######## dsdemod1 ########
### M1 wires, dsdemod1

Supply wires on this layer in gray.
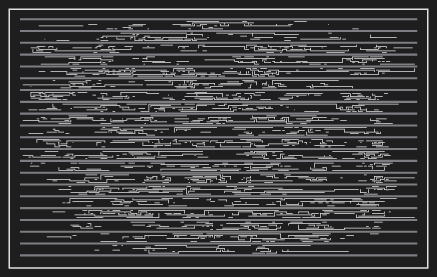
### M2 wires, dsdemod1

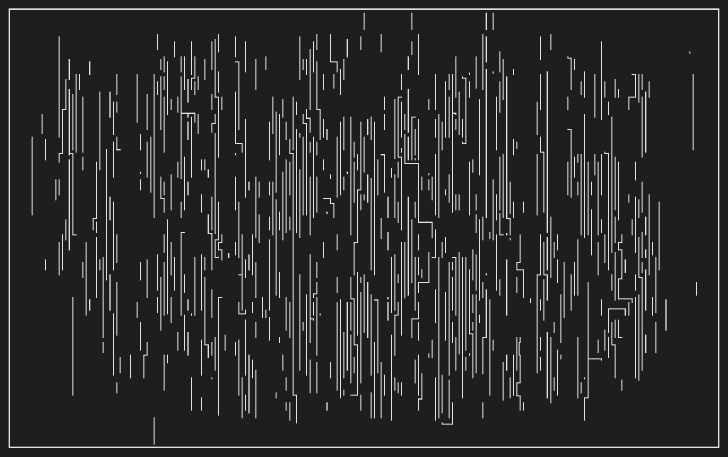
### Met3 routing, dsdemod1

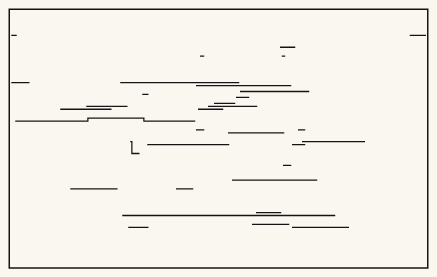
**src/rtl/dsdemod1_pkg.sv**
```systemverilog
// Shared definitions for the sinc^2 delta-sigma demodulator: bit mapping and CIC width.
package dsdemod1_pkg;

  function automatic int cic_w(input int m);
    return 2*m + 2;
  endfunction

  // 1 -> +1, 0 -> -1, as a 2-bit two's-complement code for sign extension
  function automatic logic [1:0] pm1(input logic b);
    return b ? 2'b01 : 2'b11;
  endfunction

endpackage

```
**src/rtl/dsdemod1_cic_integ.sv**
```systemverilog
// Wrapping CIC integrator; sum is the value the accumulator takes at the next edge.
module cic_integ #(
  parameter int W = 10
) (
  input  logic         clk,
  input  logic         clr,
  input  logic [W-1:0] add,
  output logic [W-1:0] sum
);

  logic [W-1:0] acc;

  assign sum = acc + add;

  always_ff @(posedge clk) begin
    if (!clr) acc <= '0;
    else      acc <= sum;
  end

endmodule

```
**src/rtl/dsdemod1.sv**
```systemverilog
// Second-order CIC decimator: 1-bit stream in, signed n-bit sample every 2^m clocks.
module dsdemod1
  import dsdemod1_pkg::*;
#(
  parameter int n = 4,
  parameter int m = 4
) (
  input  logic         clk,
  input  logic         clr,
  input  logic         in,
  output logic [n-1:0] out,
  output logic         str
);

  localparam int W    = cic_w(m);
  localparam int SH   = 2*m + 1 - n;
  localparam int MAXV = 2**(n-1) - 1;
  localparam int MINV = -(2**(n-1));
  localparam logic [m-1:0] ONE = 1;

  logic [1:0]   xs;
  logic [W-1:0] x, i1n, i2n, dz, c1z, c1, c2, sh;
  logic [n-1:0] sat;
  logic [m-1:0] cnt;
  logic         warm, dec;

  assign xs = pm1(in);
  assign x  = {{(W-2){xs[1]}}, xs};

  cic_integ #(.W(W)) u_i1 (.clk(clk), .clr(clr), .add(x),   .sum(i1n));
  cic_integ #(.W(W)) u_i2 (.clk(clk), .clr(clr), .add(i1n), .sum(i2n));

  assign dec = &cnt;
  assign c1  = i2n - dz;
  assign c2  = c1 - c1z;
  assign sh  = $signed(c2) >>> SH;

  // Only the all-ones window (+R^2) can exceed the positive rail
  always_comb begin
    sat = sh[n-1:0];
    if ($signed(sh) > MAXV)      sat = MAXV[n-1:0];
    else if ($signed(sh) < MINV) sat = MINV[n-1:0];
  end

  always_ff @(posedge clk) begin
    if (!clr) begin
      cnt  <= '0;
      dz   <= '0;
      c1z  <= '0;
      warm <= 1'b0;
      out  <= '0;
      str  <= 1'b0;
    end else begin
      cnt <= cnt + ONE;
      str <= 1'b0;
      if (dec) begin
        dz   <= i2n;
        c1z  <= c1;
        warm <= 1'b1;
        // first window after reset is zero-padded, so it is swallowed
        if (warm) begin
          out <= sat;
          str <= 1'b1;
        end
      end
    end
  end

endmodule

```
**config.mk**
```make
export PLATFORM = sky130hd
export DESIGN_NAME = dsdemod1
export DESIGN_NICKNAME = d
export VERILOG_FILES = /design/src/rtl/dsdemod1_pkg.sv /design/src/rtl/dsdemod1_cic_integ.sv /design/src/rtl/dsdemod1.sv
export SDC_FILE = /design/constraint.sdc
export NUM_CORES = 1
export LEC_CHECK = 0
export ABC_AREA = 1
export ABC_CLOCK_PERIOD_IN_PS = 6300
export CAP_MARGIN = 20
export CORE_ASPECT_RATIO = 0.6
export CORE_MARGIN = 2
export CORE_UTILIZATION = 62
export CTS_CLUSTER_SIZE = 24
export DETAILED_ROUTE_END_ITERATION = 10
export HOLD_SLACK_MARGIN = 0.06
export PLACE_DENSITY = 0.8
export SLEW_MARGIN = 20
export SYNTH_ARGS = -nofsm -noshare
export SYNTH_HDL_FRONTEND = slang
export SYNTH_SLANG_ARGS = --single-unit
```
**constraint.sdc**
```tcl
create_clock -name clk -period 6.3 [get_ports clk]
set_input_delay 1.26 -clock clk [delete_from_list [all_inputs] [get_ports clk]]
set_output_delay 1.26 -clock clk [all_outputs]
set_load 0.01 [all_outputs]
```
==> run_results.csv <==
group,metric,value,unit
yosys,top_logic_kind,"simple AND/OR/NAND/NOR gates",
yosys,syn_inst,429,
final_layout,drive_gt1_share,9.01,%
final_layout,comb_share,51.9,%
floorplan,fp.dieH,59.2,um
yosys,ys_sh_xor,6.67,%
final_layout,buf_share,3.70,%
run_status,status,"completed",
detailed_routing,detail-route-antenna-nets,0,
critical_path,cp.arrival,6.21,ns
job,cap_violations,0,
sta,worst_pin_slew,1.03,ns
final_layout,final_cells,510,
yosys,top_cell,"inv_1",
final_layout,largest_class,"multi-input combinational cells",
clocking,clock-sinks,50,
global_routing,first_global_vias,2433,
sta,min_period,5.99,ns
job,warnings,26,
critical_path,start_kind,"primary input",
yosys,syn_nets,470,
clocking,ctsHoldBuffers,0,
final_layout,final-clk-cell-share,3.02,%
## Picture notes: 'M1 wires' of dsdemod1
wire length on this layer = 3270 um
nets with wire on the layer = 470
main direction = horizontal
share of all routed wire = 50%

## Picture notes: 'M2 wires' of dsdemod1
share of all routed wire = 44%
wire length on this layer = 2890 um

## Picture notes: 'Met3 routing' of dsdemod1
share of all routed wire = 5.1%
longest straight run = 48.8 um
main direction = horizontal
wire length on this layer = 336 um
nets with wire on the layer = 22

==> worst max-delay path by stage <==
stage	start	end	slack, ns	cells past startpoint
2_1_floorplan	in	out[1]$_SDFFE_PN0P_	0.90	28
5_1_grt	in	out[2]$_SDFFE_PN0P_	-0.07	30
3_5_place_dp	in	out[0]$_SDFFE_PN0P_	-0.12	29
3_3_place_gp	in	out[0]$_SDFFE_PN0P_	-0.01	31
6_report	in	out[1]$_SDFFE_PN0P_	0.31	30
4_1_cts	in	out[1]$_SDFFE_PN0P_	0.13	29
==> metal layers <==
metal	wire, um	up-vias	global-route usage [%]
li1	-	1392	-
met1	3270	1228	33.9
met2	2890	58	38.9
met3	335	10	4.58
met4	92	0	7.76
met5	0	-	0
==> registers in the layout, summed over array words and instances (netlist names) <==
signal    cells
u_i2.acc     10
cnt           4
out           4
u_i1.acc     10
c1z          10
dz           10
warm          1
str           1
==> through the flow <==
step | setup WS [ns] | area, um2
after global placement | -0.0140 | 3310
final | 0.315 | 3520
after detailed placement | -0.122 | 3310
after global routing | -0.0661 | 3520
after floorplan | 0.902 | 3150
after CTS | 0.126 | 3420
==> repair_timing <==
action | CTS | global route
resized | 0 | 18
buffers inserted | 0 | 3
endpoints found under the setup margin | 0 | 4

######## bullet_pool ########
### M1 wires, bullet_pool

Supply wires on this layer in gray.
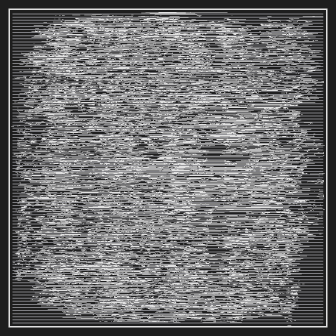
### M2 wires, bullet_pool

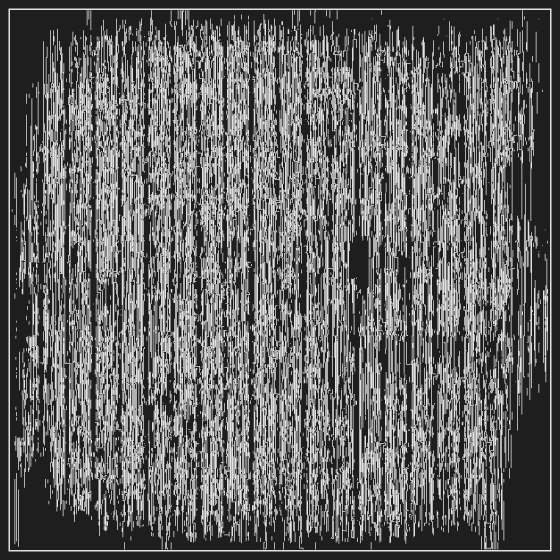
## config.mk

```make
export PLATFORM = sky130hd
export DESIGN_NAME = bullet_pool
export DESIGN_NICKNAME = d
export VERILOG_FILES = /design/src/rtl/bullet_pool.sv
export SDC_FILE = /design/constraint.sdc
export NUM_CORES = 2
export LEC_CHECK = 0
export ABC_CLOCK_PERIOD_IN_PS = 20800
export CAP_MARGIN = 10
export CORE_MARGIN = 2
export CORE_UTILIZATION = 55
export DETAILED_ROUTE_END_ITERATION = 10
export PLACE_DENSITY = 0.75
export SKIP_LAST_GASP = 1
export SLEW_MARGIN = 20
export SYNTH_ARGS = -nofsm -noshare
export SYNTH_HDL_FRONTEND = slang
export SYNTH_SLANG_ARGS = --single-unit
```

## constraint.sdc

```tcl
create_clock -name clk_100mhz -period 20.8 [get_ports clk_100mhz]
set_clock_uncertainty 0.1 [all_clocks]
set_input_delay 4.16 -clock clk_100mhz [delete_from_list [all_inputs] [get_ports clk_100mhz]]
set_output_delay 4.16 -clock clk_100mhz [all_outputs]
set_load 0.05 [all_outputs]
```

## src/rtl/bullet_pool.sv

```systemverilog
// Fixed-slot projectile engine: accepts spawns, advances every bullet one cell per
// tick with a one-slot-per-cycle sweep, and answers tank hit probes and pixel queries.
module bullet_pool #(
  parameter int MAX_BULLETS = 16,
  parameter int COORD_W     = 10,
  parameter int FIELD_W     = 60,
  parameter int FIELD_H     = 45,
  parameter int TANK_SIZE   = 3
) (
  input  logic                               clk_100mhz,
  input  logic                               rst,
  input  logic                               tick,
  input  logic                               spawn_valid,
  output logic                               spawn_ready,
  input  logic [COORD_W-1:0]                 spawn_x,
  input  logic [COORD_W-1:0]                 spawn_y,
  input  logic [2:0]                         spawn_dir,
  input  logic                               spawn_owner,
  input  logic [COORD_W-1:0]                 player_x,
  input  logic [COORD_W-1:0]                 player_y,
  output logic                               player_hit,
  input  logic                               probe_valid,
  output logic                               probe_ready,
  input  logic [COORD_W-1:0]                 probe_x,
  input  logic [COORD_W-1:0]                 probe_y,
  output logic                               probe_done,
  output logic                               probe_hit,
  input  logic [COORD_W-1:0]                 pix_x,
  input  logic [COORD_W-1:0]                 pix_y,
  output logic                               pix_bullet,
  output logic [$clog2(MAX_BULLETS+1)-1:0]   n_active,
  output logic                               busy
);

  localparam int IDX_W = $clog2(MAX_BULLETS);
  localparam int CNT_W = $clog2(MAX_BULLETS + 1);
  localparam int BW    = COORD_W + 1;

  localparam logic [IDX_W-1:0]   LAST_IDX = IDX_W'(MAX_BULLETS - 1);
  localparam logic [IDX_W-1:0]   IDX_ONE  = IDX_W'(1);
  localparam logic [COORD_W-1:0] X_LAST   = COORD_W'(FIELD_W - 1);
  localparam logic [COORD_W-1:0] Y_LAST   = COORD_W'(FIELD_H - 1);
  localparam logic [COORD_W-1:0] X_LIMIT  = COORD_W'(FIELD_W);
  localparam logic [COORD_W-1:0] Y_LIMIT  = COORD_W'(FIELD_H);
  localparam logic [COORD_W-1:0] C_ZERO   = '0;
  localparam logic [COORD_W-1:0] C_ONE    = COORD_W'(1);
  localparam logic [BW-1:0]      BOX      = BW'(TANK_SIZE);

  localparam logic [2:0] DIR_LEFT  = 3'b000;
  localparam logic [2:0] DIR_RIGHT = 3'b001;
  localparam logic [2:0] DIR_UP    = 3'b010;
  localparam logic [2:0] DIR_DOWN  = 3'b011;

  typedef enum logic [0:0] {IDLE, SWEEP} state_t;

  state_t state, next_state;
  logic [IDX_W-1:0] idx;

  logic [MAX_BULLETS-1:0] slot_valid;
  logic [MAX_BULLETS-1:0] slot_owner;
  logic [COORD_W-1:0]     slot_x   [MAX_BULLETS];
  logic [COORD_W-1:0]     slot_y   [MAX_BULLETS];
  logic [2:0]             slot_dir [MAX_BULLETS];

  logic             free_found;
  logic [IDX_W-1:0] free_idx;
  logic             match_found;
  logic [IDX_W-1:0] match_idx;
  logic             spawn_fire;
  logic             spawn_keep;
  logic             probe_fire;

  logic               cur_valid;
  logic               cur_owner;
  logic [COORD_W-1:0] cur_x;
  logic [COORD_W-1:0] cur_y;
  logic [2:0]         cur_dir;
  logic [COORD_W-1:0] next_x;
  logic [COORD_W-1:0] next_y;
  logic               step_free;
  logic               step_hit;

  logic             pix_match;
  logic [CNT_W-1:0] valid_count;

  // Box compares are done one bit wider so that corner + TANK_SIZE cannot wrap.
  function automatic logic in_box(input logic [COORD_W-1:0] px,
                                  input logic [COORD_W-1:0] py,
                                  input logic [COORD_W-1:0] bx,
                                  input logic [COORD_W-1:0] by);
    logic [BW-1:0] ex, ey, lx, ly;
    ex = {1'b0, px};
    ey = {1'b0, py};
    lx = {1'b0, bx};
    ly = {1'b0, by};
    return (ex >= lx) && (ex < lx + BOX) && (ey >= ly) && (ey < ly + BOX);
  endfunction

  always_ff @(posedge clk_100mhz or posedge rst) begin
    if (rst) begin
      state <= IDLE;
      idx   <= '0;
    end else begin
      state <= next_state;
      idx   <= (state == SWEEP && idx != LAST_IDX) ? idx + IDX_ONE : '0;
    end
  end

  always_comb begin
    next_state = state;
    case (state)
      IDLE:    if (tick) next_state = SWEEP;
      SWEEP:   if (idx == LAST_IDX) next_state = IDLE;
      default: next_state = IDLE;
    endcase
  end

  always_comb begin
    busy        = (state == SWEEP);
    spawn_ready = ~rst & (state == IDLE) & free_found;
    probe_ready = ~rst & (state == IDLE) & ~tick;
    player_hit  = (state == SWEEP) & step_hit;
  end

  assign spawn_fire = spawn_valid & spawn_ready;
  assign spawn_keep = (spawn_x < X_LIMIT) && (spawn_y < Y_LIMIT);
  assign probe_fire = probe_valid & probe_ready;

  // Scanning downwards leaves the lowest qualifying index in the result.
  always_comb begin
    free_found  = 1'b0;
    free_idx    = '0;
    match_found = 1'b0;
    match_idx   = '0;
    for (int i = MAX_BULLETS - 1; i >= 0; i--) begin
      if (!slot_valid[i]) begin
        free_found = 1'b1;
        free_idx   = IDX_W'(i);
      end
      if (slot_valid[i] && slot_owner[i] &&
          in_box(slot_x[i], slot_y[i], probe_x, probe_y)) begin
        match_found = 1'b1;
        match_idx   = IDX_W'(i);
      end
    end
  end

  assign cur_valid = slot_valid[idx];
  assign cur_owner = slot_owner[idx];
  assign cur_x     = slot_x[idx];
  assign cur_y     = slot_y[idx];
  assign cur_dir   = slot_dir[idx];

  // Boundary checks come before the step so coordinates never wrap.
  always_comb begin
    step_free = 1'b0;
    next_x    = cur_x;
    next_y    = cur_y;
    case (cur_dir)
      DIR_LEFT:  if (cur_x == C_ZERO) step_free = 1'b1; else next_x = cur_x - C_ONE;
      DIR_RIGHT: if (cur_x == X_LAST) step_free = 1'b1; else next_x = cur_x + C_ONE;
      DIR_UP:    if (cur_y == C_ZERO) step_free = 1'b1; else next_y = cur_y - C_ONE;
      DIR_DOWN:  if (cur_y == Y_LAST) step_free = 1'b1; else next_y = cur_y + C_ONE;
      default:   step_free = 1'b1;
    endcase
    step_hit = cur_valid & ~step_free & ~cur_owner &
               in_box(next_x, next_y, player_x, player_y);
  end

  // Spawn and probe act only in IDLE and touch disjoint slots; the sweep owns SWEEP.
  always_ff @(posedge clk_100mhz or posedge rst) begin
    if (rst) begin
      slot_valid <= '0;
      slot_owner <= '0;
      for (int i = 0; i < MAX_BULLETS; i++) begin
        slot_x[i]   <= '0;
        slot_y[i]   <= '0;
        slot_dir[i] <= '0;
      end
    end else begin
      if (probe_fire && match_found) begin
        slot_valid[match_idx] <= 1'b0;
      end
      if (spawn_fire && spawn_keep) begin
        slot_valid[free_idx] <= 1'b1;
        slot_owner[free_idx] <= spawn_owner;
        slot_x[free_idx]     <= spawn_x;
        slot_y[free_idx]     <= spawn_y;
        slot_dir[free_idx]   <= spawn_dir;
      end
      if (state == SWEEP && cur_valid) begin
        if (step_free || step_hit) begin
          slot_valid[idx] <= 1'b0;
        end else begin
          slot_x[idx] <= next_x;
          slot_y[idx] <= next_y;
        end
      end
    end
  end

  always_ff @(posedge clk_100mhz or posedge rst) begin
    if (rst) begin
      probe_done <= 1'b0;
      probe_hit  <= 1'b0;
    end else begin
      probe_done <= probe_fire;
      probe_hit  <= probe_fire & match_found;
    end
  end

  always_comb begin
    pix_match   = 1'b0;
    valid_count = '0;
    for (int i = 0; i < MAX_BULLETS; i++) begin
      if (slot_valid[i] && slot_x[i] == pix_x && slot_y[i] == pix_y) pix_match = 1'b1;
      valid_count = valid_count + CNT_W'(slot_valid[i]);
    end
  end

  always_ff @(posedge clk_100mhz or posedge rst) begin
    if (rst) begin
      pix_bullet <= 1'b0;
      n_active   <= '0;
    end else begin
      pix_bullet <= pix_match;
      n_active   <= valid_count;
    end
  end

endmodule

```

==> run_results.csv <==
group,metric,value,unit
run_status,status,"completed",
min_path,hp-class,"flop to flop",
global_routing,first_global_vias,35960,
critical_path,required,16.54,ns
placement,gp_congestion,1.06,
power,power.group.top,"the clock network",
job,cap_violations,0,
detailed_routing,drc,0,
critical_path,crit_fanout,42,
sta,fmax,71.1,MHz
yosys,edf_count,0,
clocking,clock-sinks,413,
power,finalPower,0.00238,W
floorplan,rows,100,
clocking,cts_max_level,2,
final_layout,fin_nets,4870,
yosys,top_cell,"ha_1",
power,p_comb,0.000545,W
floorplan,fp.dieH,278,um
final_layout,final-clk-cell-share,4.03,%
final_layout,diodes,3,
min_path,worstHoldStart,"slot_dir[6]$_DFFE_PP0P_",
placement,place_ws,7.76,ns
critical_path,path_delay_family,"buffers and inverters",
Notes on 'M1 wires' of bullet_pool above:
main direction = horizontal
nets with wire on the layer = 4457
wire length on this layer = 64.6 mm

Notes on 'M2 wires' of bullet_pool above:
wire length on this layer = 74.1 mm
share of all routed wire = 43%

==> metal layers <==
metal	wire [um]	track usage, %
met2	74100	66.9
met1	64600	56.3
met5	30	0
met3	19500	10.6
met4	15300	31.3
==> worst min-delay path by stage <==
stage / end / slack (ns) / depth (start not counted)
2_1_floorplan: slot_dir[18]$_DFFE_PP0P_ / 0.33 / 2
3_3_place_gp: slot_dir[7]$_DFFE_PP0P_ / 0.34 / 2
3_5_place_dp: slot_dir[6]$_DFFE_PP0P_ / 0.35 / 2
4_1_cts: slot_dir[6]$_DFFE_PP0P_ / 0.37 / 2
5_1_grt: slot_dir[6]$_DFFE_PP0P_ / 0.37 / 2
6_report: slot_dir[6]$_DFFE_PP0P_ / 0.36 / 2
==> sequential cells by signal, indices dropped and copies added (netlist names) <==
name        count
probe_done      1
probe_hit       1
slot_y        160
idx             4
slot_x        160
slot_valid     16
busy            1
n_active        5
slot_owner     16
slot_dir       48
pix_bullet      1
==> per-stage QoR <==
stage                     cell area, um2  hold slack [ns]  utilization [%]
after CTS                          45400            0.366             61.0
after global placement             43600            0.342             58.5
after detailed placement           43600            0.353             58.5
after global routing               45400            0.375             61.0
after floorplan                    41400            0.330                -
final                              45400            0.363             61.0

######## cache_arbiter ########
### src/rtl/cache_arbiter.sv
// cache_arbiter: round-robin arbiter sharing one memory line port
// between the I-cache and D-cache controllers.
module cache_arbiter #(
    parameter int ADDR_W = 32,
    parameter int LINE_W = 256
) (
    input  logic              clk,
    input  logic              rst_n,
    input  logic              i_read,
    input  logic              i_write,
    input  logic [ADDR_W-1:0] i_addr,
    input  logic [LINE_W-1:0] i_wdata,
    output logic [LINE_W-1:0] i_rdata,
    output logic              i_resp,
    input  logic              d_read,
    input  logic              d_write,
    input  logic [ADDR_W-1:0] d_addr,
    input  logic [LINE_W-1:0] d_wdata,
    output logic [LINE_W-1:0] d_rdata,
    output logic              d_resp,
    output logic              mem_read,
    output logic              mem_write,
    output logic [ADDR_W-1:0] mem_addr,
    output logic [LINE_W-1:0] mem_wdata,
    input  logic [LINE_W-1:0] mem_rdata,
    input  logic              mem_resp
);
    typedef enum logic [1:0] {IDLE, GRANT_I, GRANT_D} state_t;

    state_t              r_state;
    state_t              w_state_nxt;
    logic                r_last_d;
    logic                w_last_d_nxt;
    logic                r_mem_read;
    logic                w_mem_read_nxt;
    logic                r_mem_write;
    logic                w_mem_write_nxt;
    logic [ADDR_W-1:0]   r_mem_addr;
    logic [ADDR_W-1:0]   w_mem_addr_nxt;
    logic [LINE_W-1:0]   r_mem_wdata;
    logic [LINE_W-1:0]   w_mem_wdata_nxt;
    logic                w_i_act;
    logic                w_d_act;
    logic                w_pick_d;

    assign w_i_act  = i_read | i_write;
    assign w_d_act  = d_read | d_write;
    // On a tie the requester that lost the previous grant goes first
    assign w_pick_d = w_d_act & (~w_i_act | ~r_last_d);

    always_ff @(posedge clk or negedge rst_n) begin
        if (!rst_n) begin
            r_state     <= IDLE;
            r_last_d    <= 1'b1;
            r_mem_read  <= 1'b0;
            r_mem_write <= 1'b0;
            r_mem_addr  <= '0;
            r_mem_wdata <= '0;
        end else begin
            r_state     <= w_state_nxt;
            r_last_d    <= w_last_d_nxt;
            r_mem_read  <= w_mem_read_nxt;
            r_mem_write <= w_mem_write_nxt;
            r_mem_addr  <= w_mem_addr_nxt;
            r_mem_wdata <= w_mem_wdata_nxt;
        end
    end

    always_comb begin
        w_state_nxt     = r_state;
        w_last_d_nxt    = r_last_d;
        w_mem_read_nxt  = r_mem_read;
        w_mem_write_nxt = r_mem_write;
        w_mem_addr_nxt  = r_mem_addr;
        w_mem_wdata_nxt = r_mem_wdata;
        unique case (r_state)
            IDLE: begin
                if (w_i_act | w_d_act) begin
                    w_state_nxt     = w_pick_d ? GRANT_D : GRANT_I;
                    w_last_d_nxt    = w_pick_d;
                    w_mem_addr_nxt  = w_pick_d ? d_addr : i_addr;
                    w_mem_wdata_nxt = w_pick_d ? d_wdata : i_wdata;
                    w_mem_write_nxt = w_pick_d ? d_write : i_write;
                    // A write wins when read and write arrive together
                    w_mem_read_nxt  = w_pick_d ? (d_read & ~d_write)
                                               : (i_read & ~i_write);
                end
            end
            GRANT_I, GRANT_D: begin
                if (mem_resp) begin
                    w_state_nxt     = IDLE;
                    w_mem_read_nxt  = 1'b0;
                    w_mem_write_nxt = 1'b0;
                end
            end
            default: w_state_nxt = IDLE;
        endcase
    end

    assign mem_read  = r_mem_read;
    assign mem_write = r_mem_write;
    assign mem_addr  = r_mem_addr;
    assign mem_wdata = r_mem_wdata;
    assign i_resp    = (r_state == GRANT_I) & mem_resp;
    assign d_resp    = (r_state == GRANT_D) & mem_resp;
    assign i_rdata   = mem_rdata;
    assign d_rdata   = mem_rdata;
endmodule

### config.mk
export PLATFORM = sky130hd
export DESIGN_NAME = cache_arbiter
export DESIGN_NICKNAME = d
export VERILOG_FILES = /design/src/rtl/cache_arbiter.sv
export SDC_FILE = /design/constraint.sdc
export NUM_CORES = 1
export LEC_CHECK = 0
export ABC_CLOCK_PERIOD_IN_PS = 2180
export CELL_PAD_IN_SITES_DETAIL_PLACEMENT = 0
export CELL_PAD_IN_SITES_GLOBAL_PLACEMENT = 1
export CORE_AREA = 3 3 640 642
export DETAILED_ROUTE_END_ITERATION = 16
export DIE_AREA = 0 0 643 645
export GPL_TIMING_DRIVEN = 0
export PLACE_DENSITY_LB_ADDON = 0.1
export SLEW_MARGIN = 25
export SYNTH_ARGS = -nofsm -noshare
export SYNTH_HDL_FRONTEND = slang
export SYNTH_SLANG_ARGS = --single-unit
### constraint.sdc
create_clock -name clk -period 2.18 [get_ports clk]
set_input_delay 0.436 -clock clk [delete_from_list [all_inputs] [get_ports clk]]
set_output_delay 0.436 -clock clk [all_outputs]
set_load 0.005 [all_outputs]
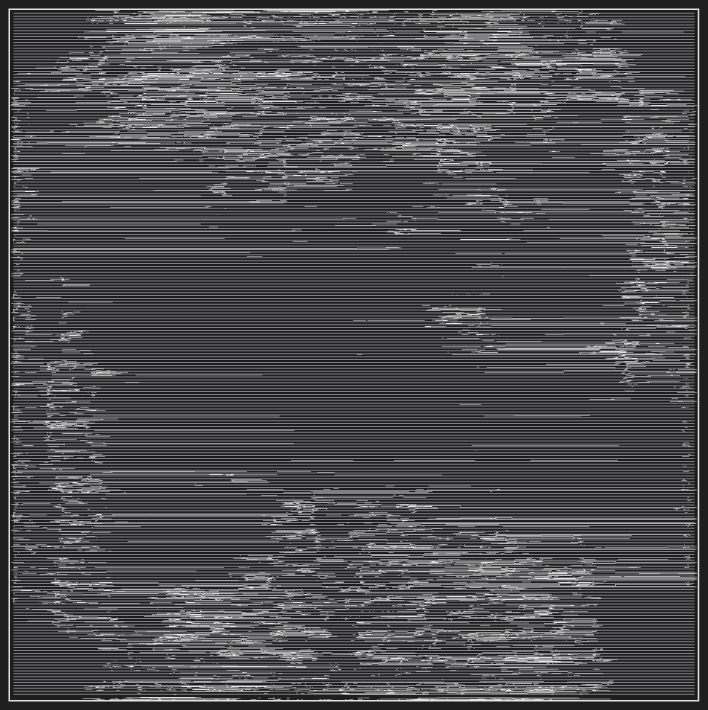
*M1 wires, cache_arbiter*
Supply wires on this layer in gray.
wire length on this layer = 89.2 mm
main direction = horizontal
share of all routed wire = 38%
nets with wire on the layer = 4078

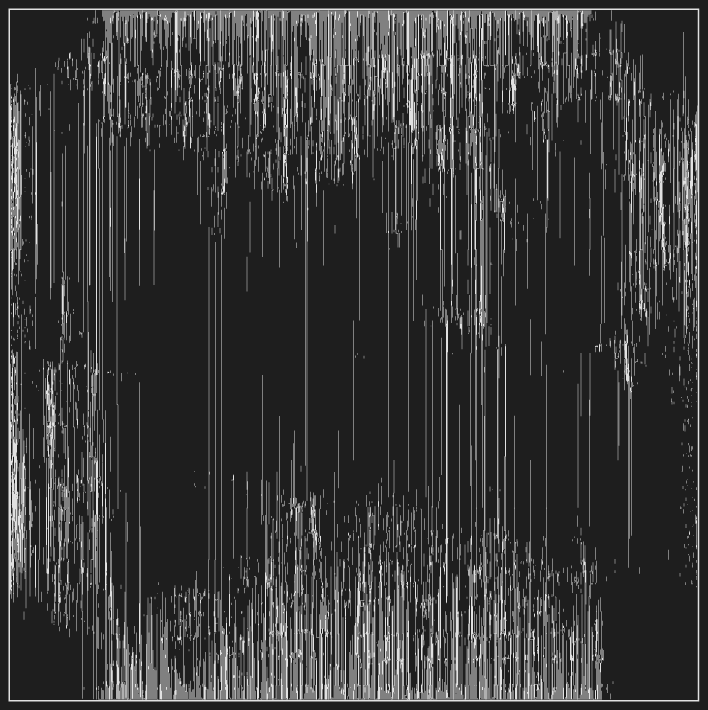
*M2 wires, cache_arbiter*
nets with wire on the layer = 3906
wire length on this layer = 120 mm
main direction = vertical
longest straight run = 426 um
share of all routed wire = 51%

==> run_results.csv <==
group,metric,value,unit
run_status,status,"completed",
min_path,holdPathEnd,"mem_write$_DFFE_PN0P_",
critical_path,reg2reg_slack,0.08,ns
critical_path,reg2reg_from,"r_state[1]$_DFFE_PN0P_",
power,p_int,0.0238,W
critical_path,worst_path_max_delay_cell,"clkdlybuf4s50_1",
global_routing,grt_use_met3,4.69,%
detailed_routing,vias,22352,
floorplan,core,405000,um2
yosys,syn_nets,3004,
placement,gp_congestion,0.754,
power,p_per_area,1110,nW/um2
clocking,ctsHoldBuffers,1,
yosys,syn_inst,2162,
global_routing,grtUsageTotal,10.9,%
power,comb_power_share,56.4,%
power,power.group.top,"combinational logic",
detailed_routing,routed_wirelength,237,mm
detailed_routing,top_layer,"met5",
critical_path,start_kind,"primary input",
final_layout,fillerInstances,47122,
global_routing,grt_antenna_before_repair,149,
yosys,area_leaders,"dfrtp_1 40%, buf_4 21%, a31oi_1 9.5%",
final_layout,final_cells,9118,
yosys,yosysTopAreaCellShare,40.0,%
power,p_comb,0.0260,W
yosys,async_flop_share,100,%
critical_path,path_cells,"clkdlybuf4s50_1, or2_0, buf_4, buf_4, buf_2, a31oi_2, a21oi_1",
critical_path,required,2.80,ns
final_layout,lay_top_cells,"1099 x clkdlybuf4s50_1, 551 x buf_4, 278 x dfrtp_1",
final_layout,postLayoutCellArea,41500,um2
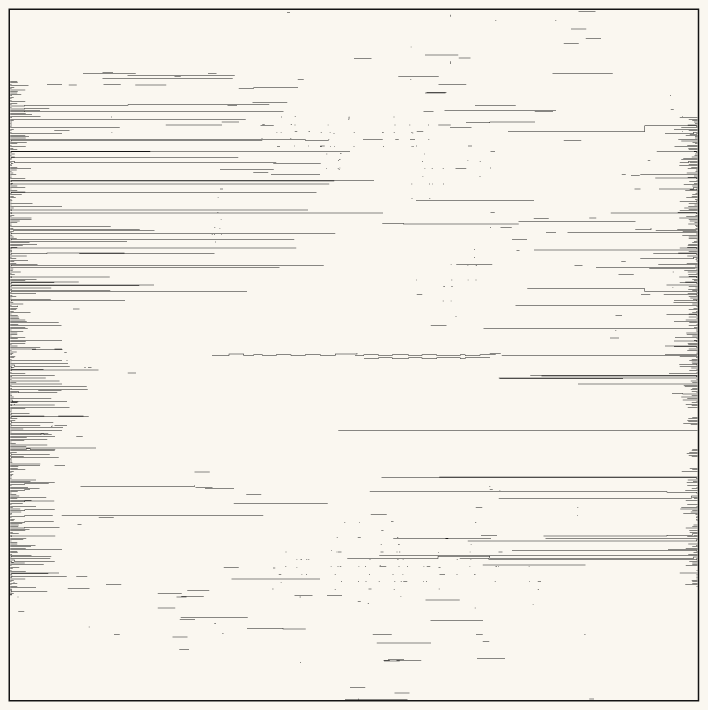
*Met3 routing, cache_arbiter*
longest straight run = 347 um
nets with wire on the layer = 788
wire length on this layer = 22.9 mm

[layout make-up]
cell class,count,area (um2),area share (%)
multi-input cells,1161,6330,15.3
diodes,28,70.1,0.169
plain buffers,700,5150,12.4
inverters,5,18.8,0.0452
flip-flops and latches,293,7350,17.7
clock buffers,83,1630,3.93
repair buffers,1401,13900,33.5
well taps,5428,6790,16.4
clock inverters,19,230,0.555
[state kept, by name, indices dropped and copies added (netlist names)]
signal / count
mem_write: 1
r_state: 2
mem_wdata: 256
r_last_d: 1
mem_read: 1
mem_addr: 32
[worst max path at each step]
stage,end,slack (ns),cells after the start,startpoint
floorplan,mem_wdata[246]$_DFFE_PN0P_,0.50,7,d_write
global placement,mem_wdata[1]$_DFFE_PN0P_,-19.36,1,rst_n
detailed placement,mem_wdata[78]$_DFFE_PN0P_,-1.79,7,d_read
CTS,d_resp,-0.07,4,r_state[0]$_DFFE_PN0P_
global route,d_resp,-0.03,4,r_state[0]$_DFFE_PN0P_
finish,mem_wdata[55]$_DFFE_PN0P_,0.05,7,d_read
[cell families after synthesis]
family,count (synthesis),share of synthesized area [%]
AOI/OAI and AO/OA,855,26.1
adders and majority gates,3,0.206
buffers and inverters,708,27.0
DFF,293,40.2
and+or+nand+nor,303,6.59

######## hazard_controller ########
### M1 wires, hazard_controller

Supply wires on this layer in gray.
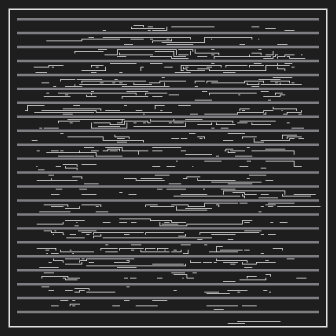
### M2 wires, hazard_controller

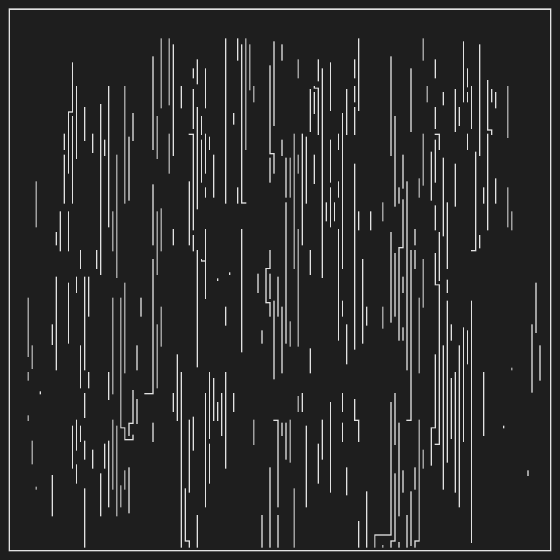
**config.mk**
```make
export PLATFORM = sky130hd
export DESIGN_NAME = hazard_controller
export DESIGN_NICKNAME = d
export VERILOG_FILES = /design/src/rtl/mips_ctrl_pkg.sv /design/src/rtl/load_use_detect.sv /design/src/rtl/hazard_controller.sv
export SDC_FILE = /design/constraint.sdc
export NUM_CORES = 1
export LEC_CHECK = 0
export ABC_AREA = 1
export CELL_PAD_IN_SITES_DETAIL_PLACEMENT = 1
export CELL_PAD_IN_SITES_GLOBAL_PLACEMENT = 1
export CORE_UTILIZATION = 36
export DETAILED_ROUTE_END_ITERATION = 12
export GPL_ROUTABILITY_DRIVEN = 0
export GPL_TIMING_DRIVEN = 0
export PLACE_DENSITY_LB_ADDON = 0.1
export SKIP_CTS_REPAIR_TIMING = 1
export SLEW_MARGIN = 20
export SYNTH_ARGS = -nofsm -noshare
export SYNTH_HDL_FRONTEND = slang
export SYNTH_SLANG_ARGS = --single-unit
```
**constraint.sdc**
```tcl
create_clock -name clk -period 2.72 [get_ports clk]
set_input_delay 0.544 -clock clk [delete_from_list [all_inputs] [get_ports clk]]
set_output_delay 0.544 -clock clk [all_outputs]
set_load 0.01 [all_outputs]
```
**src/rtl/mips_ctrl_pkg.sv**
```systemverilog
// Shared types and defaults for the MIPS pipeline hazard controller.
package mips_ctrl_pkg;
  typedef enum logic [1:0] {
    RUN      = 2'd0,
    FLUSH    = 2'd1,
    MEM_WAIT = 2'd2
  } ctrl_state_t;

  localparam logic [4:0] REG_ZERO         = 5'd0;
  localparam int         FLUSH_CYCLES_DEF = 1;
  localparam int         MEM_TIMEOUT_DEF  = 255;
endpackage

```
**src/rtl/load_use_detect.sv**
```systemverilog
// Combinational load-use compare between the EX load and the ID instruction.
module load_use_detect
  import mips_ctrl_pkg::*;
(
  input  logic [4:0] id_rs,
  input  logic [4:0] id_rt,
  input  logic       id_uses_rt,
  input  logic       ex_mem_read,
  input  logic [4:0] ex_rt,
  output logic       lu_hazard
);
  // $0 is hardwired, so a load targeting it never produces a value to wait on.
  assign lu_hazard = ex_mem_read && (ex_rt != REG_ZERO) &&
                     ((ex_rt == id_rs) || (id_uses_rt && (ex_rt == id_rt)));
endmodule

```
**src/rtl/hazard_controller.sv**
```systemverilog
// Stall/flush sequencer for the 5-stage MIPS pipeline.
// Optional HAZARD_PERF_EN adds saturating stall/flush/wait event counters.
module hazard_controller
  import mips_ctrl_pkg::*;
#(
  parameter int FLUSH_CYCLES = FLUSH_CYCLES_DEF,
  parameter int MEM_TIMEOUT  = MEM_TIMEOUT_DEF,
  parameter int TO_W         = 16
) (
  input  logic       clk,
  input  logic       reset,
  input  logic [4:0] id_rs,
  input  logic [4:0] id_rt,
  input  logic       id_uses_rt,
  input  logic       ex_mem_read,
  input  logic [4:0] ex_rt,
  input  logic       ex_branch_taken,
  input  logic       mem_req,
  input  logic       mem_ready,
  output logic       pc_write,
  output logic       if_id_write,
  output logic       if_id_flush,
  output logic       id_ex_write,
  output logic       id_ex_bubble,
  output logic       ex_mem_write,
  output logic       mem_wb_bubble,
  output logic       mem_error,
  output logic [1:0] ctrl_state
`ifdef HAZARD_PERF_EN
  ,
  output logic [31:0] stall_count,
  output logic [31:0] flush_count,
  output logic [31:0] wait_count
`endif
);
  localparam logic [2:0]      FC_M1   = 3'(FLUSH_CYCLES - 1);
  localparam logic [TO_W-1:0] TO_LAST = TO_W'(MEM_TIMEOUT - 1);

  ctrl_state_t     state, state_n;
  logic [2:0]      flush_cnt, flush_cnt_n;
  logic [TO_W-1:0] to_cnt, to_cnt_n;
  logic            lu_hazard, lu_stall, freeze, err_set;

  load_use_detect u_lud (
    .id_rs       (id_rs),
    .id_rt       (id_rt),
    .id_uses_rt  (id_uses_rt),
    .ex_mem_read (ex_mem_read),
    .ex_rt       (ex_rt),
    .lu_hazard   (lu_hazard)
  );

  // Once in MEM_WAIT the freeze depends only on mem_ready; mem_req is not re-qualified.
  assign freeze = (state == MEM_WAIT) ? !mem_ready : (mem_req && !mem_ready);

  always_comb begin
    pc_write      = 1'b1;
    if_id_write   = 1'b1;
    if_id_flush   = 1'b0;
    id_ex_write   = 1'b1;
    id_ex_bubble  = 1'b0;
    ex_mem_write  = 1'b1;
    mem_wb_bubble = 1'b0;
    state_n       = state;
    flush_cnt_n   = flush_cnt;
    to_cnt_n      = to_cnt;
    err_set       = 1'b0;
    lu_stall      = 1'b0;
    if (reset) begin
      if_id_flush   = 1'b1;
      id_ex_bubble  = 1'b1;
      mem_wb_bubble = 1'b1;
      state_n       = RUN;
      flush_cnt_n   = '0;
      to_cnt_n      = '0;
    end else if (freeze) begin
      pc_write      = 1'b0;
      if_id_write   = 1'b0;
      id_ex_write   = 1'b0;
      ex_mem_write  = 1'b0;
      mem_wb_bubble = 1'b1;
      if (state == MEM_WAIT) begin
        if (to_cnt == TO_LAST) begin
          err_set  = 1'b1;
          state_n  = RUN;
          to_cnt_n = '0;
        end else begin
          to_cnt_n = to_cnt + TO_W'(1);
        end
      end else if (state == RUN) begin
        state_n = MEM_WAIT;
      end
      // A freeze inside FLUSH holds the remaining flush count until memory is ready.
    end else begin
      to_cnt_n = '0;
      if (state == FLUSH) begin
        if_id_flush  = 1'b1;
        id_ex_bubble = 1'b1;
        if (flush_cnt <= 3'd1) begin
          state_n     = RUN;
          flush_cnt_n = '0;
        end else begin
          flush_cnt_n = flush_cnt - 3'd1;
        end
      end else if (ex_branch_taken) begin
        if_id_flush  = 1'b1;
        id_ex_bubble = 1'b1;
        if (FLUSH_CYCLES > 1) begin
          state_n     = FLUSH;
          flush_cnt_n = FC_M1;
        end else begin
          state_n = RUN;
        end
      end else begin
        state_n = RUN;
        if (lu_hazard) begin
          lu_stall     = 1'b1;
          pc_write     = 1'b0;
          if_id_write  = 1'b0;
          id_ex_bubble = 1'b1;
        end
      end
    end
  end

  always_ff @(posedge clk) begin
    if (reset) begin
      state     <= RUN;
      flush_cnt <= '0;
      to_cnt    <= '0;
      mem_error <= 1'b0;
    end else begin
      state     <= state_n;
      flush_cnt <= flush_cnt_n;
      to_cnt    <= to_cnt_n;
      if (err_set) mem_error <= 1'b1;
    end
  end

  assign ctrl_state = state;

`ifdef HAZARD_PERF_EN
  always_ff @(posedge clk) begin
    if (reset) begin
      stall_count <= '0;
      flush_count <= '0;
      wait_count  <= '0;
    end else begin
      if (lu_stall    && (stall_count != '1)) stall_count <= stall_count + 32'd1;
      if (if_id_flush && (flush_count != '1)) flush_count <= flush_count + 32'd1;
      if (freeze      && (wait_count  != '1)) wait_count  <= wait_count  + 32'd1;
    end
  end
`endif
endmodule

```
==> run_results.csv <==
group,metric,value,unit
floorplan,initial_utilization,38.1,%
yosys,flop_cell,"dfxtp_1",
final_layout,fin_nets,258,
min_path,hp-class,"flop to flop",
sta,min_period,2.58,ns
yosys,netlist_area,1280,um2
global_routing,grtUsageTotal,18.4,%
global_routing,first_global_vias,1234,
final_layout,final_common_cell,"nand2_1",
sta,setup_tns,0,ns
yosys,async_flop_share,0,%
floorplan,chip_area,3800,um2
placement,io_buffer_count,30,
detailed_routing,via_per_inst,4.60,
power,peakVddDrop,0.128,mV
critical_path,crit_fanout,4,
sta,fin_skew,0.00409,ns
yosys,yosysTopAreaCellShare,28.2,%
yosys,synthDistinctLibCells,31,
critical_path,reg2reg_slack,1.29,ns
run_status,status,"completed",
yosys,avgSynthCellArea,6.43,um2
yosys,ys_cells,199,
placement,placed_cells,275,
yosys,top_logic_kind,"simple AND/OR/NAND/NOR gates",
final_layout,lay_top_cells,"58 x nand2_1, 33 x inv_1, 31 x nor2_1",
critical_path,crit_start,"mem_ready",
floorplan,die_w,61.6,um
placement,place_area,1640,um2
critical_path,endpoint,"id_ex_write",
final_layout,logic_area,739,um2
floorplan,fp.dieH,61.6,um
critical_path,crit_type,"primary input to output port",
detailed_routing,first_iter_violations,28,
power,comb_power_share,18.9,%
critical_path,start_kind,"primary input",
power,p_leak,0.809,nW
critical_path,reg2reg_from,"to_cnt[1]$_SDFFE_PP0P_",
power,clock_power,0.000172,W
final_layout,postLayoutCellArea,1680,um2
detailed_routing,drc,0,
clocking,clkTransAtPathRegs,0.11,ns
power,p_int,0.000403,W
clocking,cts_root_buf,"clkbuf_4",
About 'M1 wires' of hazard_controller:
wire length on this layer = 1380 um
main direction = horizontal
share of all routed wire = 44%
longest straight run = 21.2 um
nets with wire on the layer = 231

About 'M2 wires' of hazard_controller:
main direction = vertical
longest straight run = 27.5 um
share of all routed wire = 52%
nets with wire on the layer = 216
wire length on this layer = 1630 um

## area by class of cell
cell class	instances	area share [%]
multi-input cells	140	44.0
well taps	46	3.42
repair buffers	30	18.3
inverters	36	8.04
flip-flops and latches	18	21.4
clock buffers	4	2.16
plain buffers	5	2.68
## worst max-delay path, cell delays in order
cell and delay [ns]:
clkdlybuf4s50_1 0.41, o21bai_2 0.24, nor2_4 0.14, inv_1 0.09, buf_4 0.13, clkdlybuf4s50_1 0.47
## state kept, by name (all words and copies together), names as in the netlist
register,count
ctrl_state,1
mem_error,1
to_cnt,16
## routing by layer
metal / GRT usage, % / vias up / wire, um
met3: 3.15 / 5 / 71
met2: 34.3 / 19 / 1630
met5: 0 / - / 0
li1: - / 668 / -
met4: 5.71 / 0 / 41
met1: 21.1 / 591 / 1380
## logic make-up after synthesis
family,after synthesis
fa+ha+maj,2
compound gates,13
simple gates,121
other cells,1
xor+xnor,3
flops,18
buf+inv,41

######## emif_csr ########
===== config.mk =====
export PLATFORM = sky130hd
export DESIGN_NAME = emif_csr
export DESIGN_NICKNAME = d
export VERILOG_FILES = /design/src/rtl/emif_csr_pkg.sv /design/src/rtl/emif_rst_pulse.sv /design/src/rtl/emif_csr.sv
export SDC_FILE = /design/constraint.sdc
export NUM_CORES = 1
export LEC_CHECK = 0
export ABC_CLOCK_PERIOD_IN_PS = 2400
export CAP_MARGIN = 20
export CORE_MARGIN = 2
export CORE_UTILIZATION = 49
export DETAILED_ROUTE_END_ITERATION = 7
export GPL_ROUTABILITY_DRIVEN = 0
export HOLD_SLACK_MARGIN = 0.02
export PLACE_DENSITY = 0.79
export RECOVER_POWER = 50
export SLEW_MARGIN = 20
export SYNTH_ARGS = -nofsm -noshare
export SYNTH_HDL_FRONTEND = slang
export SYNTH_SLANG_ARGS = --single-unit

===== constraint.sdc =====
create_clock -name clk -period 2.4 [get_ports clk]
set_clock_uncertainty 0.2 [all_clocks]
set_input_delay 0.36 -clock clk [delete_from_list [all_inputs] [get_ports clk]]
set_output_delay 0.36 -clock clk [all_outputs]
set_load 0.01 [all_outputs]

===== src/rtl/emif_csr_pkg.sv =====
// Shared register map and STAT field layout for the EMIF control/status block.
package emif_csr_pkg;

    localparam logic [11:0] OFF_DFH     = 12'h000;
    localparam logic [11:0] OFF_STAT    = 12'h008;
    localparam logic [11:0] OFF_CTRL    = 12'h010;
    localparam logic [11:0] OFF_SCRATCH = 12'h018;
    localparam logic [11:0] OFF_ERR_CNT = 12'h020;

    localparam int STAT_SUCC_LSB = 0;
    localparam int STAT_FAIL_LSB = 8;

    // Registers are 64-bit words, so only address bits [11:3] select one.
    function automatic logic [8:0] word_idx(input logic [11:0] off);
        return off[11:3];
    endfunction

endpackage


===== src/rtl/emif_rst_pulse.sv =====
// One channel's reset request pulse: a start reloads the counter, so a
// start during an active pulse extends it rather than stacking a second one.
module emif_rst_pulse
    import emif_csr_pkg::*;
#(
    parameter int RST_PULSE_LEN = 16
) (
    input  logic clk,
    input  logic rst_n,
    input  logic start,
    output logic pulse
);

    localparam logic [7:0] LEN = 8'(RST_PULSE_LEN);

    logic [7:0] cnt;

    always_ff @(posedge clk or negedge rst_n) begin
        if (!rst_n) begin
            cnt <= '0;
        end else if (start) begin
            cnt <= LEN;
        end else if (cnt != 8'd0) begin
            cnt <= cnt - 8'd1;
        end
    end

    assign pulse = (cnt != 8'd0);

endmodule


===== src/rtl/emif_csr.sv =====
// EMIF CSR block: DFH, calibration status, per-channel reset pulses, scratch.
// Optional ERR_CNT register at 0x20 is built when EMIF_CSR_ERR_CNT_EN is defined.
module emif_csr
    import emif_csr_pkg::*;
#(
    parameter int          NUM_CH        = 4,
    parameter logic [63:0] DFH_VALUE     = 64'h3000000010000009,
    parameter int          RST_PULSE_LEN = 16
) (
    input  logic              clk,
    input  logic              rst_n,
    input  logic [11:0]       avmm_address,
    input  logic              avmm_read,
    input  logic              avmm_write,
    input  logic [63:0]       avmm_writedata,
    input  logic [7:0]        avmm_byteenable,
    output logic [63:0]       avmm_readdata,
    output logic              avmm_readdatavalid,
    output logic              avmm_waitrequest,
    input  logic [NUM_CH-1:0] cal_success,
    input  logic [NUM_CH-1:0] cal_fail,
    output logic [NUM_CH-1:0] emif_rst_req
);

    localparam logic [8:0] W_DFH     = word_idx(OFF_DFH);
    localparam logic [8:0] W_STAT    = word_idx(OFF_STAT);
    localparam logic [8:0] W_CTRL    = word_idx(OFF_CTRL);
    localparam logic [8:0] W_SCRATCH = word_idx(OFF_SCRATCH);
`ifdef EMIF_CSR_ERR_CNT_EN
    localparam logic [8:0] W_ERR_CNT = word_idx(OFF_ERR_CNT);
`endif

    logic [8:0]        word;
    logic              unused_addr_bits;
    logic              rd_en;
    logic              wr_en;
    logic [NUM_CH-1:0] succ_m, succ_s, fail_m, fail_s;
    logic [63:0]       scratch;
    logic [63:0]       stat;
    logic [63:0]       ctrl_rd;
    logic [63:0]       rd_data;
    logic [NUM_CH-1:0] ctrl_start;

    assign word             = avmm_address[11:3];
    assign unused_addr_bits = ^avmm_address[2:0];

    // Handshake: a request is taken on any clk edge where its strobe is high
    // and waitrequest is low; read data follows with readdatavalid exactly one
    // cycle later, and readdata is zero in every cycle readdatavalid is low.
    assign rd_en = avmm_read  && !avmm_waitrequest;
    assign wr_en = avmm_write && !avmm_waitrequest;

    always_ff @(posedge clk or negedge rst_n) begin
        if (!rst_n) begin
            succ_m <= '0;
            succ_s <= '0;
            fail_m <= '0;
            fail_s <= '0;
        end else begin
            succ_m <= cal_success;
            succ_s <= succ_m;
            fail_m <= cal_fail;
            fail_s <= fail_m;
        end
    end

    always_ff @(posedge clk or negedge rst_n) begin
        if (!rst_n) begin
            scratch <= '0;
        end else if (wr_en && word == W_SCRATCH) begin
            for (int b = 0; b < 8; b++) begin
                if (avmm_byteenable[b]) scratch[8*b +: 8] <= avmm_writedata[8*b +: 8];
            end
        end
    end

    always_comb begin
        ctrl_start = '0;
        if (wr_en && word == W_CTRL && avmm_byteenable[0]) begin
            ctrl_start = avmm_writedata[NUM_CH-1:0];
        end
    end

    for (genvar i = 0; i < NUM_CH; i++) begin : g_ch
        emif_rst_pulse #(.RST_PULSE_LEN(RST_PULSE_LEN)) u_pulse (
            .clk   (clk),
            .rst_n (rst_n),
            .start (ctrl_start[i]),
            .pulse (emif_rst_req[i])
        );
    end

`ifdef EMIF_CSR_ERR_CNT_EN
    logic [NUM_CH-1:0]      fail_q;
    logic [NUM_CH-1:0][7:0] err_cnt;
    logic [63:0]            err_rd;
    logic                   err_clr;

    assign err_clr = wr_en && word == W_ERR_CNT;

    // A clear in the same cycle as a new edge wins; the counts saturate at 0xFF.
    always_ff @(posedge clk or negedge rst_n) begin
        if (!rst_n) begin
            fail_q  <= '0;
            err_cnt <= '0;
        end else begin
            fail_q <= fail_s;
            for (int i = 0; i < NUM_CH; i++) begin
                if (err_clr) begin
                    err_cnt[i] <= 8'd0;
                end else if (fail_s[i] && !fail_q[i] && err_cnt[i] != 8'hFF) begin
                    err_cnt[i] <= err_cnt[i] + 8'd1;
                end
            end
        end
    end

    always_comb begin
        err_rd = '0;
        for (int i = 0; i < NUM_CH; i++) err_rd[8*i +: 8] = err_cnt[i];
    end
`endif

    always_comb begin
        stat                         = '0;
        stat[STAT_SUCC_LSB +: NUM_CH] = succ_s;
        stat[STAT_FAIL_LSB +: NUM_CH] = fail_s;
        ctrl_rd                      = '0;
        ctrl_rd[NUM_CH-1:0]          = emif_rst_req;
    end

    always_comb begin
        rd_data = '0;
        case (word)
            W_DFH:     rd_data = DFH_VALUE;
            W_STAT:    rd_data = stat;
            W_CTRL:    rd_data = ctrl_rd;
            W_SCRATCH: rd_data = scratch;
`ifdef EMIF_CSR_ERR_CNT_EN
            W_ERR_CNT: rd_data = err_rd;
`endif
            default:   rd_data = '0;
        endcase
    end

    // Read data is sampled from the pre-edge registers, so a simultaneous
    // write to the same offset is seen only by the following read.
    always_ff @(posedge clk or negedge rst_n) begin
        if (!rst_n) begin
            avmm_waitrequest   <= 1'b1;
            avmm_readdatavalid <= 1'b0;
            avmm_readdata      <= '0;
        end else begin
            avmm_waitrequest   <= 1'b0;
            avmm_readdatavalid <= rd_en;
            avmm_readdata      <= rd_en ? rd_data : 64'd0;
        end
    end

endmodule

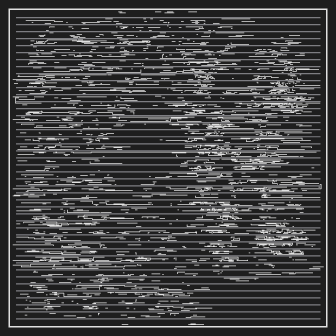
*M1 wires, emif_csr*
Supply wires on this layer in gray.
main direction = horizontal
nets with wire on the layer = 714
share of all routed wire = 38%
longest straight run = 43.7 um

==> run_results.csv <==
group,metric,value,unit
floorplan,core,13800,um2
critical_path,crit_start,"g_ch[2].u_pulse.cnt[1]$_DFFE_PN0P_",
yosys,top_logic_kind,"simple AND/OR/NAND/NOR gates",
sta,finalCritPeriodShare,96.2,%
clocking,cts_tree,"yes",
yosys,yosys.area_share.aoi,3.01,%
power,p_int,0.00505,W
yosys,ys.flops,178,
final_layout,clkbuf_count,19,
detailed_routing,wl_met3,1.42,mm
detailed_routing,wl_per_cell,16.6,um
yosys,yosysTopAreaCellShare,64.2,%
global_routing,grt_antenna_before_repair,0,
sta,hold_viol_final,0,
clocking,cts_root_buf,"clkbuf_16",
sta,fmax,433,MHz
power,clock_power,0.00246,W
final_layout,area_growth,38.2,%
final_layout,buffers_excl_clock,198,
sta,slew_headroom,45.0,%
yosys,netlist_area,6900,um2
job,cap_violations,0,
placement,hpwl,10.7,mm
clocking,clkTransAtPathRegs,0.06,ns
critical_path,rr_endpoint,"scratch[59]$_DFFE_PN0P_",
power,p_seq,0.00352,W
run_status,status,"completed",
power,power.group.top,"registers",
min_path,hp-class,"flop to flop",
sta,hold_slack,0.149,ns
==> critical path, stage by stage, from the launching register on <==
cell	delay (ns)
dfrtp_1	0.39
inv_1	0.10
ha_2	0.21
nor4b_4	0.23
nand2_1	0.11
dlygate4sd2_1	0.30
==> cells in the mapped netlist (2+ instances only) <==
| master | instances |
|---|---|
| nand2b_1 | 5 |
| mux2i_1 | 15 |
| a21oi_1 | 18 |
| nand2_1 | 11 |
| clkbuf_1 | 5 |
| a31oi_1 | 4 |
| nor2b_1 | 4 |
| a221oi_1 | 2 |
| nor2_1 | 48 |
| nand2_2 | 8 |
| o31ai_1 | 3 |
| ha_1 | 8 |
| or3_1 | 3 |
| nor4bb_1 | 2 |
| nor4_1 | 6 |
| xnor2_1 | 8 |
| dfrtp_1 | 177 |
| nor4b_1 | 4 |
| nor3_1 | 7 |
| nand4_1 | 3 |
| a211o_1 | 2 |
| mux2_2 | 65 |
| nand3b_1 | 9 |
| and2_1 | 12 |
| inv_1 | 20 |
| and2_2 | 42 |
| nand3_1 | 3 |
| a211oi_1 | 3 |
| buf_4 | 4 |

######## key_result_arbiter ########
### M1 wires, key_result_arbiter

Supply wires on this layer in gray.
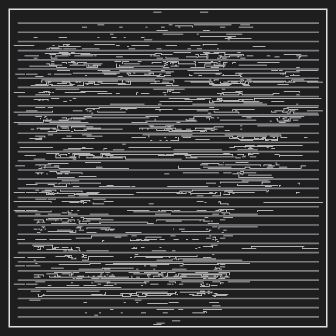
### M2 wires, key_result_arbiter

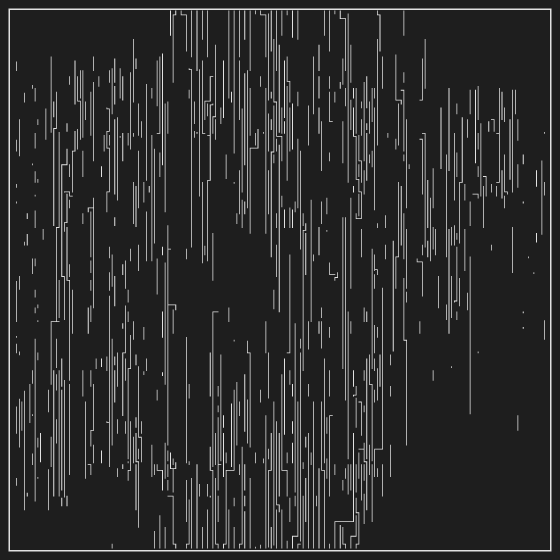
`src/rtl/key_result_arbiter.sv`:
```
// ---------------------------------------------------------------------------
// key_result_arbiter
//
// Collects per-core results from NUM_CORES parallel RC4 key-search cores.
// It latches the first successful key for the HEX display. When several
// cores succeed in the same cycle, the lowest index wins. It drives a
// broadcast stop to all cores once a search ends. It reports failure when
// every core has exhausted its key range without a success.
//
// Optional feature: define KEY_ARB_CYCLE_COUNT_EN to add the search_cycles
// counter and port.
//
// Ports
//   clk           system clock, rising edge
//   reset         asynchronous, active-high reset
//   start         1-cycle pulse that begins a new search (ignored in SEARCH)
//   clear         return to IDLE and clear the latched result (beats start)
//   core_success  bit i: core i holds a valid key
//   core_done     bit i: core i exhausted its range
//   core_key      core i key at [i*KEY_WIDTH +: KEY_WIDTH]
//   busy          high in SEARCH
//   stop_cores    high in FOUND and FAILED
//   found         high in FOUND
//   failed        high in FAILED
//   success_state one-hot winner, 0 when there is no winner
//   winner_idx    binary winner index
//   secret_key    latched winning key, 0 when there is no winner
//   search_cycles clocks spent in SEARCH, saturating (KEY_ARB_CYCLE_COUNT_EN)
// ---------------------------------------------------------------------------
module key_result_arbiter #(
  parameter int NUM_CORES = 4,
  parameter int KEY_WIDTH = 24,
  parameter int CNT_WIDTH = 32,
  localparam int WIDX = (NUM_CORES > 1) ? $clog2(NUM_CORES) : 1
) (
  input  logic                           clk,
  input  logic                           reset,
  input  logic                           start,
  input  logic                           clear,
  input  logic [NUM_CORES-1:0]           core_success,
  input  logic [NUM_CORES-1:0]           core_done,
  input  logic [NUM_CORES*KEY_WIDTH-1:0] core_key,
  output logic                           busy,
  output logic                           stop_cores,
  output logic                           found,
  output logic                           failed,
  output logic [NUM_CORES-1:0]           success_state,
  output logic [WIDX-1:0]                winner_idx,
`ifdef KEY_ARB_CYCLE_COUNT_EN
  output logic [CNT_WIDTH-1:0]           search_cycles,
`endif
  output logic [KEY_WIDTH-1:0]           secret_key
);

  if (NUM_CORES < 1) begin : g_bad_num_cores
    $error("NUM_CORES must be >= 1");
  end
  if (CNT_WIDTH < 1) begin : g_bad_cnt_width
    $error("CNT_WIDTH must be >= 1");
  end

  typedef enum logic [1:0] {
    IDLE   = 2'd0,
    SEARCH = 2'd1,
    FOUND  = 2'd2,
    FAILED = 2'd3
  } state_t;

  // Lowest set bit wins. The scan runs from the top down so that the last
  // assignment is the lowest index.
  function automatic logic [WIDX-1:0] lowest_idx(input logic [NUM_CORES-1:0] v);
    logic [WIDX-1:0] idx;
    idx = '0;
    for (int i = NUM_CORES - 1; i >= 0; i--) begin
      if (v[i]) idx = WIDX'(i);
    end
    return idx;
  endfunction

  state_t               state, state_nxt;
  logic [NUM_CORES-1:0] done_mask, done_mask_nxt;
  logic [NUM_CORES-1:0] done_all;
  logic [WIDX-1:0]      win_idx;
  logic                 latch_win;
  logic                 clr_result;

  assign win_idx = lowest_idx(core_success);

  always_comb begin
    state_nxt     = state;
    done_mask_nxt = done_mask;
    latch_win     = 1'b0;
    clr_result    = 1'b0;
    done_all      = done_mask | core_done;
    if (clear) begin
      state_nxt     = IDLE;
      clr_result    = 1'b1;
      done_mask_nxt = '0;
    end else begin
      case (state)
        IDLE, FOUND, FAILED: begin
          if (start) begin
            state_nxt     = SEARCH;
            clr_result    = 1'b1;
            done_mask_nxt = '0;
          end
        end
        SEARCH: begin
          done_mask_nxt = done_all;
          // A success beats a simultaneous final done, and a core that has
          // already reported done may still deliver a key.
          if (|core_success) begin
            state_nxt = FOUND;
            latch_win = 1'b1;
          end else if (&done_all) begin
            state_nxt = FAILED;
          end
        end
        default: state_nxt = IDLE;
      endcase
    end
  end

  // Status flags are registered from the next state, so they line up with
  // the state change and are not decoded from it.
  always_ff @(posedge clk or posedge reset) begin
    if (reset) begin
      state      <= IDLE;
      done_mask  <= '0;
      busy       <= 1'b0;
      stop_cores <= 1'b0;
      found      <= 1'b0;
      failed     <= 1'b0;
    end else begin
      state      <= state_nxt;
      done_mask  <= done_mask_nxt;
      busy       <= (state_nxt == SEARCH);
      stop_cores <= (state_nxt == FOUND) || (state_nxt == FAILED);
      found      <= (state_nxt == FOUND);
      failed     <= (state_nxt == FAILED);
    end
  end

  // The winning result is captured on the edge that samples the success.
  always_ff @(posedge clk or posedge reset) begin
    if (reset) begin
      success_state <= '0;
      winner_idx    <= '0;
      secret_key    <= '0;
    end else if (clr_result) begin
      success_state <= '0;
      winner_idx    <= '0;
      secret_key    <= '0;
    end else if (latch_win) begin
      success_state <= NUM_CORES'(1) << win_idx;
      winner_idx    <= win_idx;
      secret_key    <= core_key[int'(win_idx)*KEY_WIDTH +: KEY_WIDTH];
    end
  end

`ifdef KEY_ARB_CYCLE_COUNT_EN
  function automatic logic [CNT_WIDTH-1:0] sat_inc(input logic [CNT_WIDTH-1:0] v);
    return (&v) ? v : v + CNT_WIDTH'(1);
  endfunction

  // The counter increments on every edge taken while in SEARCH, including the
  // edge that leaves it. Start and clear reset the counter to 0.
  always_ff @(posedge clk or posedge reset) begin
    if (reset) begin
      search_cycles <= '0;
    end else if (clr_result) begin
      search_cycles <= '0;
    end else if (state == SEARCH) begin
      search_cycles <= sat_inc(search_cycles);
    end
  end
`endif

endmodule

```
`config.mk`:
```
export PLATFORM = sky130hd
export DESIGN_NAME = key_result_arbiter
export DESIGN_NICKNAME = d
export VERILOG_FILES = /design/src/rtl/key_result_arbiter.sv
export SDC_FILE = /design/constraint.sdc
export NUM_CORES = 1
export LEC_CHECK = 0
export CAP_MARGIN = 20
export CORE_MARGIN = 2
export CORE_UTILIZATION = 30
export CTS_CLUSTER_DIAMETER = 200
export DETAILED_ROUTE_END_ITERATION = 10
export GPL_TIMING_DRIVEN = 0
export HOLD_SLACK_MARGIN = 0.1
export PLACE_DENSITY = 0.66
export SLEW_MARGIN = 15
export SYNTH_ARGS = -nofsm -noshare
export SYNTH_HDL_FRONTEND = slang
export SYNTH_SLANG_ARGS = --single-unit
```
`constraint.sdc`:
```
create_clock -name clk -period 2.5 [get_ports clk]
set_clock_uncertainty 0.1 [all_clocks]
set_input_delay 0.375 -clock clk [delete_from_list [all_inputs] [get_ports clk]]
set_output_delay 0.375 -clock clk [all_outputs]
set_load 0.05 [all_outputs]
```
==> run_results.csv <==
group,metric,value,unit
global_routing,grtUsageMet1,23.5,%
power,sequentialPowerShare,38.6,%
power,comb_power_share,32.6,%
final_layout,max_flop_register,"secret_key",
sta,drv_slew,0,
floorplan,n_tap_cell,102,
power,p_per_area,448,nW/um2
final_layout,logic_area,1270,um2
yosys,yosys.area_share.aoi,39.0,%
critical_path,endpoint,"secret_key[10]$_DFFE_PP0P_",
critical_path,worst_path_max_delay_cell,"nor3_1",
detailed_routing,drc,0,
run_status,status,"completed",
power,peakVddDrop,0.267,mV
clocking,cts_max_level,2,
yosys,simple_gate_area_share,13.6,%
power,p_seq,0.000700,W
yosys,ys_seq_share,41.5,%
critical_path,worst-path-stages,5,
critical_path,reg2reg_from,"state[1]$_DFF_PP0_",
placement,placed_cells,505,
detailed_routing,via_per_inst,5.11,
critical_path,crit_type,"primary input to flop",
critical_path,crit_fanout,10,
floorplan,pin_count,142,
floorplan,die_w,93.7,um
final_layout,seq_cells,40,
## Picture notes: 'M1 wires' of key_result_arbiter
main direction = horizontal
longest straight run = 33.6 um
nets with wire on the layer = 441

## Picture notes: 'M2 wires' of key_result_arbiter
wire length on this layer = 4110 um
share of all routed wire = 49%
nets with wire on the layer = 422
main direction = vertical

## cell usage after synthesis
cell type  number  area (um2)
o22a_1          1        8.76
a21oi_1         9        45.0
o21ai_1         2        10.0
a221o_1        23         230
inv_1           2        7.51
nand3_1         1        5.00
and2_1         24         150
nand2b_1        2        12.5
nor3_2          1        10.0
nor3b_1         1        7.51
nor3b_2         1        12.5
buf_2           7        35.0
nor2b_1         4        25.0
o221ai_1        1        8.76
nand4_1         1        6.26
o211ai_1        1        7.51
a211oi_1        2        15.0
nand2_1         8        30.0
dfrtp_1        40        1000
a31oi_1        24         150
o21bai_1       23         173
or3_1           1        6.26
nor2_1          9        33.8
a22oi_1         5        37.5
nor3_1          2        10.0
or3_4           1        11.3
o21ai_0        48         240
o21a_4          1        15.0
and3b_1         1        8.76
buf_6           4        45.0
clkbuf_1       14        52.6
## stage by stage
step	hold slack [ns]	utilization (%)	power, W	instance area, um2	setup slack (ns)
after detailed placement	0.420	50.7	0.00131	3940	0.0639
after floorplan	0.391	-	0.00101	2410	0.859
after global placement	0.409	50.5	0.00130	3920	0.0772
after CTS	0.259	52.1	0.00184	4050	0.402
final	0.272	52.1	0.00181	4050	0.397
after global routing	0.280	52.1	0.00191	4050	0.256

######## reset_sequencer ########
<file path="src/rtl/reset_sequencer_pkg.sv">
// Shared types and constants for the reset sequencer.
// Includes the state encoding, the reset-cause codes and the delay counter width.
package reset_sequencer_pkg;

  localparam int CNT_W = 8;

  typedef enum logic [1:0] {
    ST_SYNC    = 2'b00,
    ST_RELEASE = 2'b01,
    ST_RUN     = 2'b10,
    ST_ASSERT  = 2'b11
  } state_t;

  localparam logic [1:0] CAUSE_EXT = 2'b00;
  localparam logic [1:0] CAUSE_SW  = 2'b01;
  localparam logic [1:0] CAUSE_WDT = 2'b10;

endpackage

</file>
<file path="src/rtl/reset_sequencer_rst_sync.sv">
// Reset-deassertion synchronizer: a SYNC_STAGES-deep flop chain with async active-high clear.
// The chain shifts in 1s, so sync_out rises SYNC_STAGES edges after rst goes low.
module reset_sequencer_rst_sync #(
  parameter int SYNC_STAGES = 2
) (
  input  logic clk,
  input  logic rst,
  output logic sync_out
);

  logic [SYNC_STAGES-1:0] chain;

  always_ff @(posedge clk or posedge rst) begin
    if (rst) chain <= '0;
    else     chain <= {chain[SYNC_STAGES-2:0], 1'b1};
  end

  assign sync_out = chain[SYNC_STAGES-1];

endmodule

</file>
<file path="src/rtl/reset_sequencer.sv">
// Sequenced release of NUM_STAGES reset domains, with software reset and reset-cause record.
// Optional watchdog is enabled by defining RESET_SEQUENCER_WDT_EN (adds wdt_kick, WDT_TIMEOUT).
module reset_sequencer
  import reset_sequencer_pkg::*;
#(
  parameter int NUM_STAGES  = 4,
  parameter int STAGE_DELAY = 16,
  parameter int SYNC_STAGES = 2
`ifdef RESET_SEQUENCER_WDT_EN
  , parameter int WDT_TIMEOUT = 1024
`endif
) (
  input  logic                  clk,
  input  logic                  rst,
  input  logic                  sw_rst_req,
  input  logic                  seq_hold,
`ifdef RESET_SEQUENCER_WDT_EN
  input  logic                  wdt_kick,
`endif
  output logic [NUM_STAGES-1:0] stage_rst_n,
  output logic                  sys_ready,
  output logic [1:0]            rst_cause
);

  localparam logic [CNT_W-1:0]      DELAY_LAST = CNT_W'(STAGE_DELAY - 1);
  localparam logic [2:0]            IDX_LAST   = 3'(NUM_STAGES - 1);
  localparam logic [NUM_STAGES-1:0] STAGE_ONE  = NUM_STAGES'(1);

  state_t                  state_q, state_d;
  logic [CNT_W-1:0]        cnt_q, cnt_d;
  logic [2:0]              idx_q, idx_d;
  logic [NUM_STAGES-1:0]   stg_d;
  logic                    rdy_d;
  logic [1:0]              cause_d;
  logic                    sync_done;
  logic                    wdt_fire;

  reset_sequencer_rst_sync #(
    .SYNC_STAGES(SYNC_STAGES)
  ) u_rst_sync (
    .clk     (clk),
    .rst     (rst),
    .sync_out(sync_done)
  );

`ifdef RESET_SEQUENCER_WDT_EN
  localparam logic [15:0] WDT_LAST = 16'(WDT_TIMEOUT - 1);
  logic [15:0] wdt_q, wdt_d;

  assign wdt_fire = (state_q == ST_RUN) && (wdt_q == WDT_LAST);

  always_comb begin
    wdt_d = wdt_q + 16'd1;
    if (state_q != ST_RUN || state_d != ST_RUN || wdt_kick) wdt_d = '0;
  end

  always_ff @(posedge clk or posedge rst) begin
    if (rst) wdt_q <= '0;
    else     wdt_q <= wdt_d;
  end
`else
  assign wdt_fire = 1'b0;
`endif

  always_comb begin
    state_d = state_q;
    cnt_d   = cnt_q;
    idx_d   = idx_q;
    stg_d   = stage_rst_n;
    rdy_d   = sys_ready;
    cause_d = rst_cause;
    case (state_q)
      ST_SYNC: begin
        // The exit cycle already counts toward the first gap, so the counter starts at 1.
        if (sync_done) begin
          state_d = ST_RELEASE;
          cnt_d   = CNT_W'(1);
          idx_d   = '0;
        end
      end
      ST_RELEASE: begin
        if (!seq_hold) begin
          if (cnt_q == DELAY_LAST) begin
            cnt_d = '0;
            stg_d = stage_rst_n | (STAGE_ONE << idx_q);
            idx_d = idx_q + 3'd1;
            if (idx_q == IDX_LAST) begin
              rdy_d   = 1'b1;
              state_d = ST_RUN;
            end
          end else begin
            cnt_d = cnt_q + CNT_W'(1);
          end
        end
      end
      ST_RUN: begin
        // A software request outranks a simultaneous watchdog expiry.
        if (sw_rst_req || wdt_fire) begin
          state_d = ST_ASSERT;
          cnt_d   = '0;
          stg_d   = '0;
          rdy_d   = 1'b0;
          cause_d = sw_rst_req ? CAUSE_SW : CAUSE_WDT;
        end
      end
      ST_ASSERT: begin
        if (cnt_q == DELAY_LAST) begin
          state_d = ST_RELEASE;
          cnt_d   = '0;
          idx_d   = '0;
        end else begin
          cnt_d = cnt_q + CNT_W'(1);
        end
      end
      default: begin
        state_d = ST_ASSERT;
        cnt_d   = '0;
        stg_d   = '0;
        rdy_d   = 1'b0;
      end
    endcase
  end

  always_ff @(posedge clk or posedge rst) begin
    if (rst) begin
      state_q     <= ST_SYNC;
      cnt_q       <= '0;
      idx_q       <= '0;
      stage_rst_n <= '0;
      sys_ready   <= 1'b0;
      rst_cause   <= CAUSE_EXT;
    end else begin
      state_q     <= state_d;
      cnt_q       <= cnt_d;
      idx_q       <= idx_d;
      stage_rst_n <= stg_d;
      sys_ready   <= rdy_d;
      rst_cause   <= cause_d;
    end
  end

endmodule

</file>
<file path="config.mk">
export PLATFORM = sky130hd
export DESIGN_NAME = reset_sequencer
export DESIGN_NICKNAME = d
export VERILOG_FILES = /design/src/rtl/reset_sequencer_pkg.sv /design/src/rtl/reset_sequencer_rst_sync.sv /design/src/rtl/reset_sequencer.sv
export SDC_FILE = /design/constraint.sdc
export NUM_CORES = 1
export LEC_CHECK = 0
export CORE_ASPECT_RATIO = 0.9
export CORE_MARGIN = 5
export CORE_UTILIZATION = 50
export CTS_BUF_LIST = sky130_fd_sc_hd__clkbuf_8
export CTS_CLUSTER_SIZE = 30
export DETAILED_ROUTE_END_ITERATION = 8
export GPL_ROUTABILITY_DRIVEN = 0
export PLACE_DENSITY_LB_ADDON = 0.08
export SETUP_SLACK_MARGIN = 0.2
export SLEW_MARGIN = 20
export SYNTH_ARGS = -nofsm -noshare
export SYNTH_HDL_FRONTEND = slang
export SYNTH_HIERARCHICAL = 1
export SYNTH_SLANG_ARGS = --single-unit
export TNS_END_PERCENT = 20
</file>
<file path="constraint.sdc">
create_clock -name clk -period 3.1 [get_ports clk]
set_clock_uncertainty 0.1 [all_clocks]
set_input_delay 0.465 -clock clk [delete_from_list [all_inputs] [get_ports clk]]
set_output_delay 0.465 -clock clk [all_outputs]
set_load 0.02 [all_outputs]
</file>
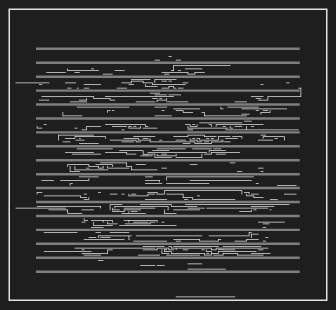
*M1 wires, reset_sequencer*
Supply wires on this layer in gray.
main direction = horizontal
share of all routed wire = 52%
wire length on this layer = 1080 um
nets with wire on the layer = 126
longest straight run = 20.2 um

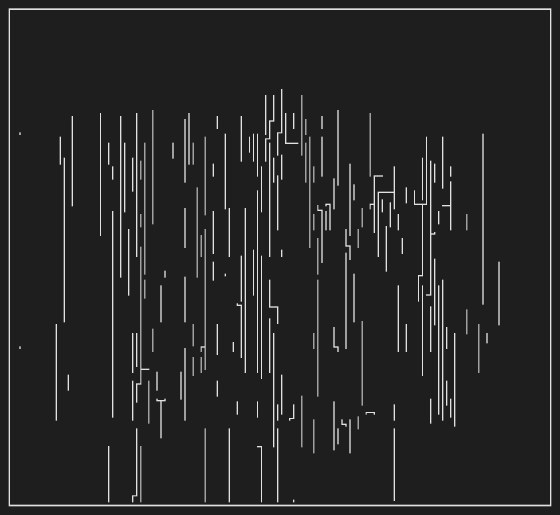
*M2 wires, reset_sequencer*
share of all routed wire = 46%
wire length on this layer = 952 um
nets with wire on the layer = 114
longest straight run = 23.5 um

==> run_results.csv <==
group,metric,value,unit
critical_path,crit_fanout,11,
clocking,clock-sinks,21,
sta,hold_viol_final,0,
floorplan,pin_count,11,
power,finalPower,0.00108,W
global_routing,grt_use_met2,19.1,%
clocking,insertion_delay,0.25,ns
floorplan,core,2240,um2
run_status,status,"completed",
final_layout,flop_area,526,um2
floorplan,n_tap_cell,27,
global_routing,busiest_layer,"met1",
detailed_routing,detail-route-antenna-nets,0,
sta,worst_pin_slew,0.716,ns
yosys,syn_nets,134,
yosys,area_leaders,"dfrtp_1 44%, ha_1 14%, mux2i_1 4.2%",
floorplan,fp.dieH,56.5,um
power,peakVddDrop,0.589,mV
floorplan,chip_area,3490,um2
final_layout,area_growth,12.8,%
final_layout,comb_share,46.3,%
power,p_comb,0.000522,W
detailed_routing,vias,822,
detailed_routing,route.met2.wl,952,um
sta,rsz0062_at_grt,"no",
critical_path,endpoint_kind,"flop",
sta,fmax,445,MHz
power,switchingPower,0.000425,W
global_routing,grt_use_met3,4.13,%
detailed_routing,first_iter_violations,26,
placement,io_buffer_count,9,
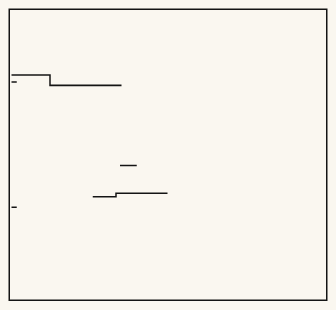
*Met3 routing, reset_sequencer*
longest straight run = 13.8 um
share of all routed wire = 2.0%
wire length on this layer = 42.5 um
nets with wire on the layer = 4
main direction = horizontal

-- registers in the layout, summed over array words and instances (netlist names) --
name              flops
cnt_q                 8
idx_q                 3
rst_cause             1
stage_rst_n           4
state_q               2
sys_ready             1
u_rst_sync/chain      2
-- path summary, 6_finish.rpt --
kind                                                    start                       endpoint  slack [ns]  cells past startpoint
worst max-delay path                   state_q[1]$_DFFE_PP0P_     stage_rst_n[0]$_DFFE_PP0P_        0.85                      6
worst min-delay path            u_rst_sync/chain[0]$_DFF_PP0_  u_rst_sync/chain[1]$_DFF_PP0_        0.26                      0
worst max register to register         state_q[1]$_DFFE_PP0P_     stage_rst_n[0]$_DFFE_PP0P_        0.85                      6
worst min register to register  u_rst_sync/chain[0]$_DFF_PP0_  u_rst_sync/chain[1]$_DFF_PP0_        0.26                      0
max in group asynchronous                                 rst     stage_rst_n[3]$_DFFE_PP0P_        1.90                      2
min in group asynchronous                                 rst  u_rst_sync/chain[1]$_DFF_PP0_        0.28                      2
-- critical path: stages, from the launching register on --
cell and delay, ns:
dfrtp_1 0.43, inv_1 0.14, ha_1 0.44, or3b_2 0.49
nor4b_2 0.36, a21oi_1 0.12, nor2_1 0.10

######## multicycle_ctrl ########
[src/rtl/multicycle_ctrl.sv]
// rtl/multicycle_ctrl.sv - Main control FSM for the multicycle RV32I core
module multicycle_ctrl #(
    parameter int unsigned RESET_STATE_HOLD = 0
) (
    input  logic       clk,
    input  logic       rst_n,
    input  logic [6:0] opcode,
    input  logic       mem_ready,
    input  logic       branch_taken,
    output logic       mem_req,
    output logic       mem_we,
    output logic       mem_addr_sel,
    output logic       ir_we,
    output logic       pc_we,
    output logic       pc_src,
    output logic       reg_we,
    output logic [2:0] imm_sel,
    output logic [1:0] alu_a_sel,
    output logic [1:0] alu_b_sel,
    output logic [1:0] alu_op,
    output logic [1:0] res_sel,
    output logic       retire,
    output logic       trap,
    output logic [3:0] state
);

    typedef enum logic [3:0] {
        S_FETCH  = 4'd0,
        S_DECODE = 4'd1,
        S_MEMADR = 4'd2,
        S_MEMRD  = 4'd3,
        S_MEMWB  = 4'd4,
        S_MEMWR  = 4'd5,
        S_EXEC_R = 4'd6,
        S_EXEC_I = 4'd7,
        S_ALUWB  = 4'd8,
        S_BRANCH = 4'd9,
        S_JAL    = 4'd10,
        S_JALR   = 4'd11,
        S_LUI    = 4'd12,
        S_AUIPC  = 4'd13,
        S_TRAP   = 4'd14
    } state_t;

    localparam logic [6:0] OP_LOAD   = 7'b0000011;
    localparam logic [6:0] OP_STORE  = 7'b0100011;
    localparam logic [6:0] OP_R      = 7'b0110011;
    localparam logic [6:0] OP_I      = 7'b0010011;
    localparam logic [6:0] OP_BRANCH = 7'b1100011;
    localparam logic [6:0] OP_JAL    = 7'b1101111;
    localparam logic [6:0] OP_JALR   = 7'b1100111;
    localparam logic [6:0] OP_LUI    = 7'b0110111;
    localparam logic [6:0] OP_AUIPC  = 7'b0010111;

    localparam logic [2:0] IMM_I = 3'b000;
    localparam logic [2:0] IMM_S = 3'b001;
    localparam logic [2:0] IMM_B = 3'b010;
    localparam logic [2:0] IMM_U = 3'b011;
    localparam logic [2:0] IMM_J = 3'b100;

    localparam logic [3:0] HOLD_INIT = 4'(RESET_STATE_HOLD);

    state_t     state_q, state_d;
    logic [3:0] hold_q, hold_d;
    logic       phase_q, phase_d;
    logic       post_rst_q, post_rst_d;
    logic       fetch_go;

    always_ff @(posedge clk) begin
        if (!rst_n) begin
            state_q    <= S_FETCH;
            hold_q     <= HOLD_INIT;
            phase_q    <= 1'b0;
            post_rst_q <= 1'b1;
        end else begin
            state_q    <= state_d;
            hold_q     <= hold_d;
            phase_q    <= phase_d;
            post_rst_q <= post_rst_d;
        end
    end

    // The cycle right after reset is blanked; the hold counter runs concurrently.
    assign fetch_go = (hold_q == 4'd0) && !post_rst_q;
    assign state    = state_q;

    always_comb begin
        state_d      = state_q;
        hold_d       = hold_q;
        phase_d      = phase_q;
        post_rst_d   = 1'b0;
        mem_req      = 1'b0;
        mem_we       = 1'b0;
        mem_addr_sel = 1'b0;
        ir_we        = 1'b0;
        pc_we        = 1'b0;
        pc_src       = 1'b0;
        reg_we       = 1'b0;
        imm_sel      = IMM_I;
        alu_a_sel    = 2'd0;
        alu_b_sel    = 2'd0;
        alu_op       = 2'b00;
        res_sel      = 2'd0;
        retire       = 1'b0;
        trap         = 1'b0;

        case (state_q)
            S_FETCH: begin
                if (hold_q != 4'd0) begin
                    hold_d = hold_q - 4'd1;
                end
                if (fetch_go) begin
                    mem_req   = 1'b1;
                    alu_a_sel = 2'd3;
                    alu_b_sel = 2'd2;
                    if (mem_ready) begin
                        ir_we   = 1'b1;
                        pc_we   = 1'b1;
                        state_d = S_DECODE;
                    end
                end
            end
            S_DECODE: begin
                // Branch/jump target is precomputed here into the ALU result register.
                alu_a_sel = 2'd1;
                alu_b_sel = 2'd1;
                imm_sel   = (opcode == OP_JAL) ? IMM_J : IMM_B;
                case (opcode)
                    OP_LOAD, OP_STORE: state_d = S_MEMADR;
                    OP_R:              state_d = S_EXEC_R;
                    OP_I:              state_d = S_EXEC_I;
                    OP_BRANCH:         state_d = S_BRANCH;
                    OP_JAL:            state_d = S_JAL;
                    OP_JALR:           state_d = S_JALR;
                    OP_LUI:            state_d = S_LUI;
                    OP_AUIPC:          state_d = S_AUIPC;
                    default:           state_d = S_TRAP;
                endcase
            end
            S_MEMADR: begin
                alu_b_sel = 2'd1;
                imm_sel   = (opcode == OP_STORE) ? IMM_S : IMM_I;
                state_d   = (opcode == OP_STORE) ? S_MEMWR : S_MEMRD;
            end
            S_MEMRD: begin
                mem_req      = 1'b1;
                mem_addr_sel = 1'b1;
                if (mem_ready) begin
                    state_d = S_MEMWB;
                end
            end
            S_MEMWB: begin
                reg_we  = 1'b1;
                res_sel = 2'd1;
                retire  = 1'b1;
                state_d = S_FETCH;
            end
            S_MEMWR: begin
                mem_req      = 1'b1;
                mem_we       = 1'b1;
                mem_addr_sel = 1'b1;
                if (mem_ready) begin
                    retire  = 1'b1;
                    state_d = S_FETCH;
                end
            end
            S_EXEC_R: begin
                alu_op  = 2'b10;
                state_d = S_ALUWB;
            end
            S_EXEC_I: begin
                alu_b_sel = 2'd1;
                alu_op    = 2'b10;
                state_d   = S_ALUWB;
            end
            S_ALUWB: begin
                reg_we  = 1'b1;
                retire  = 1'b1;
                state_d = S_FETCH;
            end
            S_BRANCH: begin
                alu_op  = 2'b01;
                pc_src  = 1'b1;
                pc_we   = branch_taken;
                retire  = 1'b1;
                state_d = S_FETCH;
            end
            S_JAL: begin
                alu_a_sel = 2'd1;
                alu_b_sel = 2'd2;
                reg_we    = 1'b1;
                res_sel   = 2'd2;
                pc_we     = 1'b1;
                pc_src    = 1'b1;
                imm_sel   = IMM_J;
                retire    = 1'b1;
                state_d   = S_FETCH;
            end
            S_JALR: begin
                // Phase 0 latches rs1+imm; phase 1 links old_pc+4 and jumps.
                if (!phase_q) begin
                    alu_b_sel = 2'd1;
                    phase_d   = 1'b1;
                end else begin
                    alu_a_sel = 2'd1;
                    alu_b_sel = 2'd2;
                    reg_we    = 1'b1;
                    res_sel   = 2'd2;
                    pc_we     = 1'b1;
                    pc_src    = 1'b1;
                    retire    = 1'b1;
                    phase_d   = 1'b0;
                    state_d   = S_FETCH;
                end
            end
            S_LUI: begin
                alu_a_sel = 2'd2;
                alu_b_sel = 2'd1;
                imm_sel   = IMM_U;
                state_d   = S_ALUWB;
            end
            S_AUIPC: begin
                alu_a_sel = 2'd1;
                alu_b_sel = 2'd1;
                imm_sel   = IMM_U;
                state_d   = S_ALUWB;
            end
            S_TRAP: begin
                trap = 1'b1;
            end
            default: begin
                state_d = S_TRAP;
            end
        endcase

        if (!rst_n || post_rst_q) begin
            mem_req      = 1'b0;
            mem_we       = 1'b0;
            mem_addr_sel = 1'b0;
            ir_we        = 1'b0;
            pc_we        = 1'b0;
            pc_src       = 1'b0;
            reg_we       = 1'b0;
            imm_sel      = IMM_I;
            alu_a_sel    = 2'd0;
            alu_b_sel    = 2'd0;
            alu_op       = 2'b00;
            res_sel      = 2'd0;
            retire       = 1'b0;
            trap         = 1'b0;
        end
    end

endmodule

[config.mk]
export PLATFORM = sky130hd
export DESIGN_NAME = multicycle_ctrl
export DESIGN_NICKNAME = d
export VERILOG_FILES = /design/src/rtl/multicycle_ctrl.sv
export SDC_FILE = /design/constraint.sdc
export NUM_CORES = 1
export LEC_CHECK = 0
export CORE_MARGIN = 2
export CORE_UTILIZATION = 35
export DETAILED_ROUTE_END_ITERATION = 8
export GPL_TIMING_DRIVEN = 0
export HOLD_SLACK_MARGIN = 0.12
export PLACE_DENSITY = 0.65
export SYNTH_ARGS = -nofsm -noshare
export SYNTH_HDL_FRONTEND = slang
export SYNTH_SLANG_ARGS = --single-unit
[constraint.sdc]
create_clock -name clk -period 1.5 [get_ports clk]
set_input_delay 0.15 -clock clk [delete_from_list [all_inputs] [get_ports clk]]
set_output_delay 0.15 -clock clk [all_outputs]
set_load 0.02 [all_outputs]
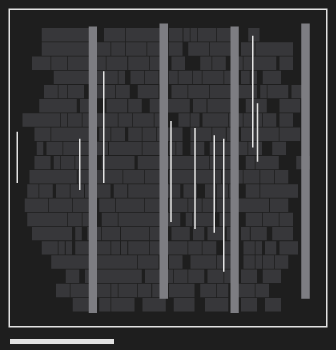
*Metal 4, multicycle_ctrl*
Scale bar: 20 um. Supply wires on this layer in gray. Cells faint in the background.
main direction = vertical
wire length on this layer = 154 um
nets with wire on the layer = 9
longest straight run = 25.2 um
share of all routed wire = 2.9%

==> run_results.csv <==
group,metric,value,unit
run_status,status,"finished, violations left",
run_status,violations,"setup timing",
sta,setup_slack,-0.507,ns
yosys,synthDistinctLibCells,57,
yosys,ys_cells,152,
critical_path,reg2reg_from,"state[3]$_SDFFE_PN0P_",
critical_path,crit_start,"state[3]$_SDFFE_PN0P_",
critical_path,required,1.35,ns
critical_path,crit_type,"flop to output port",
detailed_routing,wl_met3,217,um
critical_path,crit_fanout,5,
yosys,syn_nets,165,
final_layout,postLayoutCellArea,2390,um2
sta,setup-violations-final,27,
final_layout,flop_area,218,um2
yosys,ys_sh_xor,4.70,%
detailed_routing,drc,0,
[cell usage after synthesis, types with 2 or more instances]
| library cell | instances | area, um2 |
|---|---|---|
| o211ai_1 | 3 | 22.5 |
| nand3_1 | 7 | 35.0 |
| a211oi_1 | 3 | 22.5 |
| nand3b_1 | 3 | 22.5 |
| inv_1 | 9 | 33.8 |
| and3_1 | 2 | 12.5 |
| buf_2 | 7 | 35.0 |
| ha_1 | 2 | 25.0 |
| xnor2_1 | 3 | 26.3 |
| o21ai_1 | 5 | 25.0 |
| buf_4 | 2 | 15.0 |
| nor3_1 | 7 | 35.0 |
| o21ai_0 | 2 | 10.0 |
| a21oi_1 | 9 | 45.0 |
| nor4_1 | 3 | 18.8 |
| nand2_1 | 8 | 30.0 |
| nand2b_1 | 5 | 31.3 |
| nor2_1 | 16 | 60.1 |
| or3_1 | 3 | 18.8 |
| and3b_1 | 2 | 17.5 |
| dfxtp_1 | 10 | 200 |
| nor2b_1 | 3 | 18.8 |
| or2_1 | 2 | 12.5 |
| xor2_1 | 3 | 26.3 |
[sequential cells by signal (all words and copies together), names as in the netlist]
name	cells
hold_q	4
phase_q	1
state	4
post_rst_q	1

######## sdp_rdma_pack_arb ########
### M1 wires, sdp_rdma_pack_arb

Supply wires on this layer in gray.
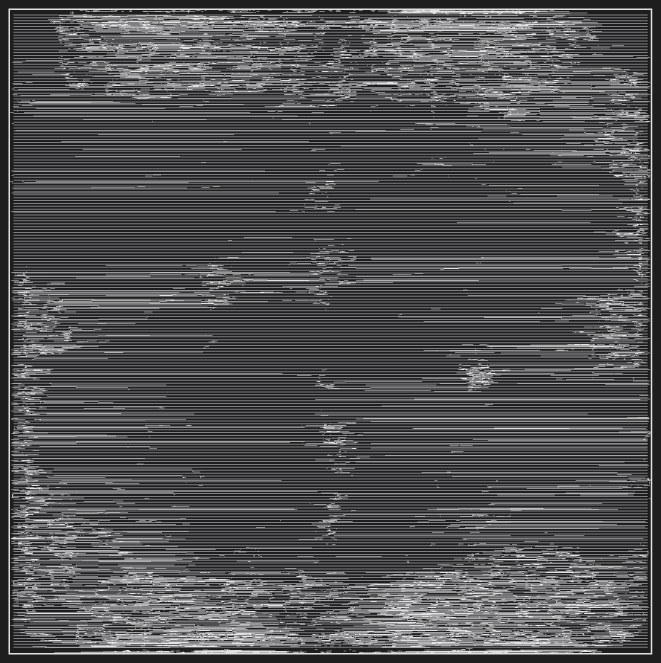
### M2 wires, sdp_rdma_pack_arb

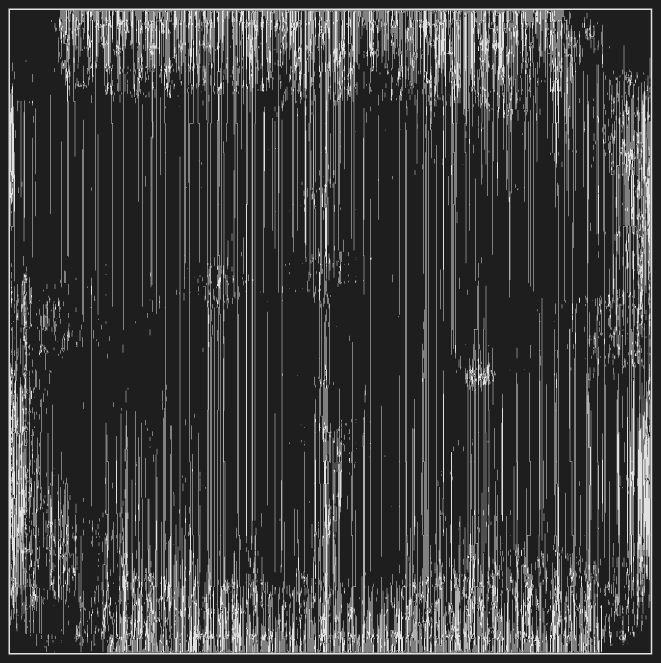
### Met3 routing, sdp_rdma_pack_arb

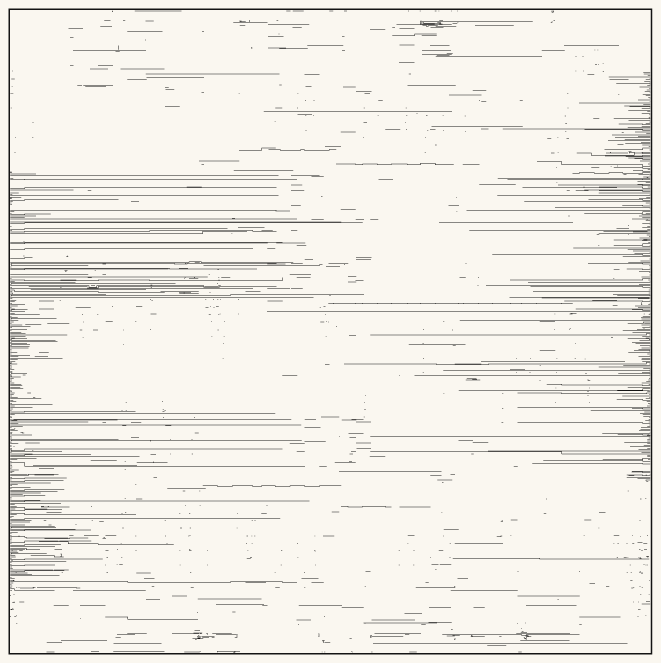
==> src/rtl/sdp_rdma_pack_arb.sv <==
// Packet-atomic round-robin arbiter sharing one SDP RDMA pack datapath between NREQ
// read-return streams, followed by a single full-throughput output register stage.
module sdp_rdma_pack_arb #(
  parameter int unsigned IW   = 512,
  parameter int unsigned CW   = 1,
  parameter int unsigned NREQ = 2,
  parameter int unsigned SW   = 1
) (
  input  logic                      nvdla_core_clk,
  input  logic                      nvdla_core_rstn,
  input  logic [NREQ-1:0]           cfg_req_mask,
  input  logic [NREQ-1:0]           req_pvld,
  output logic [NREQ-1:0]           req_prdy,
  input  logic [NREQ*(IW+CW)-1:0]   req_data,
  output logic                      out_pvld,
  input  logic                      out_prdy,
  output logic [IW+CW-1:0]          out_data,
  output logic [SW-1:0]             out_src,
  output logic                      arb_busy
);

  localparam int unsigned W = IW + CW;

  typedef enum logic [0:0] {StIdle, StBusy} state_e;

  state_e        state_q, state_d;
  logic [SW-1:0] rr_ptr_q, rr_ptr_d;
  logic [SW-1:0] lock_q, lock_d;
  logic          out_pvld_q, out_pvld_d;
  logic [W-1:0]  out_data_q, out_data_d;
  logic [SW-1:0] out_src_q, out_src_d;

  logic          pipe_rdy;
  logic          gnt_vld;
  logic [SW-1:0] gnt_idx;
  logic [SW-1:0] cand_idx;
  logic [W-1:0]  gnt_beat;
  logic          acc;
  logic          eop;

  assign pipe_rdy = !out_pvld_q || out_prdy;

  // Idle: first unmasked valid requester after rr_ptr. Busy: only the locked one.
  always_comb begin
    gnt_vld  = 1'b0;
    gnt_idx  = lock_q;
    cand_idx = '0;
    if (state_q == StBusy) begin
      gnt_vld = req_pvld[lock_q];
    end else begin
      for (int unsigned k = 1; k <= NREQ; k++) begin
        cand_idx = SW'((32'(rr_ptr_q) + k) % NREQ);
        if (!gnt_vld && req_pvld[cand_idx] && !cfg_req_mask[cand_idx]) begin
          gnt_vld = 1'b1;
          gnt_idx = cand_idx;
        end
      end
    end
  end

  assign gnt_beat = req_data[32'(gnt_idx) * W +: W];
  assign acc      = gnt_vld && pipe_rdy;
  assign eop      = gnt_beat[W-1];

  always_comb begin
    req_prdy = '0;
    if (acc) begin
      req_prdy[gnt_idx] = 1'b1;
    end
  end

  always_comb begin
    state_d    = state_q;
    rr_ptr_d   = rr_ptr_q;
    lock_d     = lock_q;
    out_pvld_d = out_pvld_q;
    out_data_d = out_data_q;
    out_src_d  = out_src_q;
    if (acc) begin
      out_pvld_d = 1'b1;
      out_data_d = gnt_beat;
      out_src_d  = gnt_idx;
      if (eop) begin
        state_d  = StIdle;
        rr_ptr_d = gnt_idx;
      end else begin
        state_d = StBusy;
        lock_d  = gnt_idx;
      end
    end else if (out_prdy) begin
      out_pvld_d = 1'b0;
    end
  end

  always_ff @(posedge nvdla_core_clk) begin
    if (!nvdla_core_rstn) begin
      state_q    <= StIdle;
      rr_ptr_q   <= SW'(NREQ - 1);
      lock_q     <= '0;
      out_pvld_q <= 1'b0;
      out_data_q <= '0;
      out_src_q  <= '0;
    end else begin
      state_q    <= state_d;
      rr_ptr_q   <= rr_ptr_d;
      lock_q     <= lock_d;
      out_pvld_q <= out_pvld_d;
      out_data_q <= out_data_d;
      out_src_q  <= out_src_d;
    end
  end

  assign out_pvld = out_pvld_q;
  assign out_data = out_data_q;
  assign out_src  = out_src_q;
  assign arb_busy = (state_q == StBusy);

endmodule

==> config.mk <==
export PLATFORM = sky130hd
export DESIGN_NAME = sdp_rdma_pack_arb
export DESIGN_NICKNAME = d
export VERILOG_FILES = /design/src/rtl/sdp_rdma_pack_arb.sv
export SDC_FILE = /design/constraint.sdc
export NUM_CORES = 1
export LEC_CHECK = 0
export CAP_MARGIN = 10
export CORE_AREA = 3 3 598 600
export CTS_CLUSTER_DIAMETER = 80
export DETAILED_ROUTE_END_ITERATION = 6
export DIE_AREA = 0 0 601 603
export PLACE_DENSITY = 0.3
export SLEW_MARGIN = 5
export SYNTH_ARGS = -nofsm -noshare
export SYNTH_HDL_FRONTEND = slang
export SYNTH_SLANG_ARGS = --single-unit
export TNS_END_PERCENT = 20
==> constraint.sdc <==
create_clock -name nvdla_core_clk -period 4.1 [get_ports nvdla_core_clk]
set_input_delay 0.615 -clock nvdla_core_clk [delete_from_list [all_inputs] [get_ports nvdla_core_clk]]
set_output_delay 0.615 -clock nvdla_core_clk [all_outputs]
set_load 0.01 [all_outputs]
==> run_results.csv <==
group,metric,value,unit
critical_path,crit_type,"primary input to output port",
floorplan,pin_count,1551,
min_path,worstHoldStart,"req_data[904]",
sta,drv_slew,0,
detailed_routing,top_layer,"met5",
yosys,syn_nets,3297,
yosys,edf_count,0,
critical_path,reg2reg_from,"out_pvld$_SDFFE_PN0P_",
power,switchingPower,0.00583,W
yosys,yosysTopAreaCellShare,52.6,%
power,sequentialPowerShare,33.2,%
critical_path,worst_path_max_delay_cell,"clkdlybuf4s50_1",
final_layout,postLayoutCellArea,44100,um2
power,p_comb,0.00458,W
detailed_routing,first_iter_violations,1695,
floorplan,core,353000,um2
yosys,ys.flops,518,
detailed_routing,vias,25437,
placement,place_area,41200,um2
sta,fmax,267,MHz
detailed_routing,dr.pass1.iters,5,
global_routing,grtUsageMet1,15.3,%
critical_path,required,3.48,ns
power,comb_power_share,24.9,%
sta,hold_slack,0.365,ns
global_routing,overflow,0,
sta,rsz0062_at_grt,"no",
floorplan,rows,218,
clocking,cts_setup_buffers,0,
sta,hold_viol_final,0,
clocking,cts_buffers,87,
run_status,status,"completed",
global_routing,grt_antenna_before_repair,318,
yosys,ys_cells,2264,
critical_path,cp_num_buf_inv,2,
detailed_routing,wl_per_cell,31.6,um
yosys,ys_sh_xor,0,%
global_routing,grt_use_met3,7.17,%
global_routing,grtUsageTotal,14.4,%
yosys,adder_share,0,%
## Picture notes: 'M1 wires' of sdp_rdma_pack_arb
share of all routed wire = 37%
wire length on this layer = 100 mm

## Picture notes: 'M2 wires' of sdp_rdma_pack_arb
wire length on this layer = 133 mm
share of all routed wire = 49%

## Picture notes: 'Met3 routing' of sdp_rdma_pack_arb
wire length on this layer = 29.4 mm
share of all routed wire = 11%
main direction = horizontal
nets with wire on the layer = 803
longest straight run = 359 um

sequential cells by signal, summed over array words and instances (netlist names):
| register | count |
|---|---|
| rr_ptr_q | 1 |
| lock_q | 1 |
| arb_busy | 1 |
| out_pvld | 1 |
| out_data | 513 |
| out_src | 1 |
cells by family after synthesis:
logic type      Yosys count
compound gates         1047
buf+inv                 686
flops                   518
simple gates             12
mux                       1
worst paths after layout:
check                          endpoint  slack (ns)  cells past startpoint
max                         req_prdy[0]        0.35                      6
min          out_data[391]$_SDFFE_PN0P_        0.37                      3
max reg2reg  out_data[126]$_SDFFE_PN0P_        1.28                      7
min reg2reg  out_data[290]$_SDFFE_PN0P_        0.49                      2
metrics by stage:
step                instances  worst slack, ns
finish                   8624            0.350
global route             8593            0.181
CTS                      8581            0.215
detailed placement       8428            0.226
global placement         8428            0.177
floorplan                2264             1.97
layout make-up:
class	instances	area (um2)	share of cell area [%]
clock buffer	113	2430	5.52
clock inverter	40	427	0.966
tap	4730	5920	13.4
inverter	516	1940	4.39
sequential	518	10400	23.5
timing repair buffer	1604	16300	36.9
multi-input combinational	1060	6680	15.1
antenna	43	108	0.244

######## pe_comp_ctrl_mlane ########
==> src/rtl/pe_comp_ctrl_mlane.sv <==
// Multi-lane PE computation controller: turns activation queue entries
// into MAC beats of LANES outputs each and sequences network layers.
// Optional: define ZERO_SKIP_EN to drop zero-valued entries without a beat.
// Ports:
//   clk, rst (async, active-high)
//   pe_start_calc, comp_done, layer_no, out_act_no  : control / config
//   queue_empty, act_out, pop_act                   : activation queue side
//   pe_start_broadcast, out_act_clear, fin_comp     : layer pulses
//   layer_idx, act_regfile_dir, busy                : status
//   comp_valid/comp_ready, in_act_idx, in_act_value,
//   out_act_base, lane_mask                         : MAC beat handshake
module pe_comp_ctrl_mlane #(
  parameter int DATA_W   = 16,
  parameter int IDX_W    = 10,
  parameter int ACT_NO_W = 8,
  parameter int LAYER_W  = 4,
  parameter int LANES    = 2
) (
  input  logic                    clk,
  input  logic                    rst,
  input  logic                    pe_start_calc,
  input  logic                    comp_done,
  input  logic [LAYER_W-1:0]      layer_no,
  input  logic [ACT_NO_W-1:0]     out_act_no,
  input  logic                    queue_empty,
  input  logic [IDX_W+DATA_W-1:0] act_out,
  output logic                    pop_act,
  output logic                    pe_start_broadcast,
  output logic                    out_act_clear,
  output logic                    fin_comp,
  output logic [LAYER_W-1:0]      layer_idx,
  output logic                    act_regfile_dir,
  output logic                    busy,
  output logic                    comp_valid,
  input  logic                    comp_ready,
  output logic [IDX_W-1:0]        in_act_idx,
  output logic [DATA_W-1:0]       in_act_value,
  output logic [ACT_NO_W-1:0]     out_act_base,
  output logic [LANES-1:0]        lane_mask
);

  typedef enum logic [1:0] {
    IDLE,
    W_CALC,
    LAYER_SYNC
  } state_t;

  localparam int EW = ACT_NO_W + 1;
  localparam logic [ACT_NO_W-1:0] STEP = ACT_NO_W'(LANES);

  state_t state, state_nxt;

  logic [ACT_NO_W-1:0] base;
  logic [IDX_W-1:0]    head_idx;
  logic [DATA_W-1:0]   head_val;
  logic [EW-1:0]       base_e;
  logic [EW-1:0]       cnt_e;
  logic [LANES-1:0]    mask_nxt;

  logic slot_free;
  logic is_marker;
  logic skip;
  logic last_beat;
  logic last_layer;
  logic load;
  logic start_layer;
  logic next_layer;

  assign {head_idx, head_val} = act_out;

  assign slot_free = ~comp_valid | comp_ready;
  assign is_marker = (act_out == '0);
  assign base_e    = {1'b0, base};
  assign cnt_e     = {1'b0, out_act_no};
  assign last_beat = (base_e + EW'(LANES)) >= cnt_e;
  assign last_layer = (layer_no == '0) ||
                      (layer_idx == layer_no - LAYER_W'(1));
  assign busy = (state != IDLE);

`ifdef ZERO_SKIP_EN
  // Zero contributions are dropped; they never occupy the output slot.
  assign skip = ~is_marker & (head_val == '0);
`else
  assign skip = 1'b0;
`endif

  always_comb begin
    mask_nxt = '0;
    for (int k = 0; k < LANES; k++) begin
      mask_nxt[k] = (base_e + EW'(k)) < cnt_e;
    end
  end

  always_ff @(posedge clk or posedge rst) begin
    if (rst) begin
      state <= IDLE;
    end else begin
      state <= state_nxt;
    end
  end

  always_comb begin
    state_nxt = state;
    unique case (state)
      IDLE:       if (pe_start_calc) state_nxt = W_CALC;
      W_CALC:     if (fin_comp) state_nxt = LAYER_SYNC;
      LAYER_SYNC: if (comp_done) state_nxt = last_layer ? IDLE : W_CALC;
      default:    state_nxt = IDLE;
    endcase
  end

  always_comb begin
    pop_act     = 1'b0;
    fin_comp    = 1'b0;
    load        = 1'b0;
    start_layer = 1'b0;
    next_layer  = 1'b0;
    unique case (state)
      IDLE: start_layer = pe_start_calc;
      W_CALC: begin
        if (!queue_empty) begin
          unique case (1'b1)
            is_marker: begin
              // Marker waits for the slot so no beat is left behind.
              pop_act  = slot_free;
              fin_comp = slot_free;
            end
            skip: pop_act = 1'b1;
            default: begin
              if (slot_free) begin
                if (out_act_no == '0) begin
                  pop_act = 1'b1;
                end else begin
                  load    = 1'b1;
                  pop_act = last_beat;
                end
              end
            end
          endcase
        end
      end
      LAYER_SYNC: begin
        next_layer  = comp_done & ~last_layer;
        start_layer = next_layer;
      end
      default: ;
    endcase
  end

  always_ff @(posedge clk or posedge rst) begin
    if (rst) begin
      pe_start_broadcast <= 1'b0;
      out_act_clear      <= 1'b0;
      layer_idx          <= '0;
      act_regfile_dir    <= 1'b0;
      base               <= '0;
      comp_valid         <= 1'b0;
      in_act_idx         <= '0;
      in_act_value       <= '0;
      out_act_base       <= '0;
      lane_mask          <= '0;
    end else begin
      pe_start_broadcast <= start_layer;
      out_act_clear      <= start_layer;
      if (state == IDLE && pe_start_calc) begin
        layer_idx <= '0;
      end else if (next_layer) begin
        layer_idx       <= layer_idx + LAYER_W'(1);
        act_regfile_dir <= ~act_regfile_dir;
      end
      if (start_layer || pop_act) begin
        base <= '0;
      end else if (load) begin
        base <= base + STEP;
      end
      if (load) begin
        comp_valid   <= 1'b1;
        in_act_idx   <= head_idx;
        in_act_value <= head_val;
        out_act_base <= base;
        lane_mask    <= mask_nxt;
      end else if (comp_ready) begin
        comp_valid <= 1'b0;
      end
    end
  end

endmodule
==> config.mk <==
export PLATFORM = sky130hd
export DESIGN_NAME = pe_comp_ctrl_mlane
export DESIGN_NICKNAME = d
export VERILOG_FILES = /design/src/rtl/pe_comp_ctrl_mlane.sv
export SDC_FILE = /design/constraint.sdc
export NUM_CORES = 1
export LEC_CHECK = 0
export CORE_UTILIZATION = 47
export CTS_BUF_LIST = sky130_fd_sc_hd__clkbuf_8 sky130_fd_sc_hd__clkbuf_16
export CTS_CLUSTER_SIZE = 14
export DETAILED_ROUTE_END_ITERATION = 7
export HOLD_SLACK_MARGIN = 0.08
export PLACE_DENSITY = 0.81
export SYNTH_ARGS = -nofsm -noshare
export SYNTH_HDL_FRONTEND = slang
export SYNTH_SLANG_ARGS = --single-unit
==> constraint.sdc <==
create_clock -name clk -period 2.4 [get_ports clk]
set_input_delay 0.24 -clock clk [delete_from_list [all_inputs] [get_ports clk]]
set_output_delay 0.24 -clock clk [all_outputs]
set_load 0.005 [all_outputs]
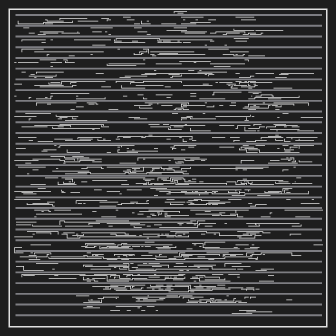
*M1 wires, pe_comp_ctrl_mlane*
Supply wires on this layer in gray.
wire length on this layer = 3000 um
share of all routed wire = 42%
main direction = horizontal
nets with wire on the layer = 380
longest straight run = 32.4 um

==> run_results.csv <==
group,metric,value,unit
run_status,status,"finished, violations left",
run_status,violations,"setup timing",
floorplan,die_w,80.2,um
power,p_per_area,733,nW/um2
critical_path,endpoint,"pop_act",
detailed_routing,route.met2.wl,3.50,mm
yosys,ys_sh_xor,4.27,%
sta,setup-violations-final,1,
yosys,mux_share,12.9,%
yosys,area_leaders,"dfrtp_1 44%, mux2_2 13%, ha_1 10%",
global_routing,grt_pass1_wl,11.2,mm
critical_path,cp_slowest_stage_delay,0.43,ns
clocking,insertion_delay,0.30,ns
sta,drv_slew,0,
sta,fmax,406,MHz
power,p_leak,1.91,nW
final_layout,postLayoutCellArea,4300,um2
placement,place_ws,-0.155,ns
yosys,syn_nets,312,
clocking,cts_setup_buffers,10,
floorplan,rows,28,
sta,setup_slack,-0.0628,ns
final_layout,final_common_cell,"clkdlybuf4s50_1",
==> state kept, by name (all words and copies together) (netlist names) <==
register	count
in_act_idx	10
comp_valid	1
out_act_base	7
base	7
in_act_value	16
layer_idx	4
out_act_clear	1
lane_mask	2
state	2
act_regfile_dir	1
==> power breakdown <==
part           total (W)  internal (W)  leakage (nW)  switching (W)
combinational    0.00147      0.000867          1.25       0.000608
sequential       0.00120       0.00105         0.622       0.000145
clock           0.000481      0.000200        0.0440       0.000281
==> cell type report <==
type                            count  area [um2]
Timing Repair Buffer              131        1240
Multi-Input combinational cell    166        1540
Clock buffer                        5        68.8
Fill cell                         434        1620
Clock inverter                      2        13.8
Sequential cell                    51        1280
Tap cell                           75        93.8
Inverter                           16        60.1
==> metal layers <==
| metal | GRT usage, % | vias up |
|---|---|---|
| met3 | 7.61 | 20 |
| met4 | 8.04 | 0 |
| met5 | 0 | - |
| li1 | - | 1129 |
| met1 | 27.3 | 1135 |
| met2 | 38.4 | 84 |
==> per-stage QoR <==
step | util (%) | std cells
detailed placement | 68.0 | 428
global route | 72.7 | 446
finish | 72.7 | 446
global placement | 68.0 | 428
floorplan | - | 245
CTS | 70.7 | 444

######## clint_timer ########
### Clock routing, clint_timer

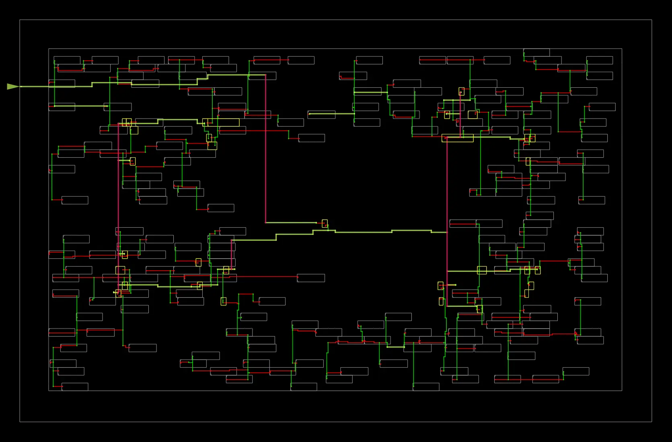
### M1 wires, clint_timer

Supply wires on this layer in gray.
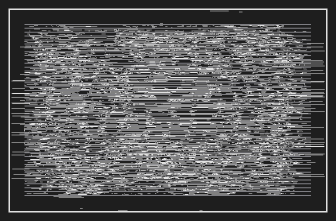
==> src/rtl/clint_timer.sv <==
// clint_timer: single-hart CLINT providing msip, mtimecmp and mtime over a valid/ready MMIO port.
// Optional mtime prescaler is built in when MTIME_PRESCALE_EN is defined.
module clint_timer #(
  parameter logic [63:0] BASE_ADDR    = 64'h0200_0000,
  parameter int          PRESCALE_DIV = 1
) (
  input  logic        clk,
  input  logic        reset,
  input  logic        req_valid,
  output logic        req_ready,
  input  logic [63:0] req_addr,
  input  logic        req_write,
  input  logic [63:0] req_wdata,
  input  logic [7:0]  req_strb,
  output logic        resp_valid,
  input  logic        resp_ready,
  output logic [63:0] resp_rdata,
  output logic        resp_err,
  input  logic        ext_irq_in,
  output logic        trint,
  output logic        swint,
  output logic        exint,
  output logic [63:0] mtime_o
);
  typedef enum logic {IDLE, RESP} state_t;
  state_t state, state_nxt;
  logic [63:0] mtime, mtimecmp, off;
  logic        msip, accept, sel_msip, sel_cmp, sel_time, hit, wr_time, tick;
  logic [1:0]  sync;
  logic        unused_off;

  if (PRESCALE_DIV < 1 || PRESCALE_DIV > 65535) begin : g_bad_div
    $error("PRESCALE_DIV out of range");
  end

  function automatic logic [63:0] merge(input logic [63:0] old, input logic [63:0] wd, input logic [7:0] st);
    logic [63:0] r;
    r = old;
    for (int i = 0; i < 8; i++)
      if (st[i]) r[i*8 +: 8] = wd[i*8 +: 8];
    return r;
  endfunction

  assign off        = req_addr - BASE_ADDR;
  assign unused_off = ^{off[63:16], off[2:0]};
  assign sel_msip   = off[15:3] == 13'h0000;
  assign sel_cmp    = off[15:3] == 13'h0800;
  assign sel_time   = off[15:3] == 13'h17FF;
  assign hit        = sel_msip || sel_cmp || sel_time;
  assign accept     = req_valid && req_ready;
  assign wr_time    = accept && req_write && sel_time;

`ifdef MTIME_PRESCALE_EN
  logic [15:0] presc;
  assign tick = presc == 16'(PRESCALE_DIV - 1);
  always_ff @(posedge clk or posedge reset)
    if (reset) presc <= '0;
    else       presc <= (wr_time || tick) ? '0 : presc + 16'd1;
`else
  assign tick = 1'b1;
`endif

  always_ff @(posedge clk or posedge reset)
    if (reset) state <= IDLE;
    else       state <= state_nxt;

  always_comb begin
    state_nxt  = state;
    req_ready  = 1'b0;
    resp_valid = 1'b0;
    req_ready  = state == IDLE;
    resp_valid = state == RESP;
    state_nxt  = state == IDLE ? (accept ? RESP : IDLE) : (resp_ready ? IDLE : RESP);
  end

  // Reads capture pre-update values because rdata samples the registers before this edge's writes land.
  always_ff @(posedge clk or posedge reset)
    if (reset) begin
      mtime      <= '0;
      mtimecmp   <= '1;
      msip       <= 1'b0;
      trint      <= 1'b0;
      sync       <= '0;
      resp_rdata <= '0;
      resp_err   <= 1'b0;
    end else begin
      mtime <= wr_time ? merge(mtime, req_wdata, req_strb) : mtime + {63'b0, tick};
      if (accept && req_write && sel_cmp) mtimecmp <= merge(mtimecmp, req_wdata, req_strb);
      if (accept && req_write && sel_msip && req_strb[0]) msip <= req_wdata[0];
      trint <= mtime >= mtimecmp;
      sync  <= {sync[0], ext_irq_in};
      if (accept) begin
        resp_err   <= !hit;
        resp_rdata <= (req_write || !hit) ? '0 : sel_msip ? {63'b0, msip} : sel_cmp ? mtimecmp : mtime;
      end
    end

  assign swint   = msip;
  assign exint   = sync[1];
  assign mtime_o = mtime;
endmodule

==> config.mk <==
export PLATFORM = sky130hd
export DESIGN_NAME = clint_timer
export DESIGN_NICKNAME = d
export VERILOG_FILES = /design/src/rtl/clint_timer.sv
export SDC_FILE = /design/constraint.sdc
export NUM_CORES = 1
export LEC_CHECK = 0
export ABC_AREA = 1
export CAP_MARGIN = 20
export CORE_ASPECT_RATIO = 0.6
export CORE_MARGIN = 10
export CORE_UTILIZATION = 54
export CTS_BUF_LIST = sky130_fd_sc_hd__clkbuf_2
export CTS_CLUSTER_DIAMETER = 60
export DETAILED_ROUTE_END_ITERATION = 6
export GPL_TIMING_DRIVEN = 0
export PLACE_DENSITY = 0.89
export SLEW_MARGIN = 20
export SYNTH_ARGS = -nofsm -noshare
export SYNTH_HDL_FRONTEND = slang
export SYNTH_SLANG_ARGS = --single-unit
export TNS_END_PERCENT = 10
==> constraint.sdc <==
create_clock -name clk -period 7.4 [get_ports clk]
set_input_delay 0.74 -clock clk [delete_from_list [all_inputs] [get_ports clk]]
set_output_delay 0.74 -clock clk [all_outputs]
set_load 0.02 [all_outputs]
==> run_results.csv <==
group,metric,value,unit
critical_path,reg2reg_slack,4.66,ns
yosys,yosysChipArea,13100,um2
global_routing,grtUsageTotal,30.1,%
sta,worst_pin_slew,0.948,ns
sta,min_period,2.94,ns
clocking,cts_tree,"yes",
final_layout,drive_gt1_share,6.53,%
sta,slew_headroom,36.3,%
yosys,syn_inst,1985,
clocking,cts_max_level,4,
min_path,holdPathEnd,"sync[0]$_DFF_PP0_",
final_layout,postLayoutCellArea,15900,um2
yosys,top_cell,"nand2_1",
critical_path,cp_num_buf_inv,1,
global_routing,grt_pass1_wl,74.5,mm
power,peakVddDrop,0.140,mV
job,warnings,79,
power,p_per_area,135,nW/um2
final_layout,diodes,0,
final_layout,area_growth,21.7,%
yosys,ys_cells,1985,
yosys,top_cells_by_count,"946 x nand2_1, 175 x nor2_1, 169 x inv_1",
global_routing,busiest_layer,"met2",
critical_path,rr_endpoint,"mtime_o[43]$_DFFE_PP0P_",
detailed_routing,drc,0,
global_routing,grt_use_met2,43.1,%
critical_path,cp.arrival,2.20,ns
clocking,cts_setup_buffers,0,
critical_path,reg2reg_from,"resp_valid$_DFF_PP0_",
global_routing,grt_use_met3,10.8,%
clocking,clkTransAtPathRegs,0.27,ns
final_layout,fin_util,66.4,%
floorplan,core,24000,um2
clocking,cts_buffers,17,
detailed_routing,top_layer,"met4",
floorplan,rows,44,
sta,finalCritPeriodShare,39.7,%
placement,io_buffer_count,218,
clocking,post_cts_resized,0,
detailed_routing,dr.pass1.iters,6,
run_status,status,"completed",
sta,rsz0062_at_grt,"no",
clocking,cts_root_buf,"clkbuf_2",
yosys,async_flop_share,100,%
yosys,ys.flops,198,
Notes on 'Clock routing' of clint_timer above:
CTS Sinks: 198
clk_buf instances: 18
Worst-Skew Late Latency: 0.86 ns

Notes on 'M1 wires' of clint_timer above:
wire length on this layer = 21.7 mm
nets with wire on the layer = 2225
share of all routed wire = 45%
longest straight run = 60.7 um

## logic make-up after synthesis
group                      after synthesis  synth area share [%]
AOI/OAI and AO/OA                      145                  5.73
buffers and inverters                  232                  7.46
xor gates and xnor gates                13                 0.869
and+or+nand+nor                       1332                  41.3
adders and majority gates               65                  6.21
DFF                                    198                  38.4
## through the flow
step | std cells | worst slack, ns
floorplan | 1985 | 1.37
global placement | 2525 | -1.30
detailed placement | 2526 | 4.04
CTS | 2558 | 4.42
global route | 2558 | 4.35
finish | 2558 | 4.46
## report_power, final
part           switching, W  internal [W]  total, W
combinational      0.000269      0.000171  0.000439
clock              0.000392      0.000154  0.000546
sequential        0.0000604       0.00111   0.00117
## layout make-up
class | count | area, um2 | area share [%]
multi-input cells | 1555 | 7090 | 44.5
flip-flops and latches | 198 | 5030 | 31.6
repair buffers | 219 | 2210 | 13.9
inverters | 170 | 646 | 4.05
well taps | 322 | 403 | 2.53
plain buffers | 62 | 339 | 2.13
clock inverters | 14 | 133 | 0.832
clock buffers | 18 | 90.1 | 0.565
## flip-flops by register name, summed over array words and instances (netlist names)
name and cells:
resp_valid 1, resp_err 1, mtimecmp 64, mtime_o 64, trint 1, swint 1
sync 2, resp_rdata 64

######## game_ctrl ########
<file path="config.mk">
export PLATFORM = sky130hd
export DESIGN_NAME = game_ctrl
export DESIGN_NICKNAME = d
export VERILOG_FILES = /design/src/rtl/runner_pkg.sv /design/src/rtl/btn_debounce.sv /design/src/rtl/game_ctrl.sv
export SDC_FILE = /design/constraint.sdc
export NUM_CORES = 1
export LEC_CHECK = 0
export CORE_UTILIZATION = 40
export DETAILED_ROUTE_END_ITERATION = 10
export PLACE_DENSITY = 0.57
export SYNTH_ARGS = -nofsm -noshare
export SYNTH_HDL_FRONTEND = slang
export SYNTH_HIERARCHICAL = 1
export SYNTH_SLANG_ARGS = --single-unit
</file>
<file path="constraint.sdc">
create_clock -name clk -period 3 [get_ports clk]
set_input_delay 0.6 -clock clk [delete_from_list [all_inputs] [get_ports clk]]
set_output_delay 0.6 -clock clk [all_outputs]
set_load 0.01 [all_outputs]
</file>
<file path="src/rtl/runner_pkg.sv">
// runner_pkg: shared types for the runner datapath and its game sequencer.
package runner_pkg;
    localparam int SCORE_W = 16;
    typedef logic [SCORE_W-1:0] score_t;
    typedef enum logic [1:0] {
        IDLE    = 2'd0,
        START   = 2'd1,
        RUNNING = 2'd2,
        CRASHED = 2'd3
    } game_state_t;
    function automatic score_t sat_inc(input score_t s);
        return (&s) ? s : s + 1'b1;
    endfunction
endpackage

</file>
<file path="src/rtl/btn_debounce.sv">
// btn_debounce: 2-FF synchronizer, stability counter, debounced level and rise pulse.
module btn_debounce #(
    parameter int DEBOUNCE_CYCLES = 16
) (
    input  logic clk,
    input  logic rst_n,
    input  logic btn_i,
    output logic level_o,
    output logic rise_o
);
    localparam int CW = $clog2(DEBOUNCE_CYCLES + 1);
    logic sync1_q, sync2_q, level_q, rise_q, flip;
    logic [CW-1:0] cnt_q;
    // the level flips only once the input has disagreed for the full window
    assign flip = (sync2_q != level_q) && (cnt_q == CW'(DEBOUNCE_CYCLES));
    always_ff @(posedge clk) begin
        if (!rst_n) begin
            sync1_q <= 1'b0;
            sync2_q <= 1'b0;
            level_q <= 1'b0;
            rise_q  <= 1'b0;
            cnt_q   <= '0;
        end else begin
            sync1_q <= btn_i;
            sync2_q <= sync1_q;
            cnt_q   <= (sync2_q == level_q || flip) ? '0 : cnt_q + 1'b1;
            level_q <= flip ? sync2_q : level_q;
            rise_q  <= flip && sync2_q;
        end
    end
    assign level_o = level_q;
    assign rise_o  = rise_q;
endmodule

</file>
<file path="src/rtl/game_ctrl.sv">
// game_ctrl: frame strobe generation, button conditioning and the game-state machine
// feeding the runner (reset, update, jump/duck requests, score).
module game_ctrl
    import runner_pkg::*;
#(
    parameter int DEBOUNCE_CYCLES   = 16,
    parameter int FRAME_DIV         = 1,
    parameter int CRASH_HOLD_FRAMES = 30
) (
    input  logic        clk,
    input  logic        rst_n,
    input  logic        vsync,
    input  logic        btn_jump,
    input  logic        btn_duck,
    input  logic        crash,
    output logic        update,
    output logic        runner_rst,
    output logic        jumping,
    output logic        ducking,
    output game_state_t state,
    output score_t      score
);
    localparam int HW = $clog2(CRASH_HOLD_FRAMES + 2);
    logic vs1_q, vs2_q, vs3_q, tick_q;
    logic [7:0] div_q;
    logic [HW-1:0] hold_q;
    game_state_t state_q, state_d;
    logic update_q, runner_rst_q, jumping_q, ducking_q;
    score_t score_q;
    logic jump_lvl, jump_rise, duck_lvl, duck_rise_unused;
    logic div_tick, hold_done, update_d;

    btn_debounce #(.DEBOUNCE_CYCLES(DEBOUNCE_CYCLES)) u_jump (
        .clk(clk), .rst_n(rst_n), .btn_i(btn_jump), .level_o(jump_lvl), .rise_o(jump_rise)
    );
    btn_debounce #(.DEBOUNCE_CYCLES(DEBOUNCE_CYCLES)) u_duck (
        .clk(clk), .rst_n(rst_n), .btn_i(btn_duck), .level_o(duck_lvl), .rise_o(duck_rise_unused)
    );

    assign div_tick  = tick_q && (div_q == 8'(FRAME_DIV - 1));
    assign hold_done = hold_q == HW'(CRASH_HOLD_FRAMES);
    // a crash in the same cycle as a divided tick suppresses the update
    assign update_d  = (state_q == RUNNING) && div_tick && !crash;

    always_comb begin
        state_d = state_q;
        case (state_q)
            IDLE:    state_d = jump_rise ? START : IDLE;
            START:   state_d = RUNNING;
            RUNNING: state_d = crash ? CRASHED : RUNNING;
            CRASHED: state_d = (jump_rise && hold_done) ? START : CRASHED;
            default: state_d = IDLE;
        endcase
    end

    always_ff @(posedge clk) begin
        if (!rst_n) begin
            vs1_q        <= 1'b0;
            vs2_q        <= 1'b0;
            vs3_q        <= 1'b0;
            tick_q       <= 1'b0;
            div_q        <= '0;
            hold_q       <= '0;
            state_q      <= IDLE;
            update_q     <= 1'b0;
            runner_rst_q <= 1'b1;
            jumping_q    <= 1'b0;
            ducking_q    <= 1'b0;
            score_q      <= '0;
        end else begin
            vs1_q        <= vsync;
            vs2_q        <= vs1_q;
            vs3_q        <= vs2_q;
            tick_q       <= vs2_q && !vs3_q;
            div_q        <= (state_q == START || div_tick) ? '0 : tick_q ? div_q + 1'b1 : div_q;
            hold_q       <= (state_q != CRASHED) ? '0 : (tick_q && !hold_done) ? hold_q + 1'b1 : hold_q;
            state_q      <= state_d;
            update_q     <= update_d;
            runner_rst_q <= state_d == START;
            jumping_q    <= jump_lvl && state_d == RUNNING;
            ducking_q    <= duck_lvl && !jump_lvl && state_d == RUNNING;
            score_q      <= (state_d == START) ? '0 : update_d ? sat_inc(score_q) : score_q;
        end
    end

    assign update     = update_q;
    assign runner_rst = runner_rst_q;
    assign jumping    = jumping_q;
    assign ducking    = ducking_q;
    assign state      = state_q;
    assign score      = score_q;
endmodule

</file>
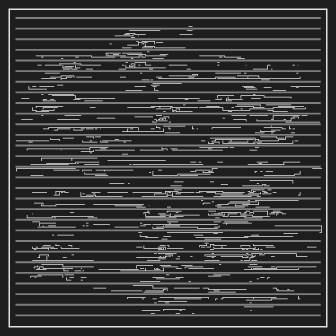
*M1 wires, game_ctrl*
Supply wires on this layer in gray.
nets with wire on the layer = 262
share of all routed wire = 50%
longest straight run = 23.0 um
wire length on this layer = 2110 um

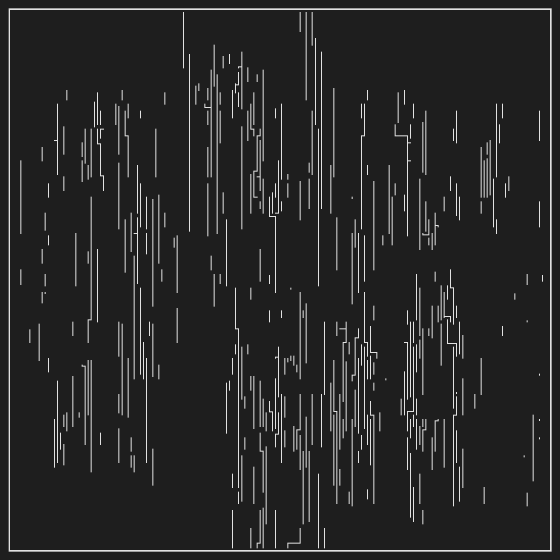
*M2 wires, game_ctrl*
wire length on this layer = 1900 um
longest straight run = 26.5 um

==> run_results.csv <==
group,metric,value,unit
detailed_routing,top_layer,"met4",
sta,slew_headroom,72.4,%
detailed_routing,dr.pass1.iters,4,
min_path,worstHoldStart,"vs3_q$_SDFF_PN0_",
final_layout,fin_util,49.6,%
placement,place_area,2840,um2
final_layout,comb_share,43.9,%
run_status,status,"completed",
placement,placed_cells,352,
critical_path,cp.arrival,2.43,ns
global_routing,first_global_vias,1559,
floorplan,rows,28,
critical_path,reg2reg_from,"div_q[0]$_SDFFE_PP0P_",
critical_path,path_delay_family,"simple AND/OR/NAND/NOR gates",
critical_path,required,3.24,ns
global_routing,grtUsageMet1,18.5,%
clocking,cts_setup_buffers,0,
power,finalPower,0.00128,W
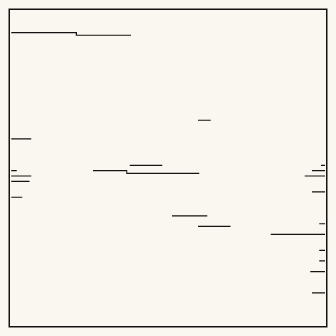
*Met3 routing, game_ctrl*
nets with wire on the layer = 18
wire length on this layer = 139 um
longest straight run = 18.4 um
main direction = horizontal
share of all routed wire = 3.3%

==> layout by cell type (no fill, tap or decap), types with 2 or more instances in the layout <==
master and n:
nand4_1 10, o21ai_0 3, inv_1 12, nand2b_1 3, nor2b_1 4, nand3_2 5
xnor2_1 10, nor2_1 40, nand3_1 12, a211oi_1 3, nor3b_1 2, a21oi_1 2
dfxtp_1 56, mux2i_1 5, xor2_1 21, buf_4 2, clkbuf_8 5, and2_1 11
nor4b_4 2, nand2_1 11, and3_1 9, and4_1 3, nand4bb_4 2, clkdlybuf4s50_1 27
ha_1 9, and4_4 2
==> worst max path at each step <==
stage / start / endpoint / slack (ns) / cells past startpoint
after CTS: crash / score[15]$_SDFFE_PP0P_ / 0.79 / 6
after global placement: crash / score[15]$_SDFFE_PP0P_ / 0.48 / 6
after detailed placement: crash / score[15]$_SDFFE_PP0P_ / 0.46 / 6
after floorplan: crash / score[7]$_SDFFE_PP0P_ / 1.24 / 5
after global routing: crash / score[15]$_SDFFE_PP0P_ / 0.64 / 6
final: crash / score[15]$_SDFFE_PP0P_ / 0.81 / 6
==> power breakdown <==
group          internal (W)  switching, W
Combinational     0.0000169     0.0000171
Clock              0.000247      0.000242
Sequential         0.000749    0.00000377
Total               0.00101      0.000262

######## seg_frame_shifter ########
### config.mk
export PLATFORM = sky130hd
export DESIGN_NAME = seg_frame_shifter
export DESIGN_NICKNAME = d
export VERILOG_FILES = /design/src/rtl/seg_frame_shifter_pkg.sv /design/src/rtl/seg_frame_shifter_timer.sv /design/src/rtl/seg_frame_shifter.sv
export SDC_FILE = /design/constraint.sdc
export NUM_CORES = 1
export LEC_CHECK = 0
export ABC_AREA = 1
export CAP_MARGIN = 5
export CORE_MARGIN = 2
export CORE_UTILIZATION = 29
export DETAILED_ROUTE_END_ITERATION = 8
export PLACE_DENSITY = 0.45
export SYNTH_ARGS = -nofsm -noshare
export SYNTH_HDL_FRONTEND = slang
export SYNTH_SLANG_ARGS = --single-unit
### constraint.sdc
create_clock -name clk -period 3.6 [get_ports clk]
set_input_delay 0.72 -clock clk [delete_from_list [all_inputs] [get_ports clk]]
set_output_delay 0.72 -clock clk [all_outputs]
set_load 0.01 [all_outputs]
### src/rtl/seg_frame_shifter_pkg.sv
// ---------------------------------------------------------------------------
// seg_shift_pkg
//
// Shared definitions for the seven-segment display frame shifter.
//   FRAME_W             : serial frame length in bits
//   SEG_W               : width of each field (red / green / LED)
//   RED_MSB/GRN_MSB/LED_MSB : MSB position of each field inside the frame
//   BIT_CNT_W           : width of the bit-position counter
//   seg_shift_state_t   : shifter FSM states
//   pack_frame()        : builds the 24-bit frame word from the three fields
// ---------------------------------------------------------------------------
package seg_shift_pkg;

  localparam int FRAME_W   = 24;
  localparam int SEG_W     = 7;
  localparam int RED_MSB   = 22;
  localparam int GRN_MSB   = 14;
  localparam int LED_MSB   = 6;
  localparam int BIT_CNT_W = 5;

  typedef logic [FRAME_W-1:0] seg_frame_t;

  typedef enum logic [1:0] {
    IDLE  = 2'd0,
    LO    = 2'd1,
    HI    = 2'd2,
    LATCH = 2'd3
  } seg_shift_state_t;

  // Frame layout, MSB first on the wire:
  //   {1'b0, red[6:0], 1'b0, grn[6:0], 1'b0, led[6:0]}
  // The three pad bits (23, 15, 7) stay 0 because f starts cleared.
  function automatic seg_frame_t pack_frame(input logic [SEG_W-1:0] red,
                                            input logic [SEG_W-1:0] grn,
                                            input logic [SEG_W-1:0] led);
    seg_frame_t f;
    f = '0;
    f[RED_MSB -: SEG_W] = red;
    f[GRN_MSB -: SEG_W] = grn;
    f[LED_MSB -: SEG_W] = led;
    return f;
  endfunction

endpackage

### src/rtl/seg_frame_shifter_timer.sv
// ---------------------------------------------------------------------------
// seg_phase_timer
//
// Phase tick generator for the frame shifter. Counts 0..DIV-1 and raises
// tick on the last count of each phase. restart forces the count back to 0
// so every FSM state starts a fresh phase.
//
// Parameters:
//   DIV      : cycles per phase, 1..255
// Ports:
//   clk      in   system clock
//   rst_n    in   asynchronous active-low reset
//   restart  in   clear the phase count (state entry)
//   tick     out  high on the final cycle of the phase
// ---------------------------------------------------------------------------
module seg_phase_timer #(
  parameter int unsigned DIV = 4
) (
  input  logic clk,
  input  logic rst_n,
  input  logic restart,
  output logic tick
);

  localparam int CNT_W = 8;
  localparam logic [CNT_W-1:0] LAST = CNT_W'(DIV - 1);

  logic [CNT_W-1:0] cnt_q;

  assign tick = (cnt_q == LAST);

  // Wrapping on tick as well as restart keeps the count bounded while the
  // FSM sits in IDLE and nothing restarts it.
  always_ff @(posedge clk or negedge rst_n) begin
    if (!rst_n) begin
      cnt_q <= '0;
    end else if (restart || tick) begin
      cnt_q <= '0;
    end else begin
      cnt_q <= cnt_q + 1'b1;
    end
  end

endmodule

### src/rtl/seg_frame_shifter.sv
// ---------------------------------------------------------------------------
// seg_frame_shifter
//
// Sequences the seven-segment clock's serial display shift register. A frame
// (7 red, 7 green, 7 LED enables) is accepted on a valid/ready handshake,
// shifted out MSB first on sclk/sdata, then committed with an slatch pulse.
//
// Optional feature, macro SEG_SHIFT_REFRESH_EN: after REFRESH_CYCLES idle
// cycles the last accepted frame is re-sent so the display recovers from
// glitches on the serial link. Without the macro frames go out only on
// acceptance.
//
// Parameters:
//   DIV            : cycles per sclk half-period and per latch width, 1..255
//   REFRESH_CYCLES : idle cycles before a refresh, 2..2^24-1
// Ports:
//   clk        in   system clock, rising edge
//   rst_n      in   asynchronous active-low reset
//   in_valid   in   frame offered
//   in_ready   out  idle and able to accept a frame
//   in_red     in   [6:0] red segment enables
//   in_grn     in   [6:0] green segment enables
//   in_led     in   [6:0] discrete LED enables
//   sclk       out  serial shift clock
//   sdata      out  serial data, stable for the whole bit period
//   slatch     out  latch strobe, display captures on its rising edge
//   busy       out  high from acceptance until the latch pulse ends
//   dbg_state  out  current FSM state
// ---------------------------------------------------------------------------
module seg_frame_shifter
  import seg_shift_pkg::*;
#(
  parameter int unsigned DIV            = 4,
  parameter int unsigned REFRESH_CYCLES = 1_000_000
) (
  input  logic             clk,
  input  logic             rst_n,
  input  logic             in_valid,
  output logic             in_ready,
  input  logic [SEG_W-1:0] in_red,
  input  logic [SEG_W-1:0] in_grn,
  input  logic [SEG_W-1:0] in_led,
  output logic             sclk,
  output logic             sdata,
  output logic             slatch,
  output logic             busy,
  output seg_shift_state_t dbg_state
);

  // Parameter range guards, evaluated at elaboration.
  if (DIV < 1 || DIV > 255) begin : g_div_range
    $error("seg_frame_shifter: DIV must be within 1..255");
  end
  if (REFRESH_CYCLES < 2 || REFRESH_CYCLES > 32'h00FF_FFFF) begin : g_refresh_range
    $error("seg_frame_shifter: REFRESH_CYCLES must be within 2..2^24-1");
  end

  localparam logic [BIT_CNT_W-1:0] BIT_FIRST = BIT_CNT_W'(FRAME_W - 1);

  seg_shift_state_t      state_q, state_d;
  seg_frame_t            sreg_q, sreg_d;
  logic [BIT_CNT_W-1:0]  bitcnt_q, bitcnt_d;
  logic                  sclk_d, sdata_d, slatch_d;
  logic                  rdy_en_q;
  logic                  tick;
  logic                  restart;
  logic                  accept;
  logic                  refresh_go;
  logic                  launch;
  seg_frame_t            in_word;
  seg_frame_t            load_word;

  assign in_word = pack_frame(in_red, in_grn, in_led);

  // Handshake: a frame transfers on any rising edge where in_valid and
  // in_ready are both high. in_ready only rises in IDLE, so in_valid during a
  // send is simply ignored; nothing is queued. in_ready is also held low on
  // the single cycle a refresh launches; that cycle by construction has
  // in_valid low, so an offered frame is never refused because of a refresh.
  assign accept = in_valid && in_ready;

`ifdef SEG_SHIFT_REFRESH_EN
  localparam logic [FRAME_W-1:0] REFRESH_LAST = FRAME_W'(REFRESH_CYCLES - 1);

  logic [FRAME_W-1:0] refresh_cnt_q;
  seg_frame_t         shadow_q;
  logic               has_frame_q;
  logic               refresh_hit;

  assign refresh_hit = (state_q == IDLE) && has_frame_q &&
                       (refresh_cnt_q == REFRESH_LAST);
  // A newly offered frame on the refresh cycle takes priority.
  assign refresh_go  = refresh_hit && !in_valid;
  assign load_word   = accept ? in_word : shadow_q;

  // Counts idle cycles since the last latch; cleared whenever a send starts
  // and again when a latch pulse completes.
  always_ff @(posedge clk or negedge rst_n) begin
    if (!rst_n) begin
      refresh_cnt_q <= '0;
      shadow_q      <= '0;
      has_frame_q   <= 1'b0;
    end else begin
      if (accept) begin
        shadow_q    <= in_word;
        has_frame_q <= 1'b1;
      end
      if (launch || (state_q == LATCH && tick)) begin
        refresh_cnt_q <= '0;
      end else if (state_q == IDLE && has_frame_q) begin
        refresh_cnt_q <= refresh_cnt_q + 1'b1;
      end
    end
  end
`else
  assign refresh_go = 1'b0;
  assign load_word  = in_word;
`endif

  assign launch    = accept || refresh_go;
  // rdy_en_q keeps in_ready low during reset and until the first clock edge
  // after reset is released.
  assign in_ready  = rdy_en_q && (state_q == IDLE) && !refresh_go;
  assign busy      = (state_q != IDLE);
  assign dbg_state = state_q;

  // Every state change begins a fresh DIV-cycle phase.
  assign restart = (state_d != state_q);

  seg_phase_timer #(
    .DIV (DIV)
  ) u_timer (
    .clk     (clk),
    .rst_n   (rst_n),
    .restart (restart),
    .tick    (tick)
  );

  // State register, plus the serial outputs registered from the next state
  // so the display pins see glitch-free levels aligned with the FSM.
  always_ff @(posedge clk or negedge rst_n) begin
    if (!rst_n) begin
      state_q  <= IDLE;
      sreg_q   <= '0;
      bitcnt_q <= '0;
      rdy_en_q <= 1'b0;
      sclk     <= 1'b0;
      sdata    <= 1'b0;
      slatch   <= 1'b0;
    end else begin
      state_q  <= state_d;
      sreg_q   <= sreg_d;
      bitcnt_q <= bitcnt_d;
      rdy_en_q <= 1'b1;
      sclk     <= sclk_d;
      sdata    <= sdata_d;
      slatch   <= slatch_d;
    end
  end

  // Next-state logic. The register's MSB is always the bit on the wire; it
  // only shifts on the HI->LO boundary so sdata holds across a full bit.
  always_comb begin
    state_d  = state_q;
    sreg_d   = sreg_q;
    bitcnt_d = bitcnt_q;
    case (state_q)
      IDLE: begin
        if (launch) begin
          state_d  = LO;
          sreg_d   = load_word;
          bitcnt_d = BIT_FIRST;
        end
      end
      LO: begin
        if (tick) begin
          state_d = HI;
        end
      end
      HI: begin
        if (tick) begin
          if (bitcnt_q == '0) begin
            state_d = LATCH;
          end else begin
            state_d  = LO;
            bitcnt_d = bitcnt_q - 1'b1;
            sreg_d   = {sreg_q[FRAME_W-2:0], 1'b0};
          end
        end
      end
      LATCH: begin
        if (tick) begin
          state_d = IDLE;
          sreg_d  = '0;
        end
      end
      default: begin
        state_d = IDLE;
      end
    endcase
  end

  // Output decode from the next state.
  always_comb begin
    sclk_d   = 1'b0;
    sdata_d  = 1'b0;
    slatch_d = 1'b0;
    case (state_d)
      LO: begin
        sdata_d = sreg_d[FRAME_W-1];
      end
      HI: begin
        sclk_d  = 1'b1;
        sdata_d = sreg_d[FRAME_W-1];
      end
      LATCH: begin
        slatch_d = 1'b1;
      end
      default: begin
        sclk_d   = 1'b0;
      end
    endcase
  end

endmodule

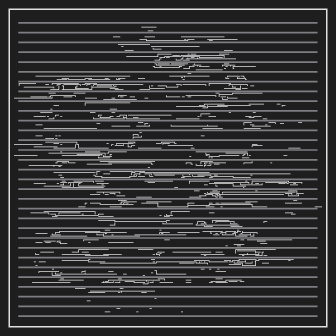
*M1 wires, seg_frame_shifter*
Supply wires on this layer in gray.
nets with wire on the layer = 265
wire length on this layer = 2060 um

==> run_results.csv <==
group,metric,value,unit
clocking,cts_max_level,2,
power,p_int,0.000680,W
yosys,avgSynthCellArea,8.27,um2
critical_path,crit_fanout,6,
critical_path,r2r_cells,10,
placement,place_area,2420,um2
min_path,hp-class,"flop to flop",
detailed_routing,drc,0,
sta,setup-violations-final,0,
min_path,worstHoldPathCells,1,
floorplan,n_tap_cell,96,
critical_path,endpoint,"in_ready",
power,clock_power,0.000333,W
critical_path,start_kind,"flop",
final_layout,nNonClkInverters,22,
clocking,insertion_delay,0.29,ns
final_layout,fin_nets,308,
sta,hold_slack,0.471,ns
power,switching_share,20.2,%
run_status,status,"completed",
final_layout,seq_cells,43,
detailed_routing,routed_wirelength,4.03,mm
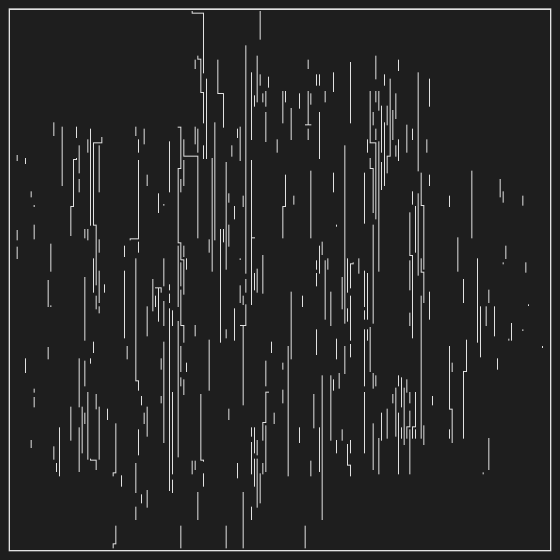
*M2 wires, seg_frame_shifter*
nets with wire on the layer = 217
longest straight run = 37.1 um
share of all routed wire = 43%

## cell families (layout without fill, tap and decap cells)
logic type | after synthesis | in the layout | synth area share, %
adder cells (fa/ha/maj) | 5 | 5 | 3.06
flip-flops | 43 | 43 | 52.7
AND/OR/NAND/NOR | 157 | 157 | 33.6
other | 1 | 1 | 0.184
XOR/XNOR | 3 | 3 | 1.29
buffers and inverters | 28 | 61 | 6.31
AND-OR/OR-AND | 10 | 10 | 2.88
## sequential cells by signal (all words and copies together) (netlist names)
signal         count
dbg_state          2
u_timer.cnt_q      8
sdata              1
sreg_q            24
bitcnt_q           5
sclk               1
rdy_en_q           1
slatch             1
## layer usage
metal	global-route usage [%]	share of wire (%)	vias up
met5	0	0	-
met4	4.62	1.5	0
met3	2.54	4.2	7
met2	18.1	43	33
met1	17.0	51	711
li1	-	-	837
## worst reg2reg max path: stages (launching register included)
cell and delay [ns]:
dfrtp_1 0.46, inv_2 0.12, nand2_2 0.09, nor3_4 0.42, a21oi_1 0.08, nand2_1 0.13
inv_1 0.05, ha_1 0.26, inv_1 0.03, nand2_1 0.05, inv_1 0.03

######## uart_frame_scheduler ########
### M1 wires, uart_frame_scheduler

Supply wires on this layer in gray.
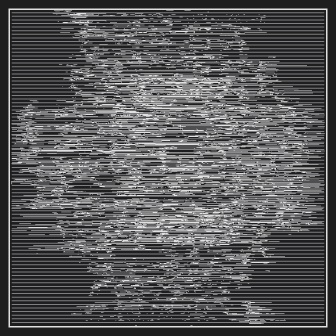
### M2 wires, uart_frame_scheduler

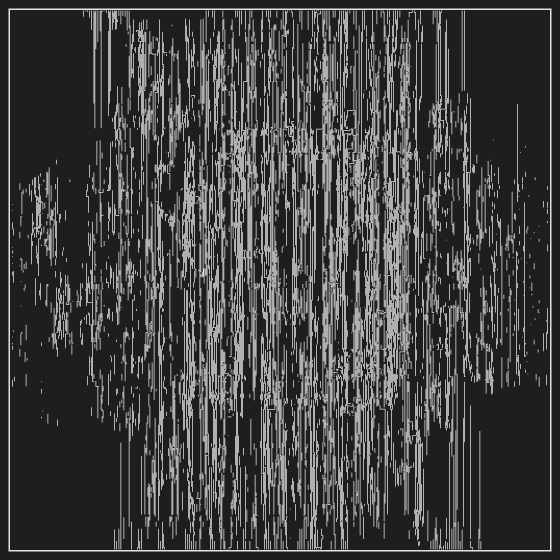
### Met3 routing, uart_frame_scheduler

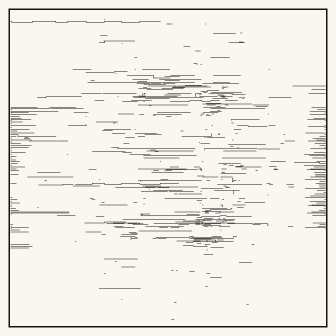
**src/rtl/uart_frame_pkg.sv**
```systemverilog
// Shared types and constants for the UART frame scheduler: FSM states,
// framing bytes and frame-length helper.
package uart_frame_pkg;

  typedef enum logic [1:0] {
    ST_IDLE  = 2'd0,
    ST_ISSUE = 2'd1,
    ST_WAIT  = 2'd2
  } state_e;

  localparam logic [7:0] HDR_S = 8'h53;
  localparam logic [7:0] HDR_T = 8'h54;
  localparam logic [7:0] TRL_E = 8'h45;
  localparam logic [7:0] TRL_N = 8'h4E;
  localparam logic [7:0] TRL_D = 8'h44;

  // Byte index width; covers the longest frame (15 points -> 66 bytes).
  localparam int unsigned IDX_W = 7;

  function automatic int unsigned frame_len(input int unsigned num_points);
    return 4 * num_points + 6;
  endfunction

endpackage

```
**src/rtl/uart_frame_byte_sel.sv**
```systemverilog
// Combinational selection of the frame byte at a given index from the
// snapshotted points and the running checksum.
module uart_frame_byte_sel
  import uart_frame_pkg::*;
#(
  parameter int unsigned NUM_POINTS = 8
) (
  input  logic [IDX_W-1:0]        idx_i,
  input  logic [16*NUM_POINTS-1:0] snap_h_i,
  input  logic [16*NUM_POINTS-1:0] snap_v_i,
  input  logic [7:0]              chk_i,
  output logic [7:0]              byte_o
);

  localparam int unsigned CHK_IDX = 4 * NUM_POINTS + 2;

  always_comb begin
    byte_o = '0;
    if (idx_i == IDX_W'(0)) begin
      byte_o = HDR_S;
    end else if (idx_i == IDX_W'(1)) begin
      byte_o = HDR_T;
    end else if (idx_i == IDX_W'(CHK_IDX)) begin
      byte_o = chk_i;
    end else if (idx_i == IDX_W'(CHK_IDX + 1)) begin
      byte_o = TRL_E;
    end else if (idx_i == IDX_W'(CHK_IDX + 2)) begin
      byte_o = TRL_N;
    end else if (idx_i == IDX_W'(CHK_IDX + 3)) begin
      byte_o = TRL_D;
    end else begin
      for (int unsigned i = 0; i < NUM_POINTS; i++) begin
        if (idx_i == IDX_W'(4 * i + 2)) byte_o = snap_h_i[16*i+8 +: 8];
        if (idx_i == IDX_W'(4 * i + 3)) byte_o = snap_h_i[16*i   +: 8];
        if (idx_i == IDX_W'(4 * i + 4)) byte_o = snap_v_i[16*i+8 +: 8];
        if (idx_i == IDX_W'(4 * i + 5)) byte_o = snap_v_i[16*i   +: 8];
      end
    end
  end

endmodule

```
**src/rtl/uart_frame_scheduler.sv**
```systemverilog
// Streams snapshotted point coordinates as checksummed frames over the
// shared UART transmitter's DV/ACTIVE/DONE handshake, with a per-byte watchdog.
module uart_frame_scheduler
  import uart_frame_pkg::*;
#(
  parameter int unsigned NUM_POINTS  = 8,
  parameter int unsigned TIMEOUT_CYC = 100000
) (
  input  logic                     CLK,
  input  logic                     RST,
  input  logic                     ENABLE,
  input  logic                     FRAME_TRIG,
  input  logic [16*NUM_POINTS-1:0] POINTS_H,
  input  logic [16*NUM_POINTS-1:0] POINTS_V,
  input  logic                     TX_ACTIVE,
  input  logic                     TX_DONE,
  output logic                     TX_DV,
  output logic [7:0]               TX_BYTE,
  output logic                     BUSY,
  output logic                     FRAME_DONE,
  output logic                     TX_ERR,
  output logic [7:0]               DROP_CNT
);

  localparam int unsigned LAST_IDX = frame_len(NUM_POINTS) - 1;
  localparam int unsigned PAY_HI   = 4 * NUM_POINTS + 1;
  localparam int unsigned WD_W     = $clog2(TIMEOUT_CYC + 1);

  state_e                    state_q, state_d;
  logic [IDX_W-1:0]          idx_q, idx_d;
  logic [7:0]                chk_q, chk_d;
  logic [16*NUM_POINTS-1:0]  snap_h_q, snap_h_d;
  logic [16*NUM_POINTS-1:0]  snap_v_q, snap_v_d;
  logic [WD_W-1:0]           wd_q, wd_d;
  logic                      done_q, done_d;
  logic                      err_q, err_d;
  logic [7:0]                drop_q, drop_d;
  logic [7:0]                sel_byte;

  uart_frame_byte_sel #(
    .NUM_POINTS(NUM_POINTS)
  ) u_byte_sel (
    .idx_i   (idx_q),
    .snap_h_i(snap_h_q),
    .snap_v_i(snap_v_q),
    .chk_i   (chk_q),
    .byte_o  (sel_byte)
  );

  always_ff @(posedge CLK) begin
    if (RST) begin
      state_q  <= ST_IDLE;
      idx_q    <= '0;
      chk_q    <= '0;
      snap_h_q <= '0;
      snap_v_q <= '0;
      wd_q     <= '0;
      done_q   <= 1'b0;
      err_q    <= 1'b0;
      drop_q   <= '0;
    end else begin
      state_q  <= state_d;
      idx_q    <= idx_d;
      chk_q    <= chk_d;
      snap_h_q <= snap_h_d;
      snap_v_q <= snap_v_d;
      wd_q     <= wd_d;
      done_q   <= done_d;
      err_q    <= err_d;
      drop_q   <= drop_d;
    end
  end

  always_comb begin
    state_d  = state_q;
    idx_d    = idx_q;
    chk_d    = chk_q;
    snap_h_d = snap_h_q;
    snap_v_d = snap_v_q;
    wd_d     = wd_q;
    done_d   = 1'b0;
    err_d    = 1'b0;
    drop_d   = drop_q;

    // Any enabled trigger outside IDLE is lost, including one coinciding
    // with the final TX_DONE, since the FSM is still in WAIT that cycle.
    if (FRAME_TRIG && ENABLE && (state_q != ST_IDLE) && (drop_q != 8'hFF)) begin
      drop_d = drop_q + 8'd1;
    end

    unique case (state_q)
      ST_IDLE: begin
        if (FRAME_TRIG && ENABLE) begin
          snap_h_d = POINTS_H;
          snap_v_d = POINTS_V;
          idx_d    = '0;
          chk_d    = '0;
          state_d  = ST_ISSUE;
        end
      end
      ST_ISSUE: begin
        if (!TX_ACTIVE) begin
          wd_d    = WD_W'(1);
          state_d = ST_WAIT;
          if ((idx_q >= IDX_W'(2)) && (idx_q <= IDX_W'(PAY_HI))) begin
            chk_d = chk_q ^ sel_byte;
          end
        end
      end
      ST_WAIT: begin
        if (TX_DONE) begin
          if (idx_q == IDX_W'(LAST_IDX)) begin
            done_d  = 1'b1;
            state_d = ST_IDLE;
          end else begin
            idx_d   = idx_q + IDX_W'(1);
            state_d = ST_ISSUE;
          end
        end else if (wd_q >= WD_W'(TIMEOUT_CYC)) begin
          err_d   = 1'b1;
          state_d = ST_IDLE;
        end else begin
          wd_d = wd_q + WD_W'(1);
        end
      end
      default: state_d = ST_IDLE;
    endcase
  end

  always_comb begin
    TX_DV      = (state_q == ST_ISSUE) && !TX_ACTIVE;
    BUSY       = (state_q != ST_IDLE);
    TX_BYTE    = (state_q == ST_IDLE) ? 8'h00 : sel_byte;
    FRAME_DONE = done_q;
    TX_ERR     = err_q;
    DROP_CNT   = drop_q;
  end

endmodule

```
**config.mk**
```make
export PLATFORM = sky130hd
export DESIGN_NAME = uart_frame_scheduler
export DESIGN_NICKNAME = d
export VERILOG_FILES = /design/src/rtl/uart_frame_pkg.sv /design/src/rtl/uart_frame_byte_sel.sv /design/src/rtl/uart_frame_scheduler.sv
export SDC_FILE = /design/constraint.sdc
export NUM_CORES = 1
export LEC_CHECK = 0
export CORE_UTILIZATION = 26
export CTS_CLUSTER_DIAMETER = 30
export DETAILED_ROUTE_END_ITERATION = 10
export GPL_TIMING_DRIVEN = 0
export PLACE_DENSITY_LB_ADDON = 0.2
export SLEW_MARGIN = 25
export SYNTH_ARGS = -nofsm -noshare
export SYNTH_HDL_FRONTEND = slang
export SYNTH_SLANG_ARGS = --single-unit
```
**constraint.sdc**
```tcl
create_clock -name CLK -period 6.5 [get_ports CLK]
set_input_delay 1.3 -clock CLK [delete_from_list [all_inputs] [get_ports CLK]]
set_output_delay 1.3 -clock CLK [all_outputs]
set_load 0.05 [all_outputs]
```
==> run_results.csv <==
group,metric,value,unit
power,power_frac_clock,61.1,%
floorplan,initial_utilization,26.4,%
global_routing,overflow,0,
critical_path,path_cells,"ha_1, buf_2, nor2b_1, clkbuf_1, buf_2, buf_2, nand3_1, nand4_1, a21oi_1, o211ai_1, a21oi_1, o21a_1, nor2_1, clkdlybuf4s50_1",
critical_path,endpoint_kind,"output port",
yosys,avgSynthCellArea,7.34,um2
placement,gp_congestion,0.977,
yosys,top_logic_kind,"simple AND/OR/NAND/NOR gates",
critical_path,r2r_cells,12,
final_layout,diodes,1,
clocking,cts_root_buf,"clkbuf_16",
critical_path,cp_slowest_stage_delay,0.86,ns
clocking,insertion_delay,0.59,ns
final_layout,flop_area,6010,um2
yosys,yosysTopAreaCellShare,41.2,%
sta,min_period,6.39,ns
floorplan,chip_area,57000,um2
sta,drv_slew,0,
run_status,status,"completed",
final_layout,nNonClkInverters,19,
clocking,cts_tree,"yes",
Notes on 'M1 wires' of uart_frame_scheduler above:
share of all routed wire = 44%
nets with wire on the layer = 2421
longest straight run = 103 um
wire length on this layer = 31.0 mm

Notes on 'M2 wires' of uart_frame_scheduler above:
share of all routed wire = 45%
longest straight run = 83.9 um

Notes on 'Met3 routing' of uart_frame_scheduler above:
main direction = horizontal
nets with wire on the layer = 325

[worst max-delay path, delay by kind of cell, from the launching register on]
kind / cells / cell delay (ns)
and+or+nand+nor: 4 / 0.65
DFF: 1 / 0.45
AOI/OAI and AO/OA: 4 / 0.87
adders and majority gates: 1 / 0.18
buffers and inverters: 5 / 2.34
[power by group through the flow]
stage | Sequential, W | Combinational, W | Clock (W)
6_report | 0.00201 | 0.000555 | 0.00402
5_1_grt | 0.00201 | 0.000601 | 0.00418
4_1_cts | 0.00201 | 0.000555 | 0.00406
3_5_place_dp | 0.00204 | 0.000550 | 0
3_3_place_gp | 0.00204 | 0.000546 | 0
2_1_floorplan | 0.00200 | 0.000249 | 0
[metrics by stage]
stage               hold WS (ns)  instances  total power (W)  utilization [%]
floorplan                  0.431       1983          0.00225                -
global placement           0.446       3012          0.00258             33.2
detailed placement         0.451       3012          0.00259             33.2
CTS                        0.457       3146          0.00662             38.2
global route               0.470       3147          0.00679             38.2
finish                     0.454       3147          0.00659             38.2
[flip-flops by register name, summed over array words and instances (netlist names)]
name        flops
idx_q           7
DROP_CNT        8
snap_h_q      128
snap_v_q      128
state_q         2
chk_q           8
FRAME_DONE      1
TX_ERR          1
wd_q           17

######## reg_bus_arbiter ########
File: src/rtl/reg_bus_arbiter_pkg.sv
// Shared definitions for the two-master register-bus arbiter.
package reg_bus_arbiter_pkg;

  // Each grant is a single state bit, so the grants come straight from a flop.
  typedef enum logic [1:0] {
    StIdle = 2'b00,
    StOwn0 = 2'b01,
    StOwn1 = 2'b10
  } arb_state_e;

  // Reset value of the last-served pointer: m1 counts as served last, so m0 wins the first tie.
  localparam logic LastRst = 1'b1;

endpackage

File: src/rtl/reg_bus_arbiter.sv
// Round-robin arbiter that lets two masters share one register-file slave,
// including the one-cycle read return path back to the owning master.
module reg_bus_arbiter
  import reg_bus_arbiter_pkg::*;
#(
  parameter int unsigned AW = 16,
  parameter int unsigned DW = 8
) (
  input  logic          clk,
  input  logic          rst,
  input  logic          m0_req,
  input  logic          m1_req,
  output logic          m0_gnt,
  output logic          m1_gnt,
  input  logic [AW-1:0] m0_addr,
  input  logic [AW-1:0] m1_addr,
  input  logic [DW-1:0] m0_wr_data,
  input  logic [DW-1:0] m1_wr_data,
  input  logic          m0_write,
  input  logic          m0_read,
  input  logic          m1_write,
  input  logic          m1_read,
  output logic          m0_rd_valid,
  output logic          m1_rd_valid,
  output logic [DW-1:0] rd_data,
  output logic [AW-1:0] s_addr,
  output logic [DW-1:0] s_wr_data,
  output logic          s_write,
  output logic          s_read,
  input  logic [DW-1:0] s_rd_data
);

  arb_state_e    state_q, state_d;
  logic          last_q, last_d;
  logic          pend_q, pend_d;
  logic [1:0]    rd_valid_q, rd_valid_d;
  logic [DW-1:0] rd_data_q, rd_data_d;
  logic          own0, own1;
  logic          rd_req;
  logic          busy;

  assign own0        = state_q[0];
  assign own1        = state_q[1];
  assign m0_gnt      = own0;
  assign m1_gnt      = own1;
  assign m0_rd_valid = rd_valid_q[0];
  assign m1_rd_valid = rd_valid_q[1];
  assign rd_data     = rd_data_q;

  // Slave side follows the owner; idle drives zeros and non-owner strobes never pass.
  always_comb begin
    s_addr    = '0;
    s_wr_data = '0;
    s_write   = 1'b0;
    rd_req    = 1'b0;
    case (state_q)
      StOwn0: begin
        s_addr    = m0_addr;
        s_wr_data = m0_wr_data;
        s_write   = m0_write;
        rd_req    = m0_read;
      end
      StOwn1: begin
        s_addr    = m1_addr;
        s_wr_data = m1_wr_data;
        s_write   = m1_write;
        rd_req    = m1_read;
      end
      default: ;
    endcase
    s_read = rd_req & ~s_write;
  end

  always_comb begin
    state_d    = state_q;
    last_d     = last_q;
    pend_d     = s_read;
    rd_valid_d = 2'b00;
    rd_data_d  = rd_data_q;
    // Slave data is valid in the cycle after the strobe; register it for the owner.
    if (pend_q) begin
      rd_valid_d = {own1, own0};
      rd_data_d  = s_rd_data;
    end
    // Hold ownership until an outstanding read has been returned.
    busy = s_read | pend_q;
    case (state_q)
      StIdle: begin
        if (m0_req && (!m1_req || last_q)) begin
          state_d = StOwn0;
          last_d  = 1'b0;
        end else if (m1_req) begin
          state_d = StOwn1;
          last_d  = 1'b1;
        end
      end
      StOwn0: begin
        if (!m0_req && !busy) begin
          if (m1_req) begin
            state_d = StOwn1;
            last_d  = 1'b1;
          end else begin
            state_d = StIdle;
          end
        end
      end
      StOwn1: begin
        if (!m1_req && !busy) begin
          if (m0_req) begin
            state_d = StOwn0;
            last_d  = 1'b0;
          end else begin
            state_d = StIdle;
          end
        end
      end
      default: state_d = StIdle;
    endcase
  end

  always_ff @(posedge clk or negedge rst) begin
    if (!rst) begin
      state_q    <= StIdle;
      last_q     <= LastRst;
      pend_q     <= 1'b0;
      rd_valid_q <= 2'b00;
      rd_data_q  <= '0;
    end else begin
      state_q    <= state_d;
      last_q     <= last_d;
      pend_q     <= pend_d;
      rd_valid_q <= rd_valid_d;
      rd_data_q  <= rd_data_d;
    end
  end

endmodule

File: config.mk
export PLATFORM = sky130hd
export DESIGN_NAME = reg_bus_arbiter
export DESIGN_NICKNAME = d
export VERILOG_FILES = /design/src/rtl/reg_bus_arbiter_pkg.sv /design/src/rtl/reg_bus_arbiter.sv
export SDC_FILE = /design/constraint.sdc
export NUM_CORES = 1
export LEC_CHECK = 0
export ABC_AREA = 1
export CAP_MARGIN = 10
export CORE_ASPECT_RATIO = 2
export CORE_MARGIN = 8
export CORE_UTILIZATION = 27
export CTS_CLUSTER_SIZE = 12
export DETAILED_ROUTE_END_ITERATION = 12
export HOLD_SLACK_MARGIN = 0.12
export PLACE_DENSITY = 0.81
export SETUP_SLACK_MARGIN = 0.4
export SLEW_MARGIN = 10
export SYNTH_ARGS = -nofsm -noshare
export SYNTH_HDL_FRONTEND = slang
export SYNTH_SLANG_ARGS = --single-unit
File: constraint.sdc
create_clock -name clk -period 1.7 [get_ports clk]
set_clock_uncertainty 0.1 [all_clocks]
set_input_delay 0.34 -clock clk [delete_from_list [all_inputs] [get_ports clk]]
set_output_delay 0.34 -clock clk [all_outputs]
set_load 0.01 [all_outputs]
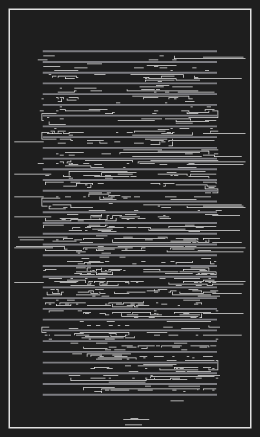
*M1 wires, reg_bus_arbiter*
Supply wires on this layer in gray.
nets with wire on the layer = 319
wire length on this layer = 2230 um
longest straight run = 27.1 um
main direction = horizontal

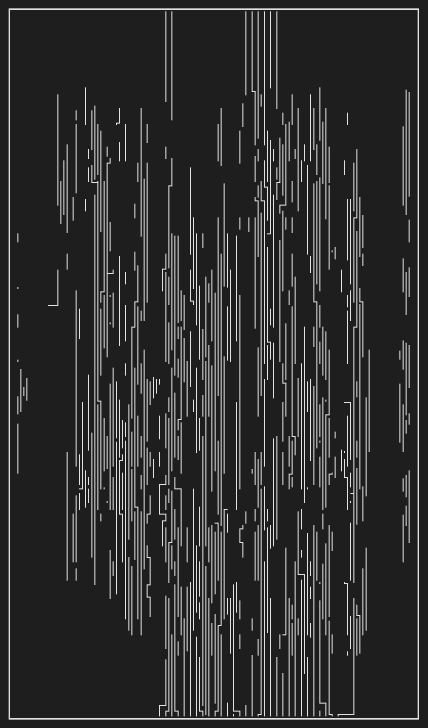
*M2 wires, reg_bus_arbiter*
main direction = vertical
nets with wire on the layer = 332

==> run_results.csv <==
group,metric,value,unit
sta,setup-violations-final,29,
critical_path,r2r_cells,13,
clocking,clkTransAtPathRegs,0.06,ns
yosys,flop_cell,"dfrtp_1",
sta,rsz0062_at_grt,"yes",
run_status,violations,"setup timing",
placement,io_buffer_count,101,
detailed_routing,dr.pass1.iters,4,
detailed_routing,vias,1719,
detailed_routing,first_iter_violations,51,
yosys,edf_count,0,
run_status,status,"finished, violations left",
final_layout,area_growth,185,%
sta,setup_slack,-0.315,ns
clocking,clock_path_buffers,2,
registers in the layout, summed over array words and instances (netlist names):
register / flops
state_q: 2
last_q: 1
rd_data: 8
pend_q: 1
rd_valid_q: 2
cells by family after synthesis:
family,synth area share (%)
simple gates,40.6
buf+inv,8.77
flops,32.4
compound gates,13.6
fa+ha+maj,4.61
layout by cell type, fill, tap and decap left out, types with 3 or more instances in the layout:
cell type / n
a21oi_1: 3
a21oi_2: 3
a21oi_4: 21
buf_12: 9
buf_16: 4
buf_2: 12
buf_4: 12
buf_6: 31
clkbuf_8: 4
clkdlybuf4s50_1: 63
dfrtp_1: 11
ha_4: 3
inv_1: 5
inv_2: 3
nand2_1: 57
nand2_2: 21
nand2_4: 15
nand3_2: 3
nand3_4: 3
nand4_1: 3
through the flow:
| stage | cells | TNS, ns | util, % | total power, W |
|---|---|---|---|---|
| global route | 350 | -9.60 | 80.4 | 0.00535 |
| finish | 350 | -8.03 | 80.4 | 0.00509 |
| floorplan | 171 | 0 | - | 0.00243 |
| CTS | 346 | -6.29 | 77.4 | 0.00475 |
| detailed placement | 327 | -10.05 | 66.1 | 0.00360 |
| global placement | 327 | -9.30 | 66.1 | 0.00353 |

######## uart_rx_ctrl ########
--- config.mk ---
export PLATFORM = sky130hd
export DESIGN_NAME = uart_rx_ctrl
export DESIGN_NICKNAME = d
export VERILOG_FILES = /design/src/rtl/uart_rx_ctrl.sv
export SDC_FILE = /design/constraint.sdc
export NUM_CORES = 1
export LEC_CHECK = 0
export CAP_MARGIN = 20
export CORE_AREA = 2 2 57 54
export DETAILED_ROUTE_END_ITERATION = 10
export DIE_AREA = 0 0 59 56
export GPL_TIMING_DRIVEN = 0
export PLACE_DENSITY = 0.76
export SETUP_SLACK_MARGIN = 0.2
export SYNTH_ARGS = -nofsm -noshare
export SYNTH_HDL_FRONTEND = slang
export SYNTH_SLANG_ARGS = --single-unit
--- constraint.sdc ---
create_clock -name clk -period 4 [get_ports clk]
set_input_delay 0.8 -clock clk [delete_from_list [all_inputs] [get_ports clk]]
set_output_delay 0.8 -clock clk [all_outputs]
set_load 0.05 [all_outputs]
--- src/rtl/uart_rx_ctrl.sv ---
// rtl/uart_rx_ctrl.sv - UART RX bit-timing controller for an external 10-bit shift register.
// Optional macro UART_RX_SYNC_EN: 2-flop synchronizer on rx_in (adds 2 cycles of latency).
module uart_rx_ctrl #(
  parameter int CLKS_PER_BIT = 868
) (
  input  logic       clk,
  input  logic       rst,
  input  logic       rx_in,
  input  logic [9:0] frame,
  output logic       shift_en,
  output logic       shift_bit,
  output logic [7:0] rx_data,
  output logic       rx_valid,
  input  logic       rx_ready,
  output logic       frame_err,
  output logic       overrun,
  input  logic       err_clr
);

  localparam int CW = $clog2(CLKS_PER_BIT);
  localparam int HALF = CLKS_PER_BIT / 2;
  localparam logic [CW-1:0] HALF_M1 = CW'(HALF - 1);
  localparam logic [CW-1:0] LAST = CW'(CLKS_PER_BIT - 1);

  typedef enum logic [2:0] {
    S_IDLE,
    S_START,
    S_DATA,
    S_STOP,
    S_DONE
  } state_t;

  state_t          r_state;
  state_t          w_state_nxt;
  logic [CW-1:0]   r_cnt;
  logic [CW-1:0]   w_cnt_nxt;
  logic [2:0]      r_bit_cnt;
  logic [2:0]      w_bit_cnt_nxt;
  logic            w_rxs;
  logic            w_shift;
  logic            w_done;
  logic            w_load;

`ifdef UART_RX_SYNC_EN
  logic [1:0] r_sync;

  always_ff @(posedge clk) begin
    if (!rst) begin
      r_sync <= 2'b11;
    end else begin
      r_sync <= {r_sync[0], rx_in};
    end
  end

  assign w_rxs = r_sync[1];
`else
  assign w_rxs = rx_in;
`endif

  always_ff @(posedge clk) begin
    if (!rst) begin
      r_state   <= S_IDLE;
      r_cnt     <= '0;
      r_bit_cnt <= 3'd0;
    end else begin
      r_state   <= w_state_nxt;
      r_cnt     <= w_cnt_nxt;
      r_bit_cnt <= w_bit_cnt_nxt;
    end
  end

  always_comb begin
    w_state_nxt   = r_state;
    w_cnt_nxt     = r_cnt + 1'b1;
    w_bit_cnt_nxt = r_bit_cnt;
    w_shift       = 1'b0;
    case (r_state)
      S_IDLE: begin
        w_cnt_nxt = '0;
        if (!w_rxs) w_state_nxt = S_START;
      end
      // Start bit is re-checked at mid-bit; a high line here is treated as a glitch.
      S_START: begin
        if (r_cnt == HALF_M1) begin
          w_cnt_nxt = '0;
          if (!w_rxs) begin
            w_shift       = 1'b1;
            w_bit_cnt_nxt = 3'd0;
            w_state_nxt   = S_DATA;
          end else begin
            w_state_nxt = S_IDLE;
          end
        end
      end
      S_DATA: begin
        if (r_cnt == LAST) begin
          w_shift       = 1'b1;
          w_cnt_nxt     = '0;
          w_bit_cnt_nxt = r_bit_cnt + 1'b1;
          if (r_bit_cnt == 3'd7) w_state_nxt = S_STOP;
        end
      end
      S_STOP: begin
        if (r_cnt == LAST) begin
          w_shift     = 1'b1;
          w_cnt_nxt   = '0;
          w_state_nxt = S_DONE;
        end
      end
      S_DONE: begin
        w_cnt_nxt   = '0;
        w_state_nxt = S_IDLE;
      end
      default: begin
        w_cnt_nxt   = '0;
        w_state_nxt = S_IDLE;
      end
    endcase
  end

  assign shift_en  = w_shift & rst;
  assign shift_bit = w_rxs;

  // A consume in the DONE cycle frees the slot, so the new byte lands without overrun.
  assign w_done = (r_state == S_DONE);
  assign w_load = w_done & (~rx_valid | rx_ready);

  always_ff @(posedge clk) begin
    if (!rst) begin
      rx_data   <= 8'h00;
      rx_valid  <= 1'b0;
      frame_err <= 1'b0;
      overrun   <= 1'b0;
    end else begin
      if (w_load) begin
        rx_data   <= frame[8:1];
        frame_err <= frame[0] | ~frame[9];
        rx_valid  <= 1'b1;
      end else if (rx_valid && rx_ready) begin
        rx_valid <= 1'b0;
      end
      if (w_done && rx_valid && !rx_ready) begin
        overrun <= 1'b1;
      end else if (err_clr) begin
        overrun <= 1'b0;
      end
    end
  end

endmodule
==> run_results.csv <==
group,metric,value,unit
critical_path,crit_type,"primary input to output port",
critical_path,cp_slowest_stage_delay,0.82,ns
detailed_routing,detail-route-antenna-nets,0,
sta,slew_headroom,65.6,%
global_routing,grt_antenna_before_repair,0,
yosys,top_cell,"dfxtp_1",
global_routing,busiest_layer,"met2",
critical_path,start_kind,"primary input",
yosys,yosysChipArea,1280,um2
critical_path,worst_path_max_delay_cell,"clkdlybuf4s50_1",
global_routing,overflow,0,
placement,place_area,1590,um2
final_layout,largest_reg_flops,10,
yosys,edf_count,0,
clocking,cts_setup_buffers,0,
critical_path,path_cells,"clkdlybuf4s50_1, nand2b_1, nor3_1, clkdlybuf4s50_1",
run_status,status,"completed",
final_layout,flop_area,541,um2
sta,setup_tns,0,ns
yosys,synthDistinctLibCells,39,
final_layout,drive_gt1_share,10.5,%
placement,place_ws,0.670,ns
detailed_routing,via_per_inst,5.28,
sta,worst_pin_slew,0.515,ns
detailed_routing,drt-met1-wl,1.07,mm
final_layout,buf_share,18.5,%
sta,fin_skew,0.0136,ns
detailed_routing,routed_wirelength,2.45,mm
[cells in the final DEF, fill, tap and decap left out, types with 2 or more instances in the layout]
cell type | synthesis | layout
nor3b_2 | 2 | 2
clkbuf_4 | 0 | 3
mux2i_1 | 8 | 8
clkdlybuf4s50_1 | 0 | 27
nand2_1 | 5 | 5
nand2b_1 | 4 | 4
nand3_1 | 4 | 4
o2bb2ai_1 | 3 | 3
ha_1 | 4 | 4
buf_2 | 2 | 2
nor2_1 | 14 | 14
and2_1 | 2 | 2
a41oi_1 | 2 | 2
xnor2_1 | 3 | 3
inv_1 | 6 | 6
a31oi_1 | 2 | 2
buf_4 | 2 | 2
nand4_1 | 2 | 2
nor2b_1 | 14 | 14
dfxtp_1 | 27 | 27
xor2_1 | 5 | 5
[final timing paths]
kind	from	endpoint	slack (ns)	cells past startpoint
min	r_bit_cnt[2]$_SDFFE_PN0P_	r_bit_cnt[2]$_SDFFE_PN0P_	0.47	2
max	rst	shift_en	0.66	4
min reg2reg	r_bit_cnt[2]$_SDFFE_PN0P_	r_bit_cnt[2]$_SDFFE_PN0P_	0.47	2
max reg2reg	r_cnt[0]$_SDFF_PN0_	r_bit_cnt[1]$_SDFFE_PN0P_	2.33	5
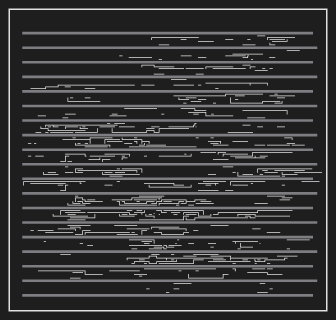
*M1 wires, uart_rx_ctrl*
Supply wires on this layer in gray.
wire length on this layer = 1070 um
nets with wire on the layer = 163


######## ex_mem_reg ########
### M1 wires, ex_mem_reg

Supply wires on this layer in gray.
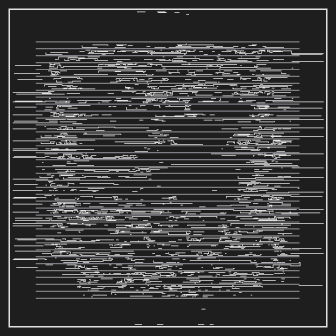
### M2 wires, ex_mem_reg

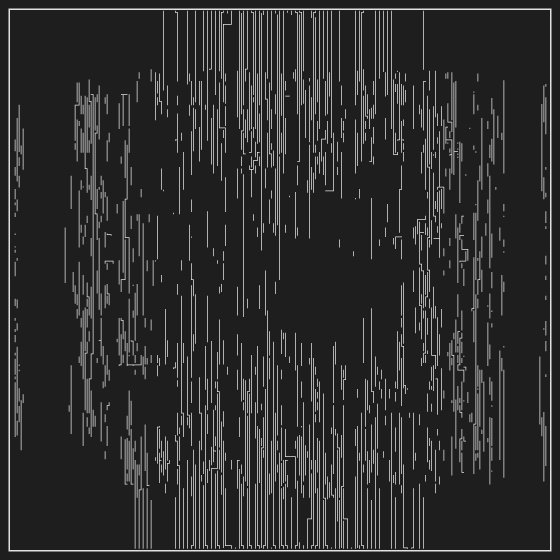
### Met3 routing, ex_mem_reg

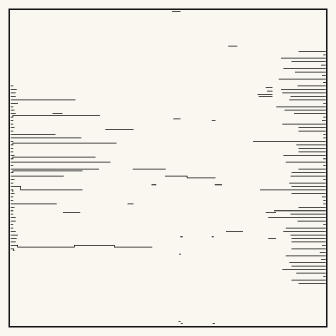
**config.mk**
```make
export PLATFORM = sky130hd
export DESIGN_NAME = ex_mem_reg
export DESIGN_NICKNAME = d
export VERILOG_FILES = /design/src/rtl/ex_mem_reg.sv
export SDC_FILE = /design/constraint.sdc
export NUM_CORES = 1
export LEC_CHECK = 0
export ABC_AREA = 1
export CAP_MARGIN = 20
export CORE_MARGIN = 10
export CORE_UTILIZATION = 40
export CTS_CLUSTER_DIAMETER = 200
export CTS_CLUSTER_SIZE = 12
export DETAILED_ROUTE_END_ITERATION = 12
export MAX_ROUTING_LAYER = met4
export PLACE_DENSITY = 0.79
export SKIP_CTS_REPAIR_TIMING = 1
export SLEW_MARGIN = 15
export SYNTH_ARGS = -nofsm -noshare
export SYNTH_HDL_FRONTEND = slang
export SYNTH_SLANG_ARGS = --single-unit
```
**constraint.sdc**
```tcl
create_clock -name clk -period 2 [get_ports clk]
set_input_delay 0.2 -clock clk [delete_from_list [all_inputs] [get_ports clk]]
set_output_delay 0.2 -clock clk [all_outputs]
set_load 0.03 [all_outputs]
```
**src/rtl/ex_mem_reg.sv**
```systemverilog
// EX->MEM pipeline register with flag holding and post-branch squash window.
// Optional EX_MEM_SQUASH_CNT_EN adds squashCnt, a saturating count of killed valid instructions.
module ex_mem_reg #(
    parameter int WIDTH  = 16,
    parameter int SHADOW = 3
) (
    input  logic             clk,
    input  logic             rst_n,
    input  logic             stall,
    input  logic             flush,
    input  logic             branch_MEM,
    input  logic             valid_ID_EX,
    input  logic [WIDTH-1:0] aluResult_ID_EX,
    input  logic [WIDTH-1:0] wrtData_ID_EX,
    input  logic             memRe_ID_EX,
    input  logic             memWe_ID_EX,
    input  logic             regWe_ID_EX,
    input  logic [3:0]       dstReg_ID_EX,
    input  logic             zr_ID_EX,
    input  logic             ne_ID_EX,
    input  logic             ov_ID_EX,
    input  logic [2:0]       flagEn_ID_EX,
    input  logic             isBranch_ID_EX,
    input  logic [2:0]       branchOp_ID_EX,
    input  logic             jal_ID_EX,
    input  logic             jr_ID_EX,
    input  logic [WIDTH-1:0] jalResult_ID_EX,
    input  logic [WIDTH-1:0] jrResult_ID_EX,
    input  logic [WIDTH-1:0] branchResult_ID_EX,
    output logic             valid_EX_MEM,
    output logic [WIDTH-1:0] aluResult_EX_MEM,
    output logic [WIDTH-1:0] memAddr_EX_MEM,
    output logic [WIDTH-1:0] wrtData_EX_MEM,
    output logic             memRe_EX_MEM,
    output logic             memWe_EX_MEM,
    output logic             regWe_EX_MEM,
    output logic [3:0]       dstReg_EX_MEM,
    output logic             zr_EX_MEM,
    output logic             ne_EX_MEM,
    output logic             ov_EX_MEM,
    output logic [2:0]       flagEn_EX_MEM,
    output logic             isBranch_EX_MEM,
    output logic [2:0]       branchOp_EX_MEM,
    output logic             jal_EX_MEM,
    output logic             jr_EX_MEM,
    output logic [WIDTH-1:0] jalResult_EX_MEM,
    output logic [WIDTH-1:0] jrResult_EX_MEM,
    output logic [WIDTH-1:0] branchResult_EX_MEM,
    output logic             squashing
`ifdef EX_MEM_SQUASH_CNT_EN
    ,
    output logic [15:0]      squashCnt
`endif
);

    localparam int CNT_W = (SHADOW > 1) ? $clog2(SHADOW) : 1;
    localparam logic [CNT_W-1:0] SHADOW_LOAD = CNT_W'(SHADOW - 1);

    localparam logic [1:0] ACT_HOLD   = 2'd0;
    localparam logic [1:0] ACT_BUBBLE = 2'd1;
    localparam logic [1:0] ACT_LOAD   = 2'd2;

    logic [CNT_W-1:0] cnt_reg;
    logic [CNT_W-1:0] cnt_next;
    logic [1:0]       action;
    logic             squash_active;

    logic             valid_reg;
    logic [WIDTH-1:0] alu_reg;
    logic [WIDTH-1:0] wrt_reg;
    logic             mem_re_reg;
    logic             mem_we_reg;
    logic             reg_we_reg;
    logic [3:0]       dst_reg;
    logic [2:0]       flag_en_reg;
    logic             is_branch_reg;
    logic [2:0]       branch_op_reg;
    logic             jal_reg;
    logic             jr_reg;
    logic [WIDTH-1:0] jal_res_reg;
    logic [WIDTH-1:0] jr_res_reg;
    logic [WIDTH-1:0] br_res_reg;
    logic [2:0]       flags_reg;
    logic [2:0]       flag_in;

    assign squash_active = (cnt_reg != '0);
    assign flag_in       = {zr_ID_EX, ne_ID_EX, ov_ID_EX};

    // Priority: flush > branch_MEM > active squash window > stall > normal load.
    always_comb begin
        action   = ACT_HOLD;
        cnt_next = cnt_reg;
        if (flush) begin
            action   = ACT_BUBBLE;
            cnt_next = '0;
        end else if (branch_MEM) begin
            action   = ACT_BUBBLE;
            cnt_next = SHADOW_LOAD;
        end else if (squash_active) begin
            if (!stall) begin
                action   = ACT_BUBBLE;
                cnt_next = cnt_reg - CNT_W'(1);
            end
        end else if (!stall) begin
            action = valid_ID_EX ? ACT_LOAD : ACT_BUBBLE;
        end
    end

    always_ff @(posedge clk or negedge rst_n) begin
        if (!rst_n) begin
            cnt_reg <= '0;
        end else begin
            cnt_reg <= cnt_next;
        end
    end

    // Bubbles clear every control and data field so a killed store can never reach memory.
    always_ff @(posedge clk or negedge rst_n) begin
        if (!rst_n) begin
            valid_reg     <= 1'b0;
            alu_reg       <= '0;
            wrt_reg       <= '0;
            mem_re_reg    <= 1'b0;
            mem_we_reg    <= 1'b0;
            reg_we_reg    <= 1'b0;
            dst_reg       <= '0;
            flag_en_reg   <= '0;
            is_branch_reg <= 1'b0;
            branch_op_reg <= '0;
            jal_reg       <= 1'b0;
            jr_reg        <= 1'b0;
            jal_res_reg   <= '0;
            jr_res_reg    <= '0;
            br_res_reg    <= '0;
        end else begin
            case (action)
                ACT_BUBBLE: begin
                    valid_reg     <= 1'b0;
                    alu_reg       <= '0;
                    wrt_reg       <= '0;
                    mem_re_reg    <= 1'b0;
                    mem_we_reg    <= 1'b0;
                    reg_we_reg    <= 1'b0;
                    dst_reg       <= '0;
                    flag_en_reg   <= '0;
                    is_branch_reg <= 1'b0;
                    branch_op_reg <= '0;
                    jal_reg       <= 1'b0;
                    jr_reg        <= 1'b0;
                    jal_res_reg   <= '0;
                    jr_res_reg    <= '0;
                    br_res_reg    <= '0;
                end
                ACT_LOAD: begin
                    valid_reg     <= 1'b1;
                    alu_reg       <= aluResult_ID_EX;
                    wrt_reg       <= wrtData_ID_EX;
                    mem_re_reg    <= memRe_ID_EX;
                    mem_we_reg    <= memWe_ID_EX;
                    reg_we_reg    <= regWe_ID_EX;
                    dst_reg       <= dstReg_ID_EX;
                    flag_en_reg   <= flagEn_ID_EX;
                    is_branch_reg <= isBranch_ID_EX;
                    branch_op_reg <= branchOp_ID_EX;
                    jal_reg       <= jal_ID_EX;
                    jr_reg        <= jr_ID_EX;
                    jal_res_reg   <= jalResult_ID_EX;
                    jr_res_reg    <= jrResult_ID_EX;
                    br_res_reg    <= branchResult_ID_EX;
                end
                default: begin
                end
            endcase
        end
    end

    // Architectural flags: only a real load with its enable bit set may change a flag.
    generate
        for (genvar gi = 0; gi < 3; gi++) begin : g_flag
            always_ff @(posedge clk or negedge rst_n) begin
                if (!rst_n) begin
                    flags_reg[gi] <= 1'b0;
                end else if (action == ACT_LOAD && flagEn_ID_EX[gi]) begin
                    flags_reg[gi] <= flag_in[gi];
                end
            end
        end
    endgenerate

`ifdef EX_MEM_SQUASH_CNT_EN
    logic        kill_valid;
    logic [15:0] squash_cnt_reg;

    assign kill_valid = valid_ID_EX & (flush | branch_MEM | (squash_active & ~stall));

    always_ff @(posedge clk or negedge rst_n) begin
        if (!rst_n) begin
            squash_cnt_reg <= '0;
        end else if (kill_valid && squash_cnt_reg != 16'hFFFF) begin
            squash_cnt_reg <= squash_cnt_reg + 16'd1;
        end
    end

    assign squashCnt = squash_cnt_reg;
`endif

    assign valid_EX_MEM        = valid_reg;
    assign aluResult_EX_MEM    = alu_reg;
    assign memAddr_EX_MEM      = alu_reg;
    assign wrtData_EX_MEM      = wrt_reg;
    assign memRe_EX_MEM        = mem_re_reg;
    assign memWe_EX_MEM        = mem_we_reg;
    assign regWe_EX_MEM        = reg_we_reg;
    assign dstReg_EX_MEM       = dst_reg;
    assign zr_EX_MEM           = flags_reg[2];
    assign ne_EX_MEM           = flags_reg[1];
    assign ov_EX_MEM           = flags_reg[0];
    assign flagEn_EX_MEM       = flag_en_reg;
    assign isBranch_EX_MEM     = is_branch_reg;
    assign branchOp_EX_MEM     = branch_op_reg;
    assign jal_EX_MEM          = jal_reg;
    assign jr_EX_MEM           = jr_reg;
    assign jalResult_EX_MEM    = jal_res_reg;
    assign jrResult_EX_MEM     = jr_res_reg;
    assign branchResult_EX_MEM = br_res_reg;
    assign squashing           = squash_active;

endmodule

```
==> run_results.csv <==
group,metric,value,unit
yosys,flop_cell,"dfrtp_1",
power,comb_power_share,11.4,%
global_routing,grt_max_degree,52,
sta,drv_slew,0,
yosys,yosys.area_share.aoi,0.463,%
yosys,edf_count,0,
power,sequentialPowerShare,48.6,%
yosys,yosys_warnings,0,
global_routing,busiest_layer,"met2",
sta,fin_skew,0.00791,ns
yosys,ys_cells,476,
global_routing,overflow,0,
placement,place_ws,-0.0683,ns
placement,placed_cells,796,
job,warnings,27,
detailed_routing,dr.pass1.iters,4,
final_layout,area_growth,57.0,%
power,power.group.top,"registers",
final_layout,diodes,0,
clocking,cts_tree,"yes",
yosys,ys_sh_xor,0,%
floorplan,die_w,124,um
yosys,synthDistinctLibCells,13,
final_layout,fin_util,65.2,%
run_status,status,"completed",
sta,finalCritPeriodShare,92.0,%
critical_path,endpoint_kind,"flop",
yosys,yosysChipArea,4330,um2
yosys,area_leaders,"dfrtp_1 59%, nand2_1 18%, nand3_1 11%",
clocking,insertion_delay,0.35,ns
sta,setup_slack,0.161,ns
yosys,top_cells_by_count,"210 x nand2_1, 102 x dfrtp_1, 97 x nand3_1",
min_path,hp-class,"primary input to flop",
detailed_routing,first_iter_violations,387,
clocking,cts_buffers,9,
floorplan,pin_count,222,
yosys,yosysTopAreaCellShare,59.0,%
placement,io_buffer_count,221,
detailed_routing,routed_wirelength,13.7,mm
power,p_leak,3.35,nW
critical_path,cp_slowest_stage_delay,0.41,ns
critical_path,cp_common_cell,"nand2_1",
Notes on 'M1 wires' of ex_mem_reg above:
share of all routed wire = 40%
main direction = horizontal
wire length on this layer = 5500 um

Notes on 'M2 wires' of ex_mem_reg above:
wire length on this layer = 6770 um
main direction = vertical

Notes on 'Met3 routing' of ex_mem_reg above:
share of all routed wire = 9.2%
longest straight run = 40.5 um
nets with wire on the layer = 130

worst paths after layout:
path,endpoint,slack [ns],start,depth (start not counted)
setup / recovery,branchResult_EX_MEM[6]$_DFFE_PN0P_,0.16,cnt_reg[0]$_DFFE_PN0P_,10
hold / removal,jalResult_EX_MEM[7]$_DFFE_PN0P_,0.38,jalResult_ID_EX[7],3
setup reg to reg,branchResult_EX_MEM[6]$_DFFE_PN0P_,0.16,cnt_reg[0]$_DFFE_PN0P_,10
hold reg to reg,ne_EX_MEM$_DFFE_PN0P_,0.48,ne_EX_MEM$_DFFE_PN0P_,2
max in group asynchronous,dstReg_EX_MEM[3]$_DFFE_PN0P_,0.89,rst_n,3
min in group asynchronous,memRe_EX_MEM$_DFFE_PN0P_,0.40,rst_n,2
worst min-delay path, delay by kind of cell:
kind,cells,cell delay [ns]
buffers and inverters,1,0.39
AND/OR/NAND/NOR,2,0.12
layout make-up:
cell class                      count  area, um2
Multi-Input combinational cell    319       1370
Clock buffer                       11        151
Inverter                            7       26.3
Timing Repair Buffer              233       2390
Sequential cell                   102       2550
Clock inverter                      5        129
Tap cell                          136        170
Fill cell                         858       3630

######## fwd_hazard_unit ########
### M1 wires, fwd_hazard_unit

Supply wires on this layer in gray.
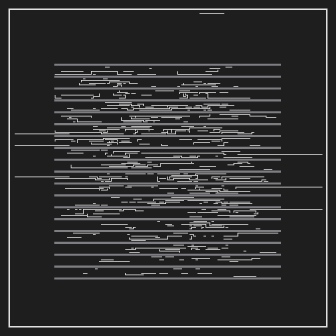
### M2 wires, fwd_hazard_unit

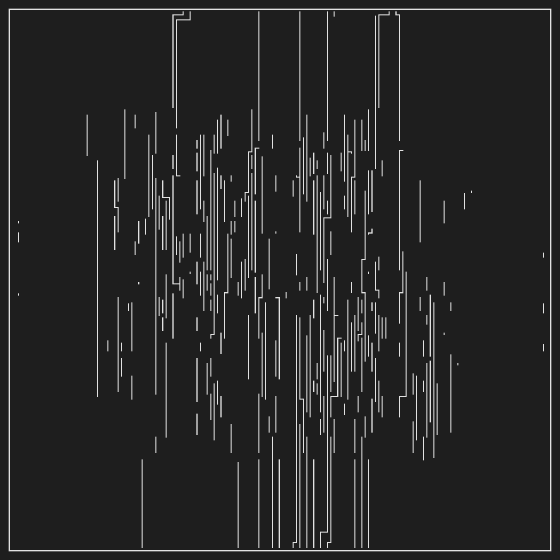
<file path="src/rtl/fwd_hazard_unit.sv">
// Purpose : operand forwarding select and load-use hazard detection over a DEPTH-stage tag pipeline.
// Latency : stall/fwd_sel are combinational from registered tags + ID inputs; tags advance one stage per cycle.
// Backpres: ext_stall freezes the tag pipeline; stall injects a bubble into stage 1; flush empties all stages.
//
// Ports:
//   clk, rst_n                 clock, asynchronous active-low reset
//   id_valid/id_rd/id_regwrite/id_load   ID instruction and its destination
//   id_rs/id_rs_used           NSRC packed source addresses and their use flags
//   ext_stall, flush           external freeze, squash of in-flight instructions
//   stall                      load-use stall request
//   fwd_sel                    per-source forward select (0 = register file, k = stage k)
//   stall_cnt                  saturating count of stall cycles
module fwd_hazard_unit #(
    parameter int AW       = 3,
    parameter int DEPTH    = 2,
    parameter int NSRC     = 2,
    parameter int ZERO_REG = 0,
    parameter int CNTW     = 16,
    parameter int SELW     = $clog2(DEPTH + 1)
) (
    input  logic                 clk,
    input  logic                 rst_n,
    input  logic                 id_valid,
    input  logic [AW-1:0]        id_rd,
    input  logic                 id_regwrite,
    input  logic                 id_load,
    input  logic [NSRC*AW-1:0]   id_rs,
    input  logic [NSRC-1:0]      id_rs_used,
    input  logic                 ext_stall,
    input  logic                 flush,
    output logic                 stall,
    output logic [NSRC*SELW-1:0] fwd_sel,
    output logic [CNTW-1:0]      stall_cnt
);

    // Tag pipeline: index 1 is EX, index DEPTH the oldest tracked stage.
    logic [DEPTH:1]  r_v;
    logic [DEPTH:1]  r_load;
    logic [AW-1:0]   r_rd [1:DEPTH];
    logic [CNTW-1:0] r_cnt;

    logic [SELW-1:0] w_sel [NSRC];
    logic            w_stall;
    logic [AW-1:0]   w_rs;
    logic            w_src_ok;

    // Scan from the oldest stage down so the youngest matching producer
    // is the last one written and therefore wins.
    always_comb begin
        w_stall  = 1'b0;
        w_rs     = '0;
        w_src_ok = 1'b0;
        for (int i = 0; i < NSRC; i++) begin
            w_sel[i] = '0;
            w_rs     = id_rs[i*AW +: AW];
            w_src_ok = id_valid && id_rs_used[i] && !((ZERO_REG != 0) && (w_rs == '0));
            for (int k = DEPTH; k >= 1; k--) begin
                if (w_src_ok && r_v[k] && (r_rd[k] == w_rs))
                    w_sel[i] = SELW'(k);
            end
            // A load's data is not ready in EX; the consumer must wait a cycle.
            if ((w_sel[i] == SELW'(1)) && r_load[1])
                w_stall = 1'b1;
        end
    end

    always_comb begin
        fwd_sel = '0;
        for (int i = 0; i < NSRC; i++)
            fwd_sel[i*SELW +: SELW] = w_stall ? '0 : w_sel[i];
    end

    assign stall     = w_stall;
    assign stall_cnt = r_cnt;

    always_ff @(posedge clk or negedge rst_n) begin
        if (!rst_n) begin
            r_v    <= '0;
            r_load <= '0;
            for (int k = 1; k <= DEPTH; k++)
                r_rd[k] <= '0;
        end else if (flush) begin
            r_v <= '0;
        end else if (!ext_stall) begin
            for (int k = DEPTH; k >= 2; k--) begin
                r_v[k]    <= r_v[k-1];
                r_rd[k]   <= r_rd[k-1];
                r_load[k] <= r_load[k-1];
            end
            // A stalled instruction enters as a bubble; it re-issues next cycle.
            r_v[1]    <= id_valid & id_regwrite & ~w_stall;
            r_rd[1]   <= id_rd;
            r_load[1] <= id_load;
        end
    end

    // Counts cycles the front end is actually held by a load-use stall;
    // frozen cycles are attributed to the external cause instead.
    always_ff @(posedge clk or negedge rst_n) begin
        if (!rst_n)
            r_cnt <= '0;
        else if (w_stall && !ext_stall && (r_cnt != '1))
            r_cnt <= r_cnt + CNTW'(1);
    end

endmodule

</file>
<file path="config.mk">
export PLATFORM = sky130hd
export DESIGN_NAME = fwd_hazard_unit
export DESIGN_NICKNAME = d
export VERILOG_FILES = /design/src/rtl/fwd_hazard_unit.sv
export SDC_FILE = /design/constraint.sdc
export NUM_CORES = 1
export LEC_CHECK = 0
export CAP_MARGIN = 20
export CORE_MARGIN = 10
export CORE_UTILIZATION = 50
export CTS_CLUSTER_SIZE = 30
export DETAILED_ROUTE_END_ITERATION = 8
export PLACE_DENSITY = 0.85
export SYNTH_ARGS = -nofsm -noshare
export SYNTH_HDL_FRONTEND = slang
export SYNTH_SLANG_ARGS = --single-unit
</file>
<file path="constraint.sdc">
create_clock -name clk -period 3.1 [get_ports clk]
set_input_delay 0.31 -clock clk [delete_from_list [all_inputs] [get_ports clk]]
set_output_delay 0.31 -clock clk [all_outputs]
set_load 0.01 [all_outputs]
</file>
==> run_results.csv <==
group,metric,value,unit
run_status,status,"completed",
yosys,adder_share,0.912,%
job,cap_violations,0,
sta,finalCritPeriodShare,88.4,%
critical_path,path_delay_family,"buffers and inverters",
sta,hold_viol_final,0,
final_layout,final_cells,196,
critical_path,crit_type,"primary input to output port",
power,power.group.top,"registers",
final_layout,fillerInstances,199,
detailed_routing,first_iter_violations,68,
power,peakVddDrop,0.295,mV
yosys,ys_sh_xor,17.2,%
critical_path,start_kind,"primary input",
final_layout,drive_gt1_share,11.4,%
floorplan,initial_utilization,53.9,%
yosys,ys.flops,25,
sta,min_period,2.74,ns
final_layout,logic_gates,96,
global_routing,grt_antenna_before_repair,0,
yosys,avgSynthCellArea,10.8,um2
power,switching_share,25.6,%
global_routing,grt_max_degree,26,
detailed_routing,detail-route-antenna-nets,0,
yosys,netlist_area,1370,um2
About 'M1 wires' of fwd_hazard_unit:
main direction = horizontal
longest straight run = 19.8 um
wire length on this layer = 1300 um
nets with wire on the layer = 164
share of all routed wire = 42%

About 'M2 wires' of fwd_hazard_unit:
main direction = vertical
share of all routed wire = 50%

[synthesized netlist by cell type]
cell      count
nor4bb_1      1
inv_1         1
clkbuf_1      2
nor3b_2       1
xnor2_1      13
dfrtp_1      25
nand4b_1      1
ha_1          1
nand4_1       7
nand3_1      12
or2_1         1
and4b_1       1
nor3_1        3
or4_4         2
and4_1        2
or3_1         1
nor3b_1       2
mux2_2        7
mux2i_1       1
xor2_1       14
clkinv_2      1
nand3_2       1
buf_4         1
and2_1        2
nand2_1       8
nor2_1        9
nor4b_2       2
a21oi_1       1
nor4_1        1
mux2_1        1
buf_6         1
or4_1         1
[worst max path at each step]
| stage | to | slack, ns | cells past startpoint |
|---|---|---|---|
| 6_report | stall | 0.36 | 7 |
| 5_1_grt | stall | 0.19 | 6 |
| 4_1_cts | stall | 0.34 | 6 |
| 3_5_place_dp | stall | 0.34 | 7 |
| 3_3_place_gp | stall | 0.40 | 7 |
| 2_1_floorplan | stall_cnt[2]$_DFFE_PN0P_ | 1.01 | 7 |
[routing by layer]
metal	part of all wire [%]	GRT usage, %
met2	50	20.8
met5	0	0
met4	0	1.27
met3	7.5	5.31
met1	42	13.9

######## kt8_datareg ########
### M1 wires, kt8_datareg

Supply wires on this layer in gray.
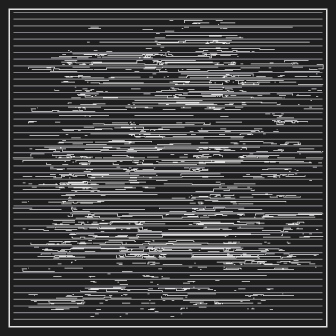
### M2 wires, kt8_datareg

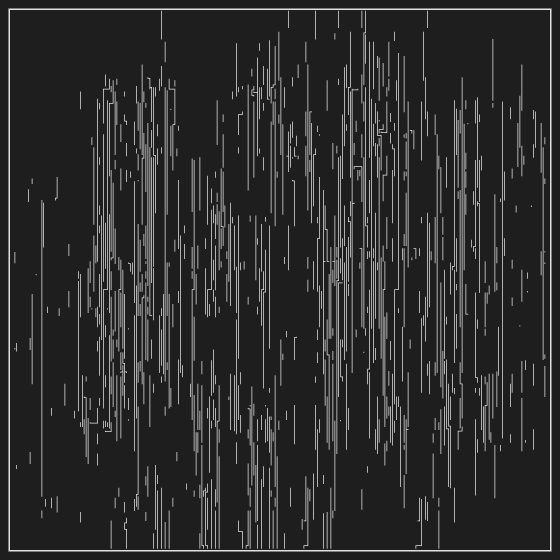
`config.mk`:
```
export PLATFORM = sky130hd
export DESIGN_NAME = kt8_datareg
export DESIGN_NICKNAME = d
export VERILOG_FILES = /design/src/rtl/kt8_pkg.sv /design/src/rtl/kt8_regfile.sv /design/src/rtl/kt8_datareg.sv
export SDC_FILE = /design/constraint.sdc
export NUM_CORES = 1
export LEC_CHECK = 0
export CORE_UTILIZATION = 30
export CTS_CLUSTER_DIAMETER = 80
export DETAILED_ROUTE_END_ITERATION = 10
export GPL_TIMING_DRIVEN = 0
export PLACE_DENSITY_LB_ADDON = 0.05
export SETUP_SLACK_MARGIN = 0.1
export SLEW_MARGIN = 20
export SYNTH_ARGS = -nofsm -noshare
export SYNTH_HDL_FRONTEND = slang
export SYNTH_SLANG_ARGS = --single-unit
```
`constraint.sdc`:
```
create_clock -name clk_i -period 2.9 [get_ports clk_i]
set_input_delay 0.87 -clock clk_i [delete_from_list [all_inputs] [get_ports clk_i]]
set_output_delay 0.87 -clock clk_i [all_outputs]
set_load 0.005 [all_outputs]
```
`src/rtl/kt8_pkg.sv`:
```
// Shared encodings for the kt8 datapath: command types, sequencer states and the
// ALU opcode width.
package kt8_pkg;

  localparam int OP_W = 4;

  typedef enum logic [1:0] {
    CMD_ALU  = 2'd0,
    CMD_LOAD = 2'd1,
    CMD_MOVE = 2'd2,
    CMD_RSVD = 2'd3
  } cmd_type_e;

  typedef enum logic [1:0] {
    S_IDLE = 2'd0,
    S_EXEC = 2'd1,
    S_DONE = 2'd2
  } state_e;

endpackage

```
`src/rtl/kt8_regfile.sv`:
```
// kt8 register file: NREG x DW storage, two combinational read ports and one write
// port. Register 0 is hardwired to zero.
module kt8_regfile #(
  parameter  int DW   = 8,
  parameter  int NREG = 8,
  localparam int AW   = $clog2(NREG)
) (
  input  logic          clk_i,
  input  logic          rst_ni,
  input  logic          we_i,
  input  logic [AW-1:0] waddr_i,
  input  logic [DW-1:0] wdata_i,
  input  logic [AW-1:0] raddr_a_i,
  output logic [DW-1:0] rdata_a_o,
  input  logic [AW-1:0] raddr_b_i,
  output logic [DW-1:0] rdata_b_o
);

  logic [DW-1:0] mem [NREG];

  always_ff @(posedge clk_i or negedge rst_ni) begin
    if (!rst_ni) begin
      for (int i = 0; i < NREG; i++) mem[i] <= '0;
    end else if (we_i && (waddr_i != '0)) begin
      mem[waddr_i] <= wdata_i;
    end
  end

  assign rdata_a_o = (raddr_a_i == '0) ? '0 : mem[raddr_a_i];
  assign rdata_b_o = (raddr_b_i == '0) ? '0 : mem[raddr_b_i];

endmodule

```
`src/rtl/kt8_datareg.sv`:
```
// kt8 register file plus IDLE/EXEC/DONE execute sequencer feeding the ALU.
// Define KT8_DATAREG_ZFLAG_EN to add the zero flag register and zero_o port.
module kt8_datareg
  import kt8_pkg::*;
#(
  parameter  int DW   = 8,
  parameter  int NREG = 8,
  localparam int AW   = $clog2(NREG)
) (
  input  logic            clk_i,
  input  logic            rst_ni,
  input  logic            cmd_valid_i,
  output logic            cmd_ready_o,
  input  logic [1:0]      cmd_type_i,
  input  logic [OP_W-1:0] cmd_op_i,
  input  logic [AW-1:0]   cmd_rd_i,
  input  logic [AW-1:0]   cmd_rsa_i,
  input  logic [AW-1:0]   cmd_rsb_i,
  input  logic [DW-1:0]   cmd_imm_i,
  output logic [DW-1:0]   a_o,
  output logic [DW-1:0]   b_o,
  output logic [OP_W-1:0] op_o,
  input  logic [DW-1:0]   r_i,
  output logic            done_o,
  output logic [DW-1:0]   result_o
`ifdef KT8_DATAREG_ZFLAG_EN
  ,
  output logic            zero_o
`endif
);

  state_e          state;
  cmd_type_e       type_p0;
  logic [OP_W-1:0] op_p0;
  logic [AW-1:0]   rd_p0, rsa_p0, rsb_p0;
  logic [DW-1:0]   imm_p0;
  logic [DW-1:0]   rd_a, rd_b, wr_data;
  logic            wr_en, alu_exec;

  kt8_regfile #(.DW(DW), .NREG(NREG)) u_regfile (
    .clk_i     (clk_i),
    .rst_ni    (rst_ni),
    .we_i      (wr_en),
    .waddr_i   (rd_p0),
    .wdata_i   (wr_data),
    .raddr_a_i (rsa_p0),
    .rdata_a_o (rd_a),
    .raddr_b_i (rsb_p0),
    .rdata_b_o (rd_b)
  );

  assign cmd_ready_o = (state == S_IDLE);
  assign alu_exec    = (state == S_EXEC) && (type_p0 == CMD_ALU);

  // Stage p0: command fields captured at the handshake edge
  always_ff @(posedge clk_i) begin
    if (cmd_ready_o && cmd_valid_i) begin
      type_p0 <= cmd_type_e'(cmd_type_i);
      op_p0   <= cmd_op_i;
      rd_p0   <= cmd_rd_i;
      rsa_p0  <= cmd_rsa_i;
      rsb_p0  <= cmd_rsb_i;
      imm_p0  <= cmd_imm_i;
    end
  end

  // ALU inputs held at zero unless an ALU command is executing
  assign a_o  = alu_exec ? rd_a  : '0;
  assign b_o  = alu_exec ? rd_b  : '0;
  assign op_o = alu_exec ? op_p0 : '0;

  always_comb begin
    wr_data = '0;
    case (type_p0)
      CMD_ALU:  wr_data = r_i;
      CMD_LOAD: wr_data = imm_p0;
      CMD_MOVE: wr_data = rd_a;
      default:  wr_data = '0;
    endcase
  end

  assign wr_en = (state == S_EXEC) && (type_p0 != CMD_RSVD);

  // Stage p1: sequencer and retire outputs
  always_ff @(posedge clk_i or negedge rst_ni) begin
    if (!rst_ni) begin
      state    <= S_IDLE;
      done_o   <= 1'b0;
      result_o <= '0;
    end else begin
      case (state)
        S_IDLE: begin
          if (cmd_valid_i) state <= S_EXEC;
        end
        S_EXEC: begin
          done_o   <= 1'b1;
          result_o <= wr_data;
          state    <= S_DONE;
        end
        S_DONE: begin
          done_o   <= 1'b0;
          result_o <= '0;
          state    <= S_IDLE;
        end
        default: begin
          done_o   <= 1'b0;
          result_o <= '0;
          state    <= S_IDLE;
        end
      endcase
    end
  end

`ifdef KT8_DATAREG_ZFLAG_EN
  logic zflag;

  // Flag tracks every ALU result, including ones discarded by a write to r0
  always_ff @(posedge clk_i or negedge rst_ni) begin
    if (!rst_ni) zflag <= 1'b0;
    else if (alu_exec) zflag <= (r_i == '0);
  end

  assign zero_o = zflag;
`endif

endmodule

```
==> run_results.csv <==
group,metric,value,unit
power,peakVddDrop,0.298,mV
yosys,mux_share,29.2,%
placement,io_buffer_count,63,
yosys,yosys_warnings,0,
global_routing,overflow,0,
yosys,ys_seq_share,50.6,%
final_layout,comb_share,36.5,%
job,cap_violations,0,
clocking,cts_setup_buffers,15,
global_routing,busiest_layer,"met2",
final_layout,buf_share,16.5,%
final_layout,diodes,0,
run_status,status,"finished, violations left",
clocking,post_cts_resized,135,
detailed_routing,via_per_inst,4.86,
clocking,clkTransAtPathRegs,0.07,ns
critical_path,endpoint,"b_o[6]",
sta,setup-violations-final,1,
critical_path,start_kind,"flop",
placement,gp_congestion,0.715,
global_routing,grtUsageMet1,24.8,%
run_status,violations,"setup timing",
yosys,yosysChipArea,4830,um2
critical_path,crit_type,"flop to output port",
detailed_routing,route.met2.wl,6.68,mm
floorplan,fp.dieH,129,um
final_layout,drive_gt1_share,42.1,%
critical_path,r2r_cells,6,
global_routing,grt_use_met2,29.4,%
floorplan,initial_utilization,30.6,%
final_layout,fin_nets,471,
clocking,cts_buffers,9,
final_layout,buffers_excl_clock,112,
global_routing,grt_use_met3,2.49,%
sta,setup_slack,-0.0177,ns
final_layout,seq_cells,93,
detailed_routing,routed_wirelength,13.7,mm
final_layout,largest_class,"registers",
floorplan,die_w,129,um
clocking,clock_path_buffers,2,
final_layout,clkbuf_count,14,
About 'M1 wires' of kt8_datareg:
main direction = horizontal
longest straight run = 54.3 um
share of all routed wire = 47%

About 'M2 wires' of kt8_datareg:
share of all routed wire = 49%
wire length on this layer = 6680 um
longest straight run = 80.2 um

[logic make-up after synthesis]
family,Yosys count
simple gates,69
flops,93
compound gates,42
buf+inv,24
mux,109
[worst max-delay path, cell delays in order (launching register included)]
cell and delay, ns:
dfrtp_1 0.38, buf_6 0.11, or3b_4 0.40, nor2_4 0.15, buf_6 0.13, buf_6 0.09, o21ai_2 0.05, a211oi_2 0.21
buf_2 0.17
[where the power goes]
group | switching (W) | internal (W) | total [W]
Sequential | 0.000280 | 0.00175 | 0.00203
Clock | 0.000515 | 0.000670 | 0.00118
Combinational | 0.000617 | 0.000816 | 0.00143
Total | 0.00141 | 0.00323 | 0.00465
[stage by stage]
step	total power, W	instances	setup TNS [ns]	worst slack [ns]
6_report	0.00465	658	-0.0177	-0.0177
5_1_grt	0.00490	658	-0.317	-0.0862
4_1_cts	0.00464	647	-0.516	-0.0839
3_5_place_dp	0.00331	617	-10.28	-0.860
3_3_place_gp	0.00330	616	-139.00	-1.85
2_1_floorplan	0.00288	337	0	0.484
[state kept, by name (all words and copies together) (netlist names), 2 cells and up]
register	cells
u_regfile.mem	59
imm_p0	8
result_o	8
op_p0	4
rd_p0	3
rsa_p0	3
rsb_p0	3
state	2
type_p0	2

######## mem_responder ########
### Clock routing, mem_responder

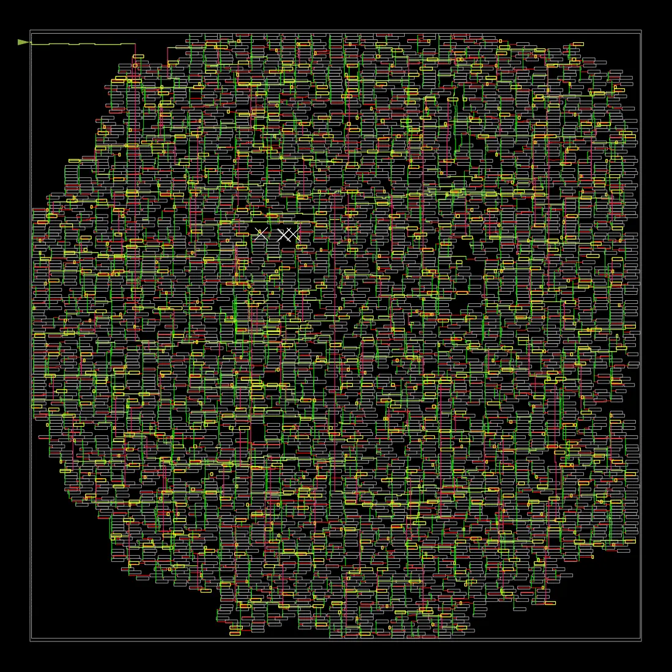
### M2 wires, mem_responder

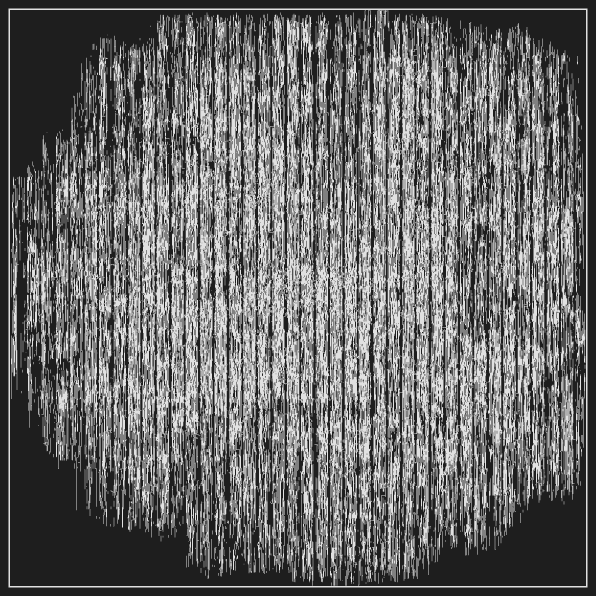
[config.mk]
export PLATFORM = sky130hd
export DESIGN_NAME = mem_responder
export DESIGN_NICKNAME = d
export VERILOG_FILES = /design/src/rtl/mem_responder.sv
export SDC_FILE = /design/constraint.sdc
export NUM_CORES = 2
export LEC_CHECK = 0
export CAP_MARGIN = 20
export CELL_PAD_IN_SITES_DETAIL_PLACEMENT = 1
export CELL_PAD_IN_SITES_GLOBAL_PLACEMENT = 1
export CORE_UTILIZATION = 55
export DETAILED_ROUTE_END_ITERATION = 6
export GPL_TIMING_DRIVEN = 0
export PLACE_DENSITY = 0.77
export SLEW_MARGIN = 20
export SYNTH_ARGS = -nofsm -noshare
export SYNTH_HDL_FRONTEND = slang
export SYNTH_SLANG_ARGS = --single-unit
[constraint.sdc]
create_clock -name clk -period 7.5 [get_ports clk]
set_clock_uncertainty 0.05 [all_clocks]
set_input_delay 1.5 -clock clk [delete_from_list [all_inputs] [get_ports clk]]
set_output_delay 1.5 -clock clk [all_outputs]
set_load 0.01 [all_outputs]
[src/rtl/mem_responder.sv]
// mem_responder: wait-stated word memory answering a memEn/MFC handshake with registered read data.
module mem_responder #(
    parameter int DATA_W      = 16,
    parameter int ADDR_W      = 16,
    parameter int DEPTH       = 256,
    parameter int WAIT_STATES = 2
) (
    input  logic              clk,
    input  logic              reset,
    input  logic              memEn,
    input  logic              R_W,
    input  logic [ADDR_W-1:0] addr,
    input  logic [DATA_W-1:0] wdata,
    output logic [DATA_W-1:0] rdata,
    output logic              MFC,
    output logic              err
);
    localparam int IW = DEPTH > 1 ? $clog2(DEPTH) : 1;
    localparam logic [ADDR_W:0] LIMIT = (ADDR_W + 1)'(DEPTH);

    typedef enum logic [1:0] {IDLE, WAIT, ACCESS, DONE} state_t;

    state_t            state, next;
    logic [3:0]        cnt;
    logic [ADDR_W-1:0] addr_q;
    logic              rw_q;
    logic [DATA_W-1:0] wdata_q;
    logic [DATA_W-1:0] mem [DEPTH];
    logic              in_range, go;
    logic [IW-1:0]     idx;

    assign in_range = {1'b0, addr_q} < LIMIT;
    assign go       = state == ACCESS && memEn;
    assign idx      = addr_q[IW-1:0];

    always_ff @(posedge clk or posedge reset)
        if (reset) state <= IDLE;
        else       state <= next;

    always_comb begin
        next = state;
        case (state)
            IDLE:    next = memEn ? WAIT : IDLE;
            WAIT:    next = !memEn ? IDLE : (cnt == 4'd0 ? ACCESS : WAIT);
            ACCESS:  next = memEn ? DONE : IDLE;
            default: next = memEn ? DONE : IDLE;
        endcase
    end

    // Request fields are captured once so initiator changes mid-transaction are ignored
    always_ff @(posedge clk or posedge reset) begin
        if (reset) begin
            cnt     <= '0;
            addr_q  <= '0;
            rw_q    <= 1'b0;
            wdata_q <= '0;
            rdata   <= '0;
            MFC     <= 1'b0;
            err     <= 1'b0;
        end else begin
            if (state == IDLE && memEn) begin
                cnt     <= 4'(WAIT_STATES);
                addr_q  <= addr;
                rw_q    <= R_W;
                wdata_q <= wdata;
            end
            if (state == WAIT && memEn && cnt != 4'd0) cnt <= cnt - 4'd1;
            if (go) begin
                MFC <= 1'b1;
                err <= !in_range;
                if (rw_q) rdata <= in_range ? mem[idx] : '0;
            end
            if (state == DONE && !memEn) begin
                MFC <= 1'b0;
                err <= 1'b0;
            end
        end
    end

    // Array has no reset; aborted or reset-interrupted writes never reach ACCESS
    always_ff @(posedge clk)
        if (go && !rw_q && in_range) mem[idx] <= wdata_q;
endmodule

==> run_results.csv <==
group,metric,value,unit
run_status,status,"finished, violations left",
run_status,violations,"DRC, setup timing",
critical_path,required,8.15,ns
yosys,top_logic_kind,"multiplexers",
critical_path,reg2reg_slack,-0.26,ns
placement,hpwl,371,mm
min_path,worstHoldPathCells,1,
global_routing,grt_pass1_wl,749,mm
min_path,worstHoldStart,"addr_q[14]$_DFFE_PP0P_",
global_routing,grt_use_met2,56.4,%
final_layout,comb_share,18.5,%
critical_path,path_delay_family,"buffers and inverters",
final_layout,logic_gates,3140,
sta,setup_slack,-0.263,ns
final_layout,nNonClkInverters,10,
critical_path,crit_type,"flop to flop",
clocking,cts_setup_buffers,0,
yosys,syn_inst,7778,
critical_path,worst-path-stages,12,
detailed_routing,drc,9,
critical_path,reg2reg_from,"addr_q[1]$_DFFE_PP0P_",
sta,setup-violations-final,163,
floorplan,initial_utilization,55.4,%
detailed_routing,via_per_inst,7.09,
floorplan,n_tap_cell,3880,
global_routing,grt_antenna_before_repair,44,
final_layout,largest_class,"registers",
yosys,yosys.area_share.aoi,3.56,%
sta,slew_headroom,4.96,%
## Picture notes: 'Clock routing' of mem_responder
cts bufs inserted: 409
Flops: 4153
Worst-Skew Late Latency: 1.03 ns
CTS Sinks: 4153

## Picture notes: 'M2 wires' of mem_responder
main direction = vertical
share of all routed wire = 45%

synth_stat cells, types with 33 or more instances:
| library cell | instances | area, um2 |
|---|---|---|
| edfxtp_1 | 4096 | 123000 |
| nand4_1 | 66 | 413 |
| clkbuf_1 | 227 | 852 |
| o21ai_0 | 74 | 370 |
| buf_2 | 174 | 871 |
| mux2i_1 | 587 | 5880 |
| buf_1 | 35 | 131 |
| nand3_1 | 132 | 661 |
| o22ai_1 | 46 | 288 |
| mux4_2 | 723 | 16300 |
| nand2_1 | 154 | 578 |
| dfrtp_1 | 57 | 1430 |
| a22oi_1 | 253 | 1900 |
| and3_1 | 109 | 682 |
| o211ai_1 | 62 | 465 |
| nor2_1 | 316 | 1190 |
| a221oi_1 | 33 | 289 |
| mux2_2 | 108 | 1220 |
| a21oi_1 | 208 | 1040 |
power by group through the flow:
stage	sequential [W]	combinational [W]	clock, W
floorplan	0.0303	0.00770	0
global route	0.0286	0.0182	0.0213
finish	0.0286	0.0183	0.0207
CTS	0.0286	0.0175	0.0206
global placement	0.0329	0.0132	0
detailed placement	0.0290	0.0172	0

######## snake_move ########
===== src/rtl/snake_pkg.sv =====
// Shared constants and types for the snake movement block.
// Direction codes, coordinate width, FSM state type, start position.
package snake_pkg;

    localparam int COORD_W = 8;

    localparam logic [1:0] DIR_UP    = 2'b00;
    localparam logic [1:0] DIR_RIGHT = 2'b01;
    localparam logic [1:0] DIR_DOWN  = 2'b10;
    localparam logic [1:0] DIR_LEFT  = 2'b11;

    typedef enum logic [2:0] {
        ST_IDLE,
        ST_HEAD,
        ST_CHECK,
        ST_MOVE,
        ST_DEAD
    } state_t;

    // Head starts at (START_X, START_Y); body trails to the left.
    localparam logic [COORD_W-1:0] START_X   = 8'd2;
    localparam logic [COORD_W-1:0] START_Y   = 8'd0;
    localparam logic [15:0]        START_LEN = 16'd3;

    function automatic logic [15:0] seg_xy(
        input logic [COORD_W-1:0] x,
        input logic [COORD_W-1:0] y
    );
        return {y, x};
    endfunction

endpackage


===== src/rtl/snake_next_head.sv =====
// Combinational next-head calculator for one step in direction dir.
// Ports: head_x/head_y in, dir in, new_x/new_y out, out_of_field out.
// SNAKE_WRAP_EN defined: edges wrap around, out_of_field stays 0.
module snake_next_head
    import snake_pkg::*;
#(
    parameter int SIZE_X = 10,
    parameter int SIZE_Y = 10
) (
    input  logic [COORD_W-1:0] head_x,
    input  logic [COORD_W-1:0] head_y,
    input  logic [1:0]         dir,
    output logic [COORD_W-1:0] new_x,
    output logic [COORD_W-1:0] new_y,
    output logic               out_of_field
);

    localparam logic [COORD_W-1:0] MAX_X = COORD_W'(SIZE_X - 1);
    localparam logic [COORD_W-1:0] MAX_Y = COORD_W'(SIZE_Y - 1);

    always_comb begin
        new_x        = head_x;
        new_y        = head_y;
        out_of_field = 1'b0;
        unique case (dir)
            DIR_UP: begin
                if (head_y == '0) begin
`ifdef SNAKE_WRAP_EN
                    new_y = MAX_Y;
`else
                    out_of_field = 1'b1;
`endif
                end else begin
                    new_y = head_y - 8'd1;
                end
            end
            DIR_RIGHT: begin
                if (head_x == MAX_X) begin
`ifdef SNAKE_WRAP_EN
                    new_x = '0;
`else
                    out_of_field = 1'b1;
`endif
                end else begin
                    new_x = head_x + 8'd1;
                end
            end
            DIR_DOWN: begin
                if (head_y == MAX_Y) begin
`ifdef SNAKE_WRAP_EN
                    new_y = '0;
`else
                    out_of_field = 1'b1;
`endif
                end else begin
                    new_y = head_y + 8'd1;
                end
            end
            default: begin
                if (head_x == '0) begin
`ifdef SNAKE_WRAP_EN
                    new_x = MAX_X;
`else
                    out_of_field = 1'b1;
`endif
                end else begin
                    new_x = head_x - 8'd1;
                end
            end
        endcase
    end

endmodule


===== src/rtl/snake_move.sv =====
// Snake body owner: advances the snake one cell per step request.
// Ports: clk, rst (sync, active-high), step, dir/dir_valid, grow in;
// snake_xy, length, moved, busy, game_over out.
// SNAKE_WRAP_EN (in snake_next_head) turns walls into wrap-around.
module snake_move
    import snake_pkg::*;
#(
    parameter int SIZE_X     = 10,
    parameter int SIZE_Y     = 10,
    parameter int MAX_LEN    = SIZE_X * SIZE_Y,
    parameter int SNAKE_SIZE = 16 * MAX_LEN
) (
    input  logic                  clk,
    input  logic                  rst,
    input  logic                  step,
    input  logic [1:0]            dir,
    input  logic                  dir_valid,
    input  logic                  grow,
    output logic [SNAKE_SIZE-1:0] snake_xy,
    output logic [15:0]           length,
    output logic                  moved,
    output logic                  busy,
    output logic                  game_over
);

    localparam logic [15:0] MAX_LEN16 = 16'(MAX_LEN);

    state_t               state;
    logic [1:0]           cur_dir;
    logic [1:0]           pend_dir;
    logic                 grow_pending;
    logic                 grow_applied;
    logic [COORD_W-1:0]   nh_x;
    logic [COORD_W-1:0]   nh_y;
    logic [15:0]          n_cnt;
    logic [15:0]          idx;
    logic [15:0]          seg_idx;
    logic [COORD_W-1:0]   calc_x;
    logic [COORD_W-1:0]   calc_y;
    logic                 calc_oof;
    logic                 dir_ok;
    logic                 grow_now;

    snake_next_head #(
        .SIZE_X(SIZE_X),
        .SIZE_Y(SIZE_Y)
    ) u_next_head (
        .head_x      (snake_xy[7:0]),
        .head_y      (snake_xy[15:8]),
        .dir         (pend_dir),
        .new_x       (calc_x),
        .new_y       (calc_y),
        .out_of_field(calc_oof)
    );

    // A request equal to the current direction flipped is a reversal.
    assign dir_ok   = dir_valid && (dir != (cur_dir ^ 2'b10));
    assign grow_now = grow_pending && (length < MAX_LEN16);

    always_comb begin
        seg_idx = '0;
        for (int i = 0; i < MAX_LEN; i++) begin
            if (idx == 16'(i)) begin
                seg_idx = snake_xy[16*i +: 16];
            end
        end
    end

    // moved keeps busy up through the pulse cycle after MOVE.
    assign busy = (state == ST_HEAD) || (state == ST_CHECK) ||
                  (state == ST_MOVE) || moved;

    always_ff @(posedge clk) begin
        if (rst) begin
            state        <= ST_IDLE;
            cur_dir      <= DIR_RIGHT;
            pend_dir     <= DIR_RIGHT;
            grow_pending <= 1'b0;
            grow_applied <= 1'b0;
            nh_x         <= '0;
            nh_y         <= '0;
            n_cnt        <= '0;
            idx          <= '0;
            length       <= START_LEN;
            moved        <= 1'b0;
            game_over    <= 1'b0;
            snake_xy     <= '0;
            snake_xy[47:0] <= {
                seg_xy(START_X - 8'd2, START_Y),
                seg_xy(START_X - 8'd1, START_Y),
                seg_xy(START_X, START_Y)
            };
        end else begin
            moved <= 1'b0;
            if (state != ST_DEAD) begin
                if (dir_ok) begin
                    pend_dir <= dir;
                end
                if (grow) begin
                    grow_pending <= 1'b1;
                end
            end
            unique case (state)
                ST_IDLE: begin
                    if (step) begin
                        state <= ST_HEAD;
                    end
                end
                ST_HEAD: begin
                    if (calc_oof) begin
                        state <= ST_DEAD;
                    end else begin
                        nh_x         <= calc_x;
                        nh_y         <= calc_y;
                        grow_applied <= grow_now;
                        n_cnt        <= grow_now ? length
                                                 : length - 16'd1;
                        idx          <= '0;
                        state        <= ST_CHECK;
                    end
                end
                ST_CHECK: begin
                    if (seg_idx == {nh_y, nh_x}) begin
                        state <= ST_DEAD;
                    end else if (idx == n_cnt - 16'd1) begin
                        state <= ST_MOVE;
                    end else begin
                        idx <= idx + 16'd1;
                    end
                end
                ST_MOVE: begin
                    snake_xy <= {snake_xy[SNAKE_SIZE-17:0], nh_y, nh_x};
                    cur_dir  <= pend_dir;
                    if (grow_applied) begin
                        length       <= length + 16'd1;
                        // A grow arriving now survives for the next step.
                        grow_pending <= grow;
                    end
                    moved <= 1'b1;
                    state <= ST_IDLE;
                end
                ST_DEAD: begin
                    game_over <= 1'b1;
                end
                default: begin
                    state <= ST_IDLE;
                end
            endcase
        end
    end

endmodule


===== config.mk =====
export PLATFORM = sky130hd
export DESIGN_NAME = snake_move
export DESIGN_NICKNAME = d
export VERILOG_FILES = /design/src/rtl/snake_pkg.sv /design/src/rtl/snake_next_head.sv /design/src/rtl/snake_move.sv
export SDC_FILE = /design/constraint.sdc
export NUM_CORES = 2
export LEC_CHECK = 0
export ABC_AREA = 1
export CORE_AREA = 2 2 641 643
export DETAILED_ROUTE_END_ITERATION = 7
export DIE_AREA = 0 0 643 645
export PLACE_DENSITY_LB_ADDON = 0.15
export SETUP_SLACK_MARGIN = 0.3
export SLEW_MARGIN = 10
export SYNTH_ARGS = -nofsm -noshare
export SYNTH_HDL_FRONTEND = slang
export SYNTH_SLANG_ARGS = --single-unit

===== constraint.sdc =====
create_clock -name clk -period 10.88 [get_ports clk]
set_input_delay 2.72 -clock clk [delete_from_list [all_inputs] [get_ports clk]]
set_output_delay 2.72 -clock clk [all_outputs]
set_load 0.02 [all_outputs]

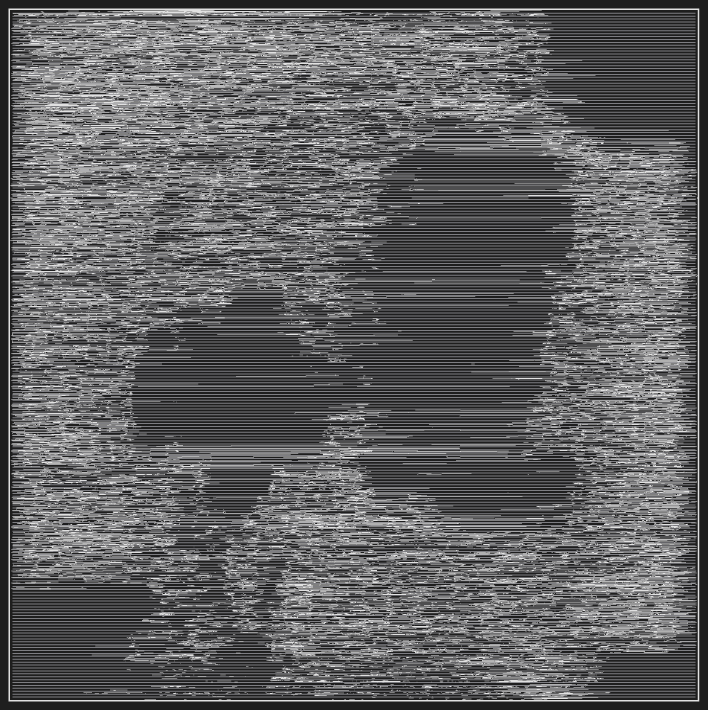
*M1 wires, snake_move*
Supply wires on this layer in gray.
main direction = horizontal
nets with wire on the layer = 12545

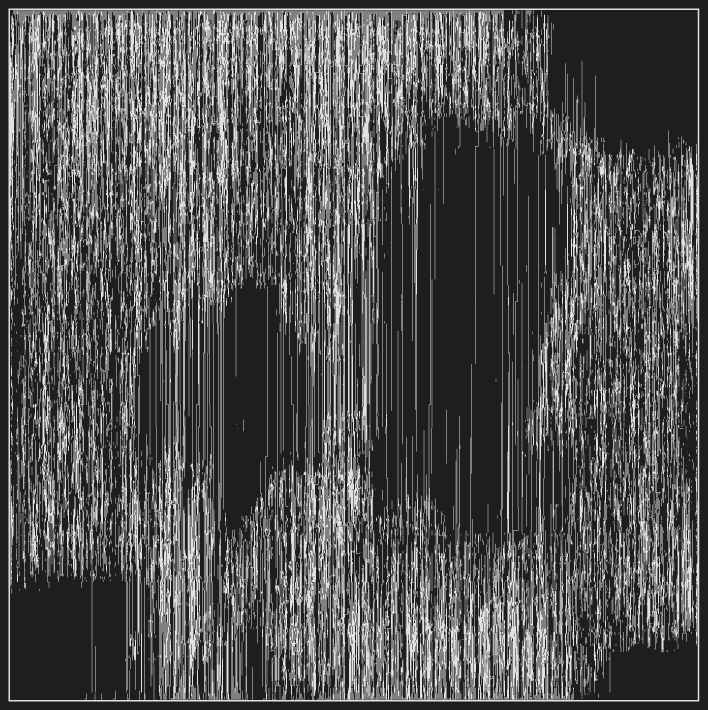
*M2 wires, snake_move*
main direction = vertical
wire length on this layer = 246 mm
longest straight run = 241 um
nets with wire on the layer = 9813

cells by family after synthesis:
family	Yosys count	share of synthesized area [%]
AND-OR/OR-AND	2712	18.3
adder cells (fa/ha/maj)	14	0.231
multiplexers	5	0.0660
flip-flops	1675	44.2
buffers and inverters	1447	7.33
AND/OR/NAND/NOR	5560	29.3
XOR/XNOR	50	0.577
final cells by class:
type / count / share of cell area (%)
antenna: 10 / 0.0223
clock buffer: 313 / 5.63
clock inverter: 74 / 0.828
inverter: 736 / 2.49
multi-input combinational: 8343 / 34.6
sequential: 1675 / 29.9
tap: 5451 / 6.09
timing repair buffer: 2418 / 20.4
timing repair inverter: 1 / 0.00558
through the flow:
step / utilization [%] / TNS, ns / instances / hold WS, ns / power (W)
after floorplan: - / 0 / 11463 / 0.440 / 0.0124
after global placement: 25.1 / -50.66 / 18599 / 0.451 / 0.0182
after global routing: 27.4 / -52.98 / 19014 / 0.495 / 0.0272
final: 27.4 / -31.85 / 19021 / 0.464 / 0.0259
after detailed placement: 25.1 / -51.36 / 18599 / 0.458 / 0.0182
after CTS: 27.3 / -32.64 / 19005 / 0.464 / 0.0262
==> run_results.csv <==
group,metric,value,unit
sta,setup-violations-final,19,
power,p_seq,0.00850,W
floorplan,chip_area,415000,um2
floorplan,initial_utilization,18.6,%
detailed_routing,routed_wirelength,519,mm
critical_path,r2r_cells,123,
yosys,yosysChipArea,75900,um2
power,switching_share,41.7,%
floorplan,core,408000,um2
yosys,avgSynthCellArea,6.62,um2
yosys,top_area_cell,"dfxtp_1",
power,switchingPower,0.0108,W
power,p_per_area,231,nW/um2
clocking,cts_max_level,4,
run_status,violations,"setup timing",
final_layout,flop_area,33500,um2
final_layout,drive_gt1_share,12.6,%
yosys,async_flop_share,0,%
clocking,ctsHoldBuffers,0,
min_path,hp-class,"flop to flop",
run_status,status,"finished, violations left",
sta,slew_headroom,3.05,%
floorplan,pin_count,1626,
power,comb_power_share,38.1,%
final_layout,fin_nets,13410,
power,peakVddDrop,0.140,mV
yosys,ys.flops,1675,
sta,setup_slack,-1.74,ns
sta,drv_slew,0,
sta,finalCritPeriodShare,116,%
power,p_comb,0.00987,W
final_layout,logic_area,38700,um2
floorplan,rows,235,
critical_path,cp_common_cell,"nand2_1",

######## clock_divider_scheduler ########
## config.mk

```make
export PLATFORM = sky130hd
export DESIGN_NAME = clock_divider_scheduler
export DESIGN_NICKNAME = d
export VERILOG_FILES = /design/src/rtl/clock_divider_scheduler_pkg.sv /design/src/rtl/clock_divider_channel.sv /design/src/rtl/clock_divider_scheduler.sv
export SDC_FILE = /design/constraint.sdc
export NUM_CORES = 1
export LEC_CHECK = 0
export CORE_MARGIN = 1
export CORE_UTILIZATION = 59
export DETAILED_ROUTE_END_ITERATION = 10
export PLACE_DENSITY = 0.87
export SLEW_MARGIN = 20
export SYNTH_ARGS = -nofsm -noshare
export SYNTH_HDL_FRONTEND = slang
export SYNTH_HIERARCHICAL = 1
export SYNTH_SLANG_ARGS = --single-unit
```

## constraint.sdc

```tcl
create_clock -name clk -period 3 [get_ports clk]
set_clock_uncertainty 0.1 [all_clocks]
set_input_delay 0.9 -clock clk [delete_from_list [all_inputs] [get_ports clk]]
set_output_delay 0.9 -clock clk [all_outputs]
set_load 0.02 [all_outputs]
```

## src/rtl/clock_divider_scheduler_pkg.sv

```systemverilog
`default_nettype none
// ============================================================================
// Module   : clock_divider_scheduler_pkg
// Purpose  : Shared defaults and the channel-index width helper for the
//            runtime-programmable clock-enable divider bank.
// Revision : 1.0 - initial release
// ============================================================================
package clock_divider_scheduler_pkg;

    localparam int c_div_w_default       = 8;
    localparam int c_default_div_default = 2;

    // Width of a channel index; a single-channel bank still gets one bit
    function automatic int ch_idx_width(input int n);
        return (n <= 1) ? 1 : $clog2(n);
    endfunction

endpackage
`default_nettype wire

```

## src/rtl/clock_divider_channel.sv

```systemverilog
`default_nettype none
// ============================================================================
// Module   : clock_divider_channel
// Purpose  : One divider channel: active divisor, counter, shadow divisor and
//            pending flag, boundary-only update, and tick/div_clk decode.
// Revision : 1.0 - initial release
// ============================================================================
module clock_divider_channel
    import clock_divider_scheduler_pkg::*;
#(
    parameter int DIV_W       = c_div_w_default,
    parameter int DEFAULT_DIV = c_default_div_default
) (
    input  logic             clk,
    input  logic             rst,
    input  logic             sync,
    input  logic             wr_en,
    input  logic [DIV_W-1:0] wr_div,
    output logic             tick,
    output logic             div_clk,
    output logic             pending
);

    logic [DIV_W-1:0] r_div;
    logic [DIV_W-1:0] r_cnt;
    logic [DIV_W-1:0] r_shadow;
    logic             r_pend;

    logic             w_running;
    logic             w_at_end;
    logic             w_apply;
    logic [DIV_W-1:0] w_last;

    assign w_running = (r_div != '0);
    assign w_last    = r_div - DIV_W'(1);
    assign w_at_end  = w_running && (r_cnt == w_last);
    // A stopped channel has no period to finish, so it is always at a boundary
    assign w_apply   = r_pend && (w_at_end || !w_running);

    // Counter, divisor and shadow registers with boundary-only update
    always_ff @(posedge clk) begin
        if (rst) begin
            r_div    <= DIV_W'(DEFAULT_DIV);
            r_cnt    <= '0;
            r_shadow <= '0;
            r_pend   <= 1'b0;
        end else if (w_apply) begin
            // Write cannot coincide: the port is not ready while pending
            r_div  <= r_shadow;
            r_cnt  <= '0;
            r_pend <= 1'b0;
        end else begin
            if (sync || !w_running || w_at_end) begin
                r_cnt <= '0;
            end else begin
                r_cnt <= r_cnt + DIV_W'(1);
            end
            if (wr_en) begin
                r_shadow <= wr_div;
                r_pend   <= 1'b1;
            end
        end
    end

    // Outputs decode registered state only; div=1 gives tick=1, div_clk=0
    assign tick    = w_at_end;
    assign div_clk = w_running && (r_cnt < (r_div >> 1));
    assign pending = r_pend;

endmodule
`default_nettype wire

```

## src/rtl/clock_divider_scheduler.sv

```systemverilog
`default_nettype none
// ============================================================================
// Module   : clock_divider_scheduler
// Purpose  : Bank of NUM_CH runtime-programmable clock-enable dividers with a
//            shared valid/ready configuration port and global phase sync.
// Revision : 1.0 - initial release
// ============================================================================
module clock_divider_scheduler
    import clock_divider_scheduler_pkg::*;
#(
    parameter int   NUM_CH      = 3,
    parameter int   DIV_W       = c_div_w_default,
    parameter int   DEFAULT_DIV = c_default_div_default,
    localparam int  CH_W        = ch_idx_width(NUM_CH)
) (
    input  logic              clk,
    input  logic              rst,
    input  logic              cfg_valid,
    output logic              cfg_ready,
    input  logic [CH_W-1:0]   cfg_ch,
    input  logic [DIV_W-1:0]  cfg_div,
    input  logic              sync,
    output logic [NUM_CH-1:0] tick,
    output logic [NUM_CH-1:0] div_clk,
    output logic [NUM_CH-1:0] pending,
    output logic              cfg_err
);

    localparam logic [CH_W:0] c_num_ch = CH_W'(NUM_CH) == '0 && NUM_CH > 0
                                         ? {1'b1, {CH_W{1'b0}}}
                                         : {1'b0, CH_W'(NUM_CH)};

    logic              w_ch_valid;
    logic              w_pend_sel;
    logic              w_accept;
    logic [NUM_CH-1:0] w_wr_en;
    logic              r_cfg_err;

    assign w_ch_valid = ({1'b0, cfg_ch} < c_num_ch);

    // Select the pending flag of the addressed channel
    always_comb begin
        w_pend_sel = 1'b0;
        for (int i = 0; i < NUM_CH; i++) begin
            if (cfg_ch == CH_W'(i)) begin
                w_pend_sel = pending[i];
            end
        end
    end

    // Out-of-range requests are always accepted so the port never stalls
    assign cfg_ready = w_ch_valid ? ~w_pend_sel : 1'b1;
    assign w_accept  = cfg_valid && cfg_ready;

    generate
        for (genvar g = 0; g < NUM_CH; g++) begin : g_ch
            assign w_wr_en[g] = w_accept && w_ch_valid && (cfg_ch == CH_W'(g));

            clock_divider_channel #(
                .DIV_W       (DIV_W),
                .DEFAULT_DIV (DEFAULT_DIV)
            ) u_ch (
                .clk     (clk),
                .rst     (rst),
                .sync    (sync),
                .wr_en   (w_wr_en[g]),
                .wr_div  (cfg_div),
                .tick    (tick[g]),
                .div_clk (div_clk[g]),
                .pending (pending[g])
            );
        end
    endgenerate

    // Sticky error flag for accepted writes to a non-existent channel
    always_ff @(posedge clk) begin
        if (rst) begin
            r_cfg_err <= 1'b0;
        end else if (w_accept && !w_ch_valid) begin
            r_cfg_err <= 1'b1;
        end
    end

    assign cfg_err = r_cfg_err;

endmodule
`default_nettype wire

```

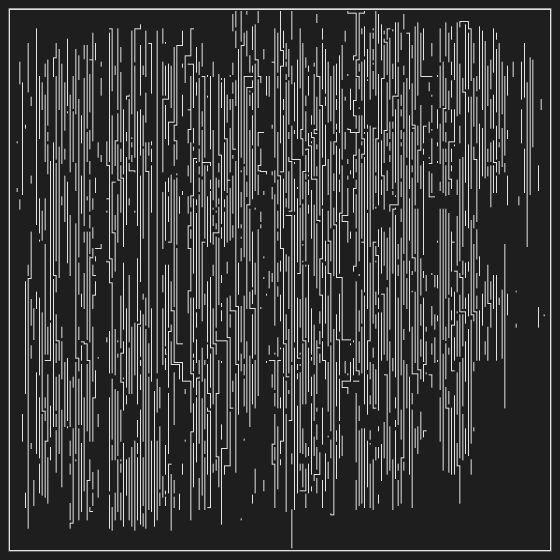
*M2 wires, clock_divider_scheduler*
wire length on this layer = 7250 um
share of all routed wire = 49%
main direction = vertical

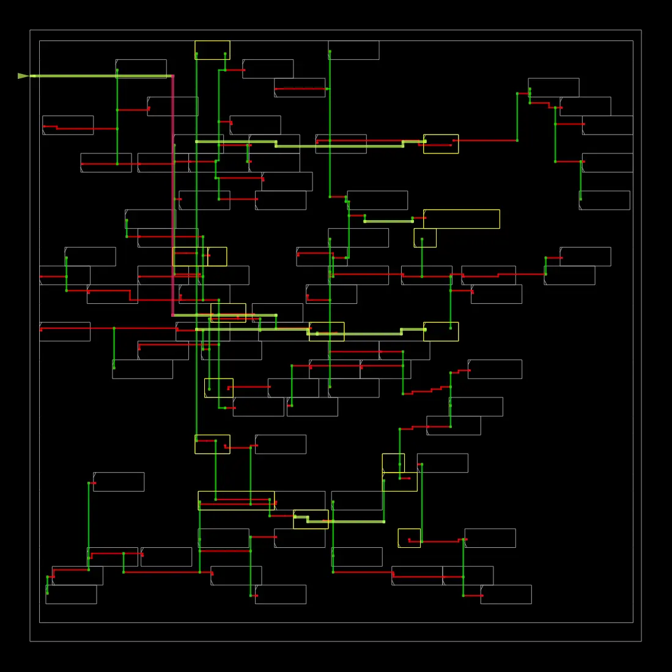
*Clock routing, clock_divider_scheduler*
clk_buf instances: 9
Clk. pwr: 0.000927 W

==> run_results.csv <==
group,metric,value,unit
detailed_routing,wl_per_cell,21.7,um
run_status,status,"finished, violations left",
final_layout,fin_nets,615,
floorplan,rows,31,
sta,setup-violations-final,5,
yosys,adder_share,7.63,%
clocking,cts_root_buf,"clkbuf_8",
clocking,cts_max_level,3,
detailed_routing,top_layer,"met4",
yosys,area_leaders,"dfxtp_1 34%, ha_1 7.6%, xnor2_1 5.1%",
final_layout,area_growth,33.9,%
power,p_leak,2.38,nW
detailed_routing,route.met2.wl,7.25,mm
global_routing,grtUsageTotal,32.8,%
final_layout,fillerInstances,396,
yosys,syn_nets,515,
final_layout,comb_share,50.5,%
sta,setup_slack,-0.199,ns
power,finalPower,0.00243,W
yosys,top_cells_by_count,"76 x dfxtp_1, 42 x nor2_1, 29 x inv_1",
final_layout,logic_gates,348,
yosys,avgSynthCellArea,9.34,um2
detailed_routing,wl_met3,1.22,mm
run_status,violations,"setup timing",
yosys,top_logic_kind,"AND-OR/OR-AND gates",
critical_path,start_kind,"flop",
critical_path,endpoint_kind,"output port",
flip-flops by register name (all words and copies together) (netlist names):
| register | count |
|---|---|
| g_ch.u_ch/r_cnt | 24 |
| g_ch.u_ch/r_div | 24 |
| g_ch.u_ch/r_shadow | 24 |
| g_ch.u_ch/pending | 3 |
| cfg_err | 1 |
worst max-delay path: cells and delay by family (launching register included):
family,cells,cell delay (ns)
buf+inv,2,0.20
flops,1,0.42
simple gates,3,0.63
compound gates,1,0.17
xor+xnor,1,0.15
fa+ha+maj,1,0.27
through the flow:
step                instance area [um2]  std cells  hold slack, ns  utilization (%)  worst slack, ns
floorplan                          4430        474           0.342                -           0.0748
global placement                   5200        645           0.357             71.7           -0.383
detailed placement                 5200        645           0.374             71.7           -0.385
CTS                                5610        667           0.397             77.4           -0.116
global route                       5920        678           0.419             81.7           -0.326
finish                             5920        678           0.395             81.7           -0.199
where the power goes:
group	leakage, nW	internal [W]	switching, W
Sequential	0.620	0.00103	0.0000223
Combinational	1.64	0.000209	0.000241
Clock	0.113	0.000483	0.000443
layer usage:
layer  global-route usage [%]  vias to the layer above
met5                        0                        -
met4                     18.5                        0
met3                     6.62                       85
met2                     55.7                      303
met1                     38.5                     2102
li1                         -                     1921


==> gallery <==
Signal metal coverage by tile.
Plate I
Scale bar: 20 um. 12 x 11 tiles, from dark purple (low) to yellow (high), scaled to the fullest tile. Values are wire area over tile area, all layers added.
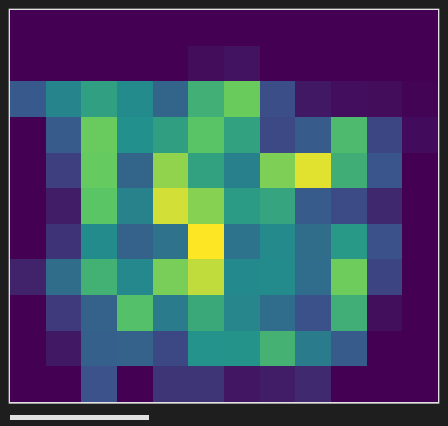
Plate II
Scale bar: 20 um. 12 x 12 tiles, from dark purple (low) to yellow (high), scaled to the fullest tile. Values are wire area over tile area, all layers added.
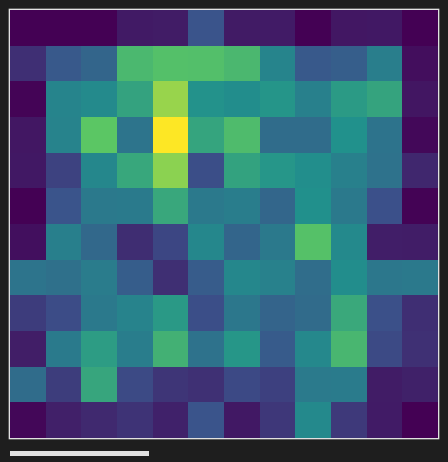
Plate III
Scale bar: 20 um. 19 x 19 tiles, from dark purple (low) to yellow (high), scaled to the fullest tile. Values are wire area over tile area, all layers added.
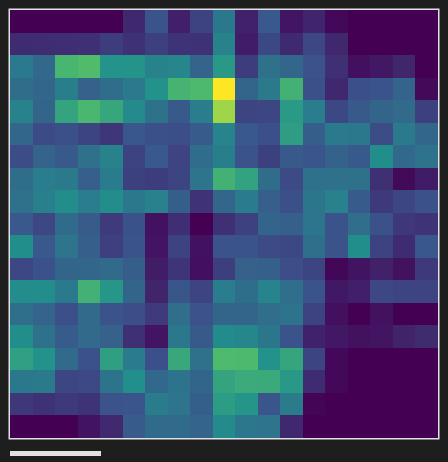
Plate IV
Scale bar: 20 um. 18 x 18 tiles, from dark purple (low) to yellow (high), scaled to the fullest tile. Values are wire area over tile area, all layers added.
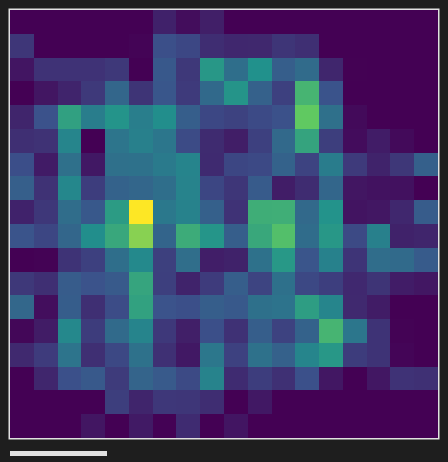
Plate V
Scale bar: 20 um. 16 x 16 tiles, from dark purple (low) to yellow (high), scaled to the fullest tile. Values are wire area over tile area, all layers added.
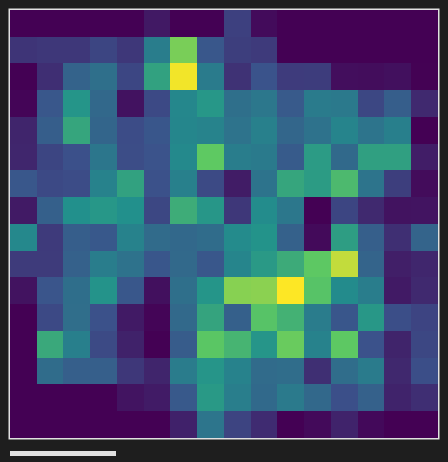
Plate VI
Scale bar: 20 um. 12 x 11 tiles, from dark purple (low) to yellow (high), scaled to the fullest tile. Values are wire area over tile area, all layers added.
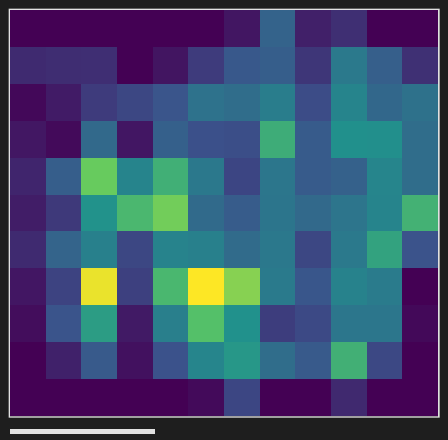
seg_frame_shifter is Plate IV.
key_result_arbiter is Plate III.
uart_rx_ctrl is Plate VI.
hazard_controller is Plate II.
reset_sequencer is Plate I.
game_ctrl is Plate V.

Key to Plate V:
tiles over half the peak = 16%
mean over tiles = 0.10
densest ninth of the die = middle
fullest tile = 0.36
nearly empty tiles = 16%


==> layout pictures side by side <==
M1 wires.
Supply wires on this layer in gray.
image #1
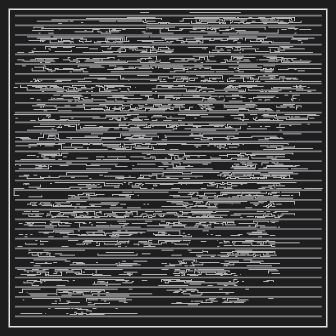
image #2
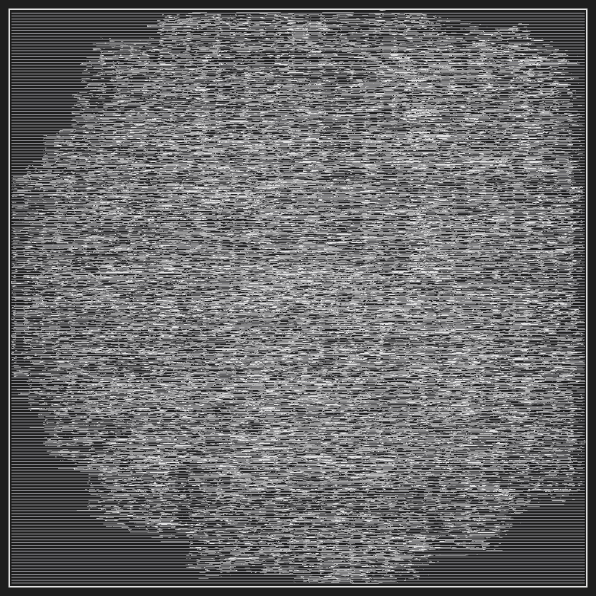
image #3
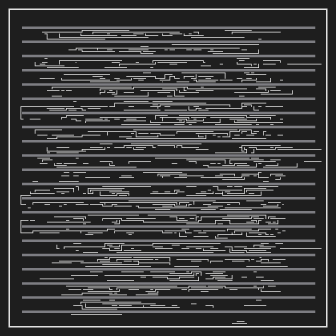
mem_responder: image #2
clock_divider_scheduler: image #1
multicycle_ctrl: image #3

Power and IR drop assume default switching activity.
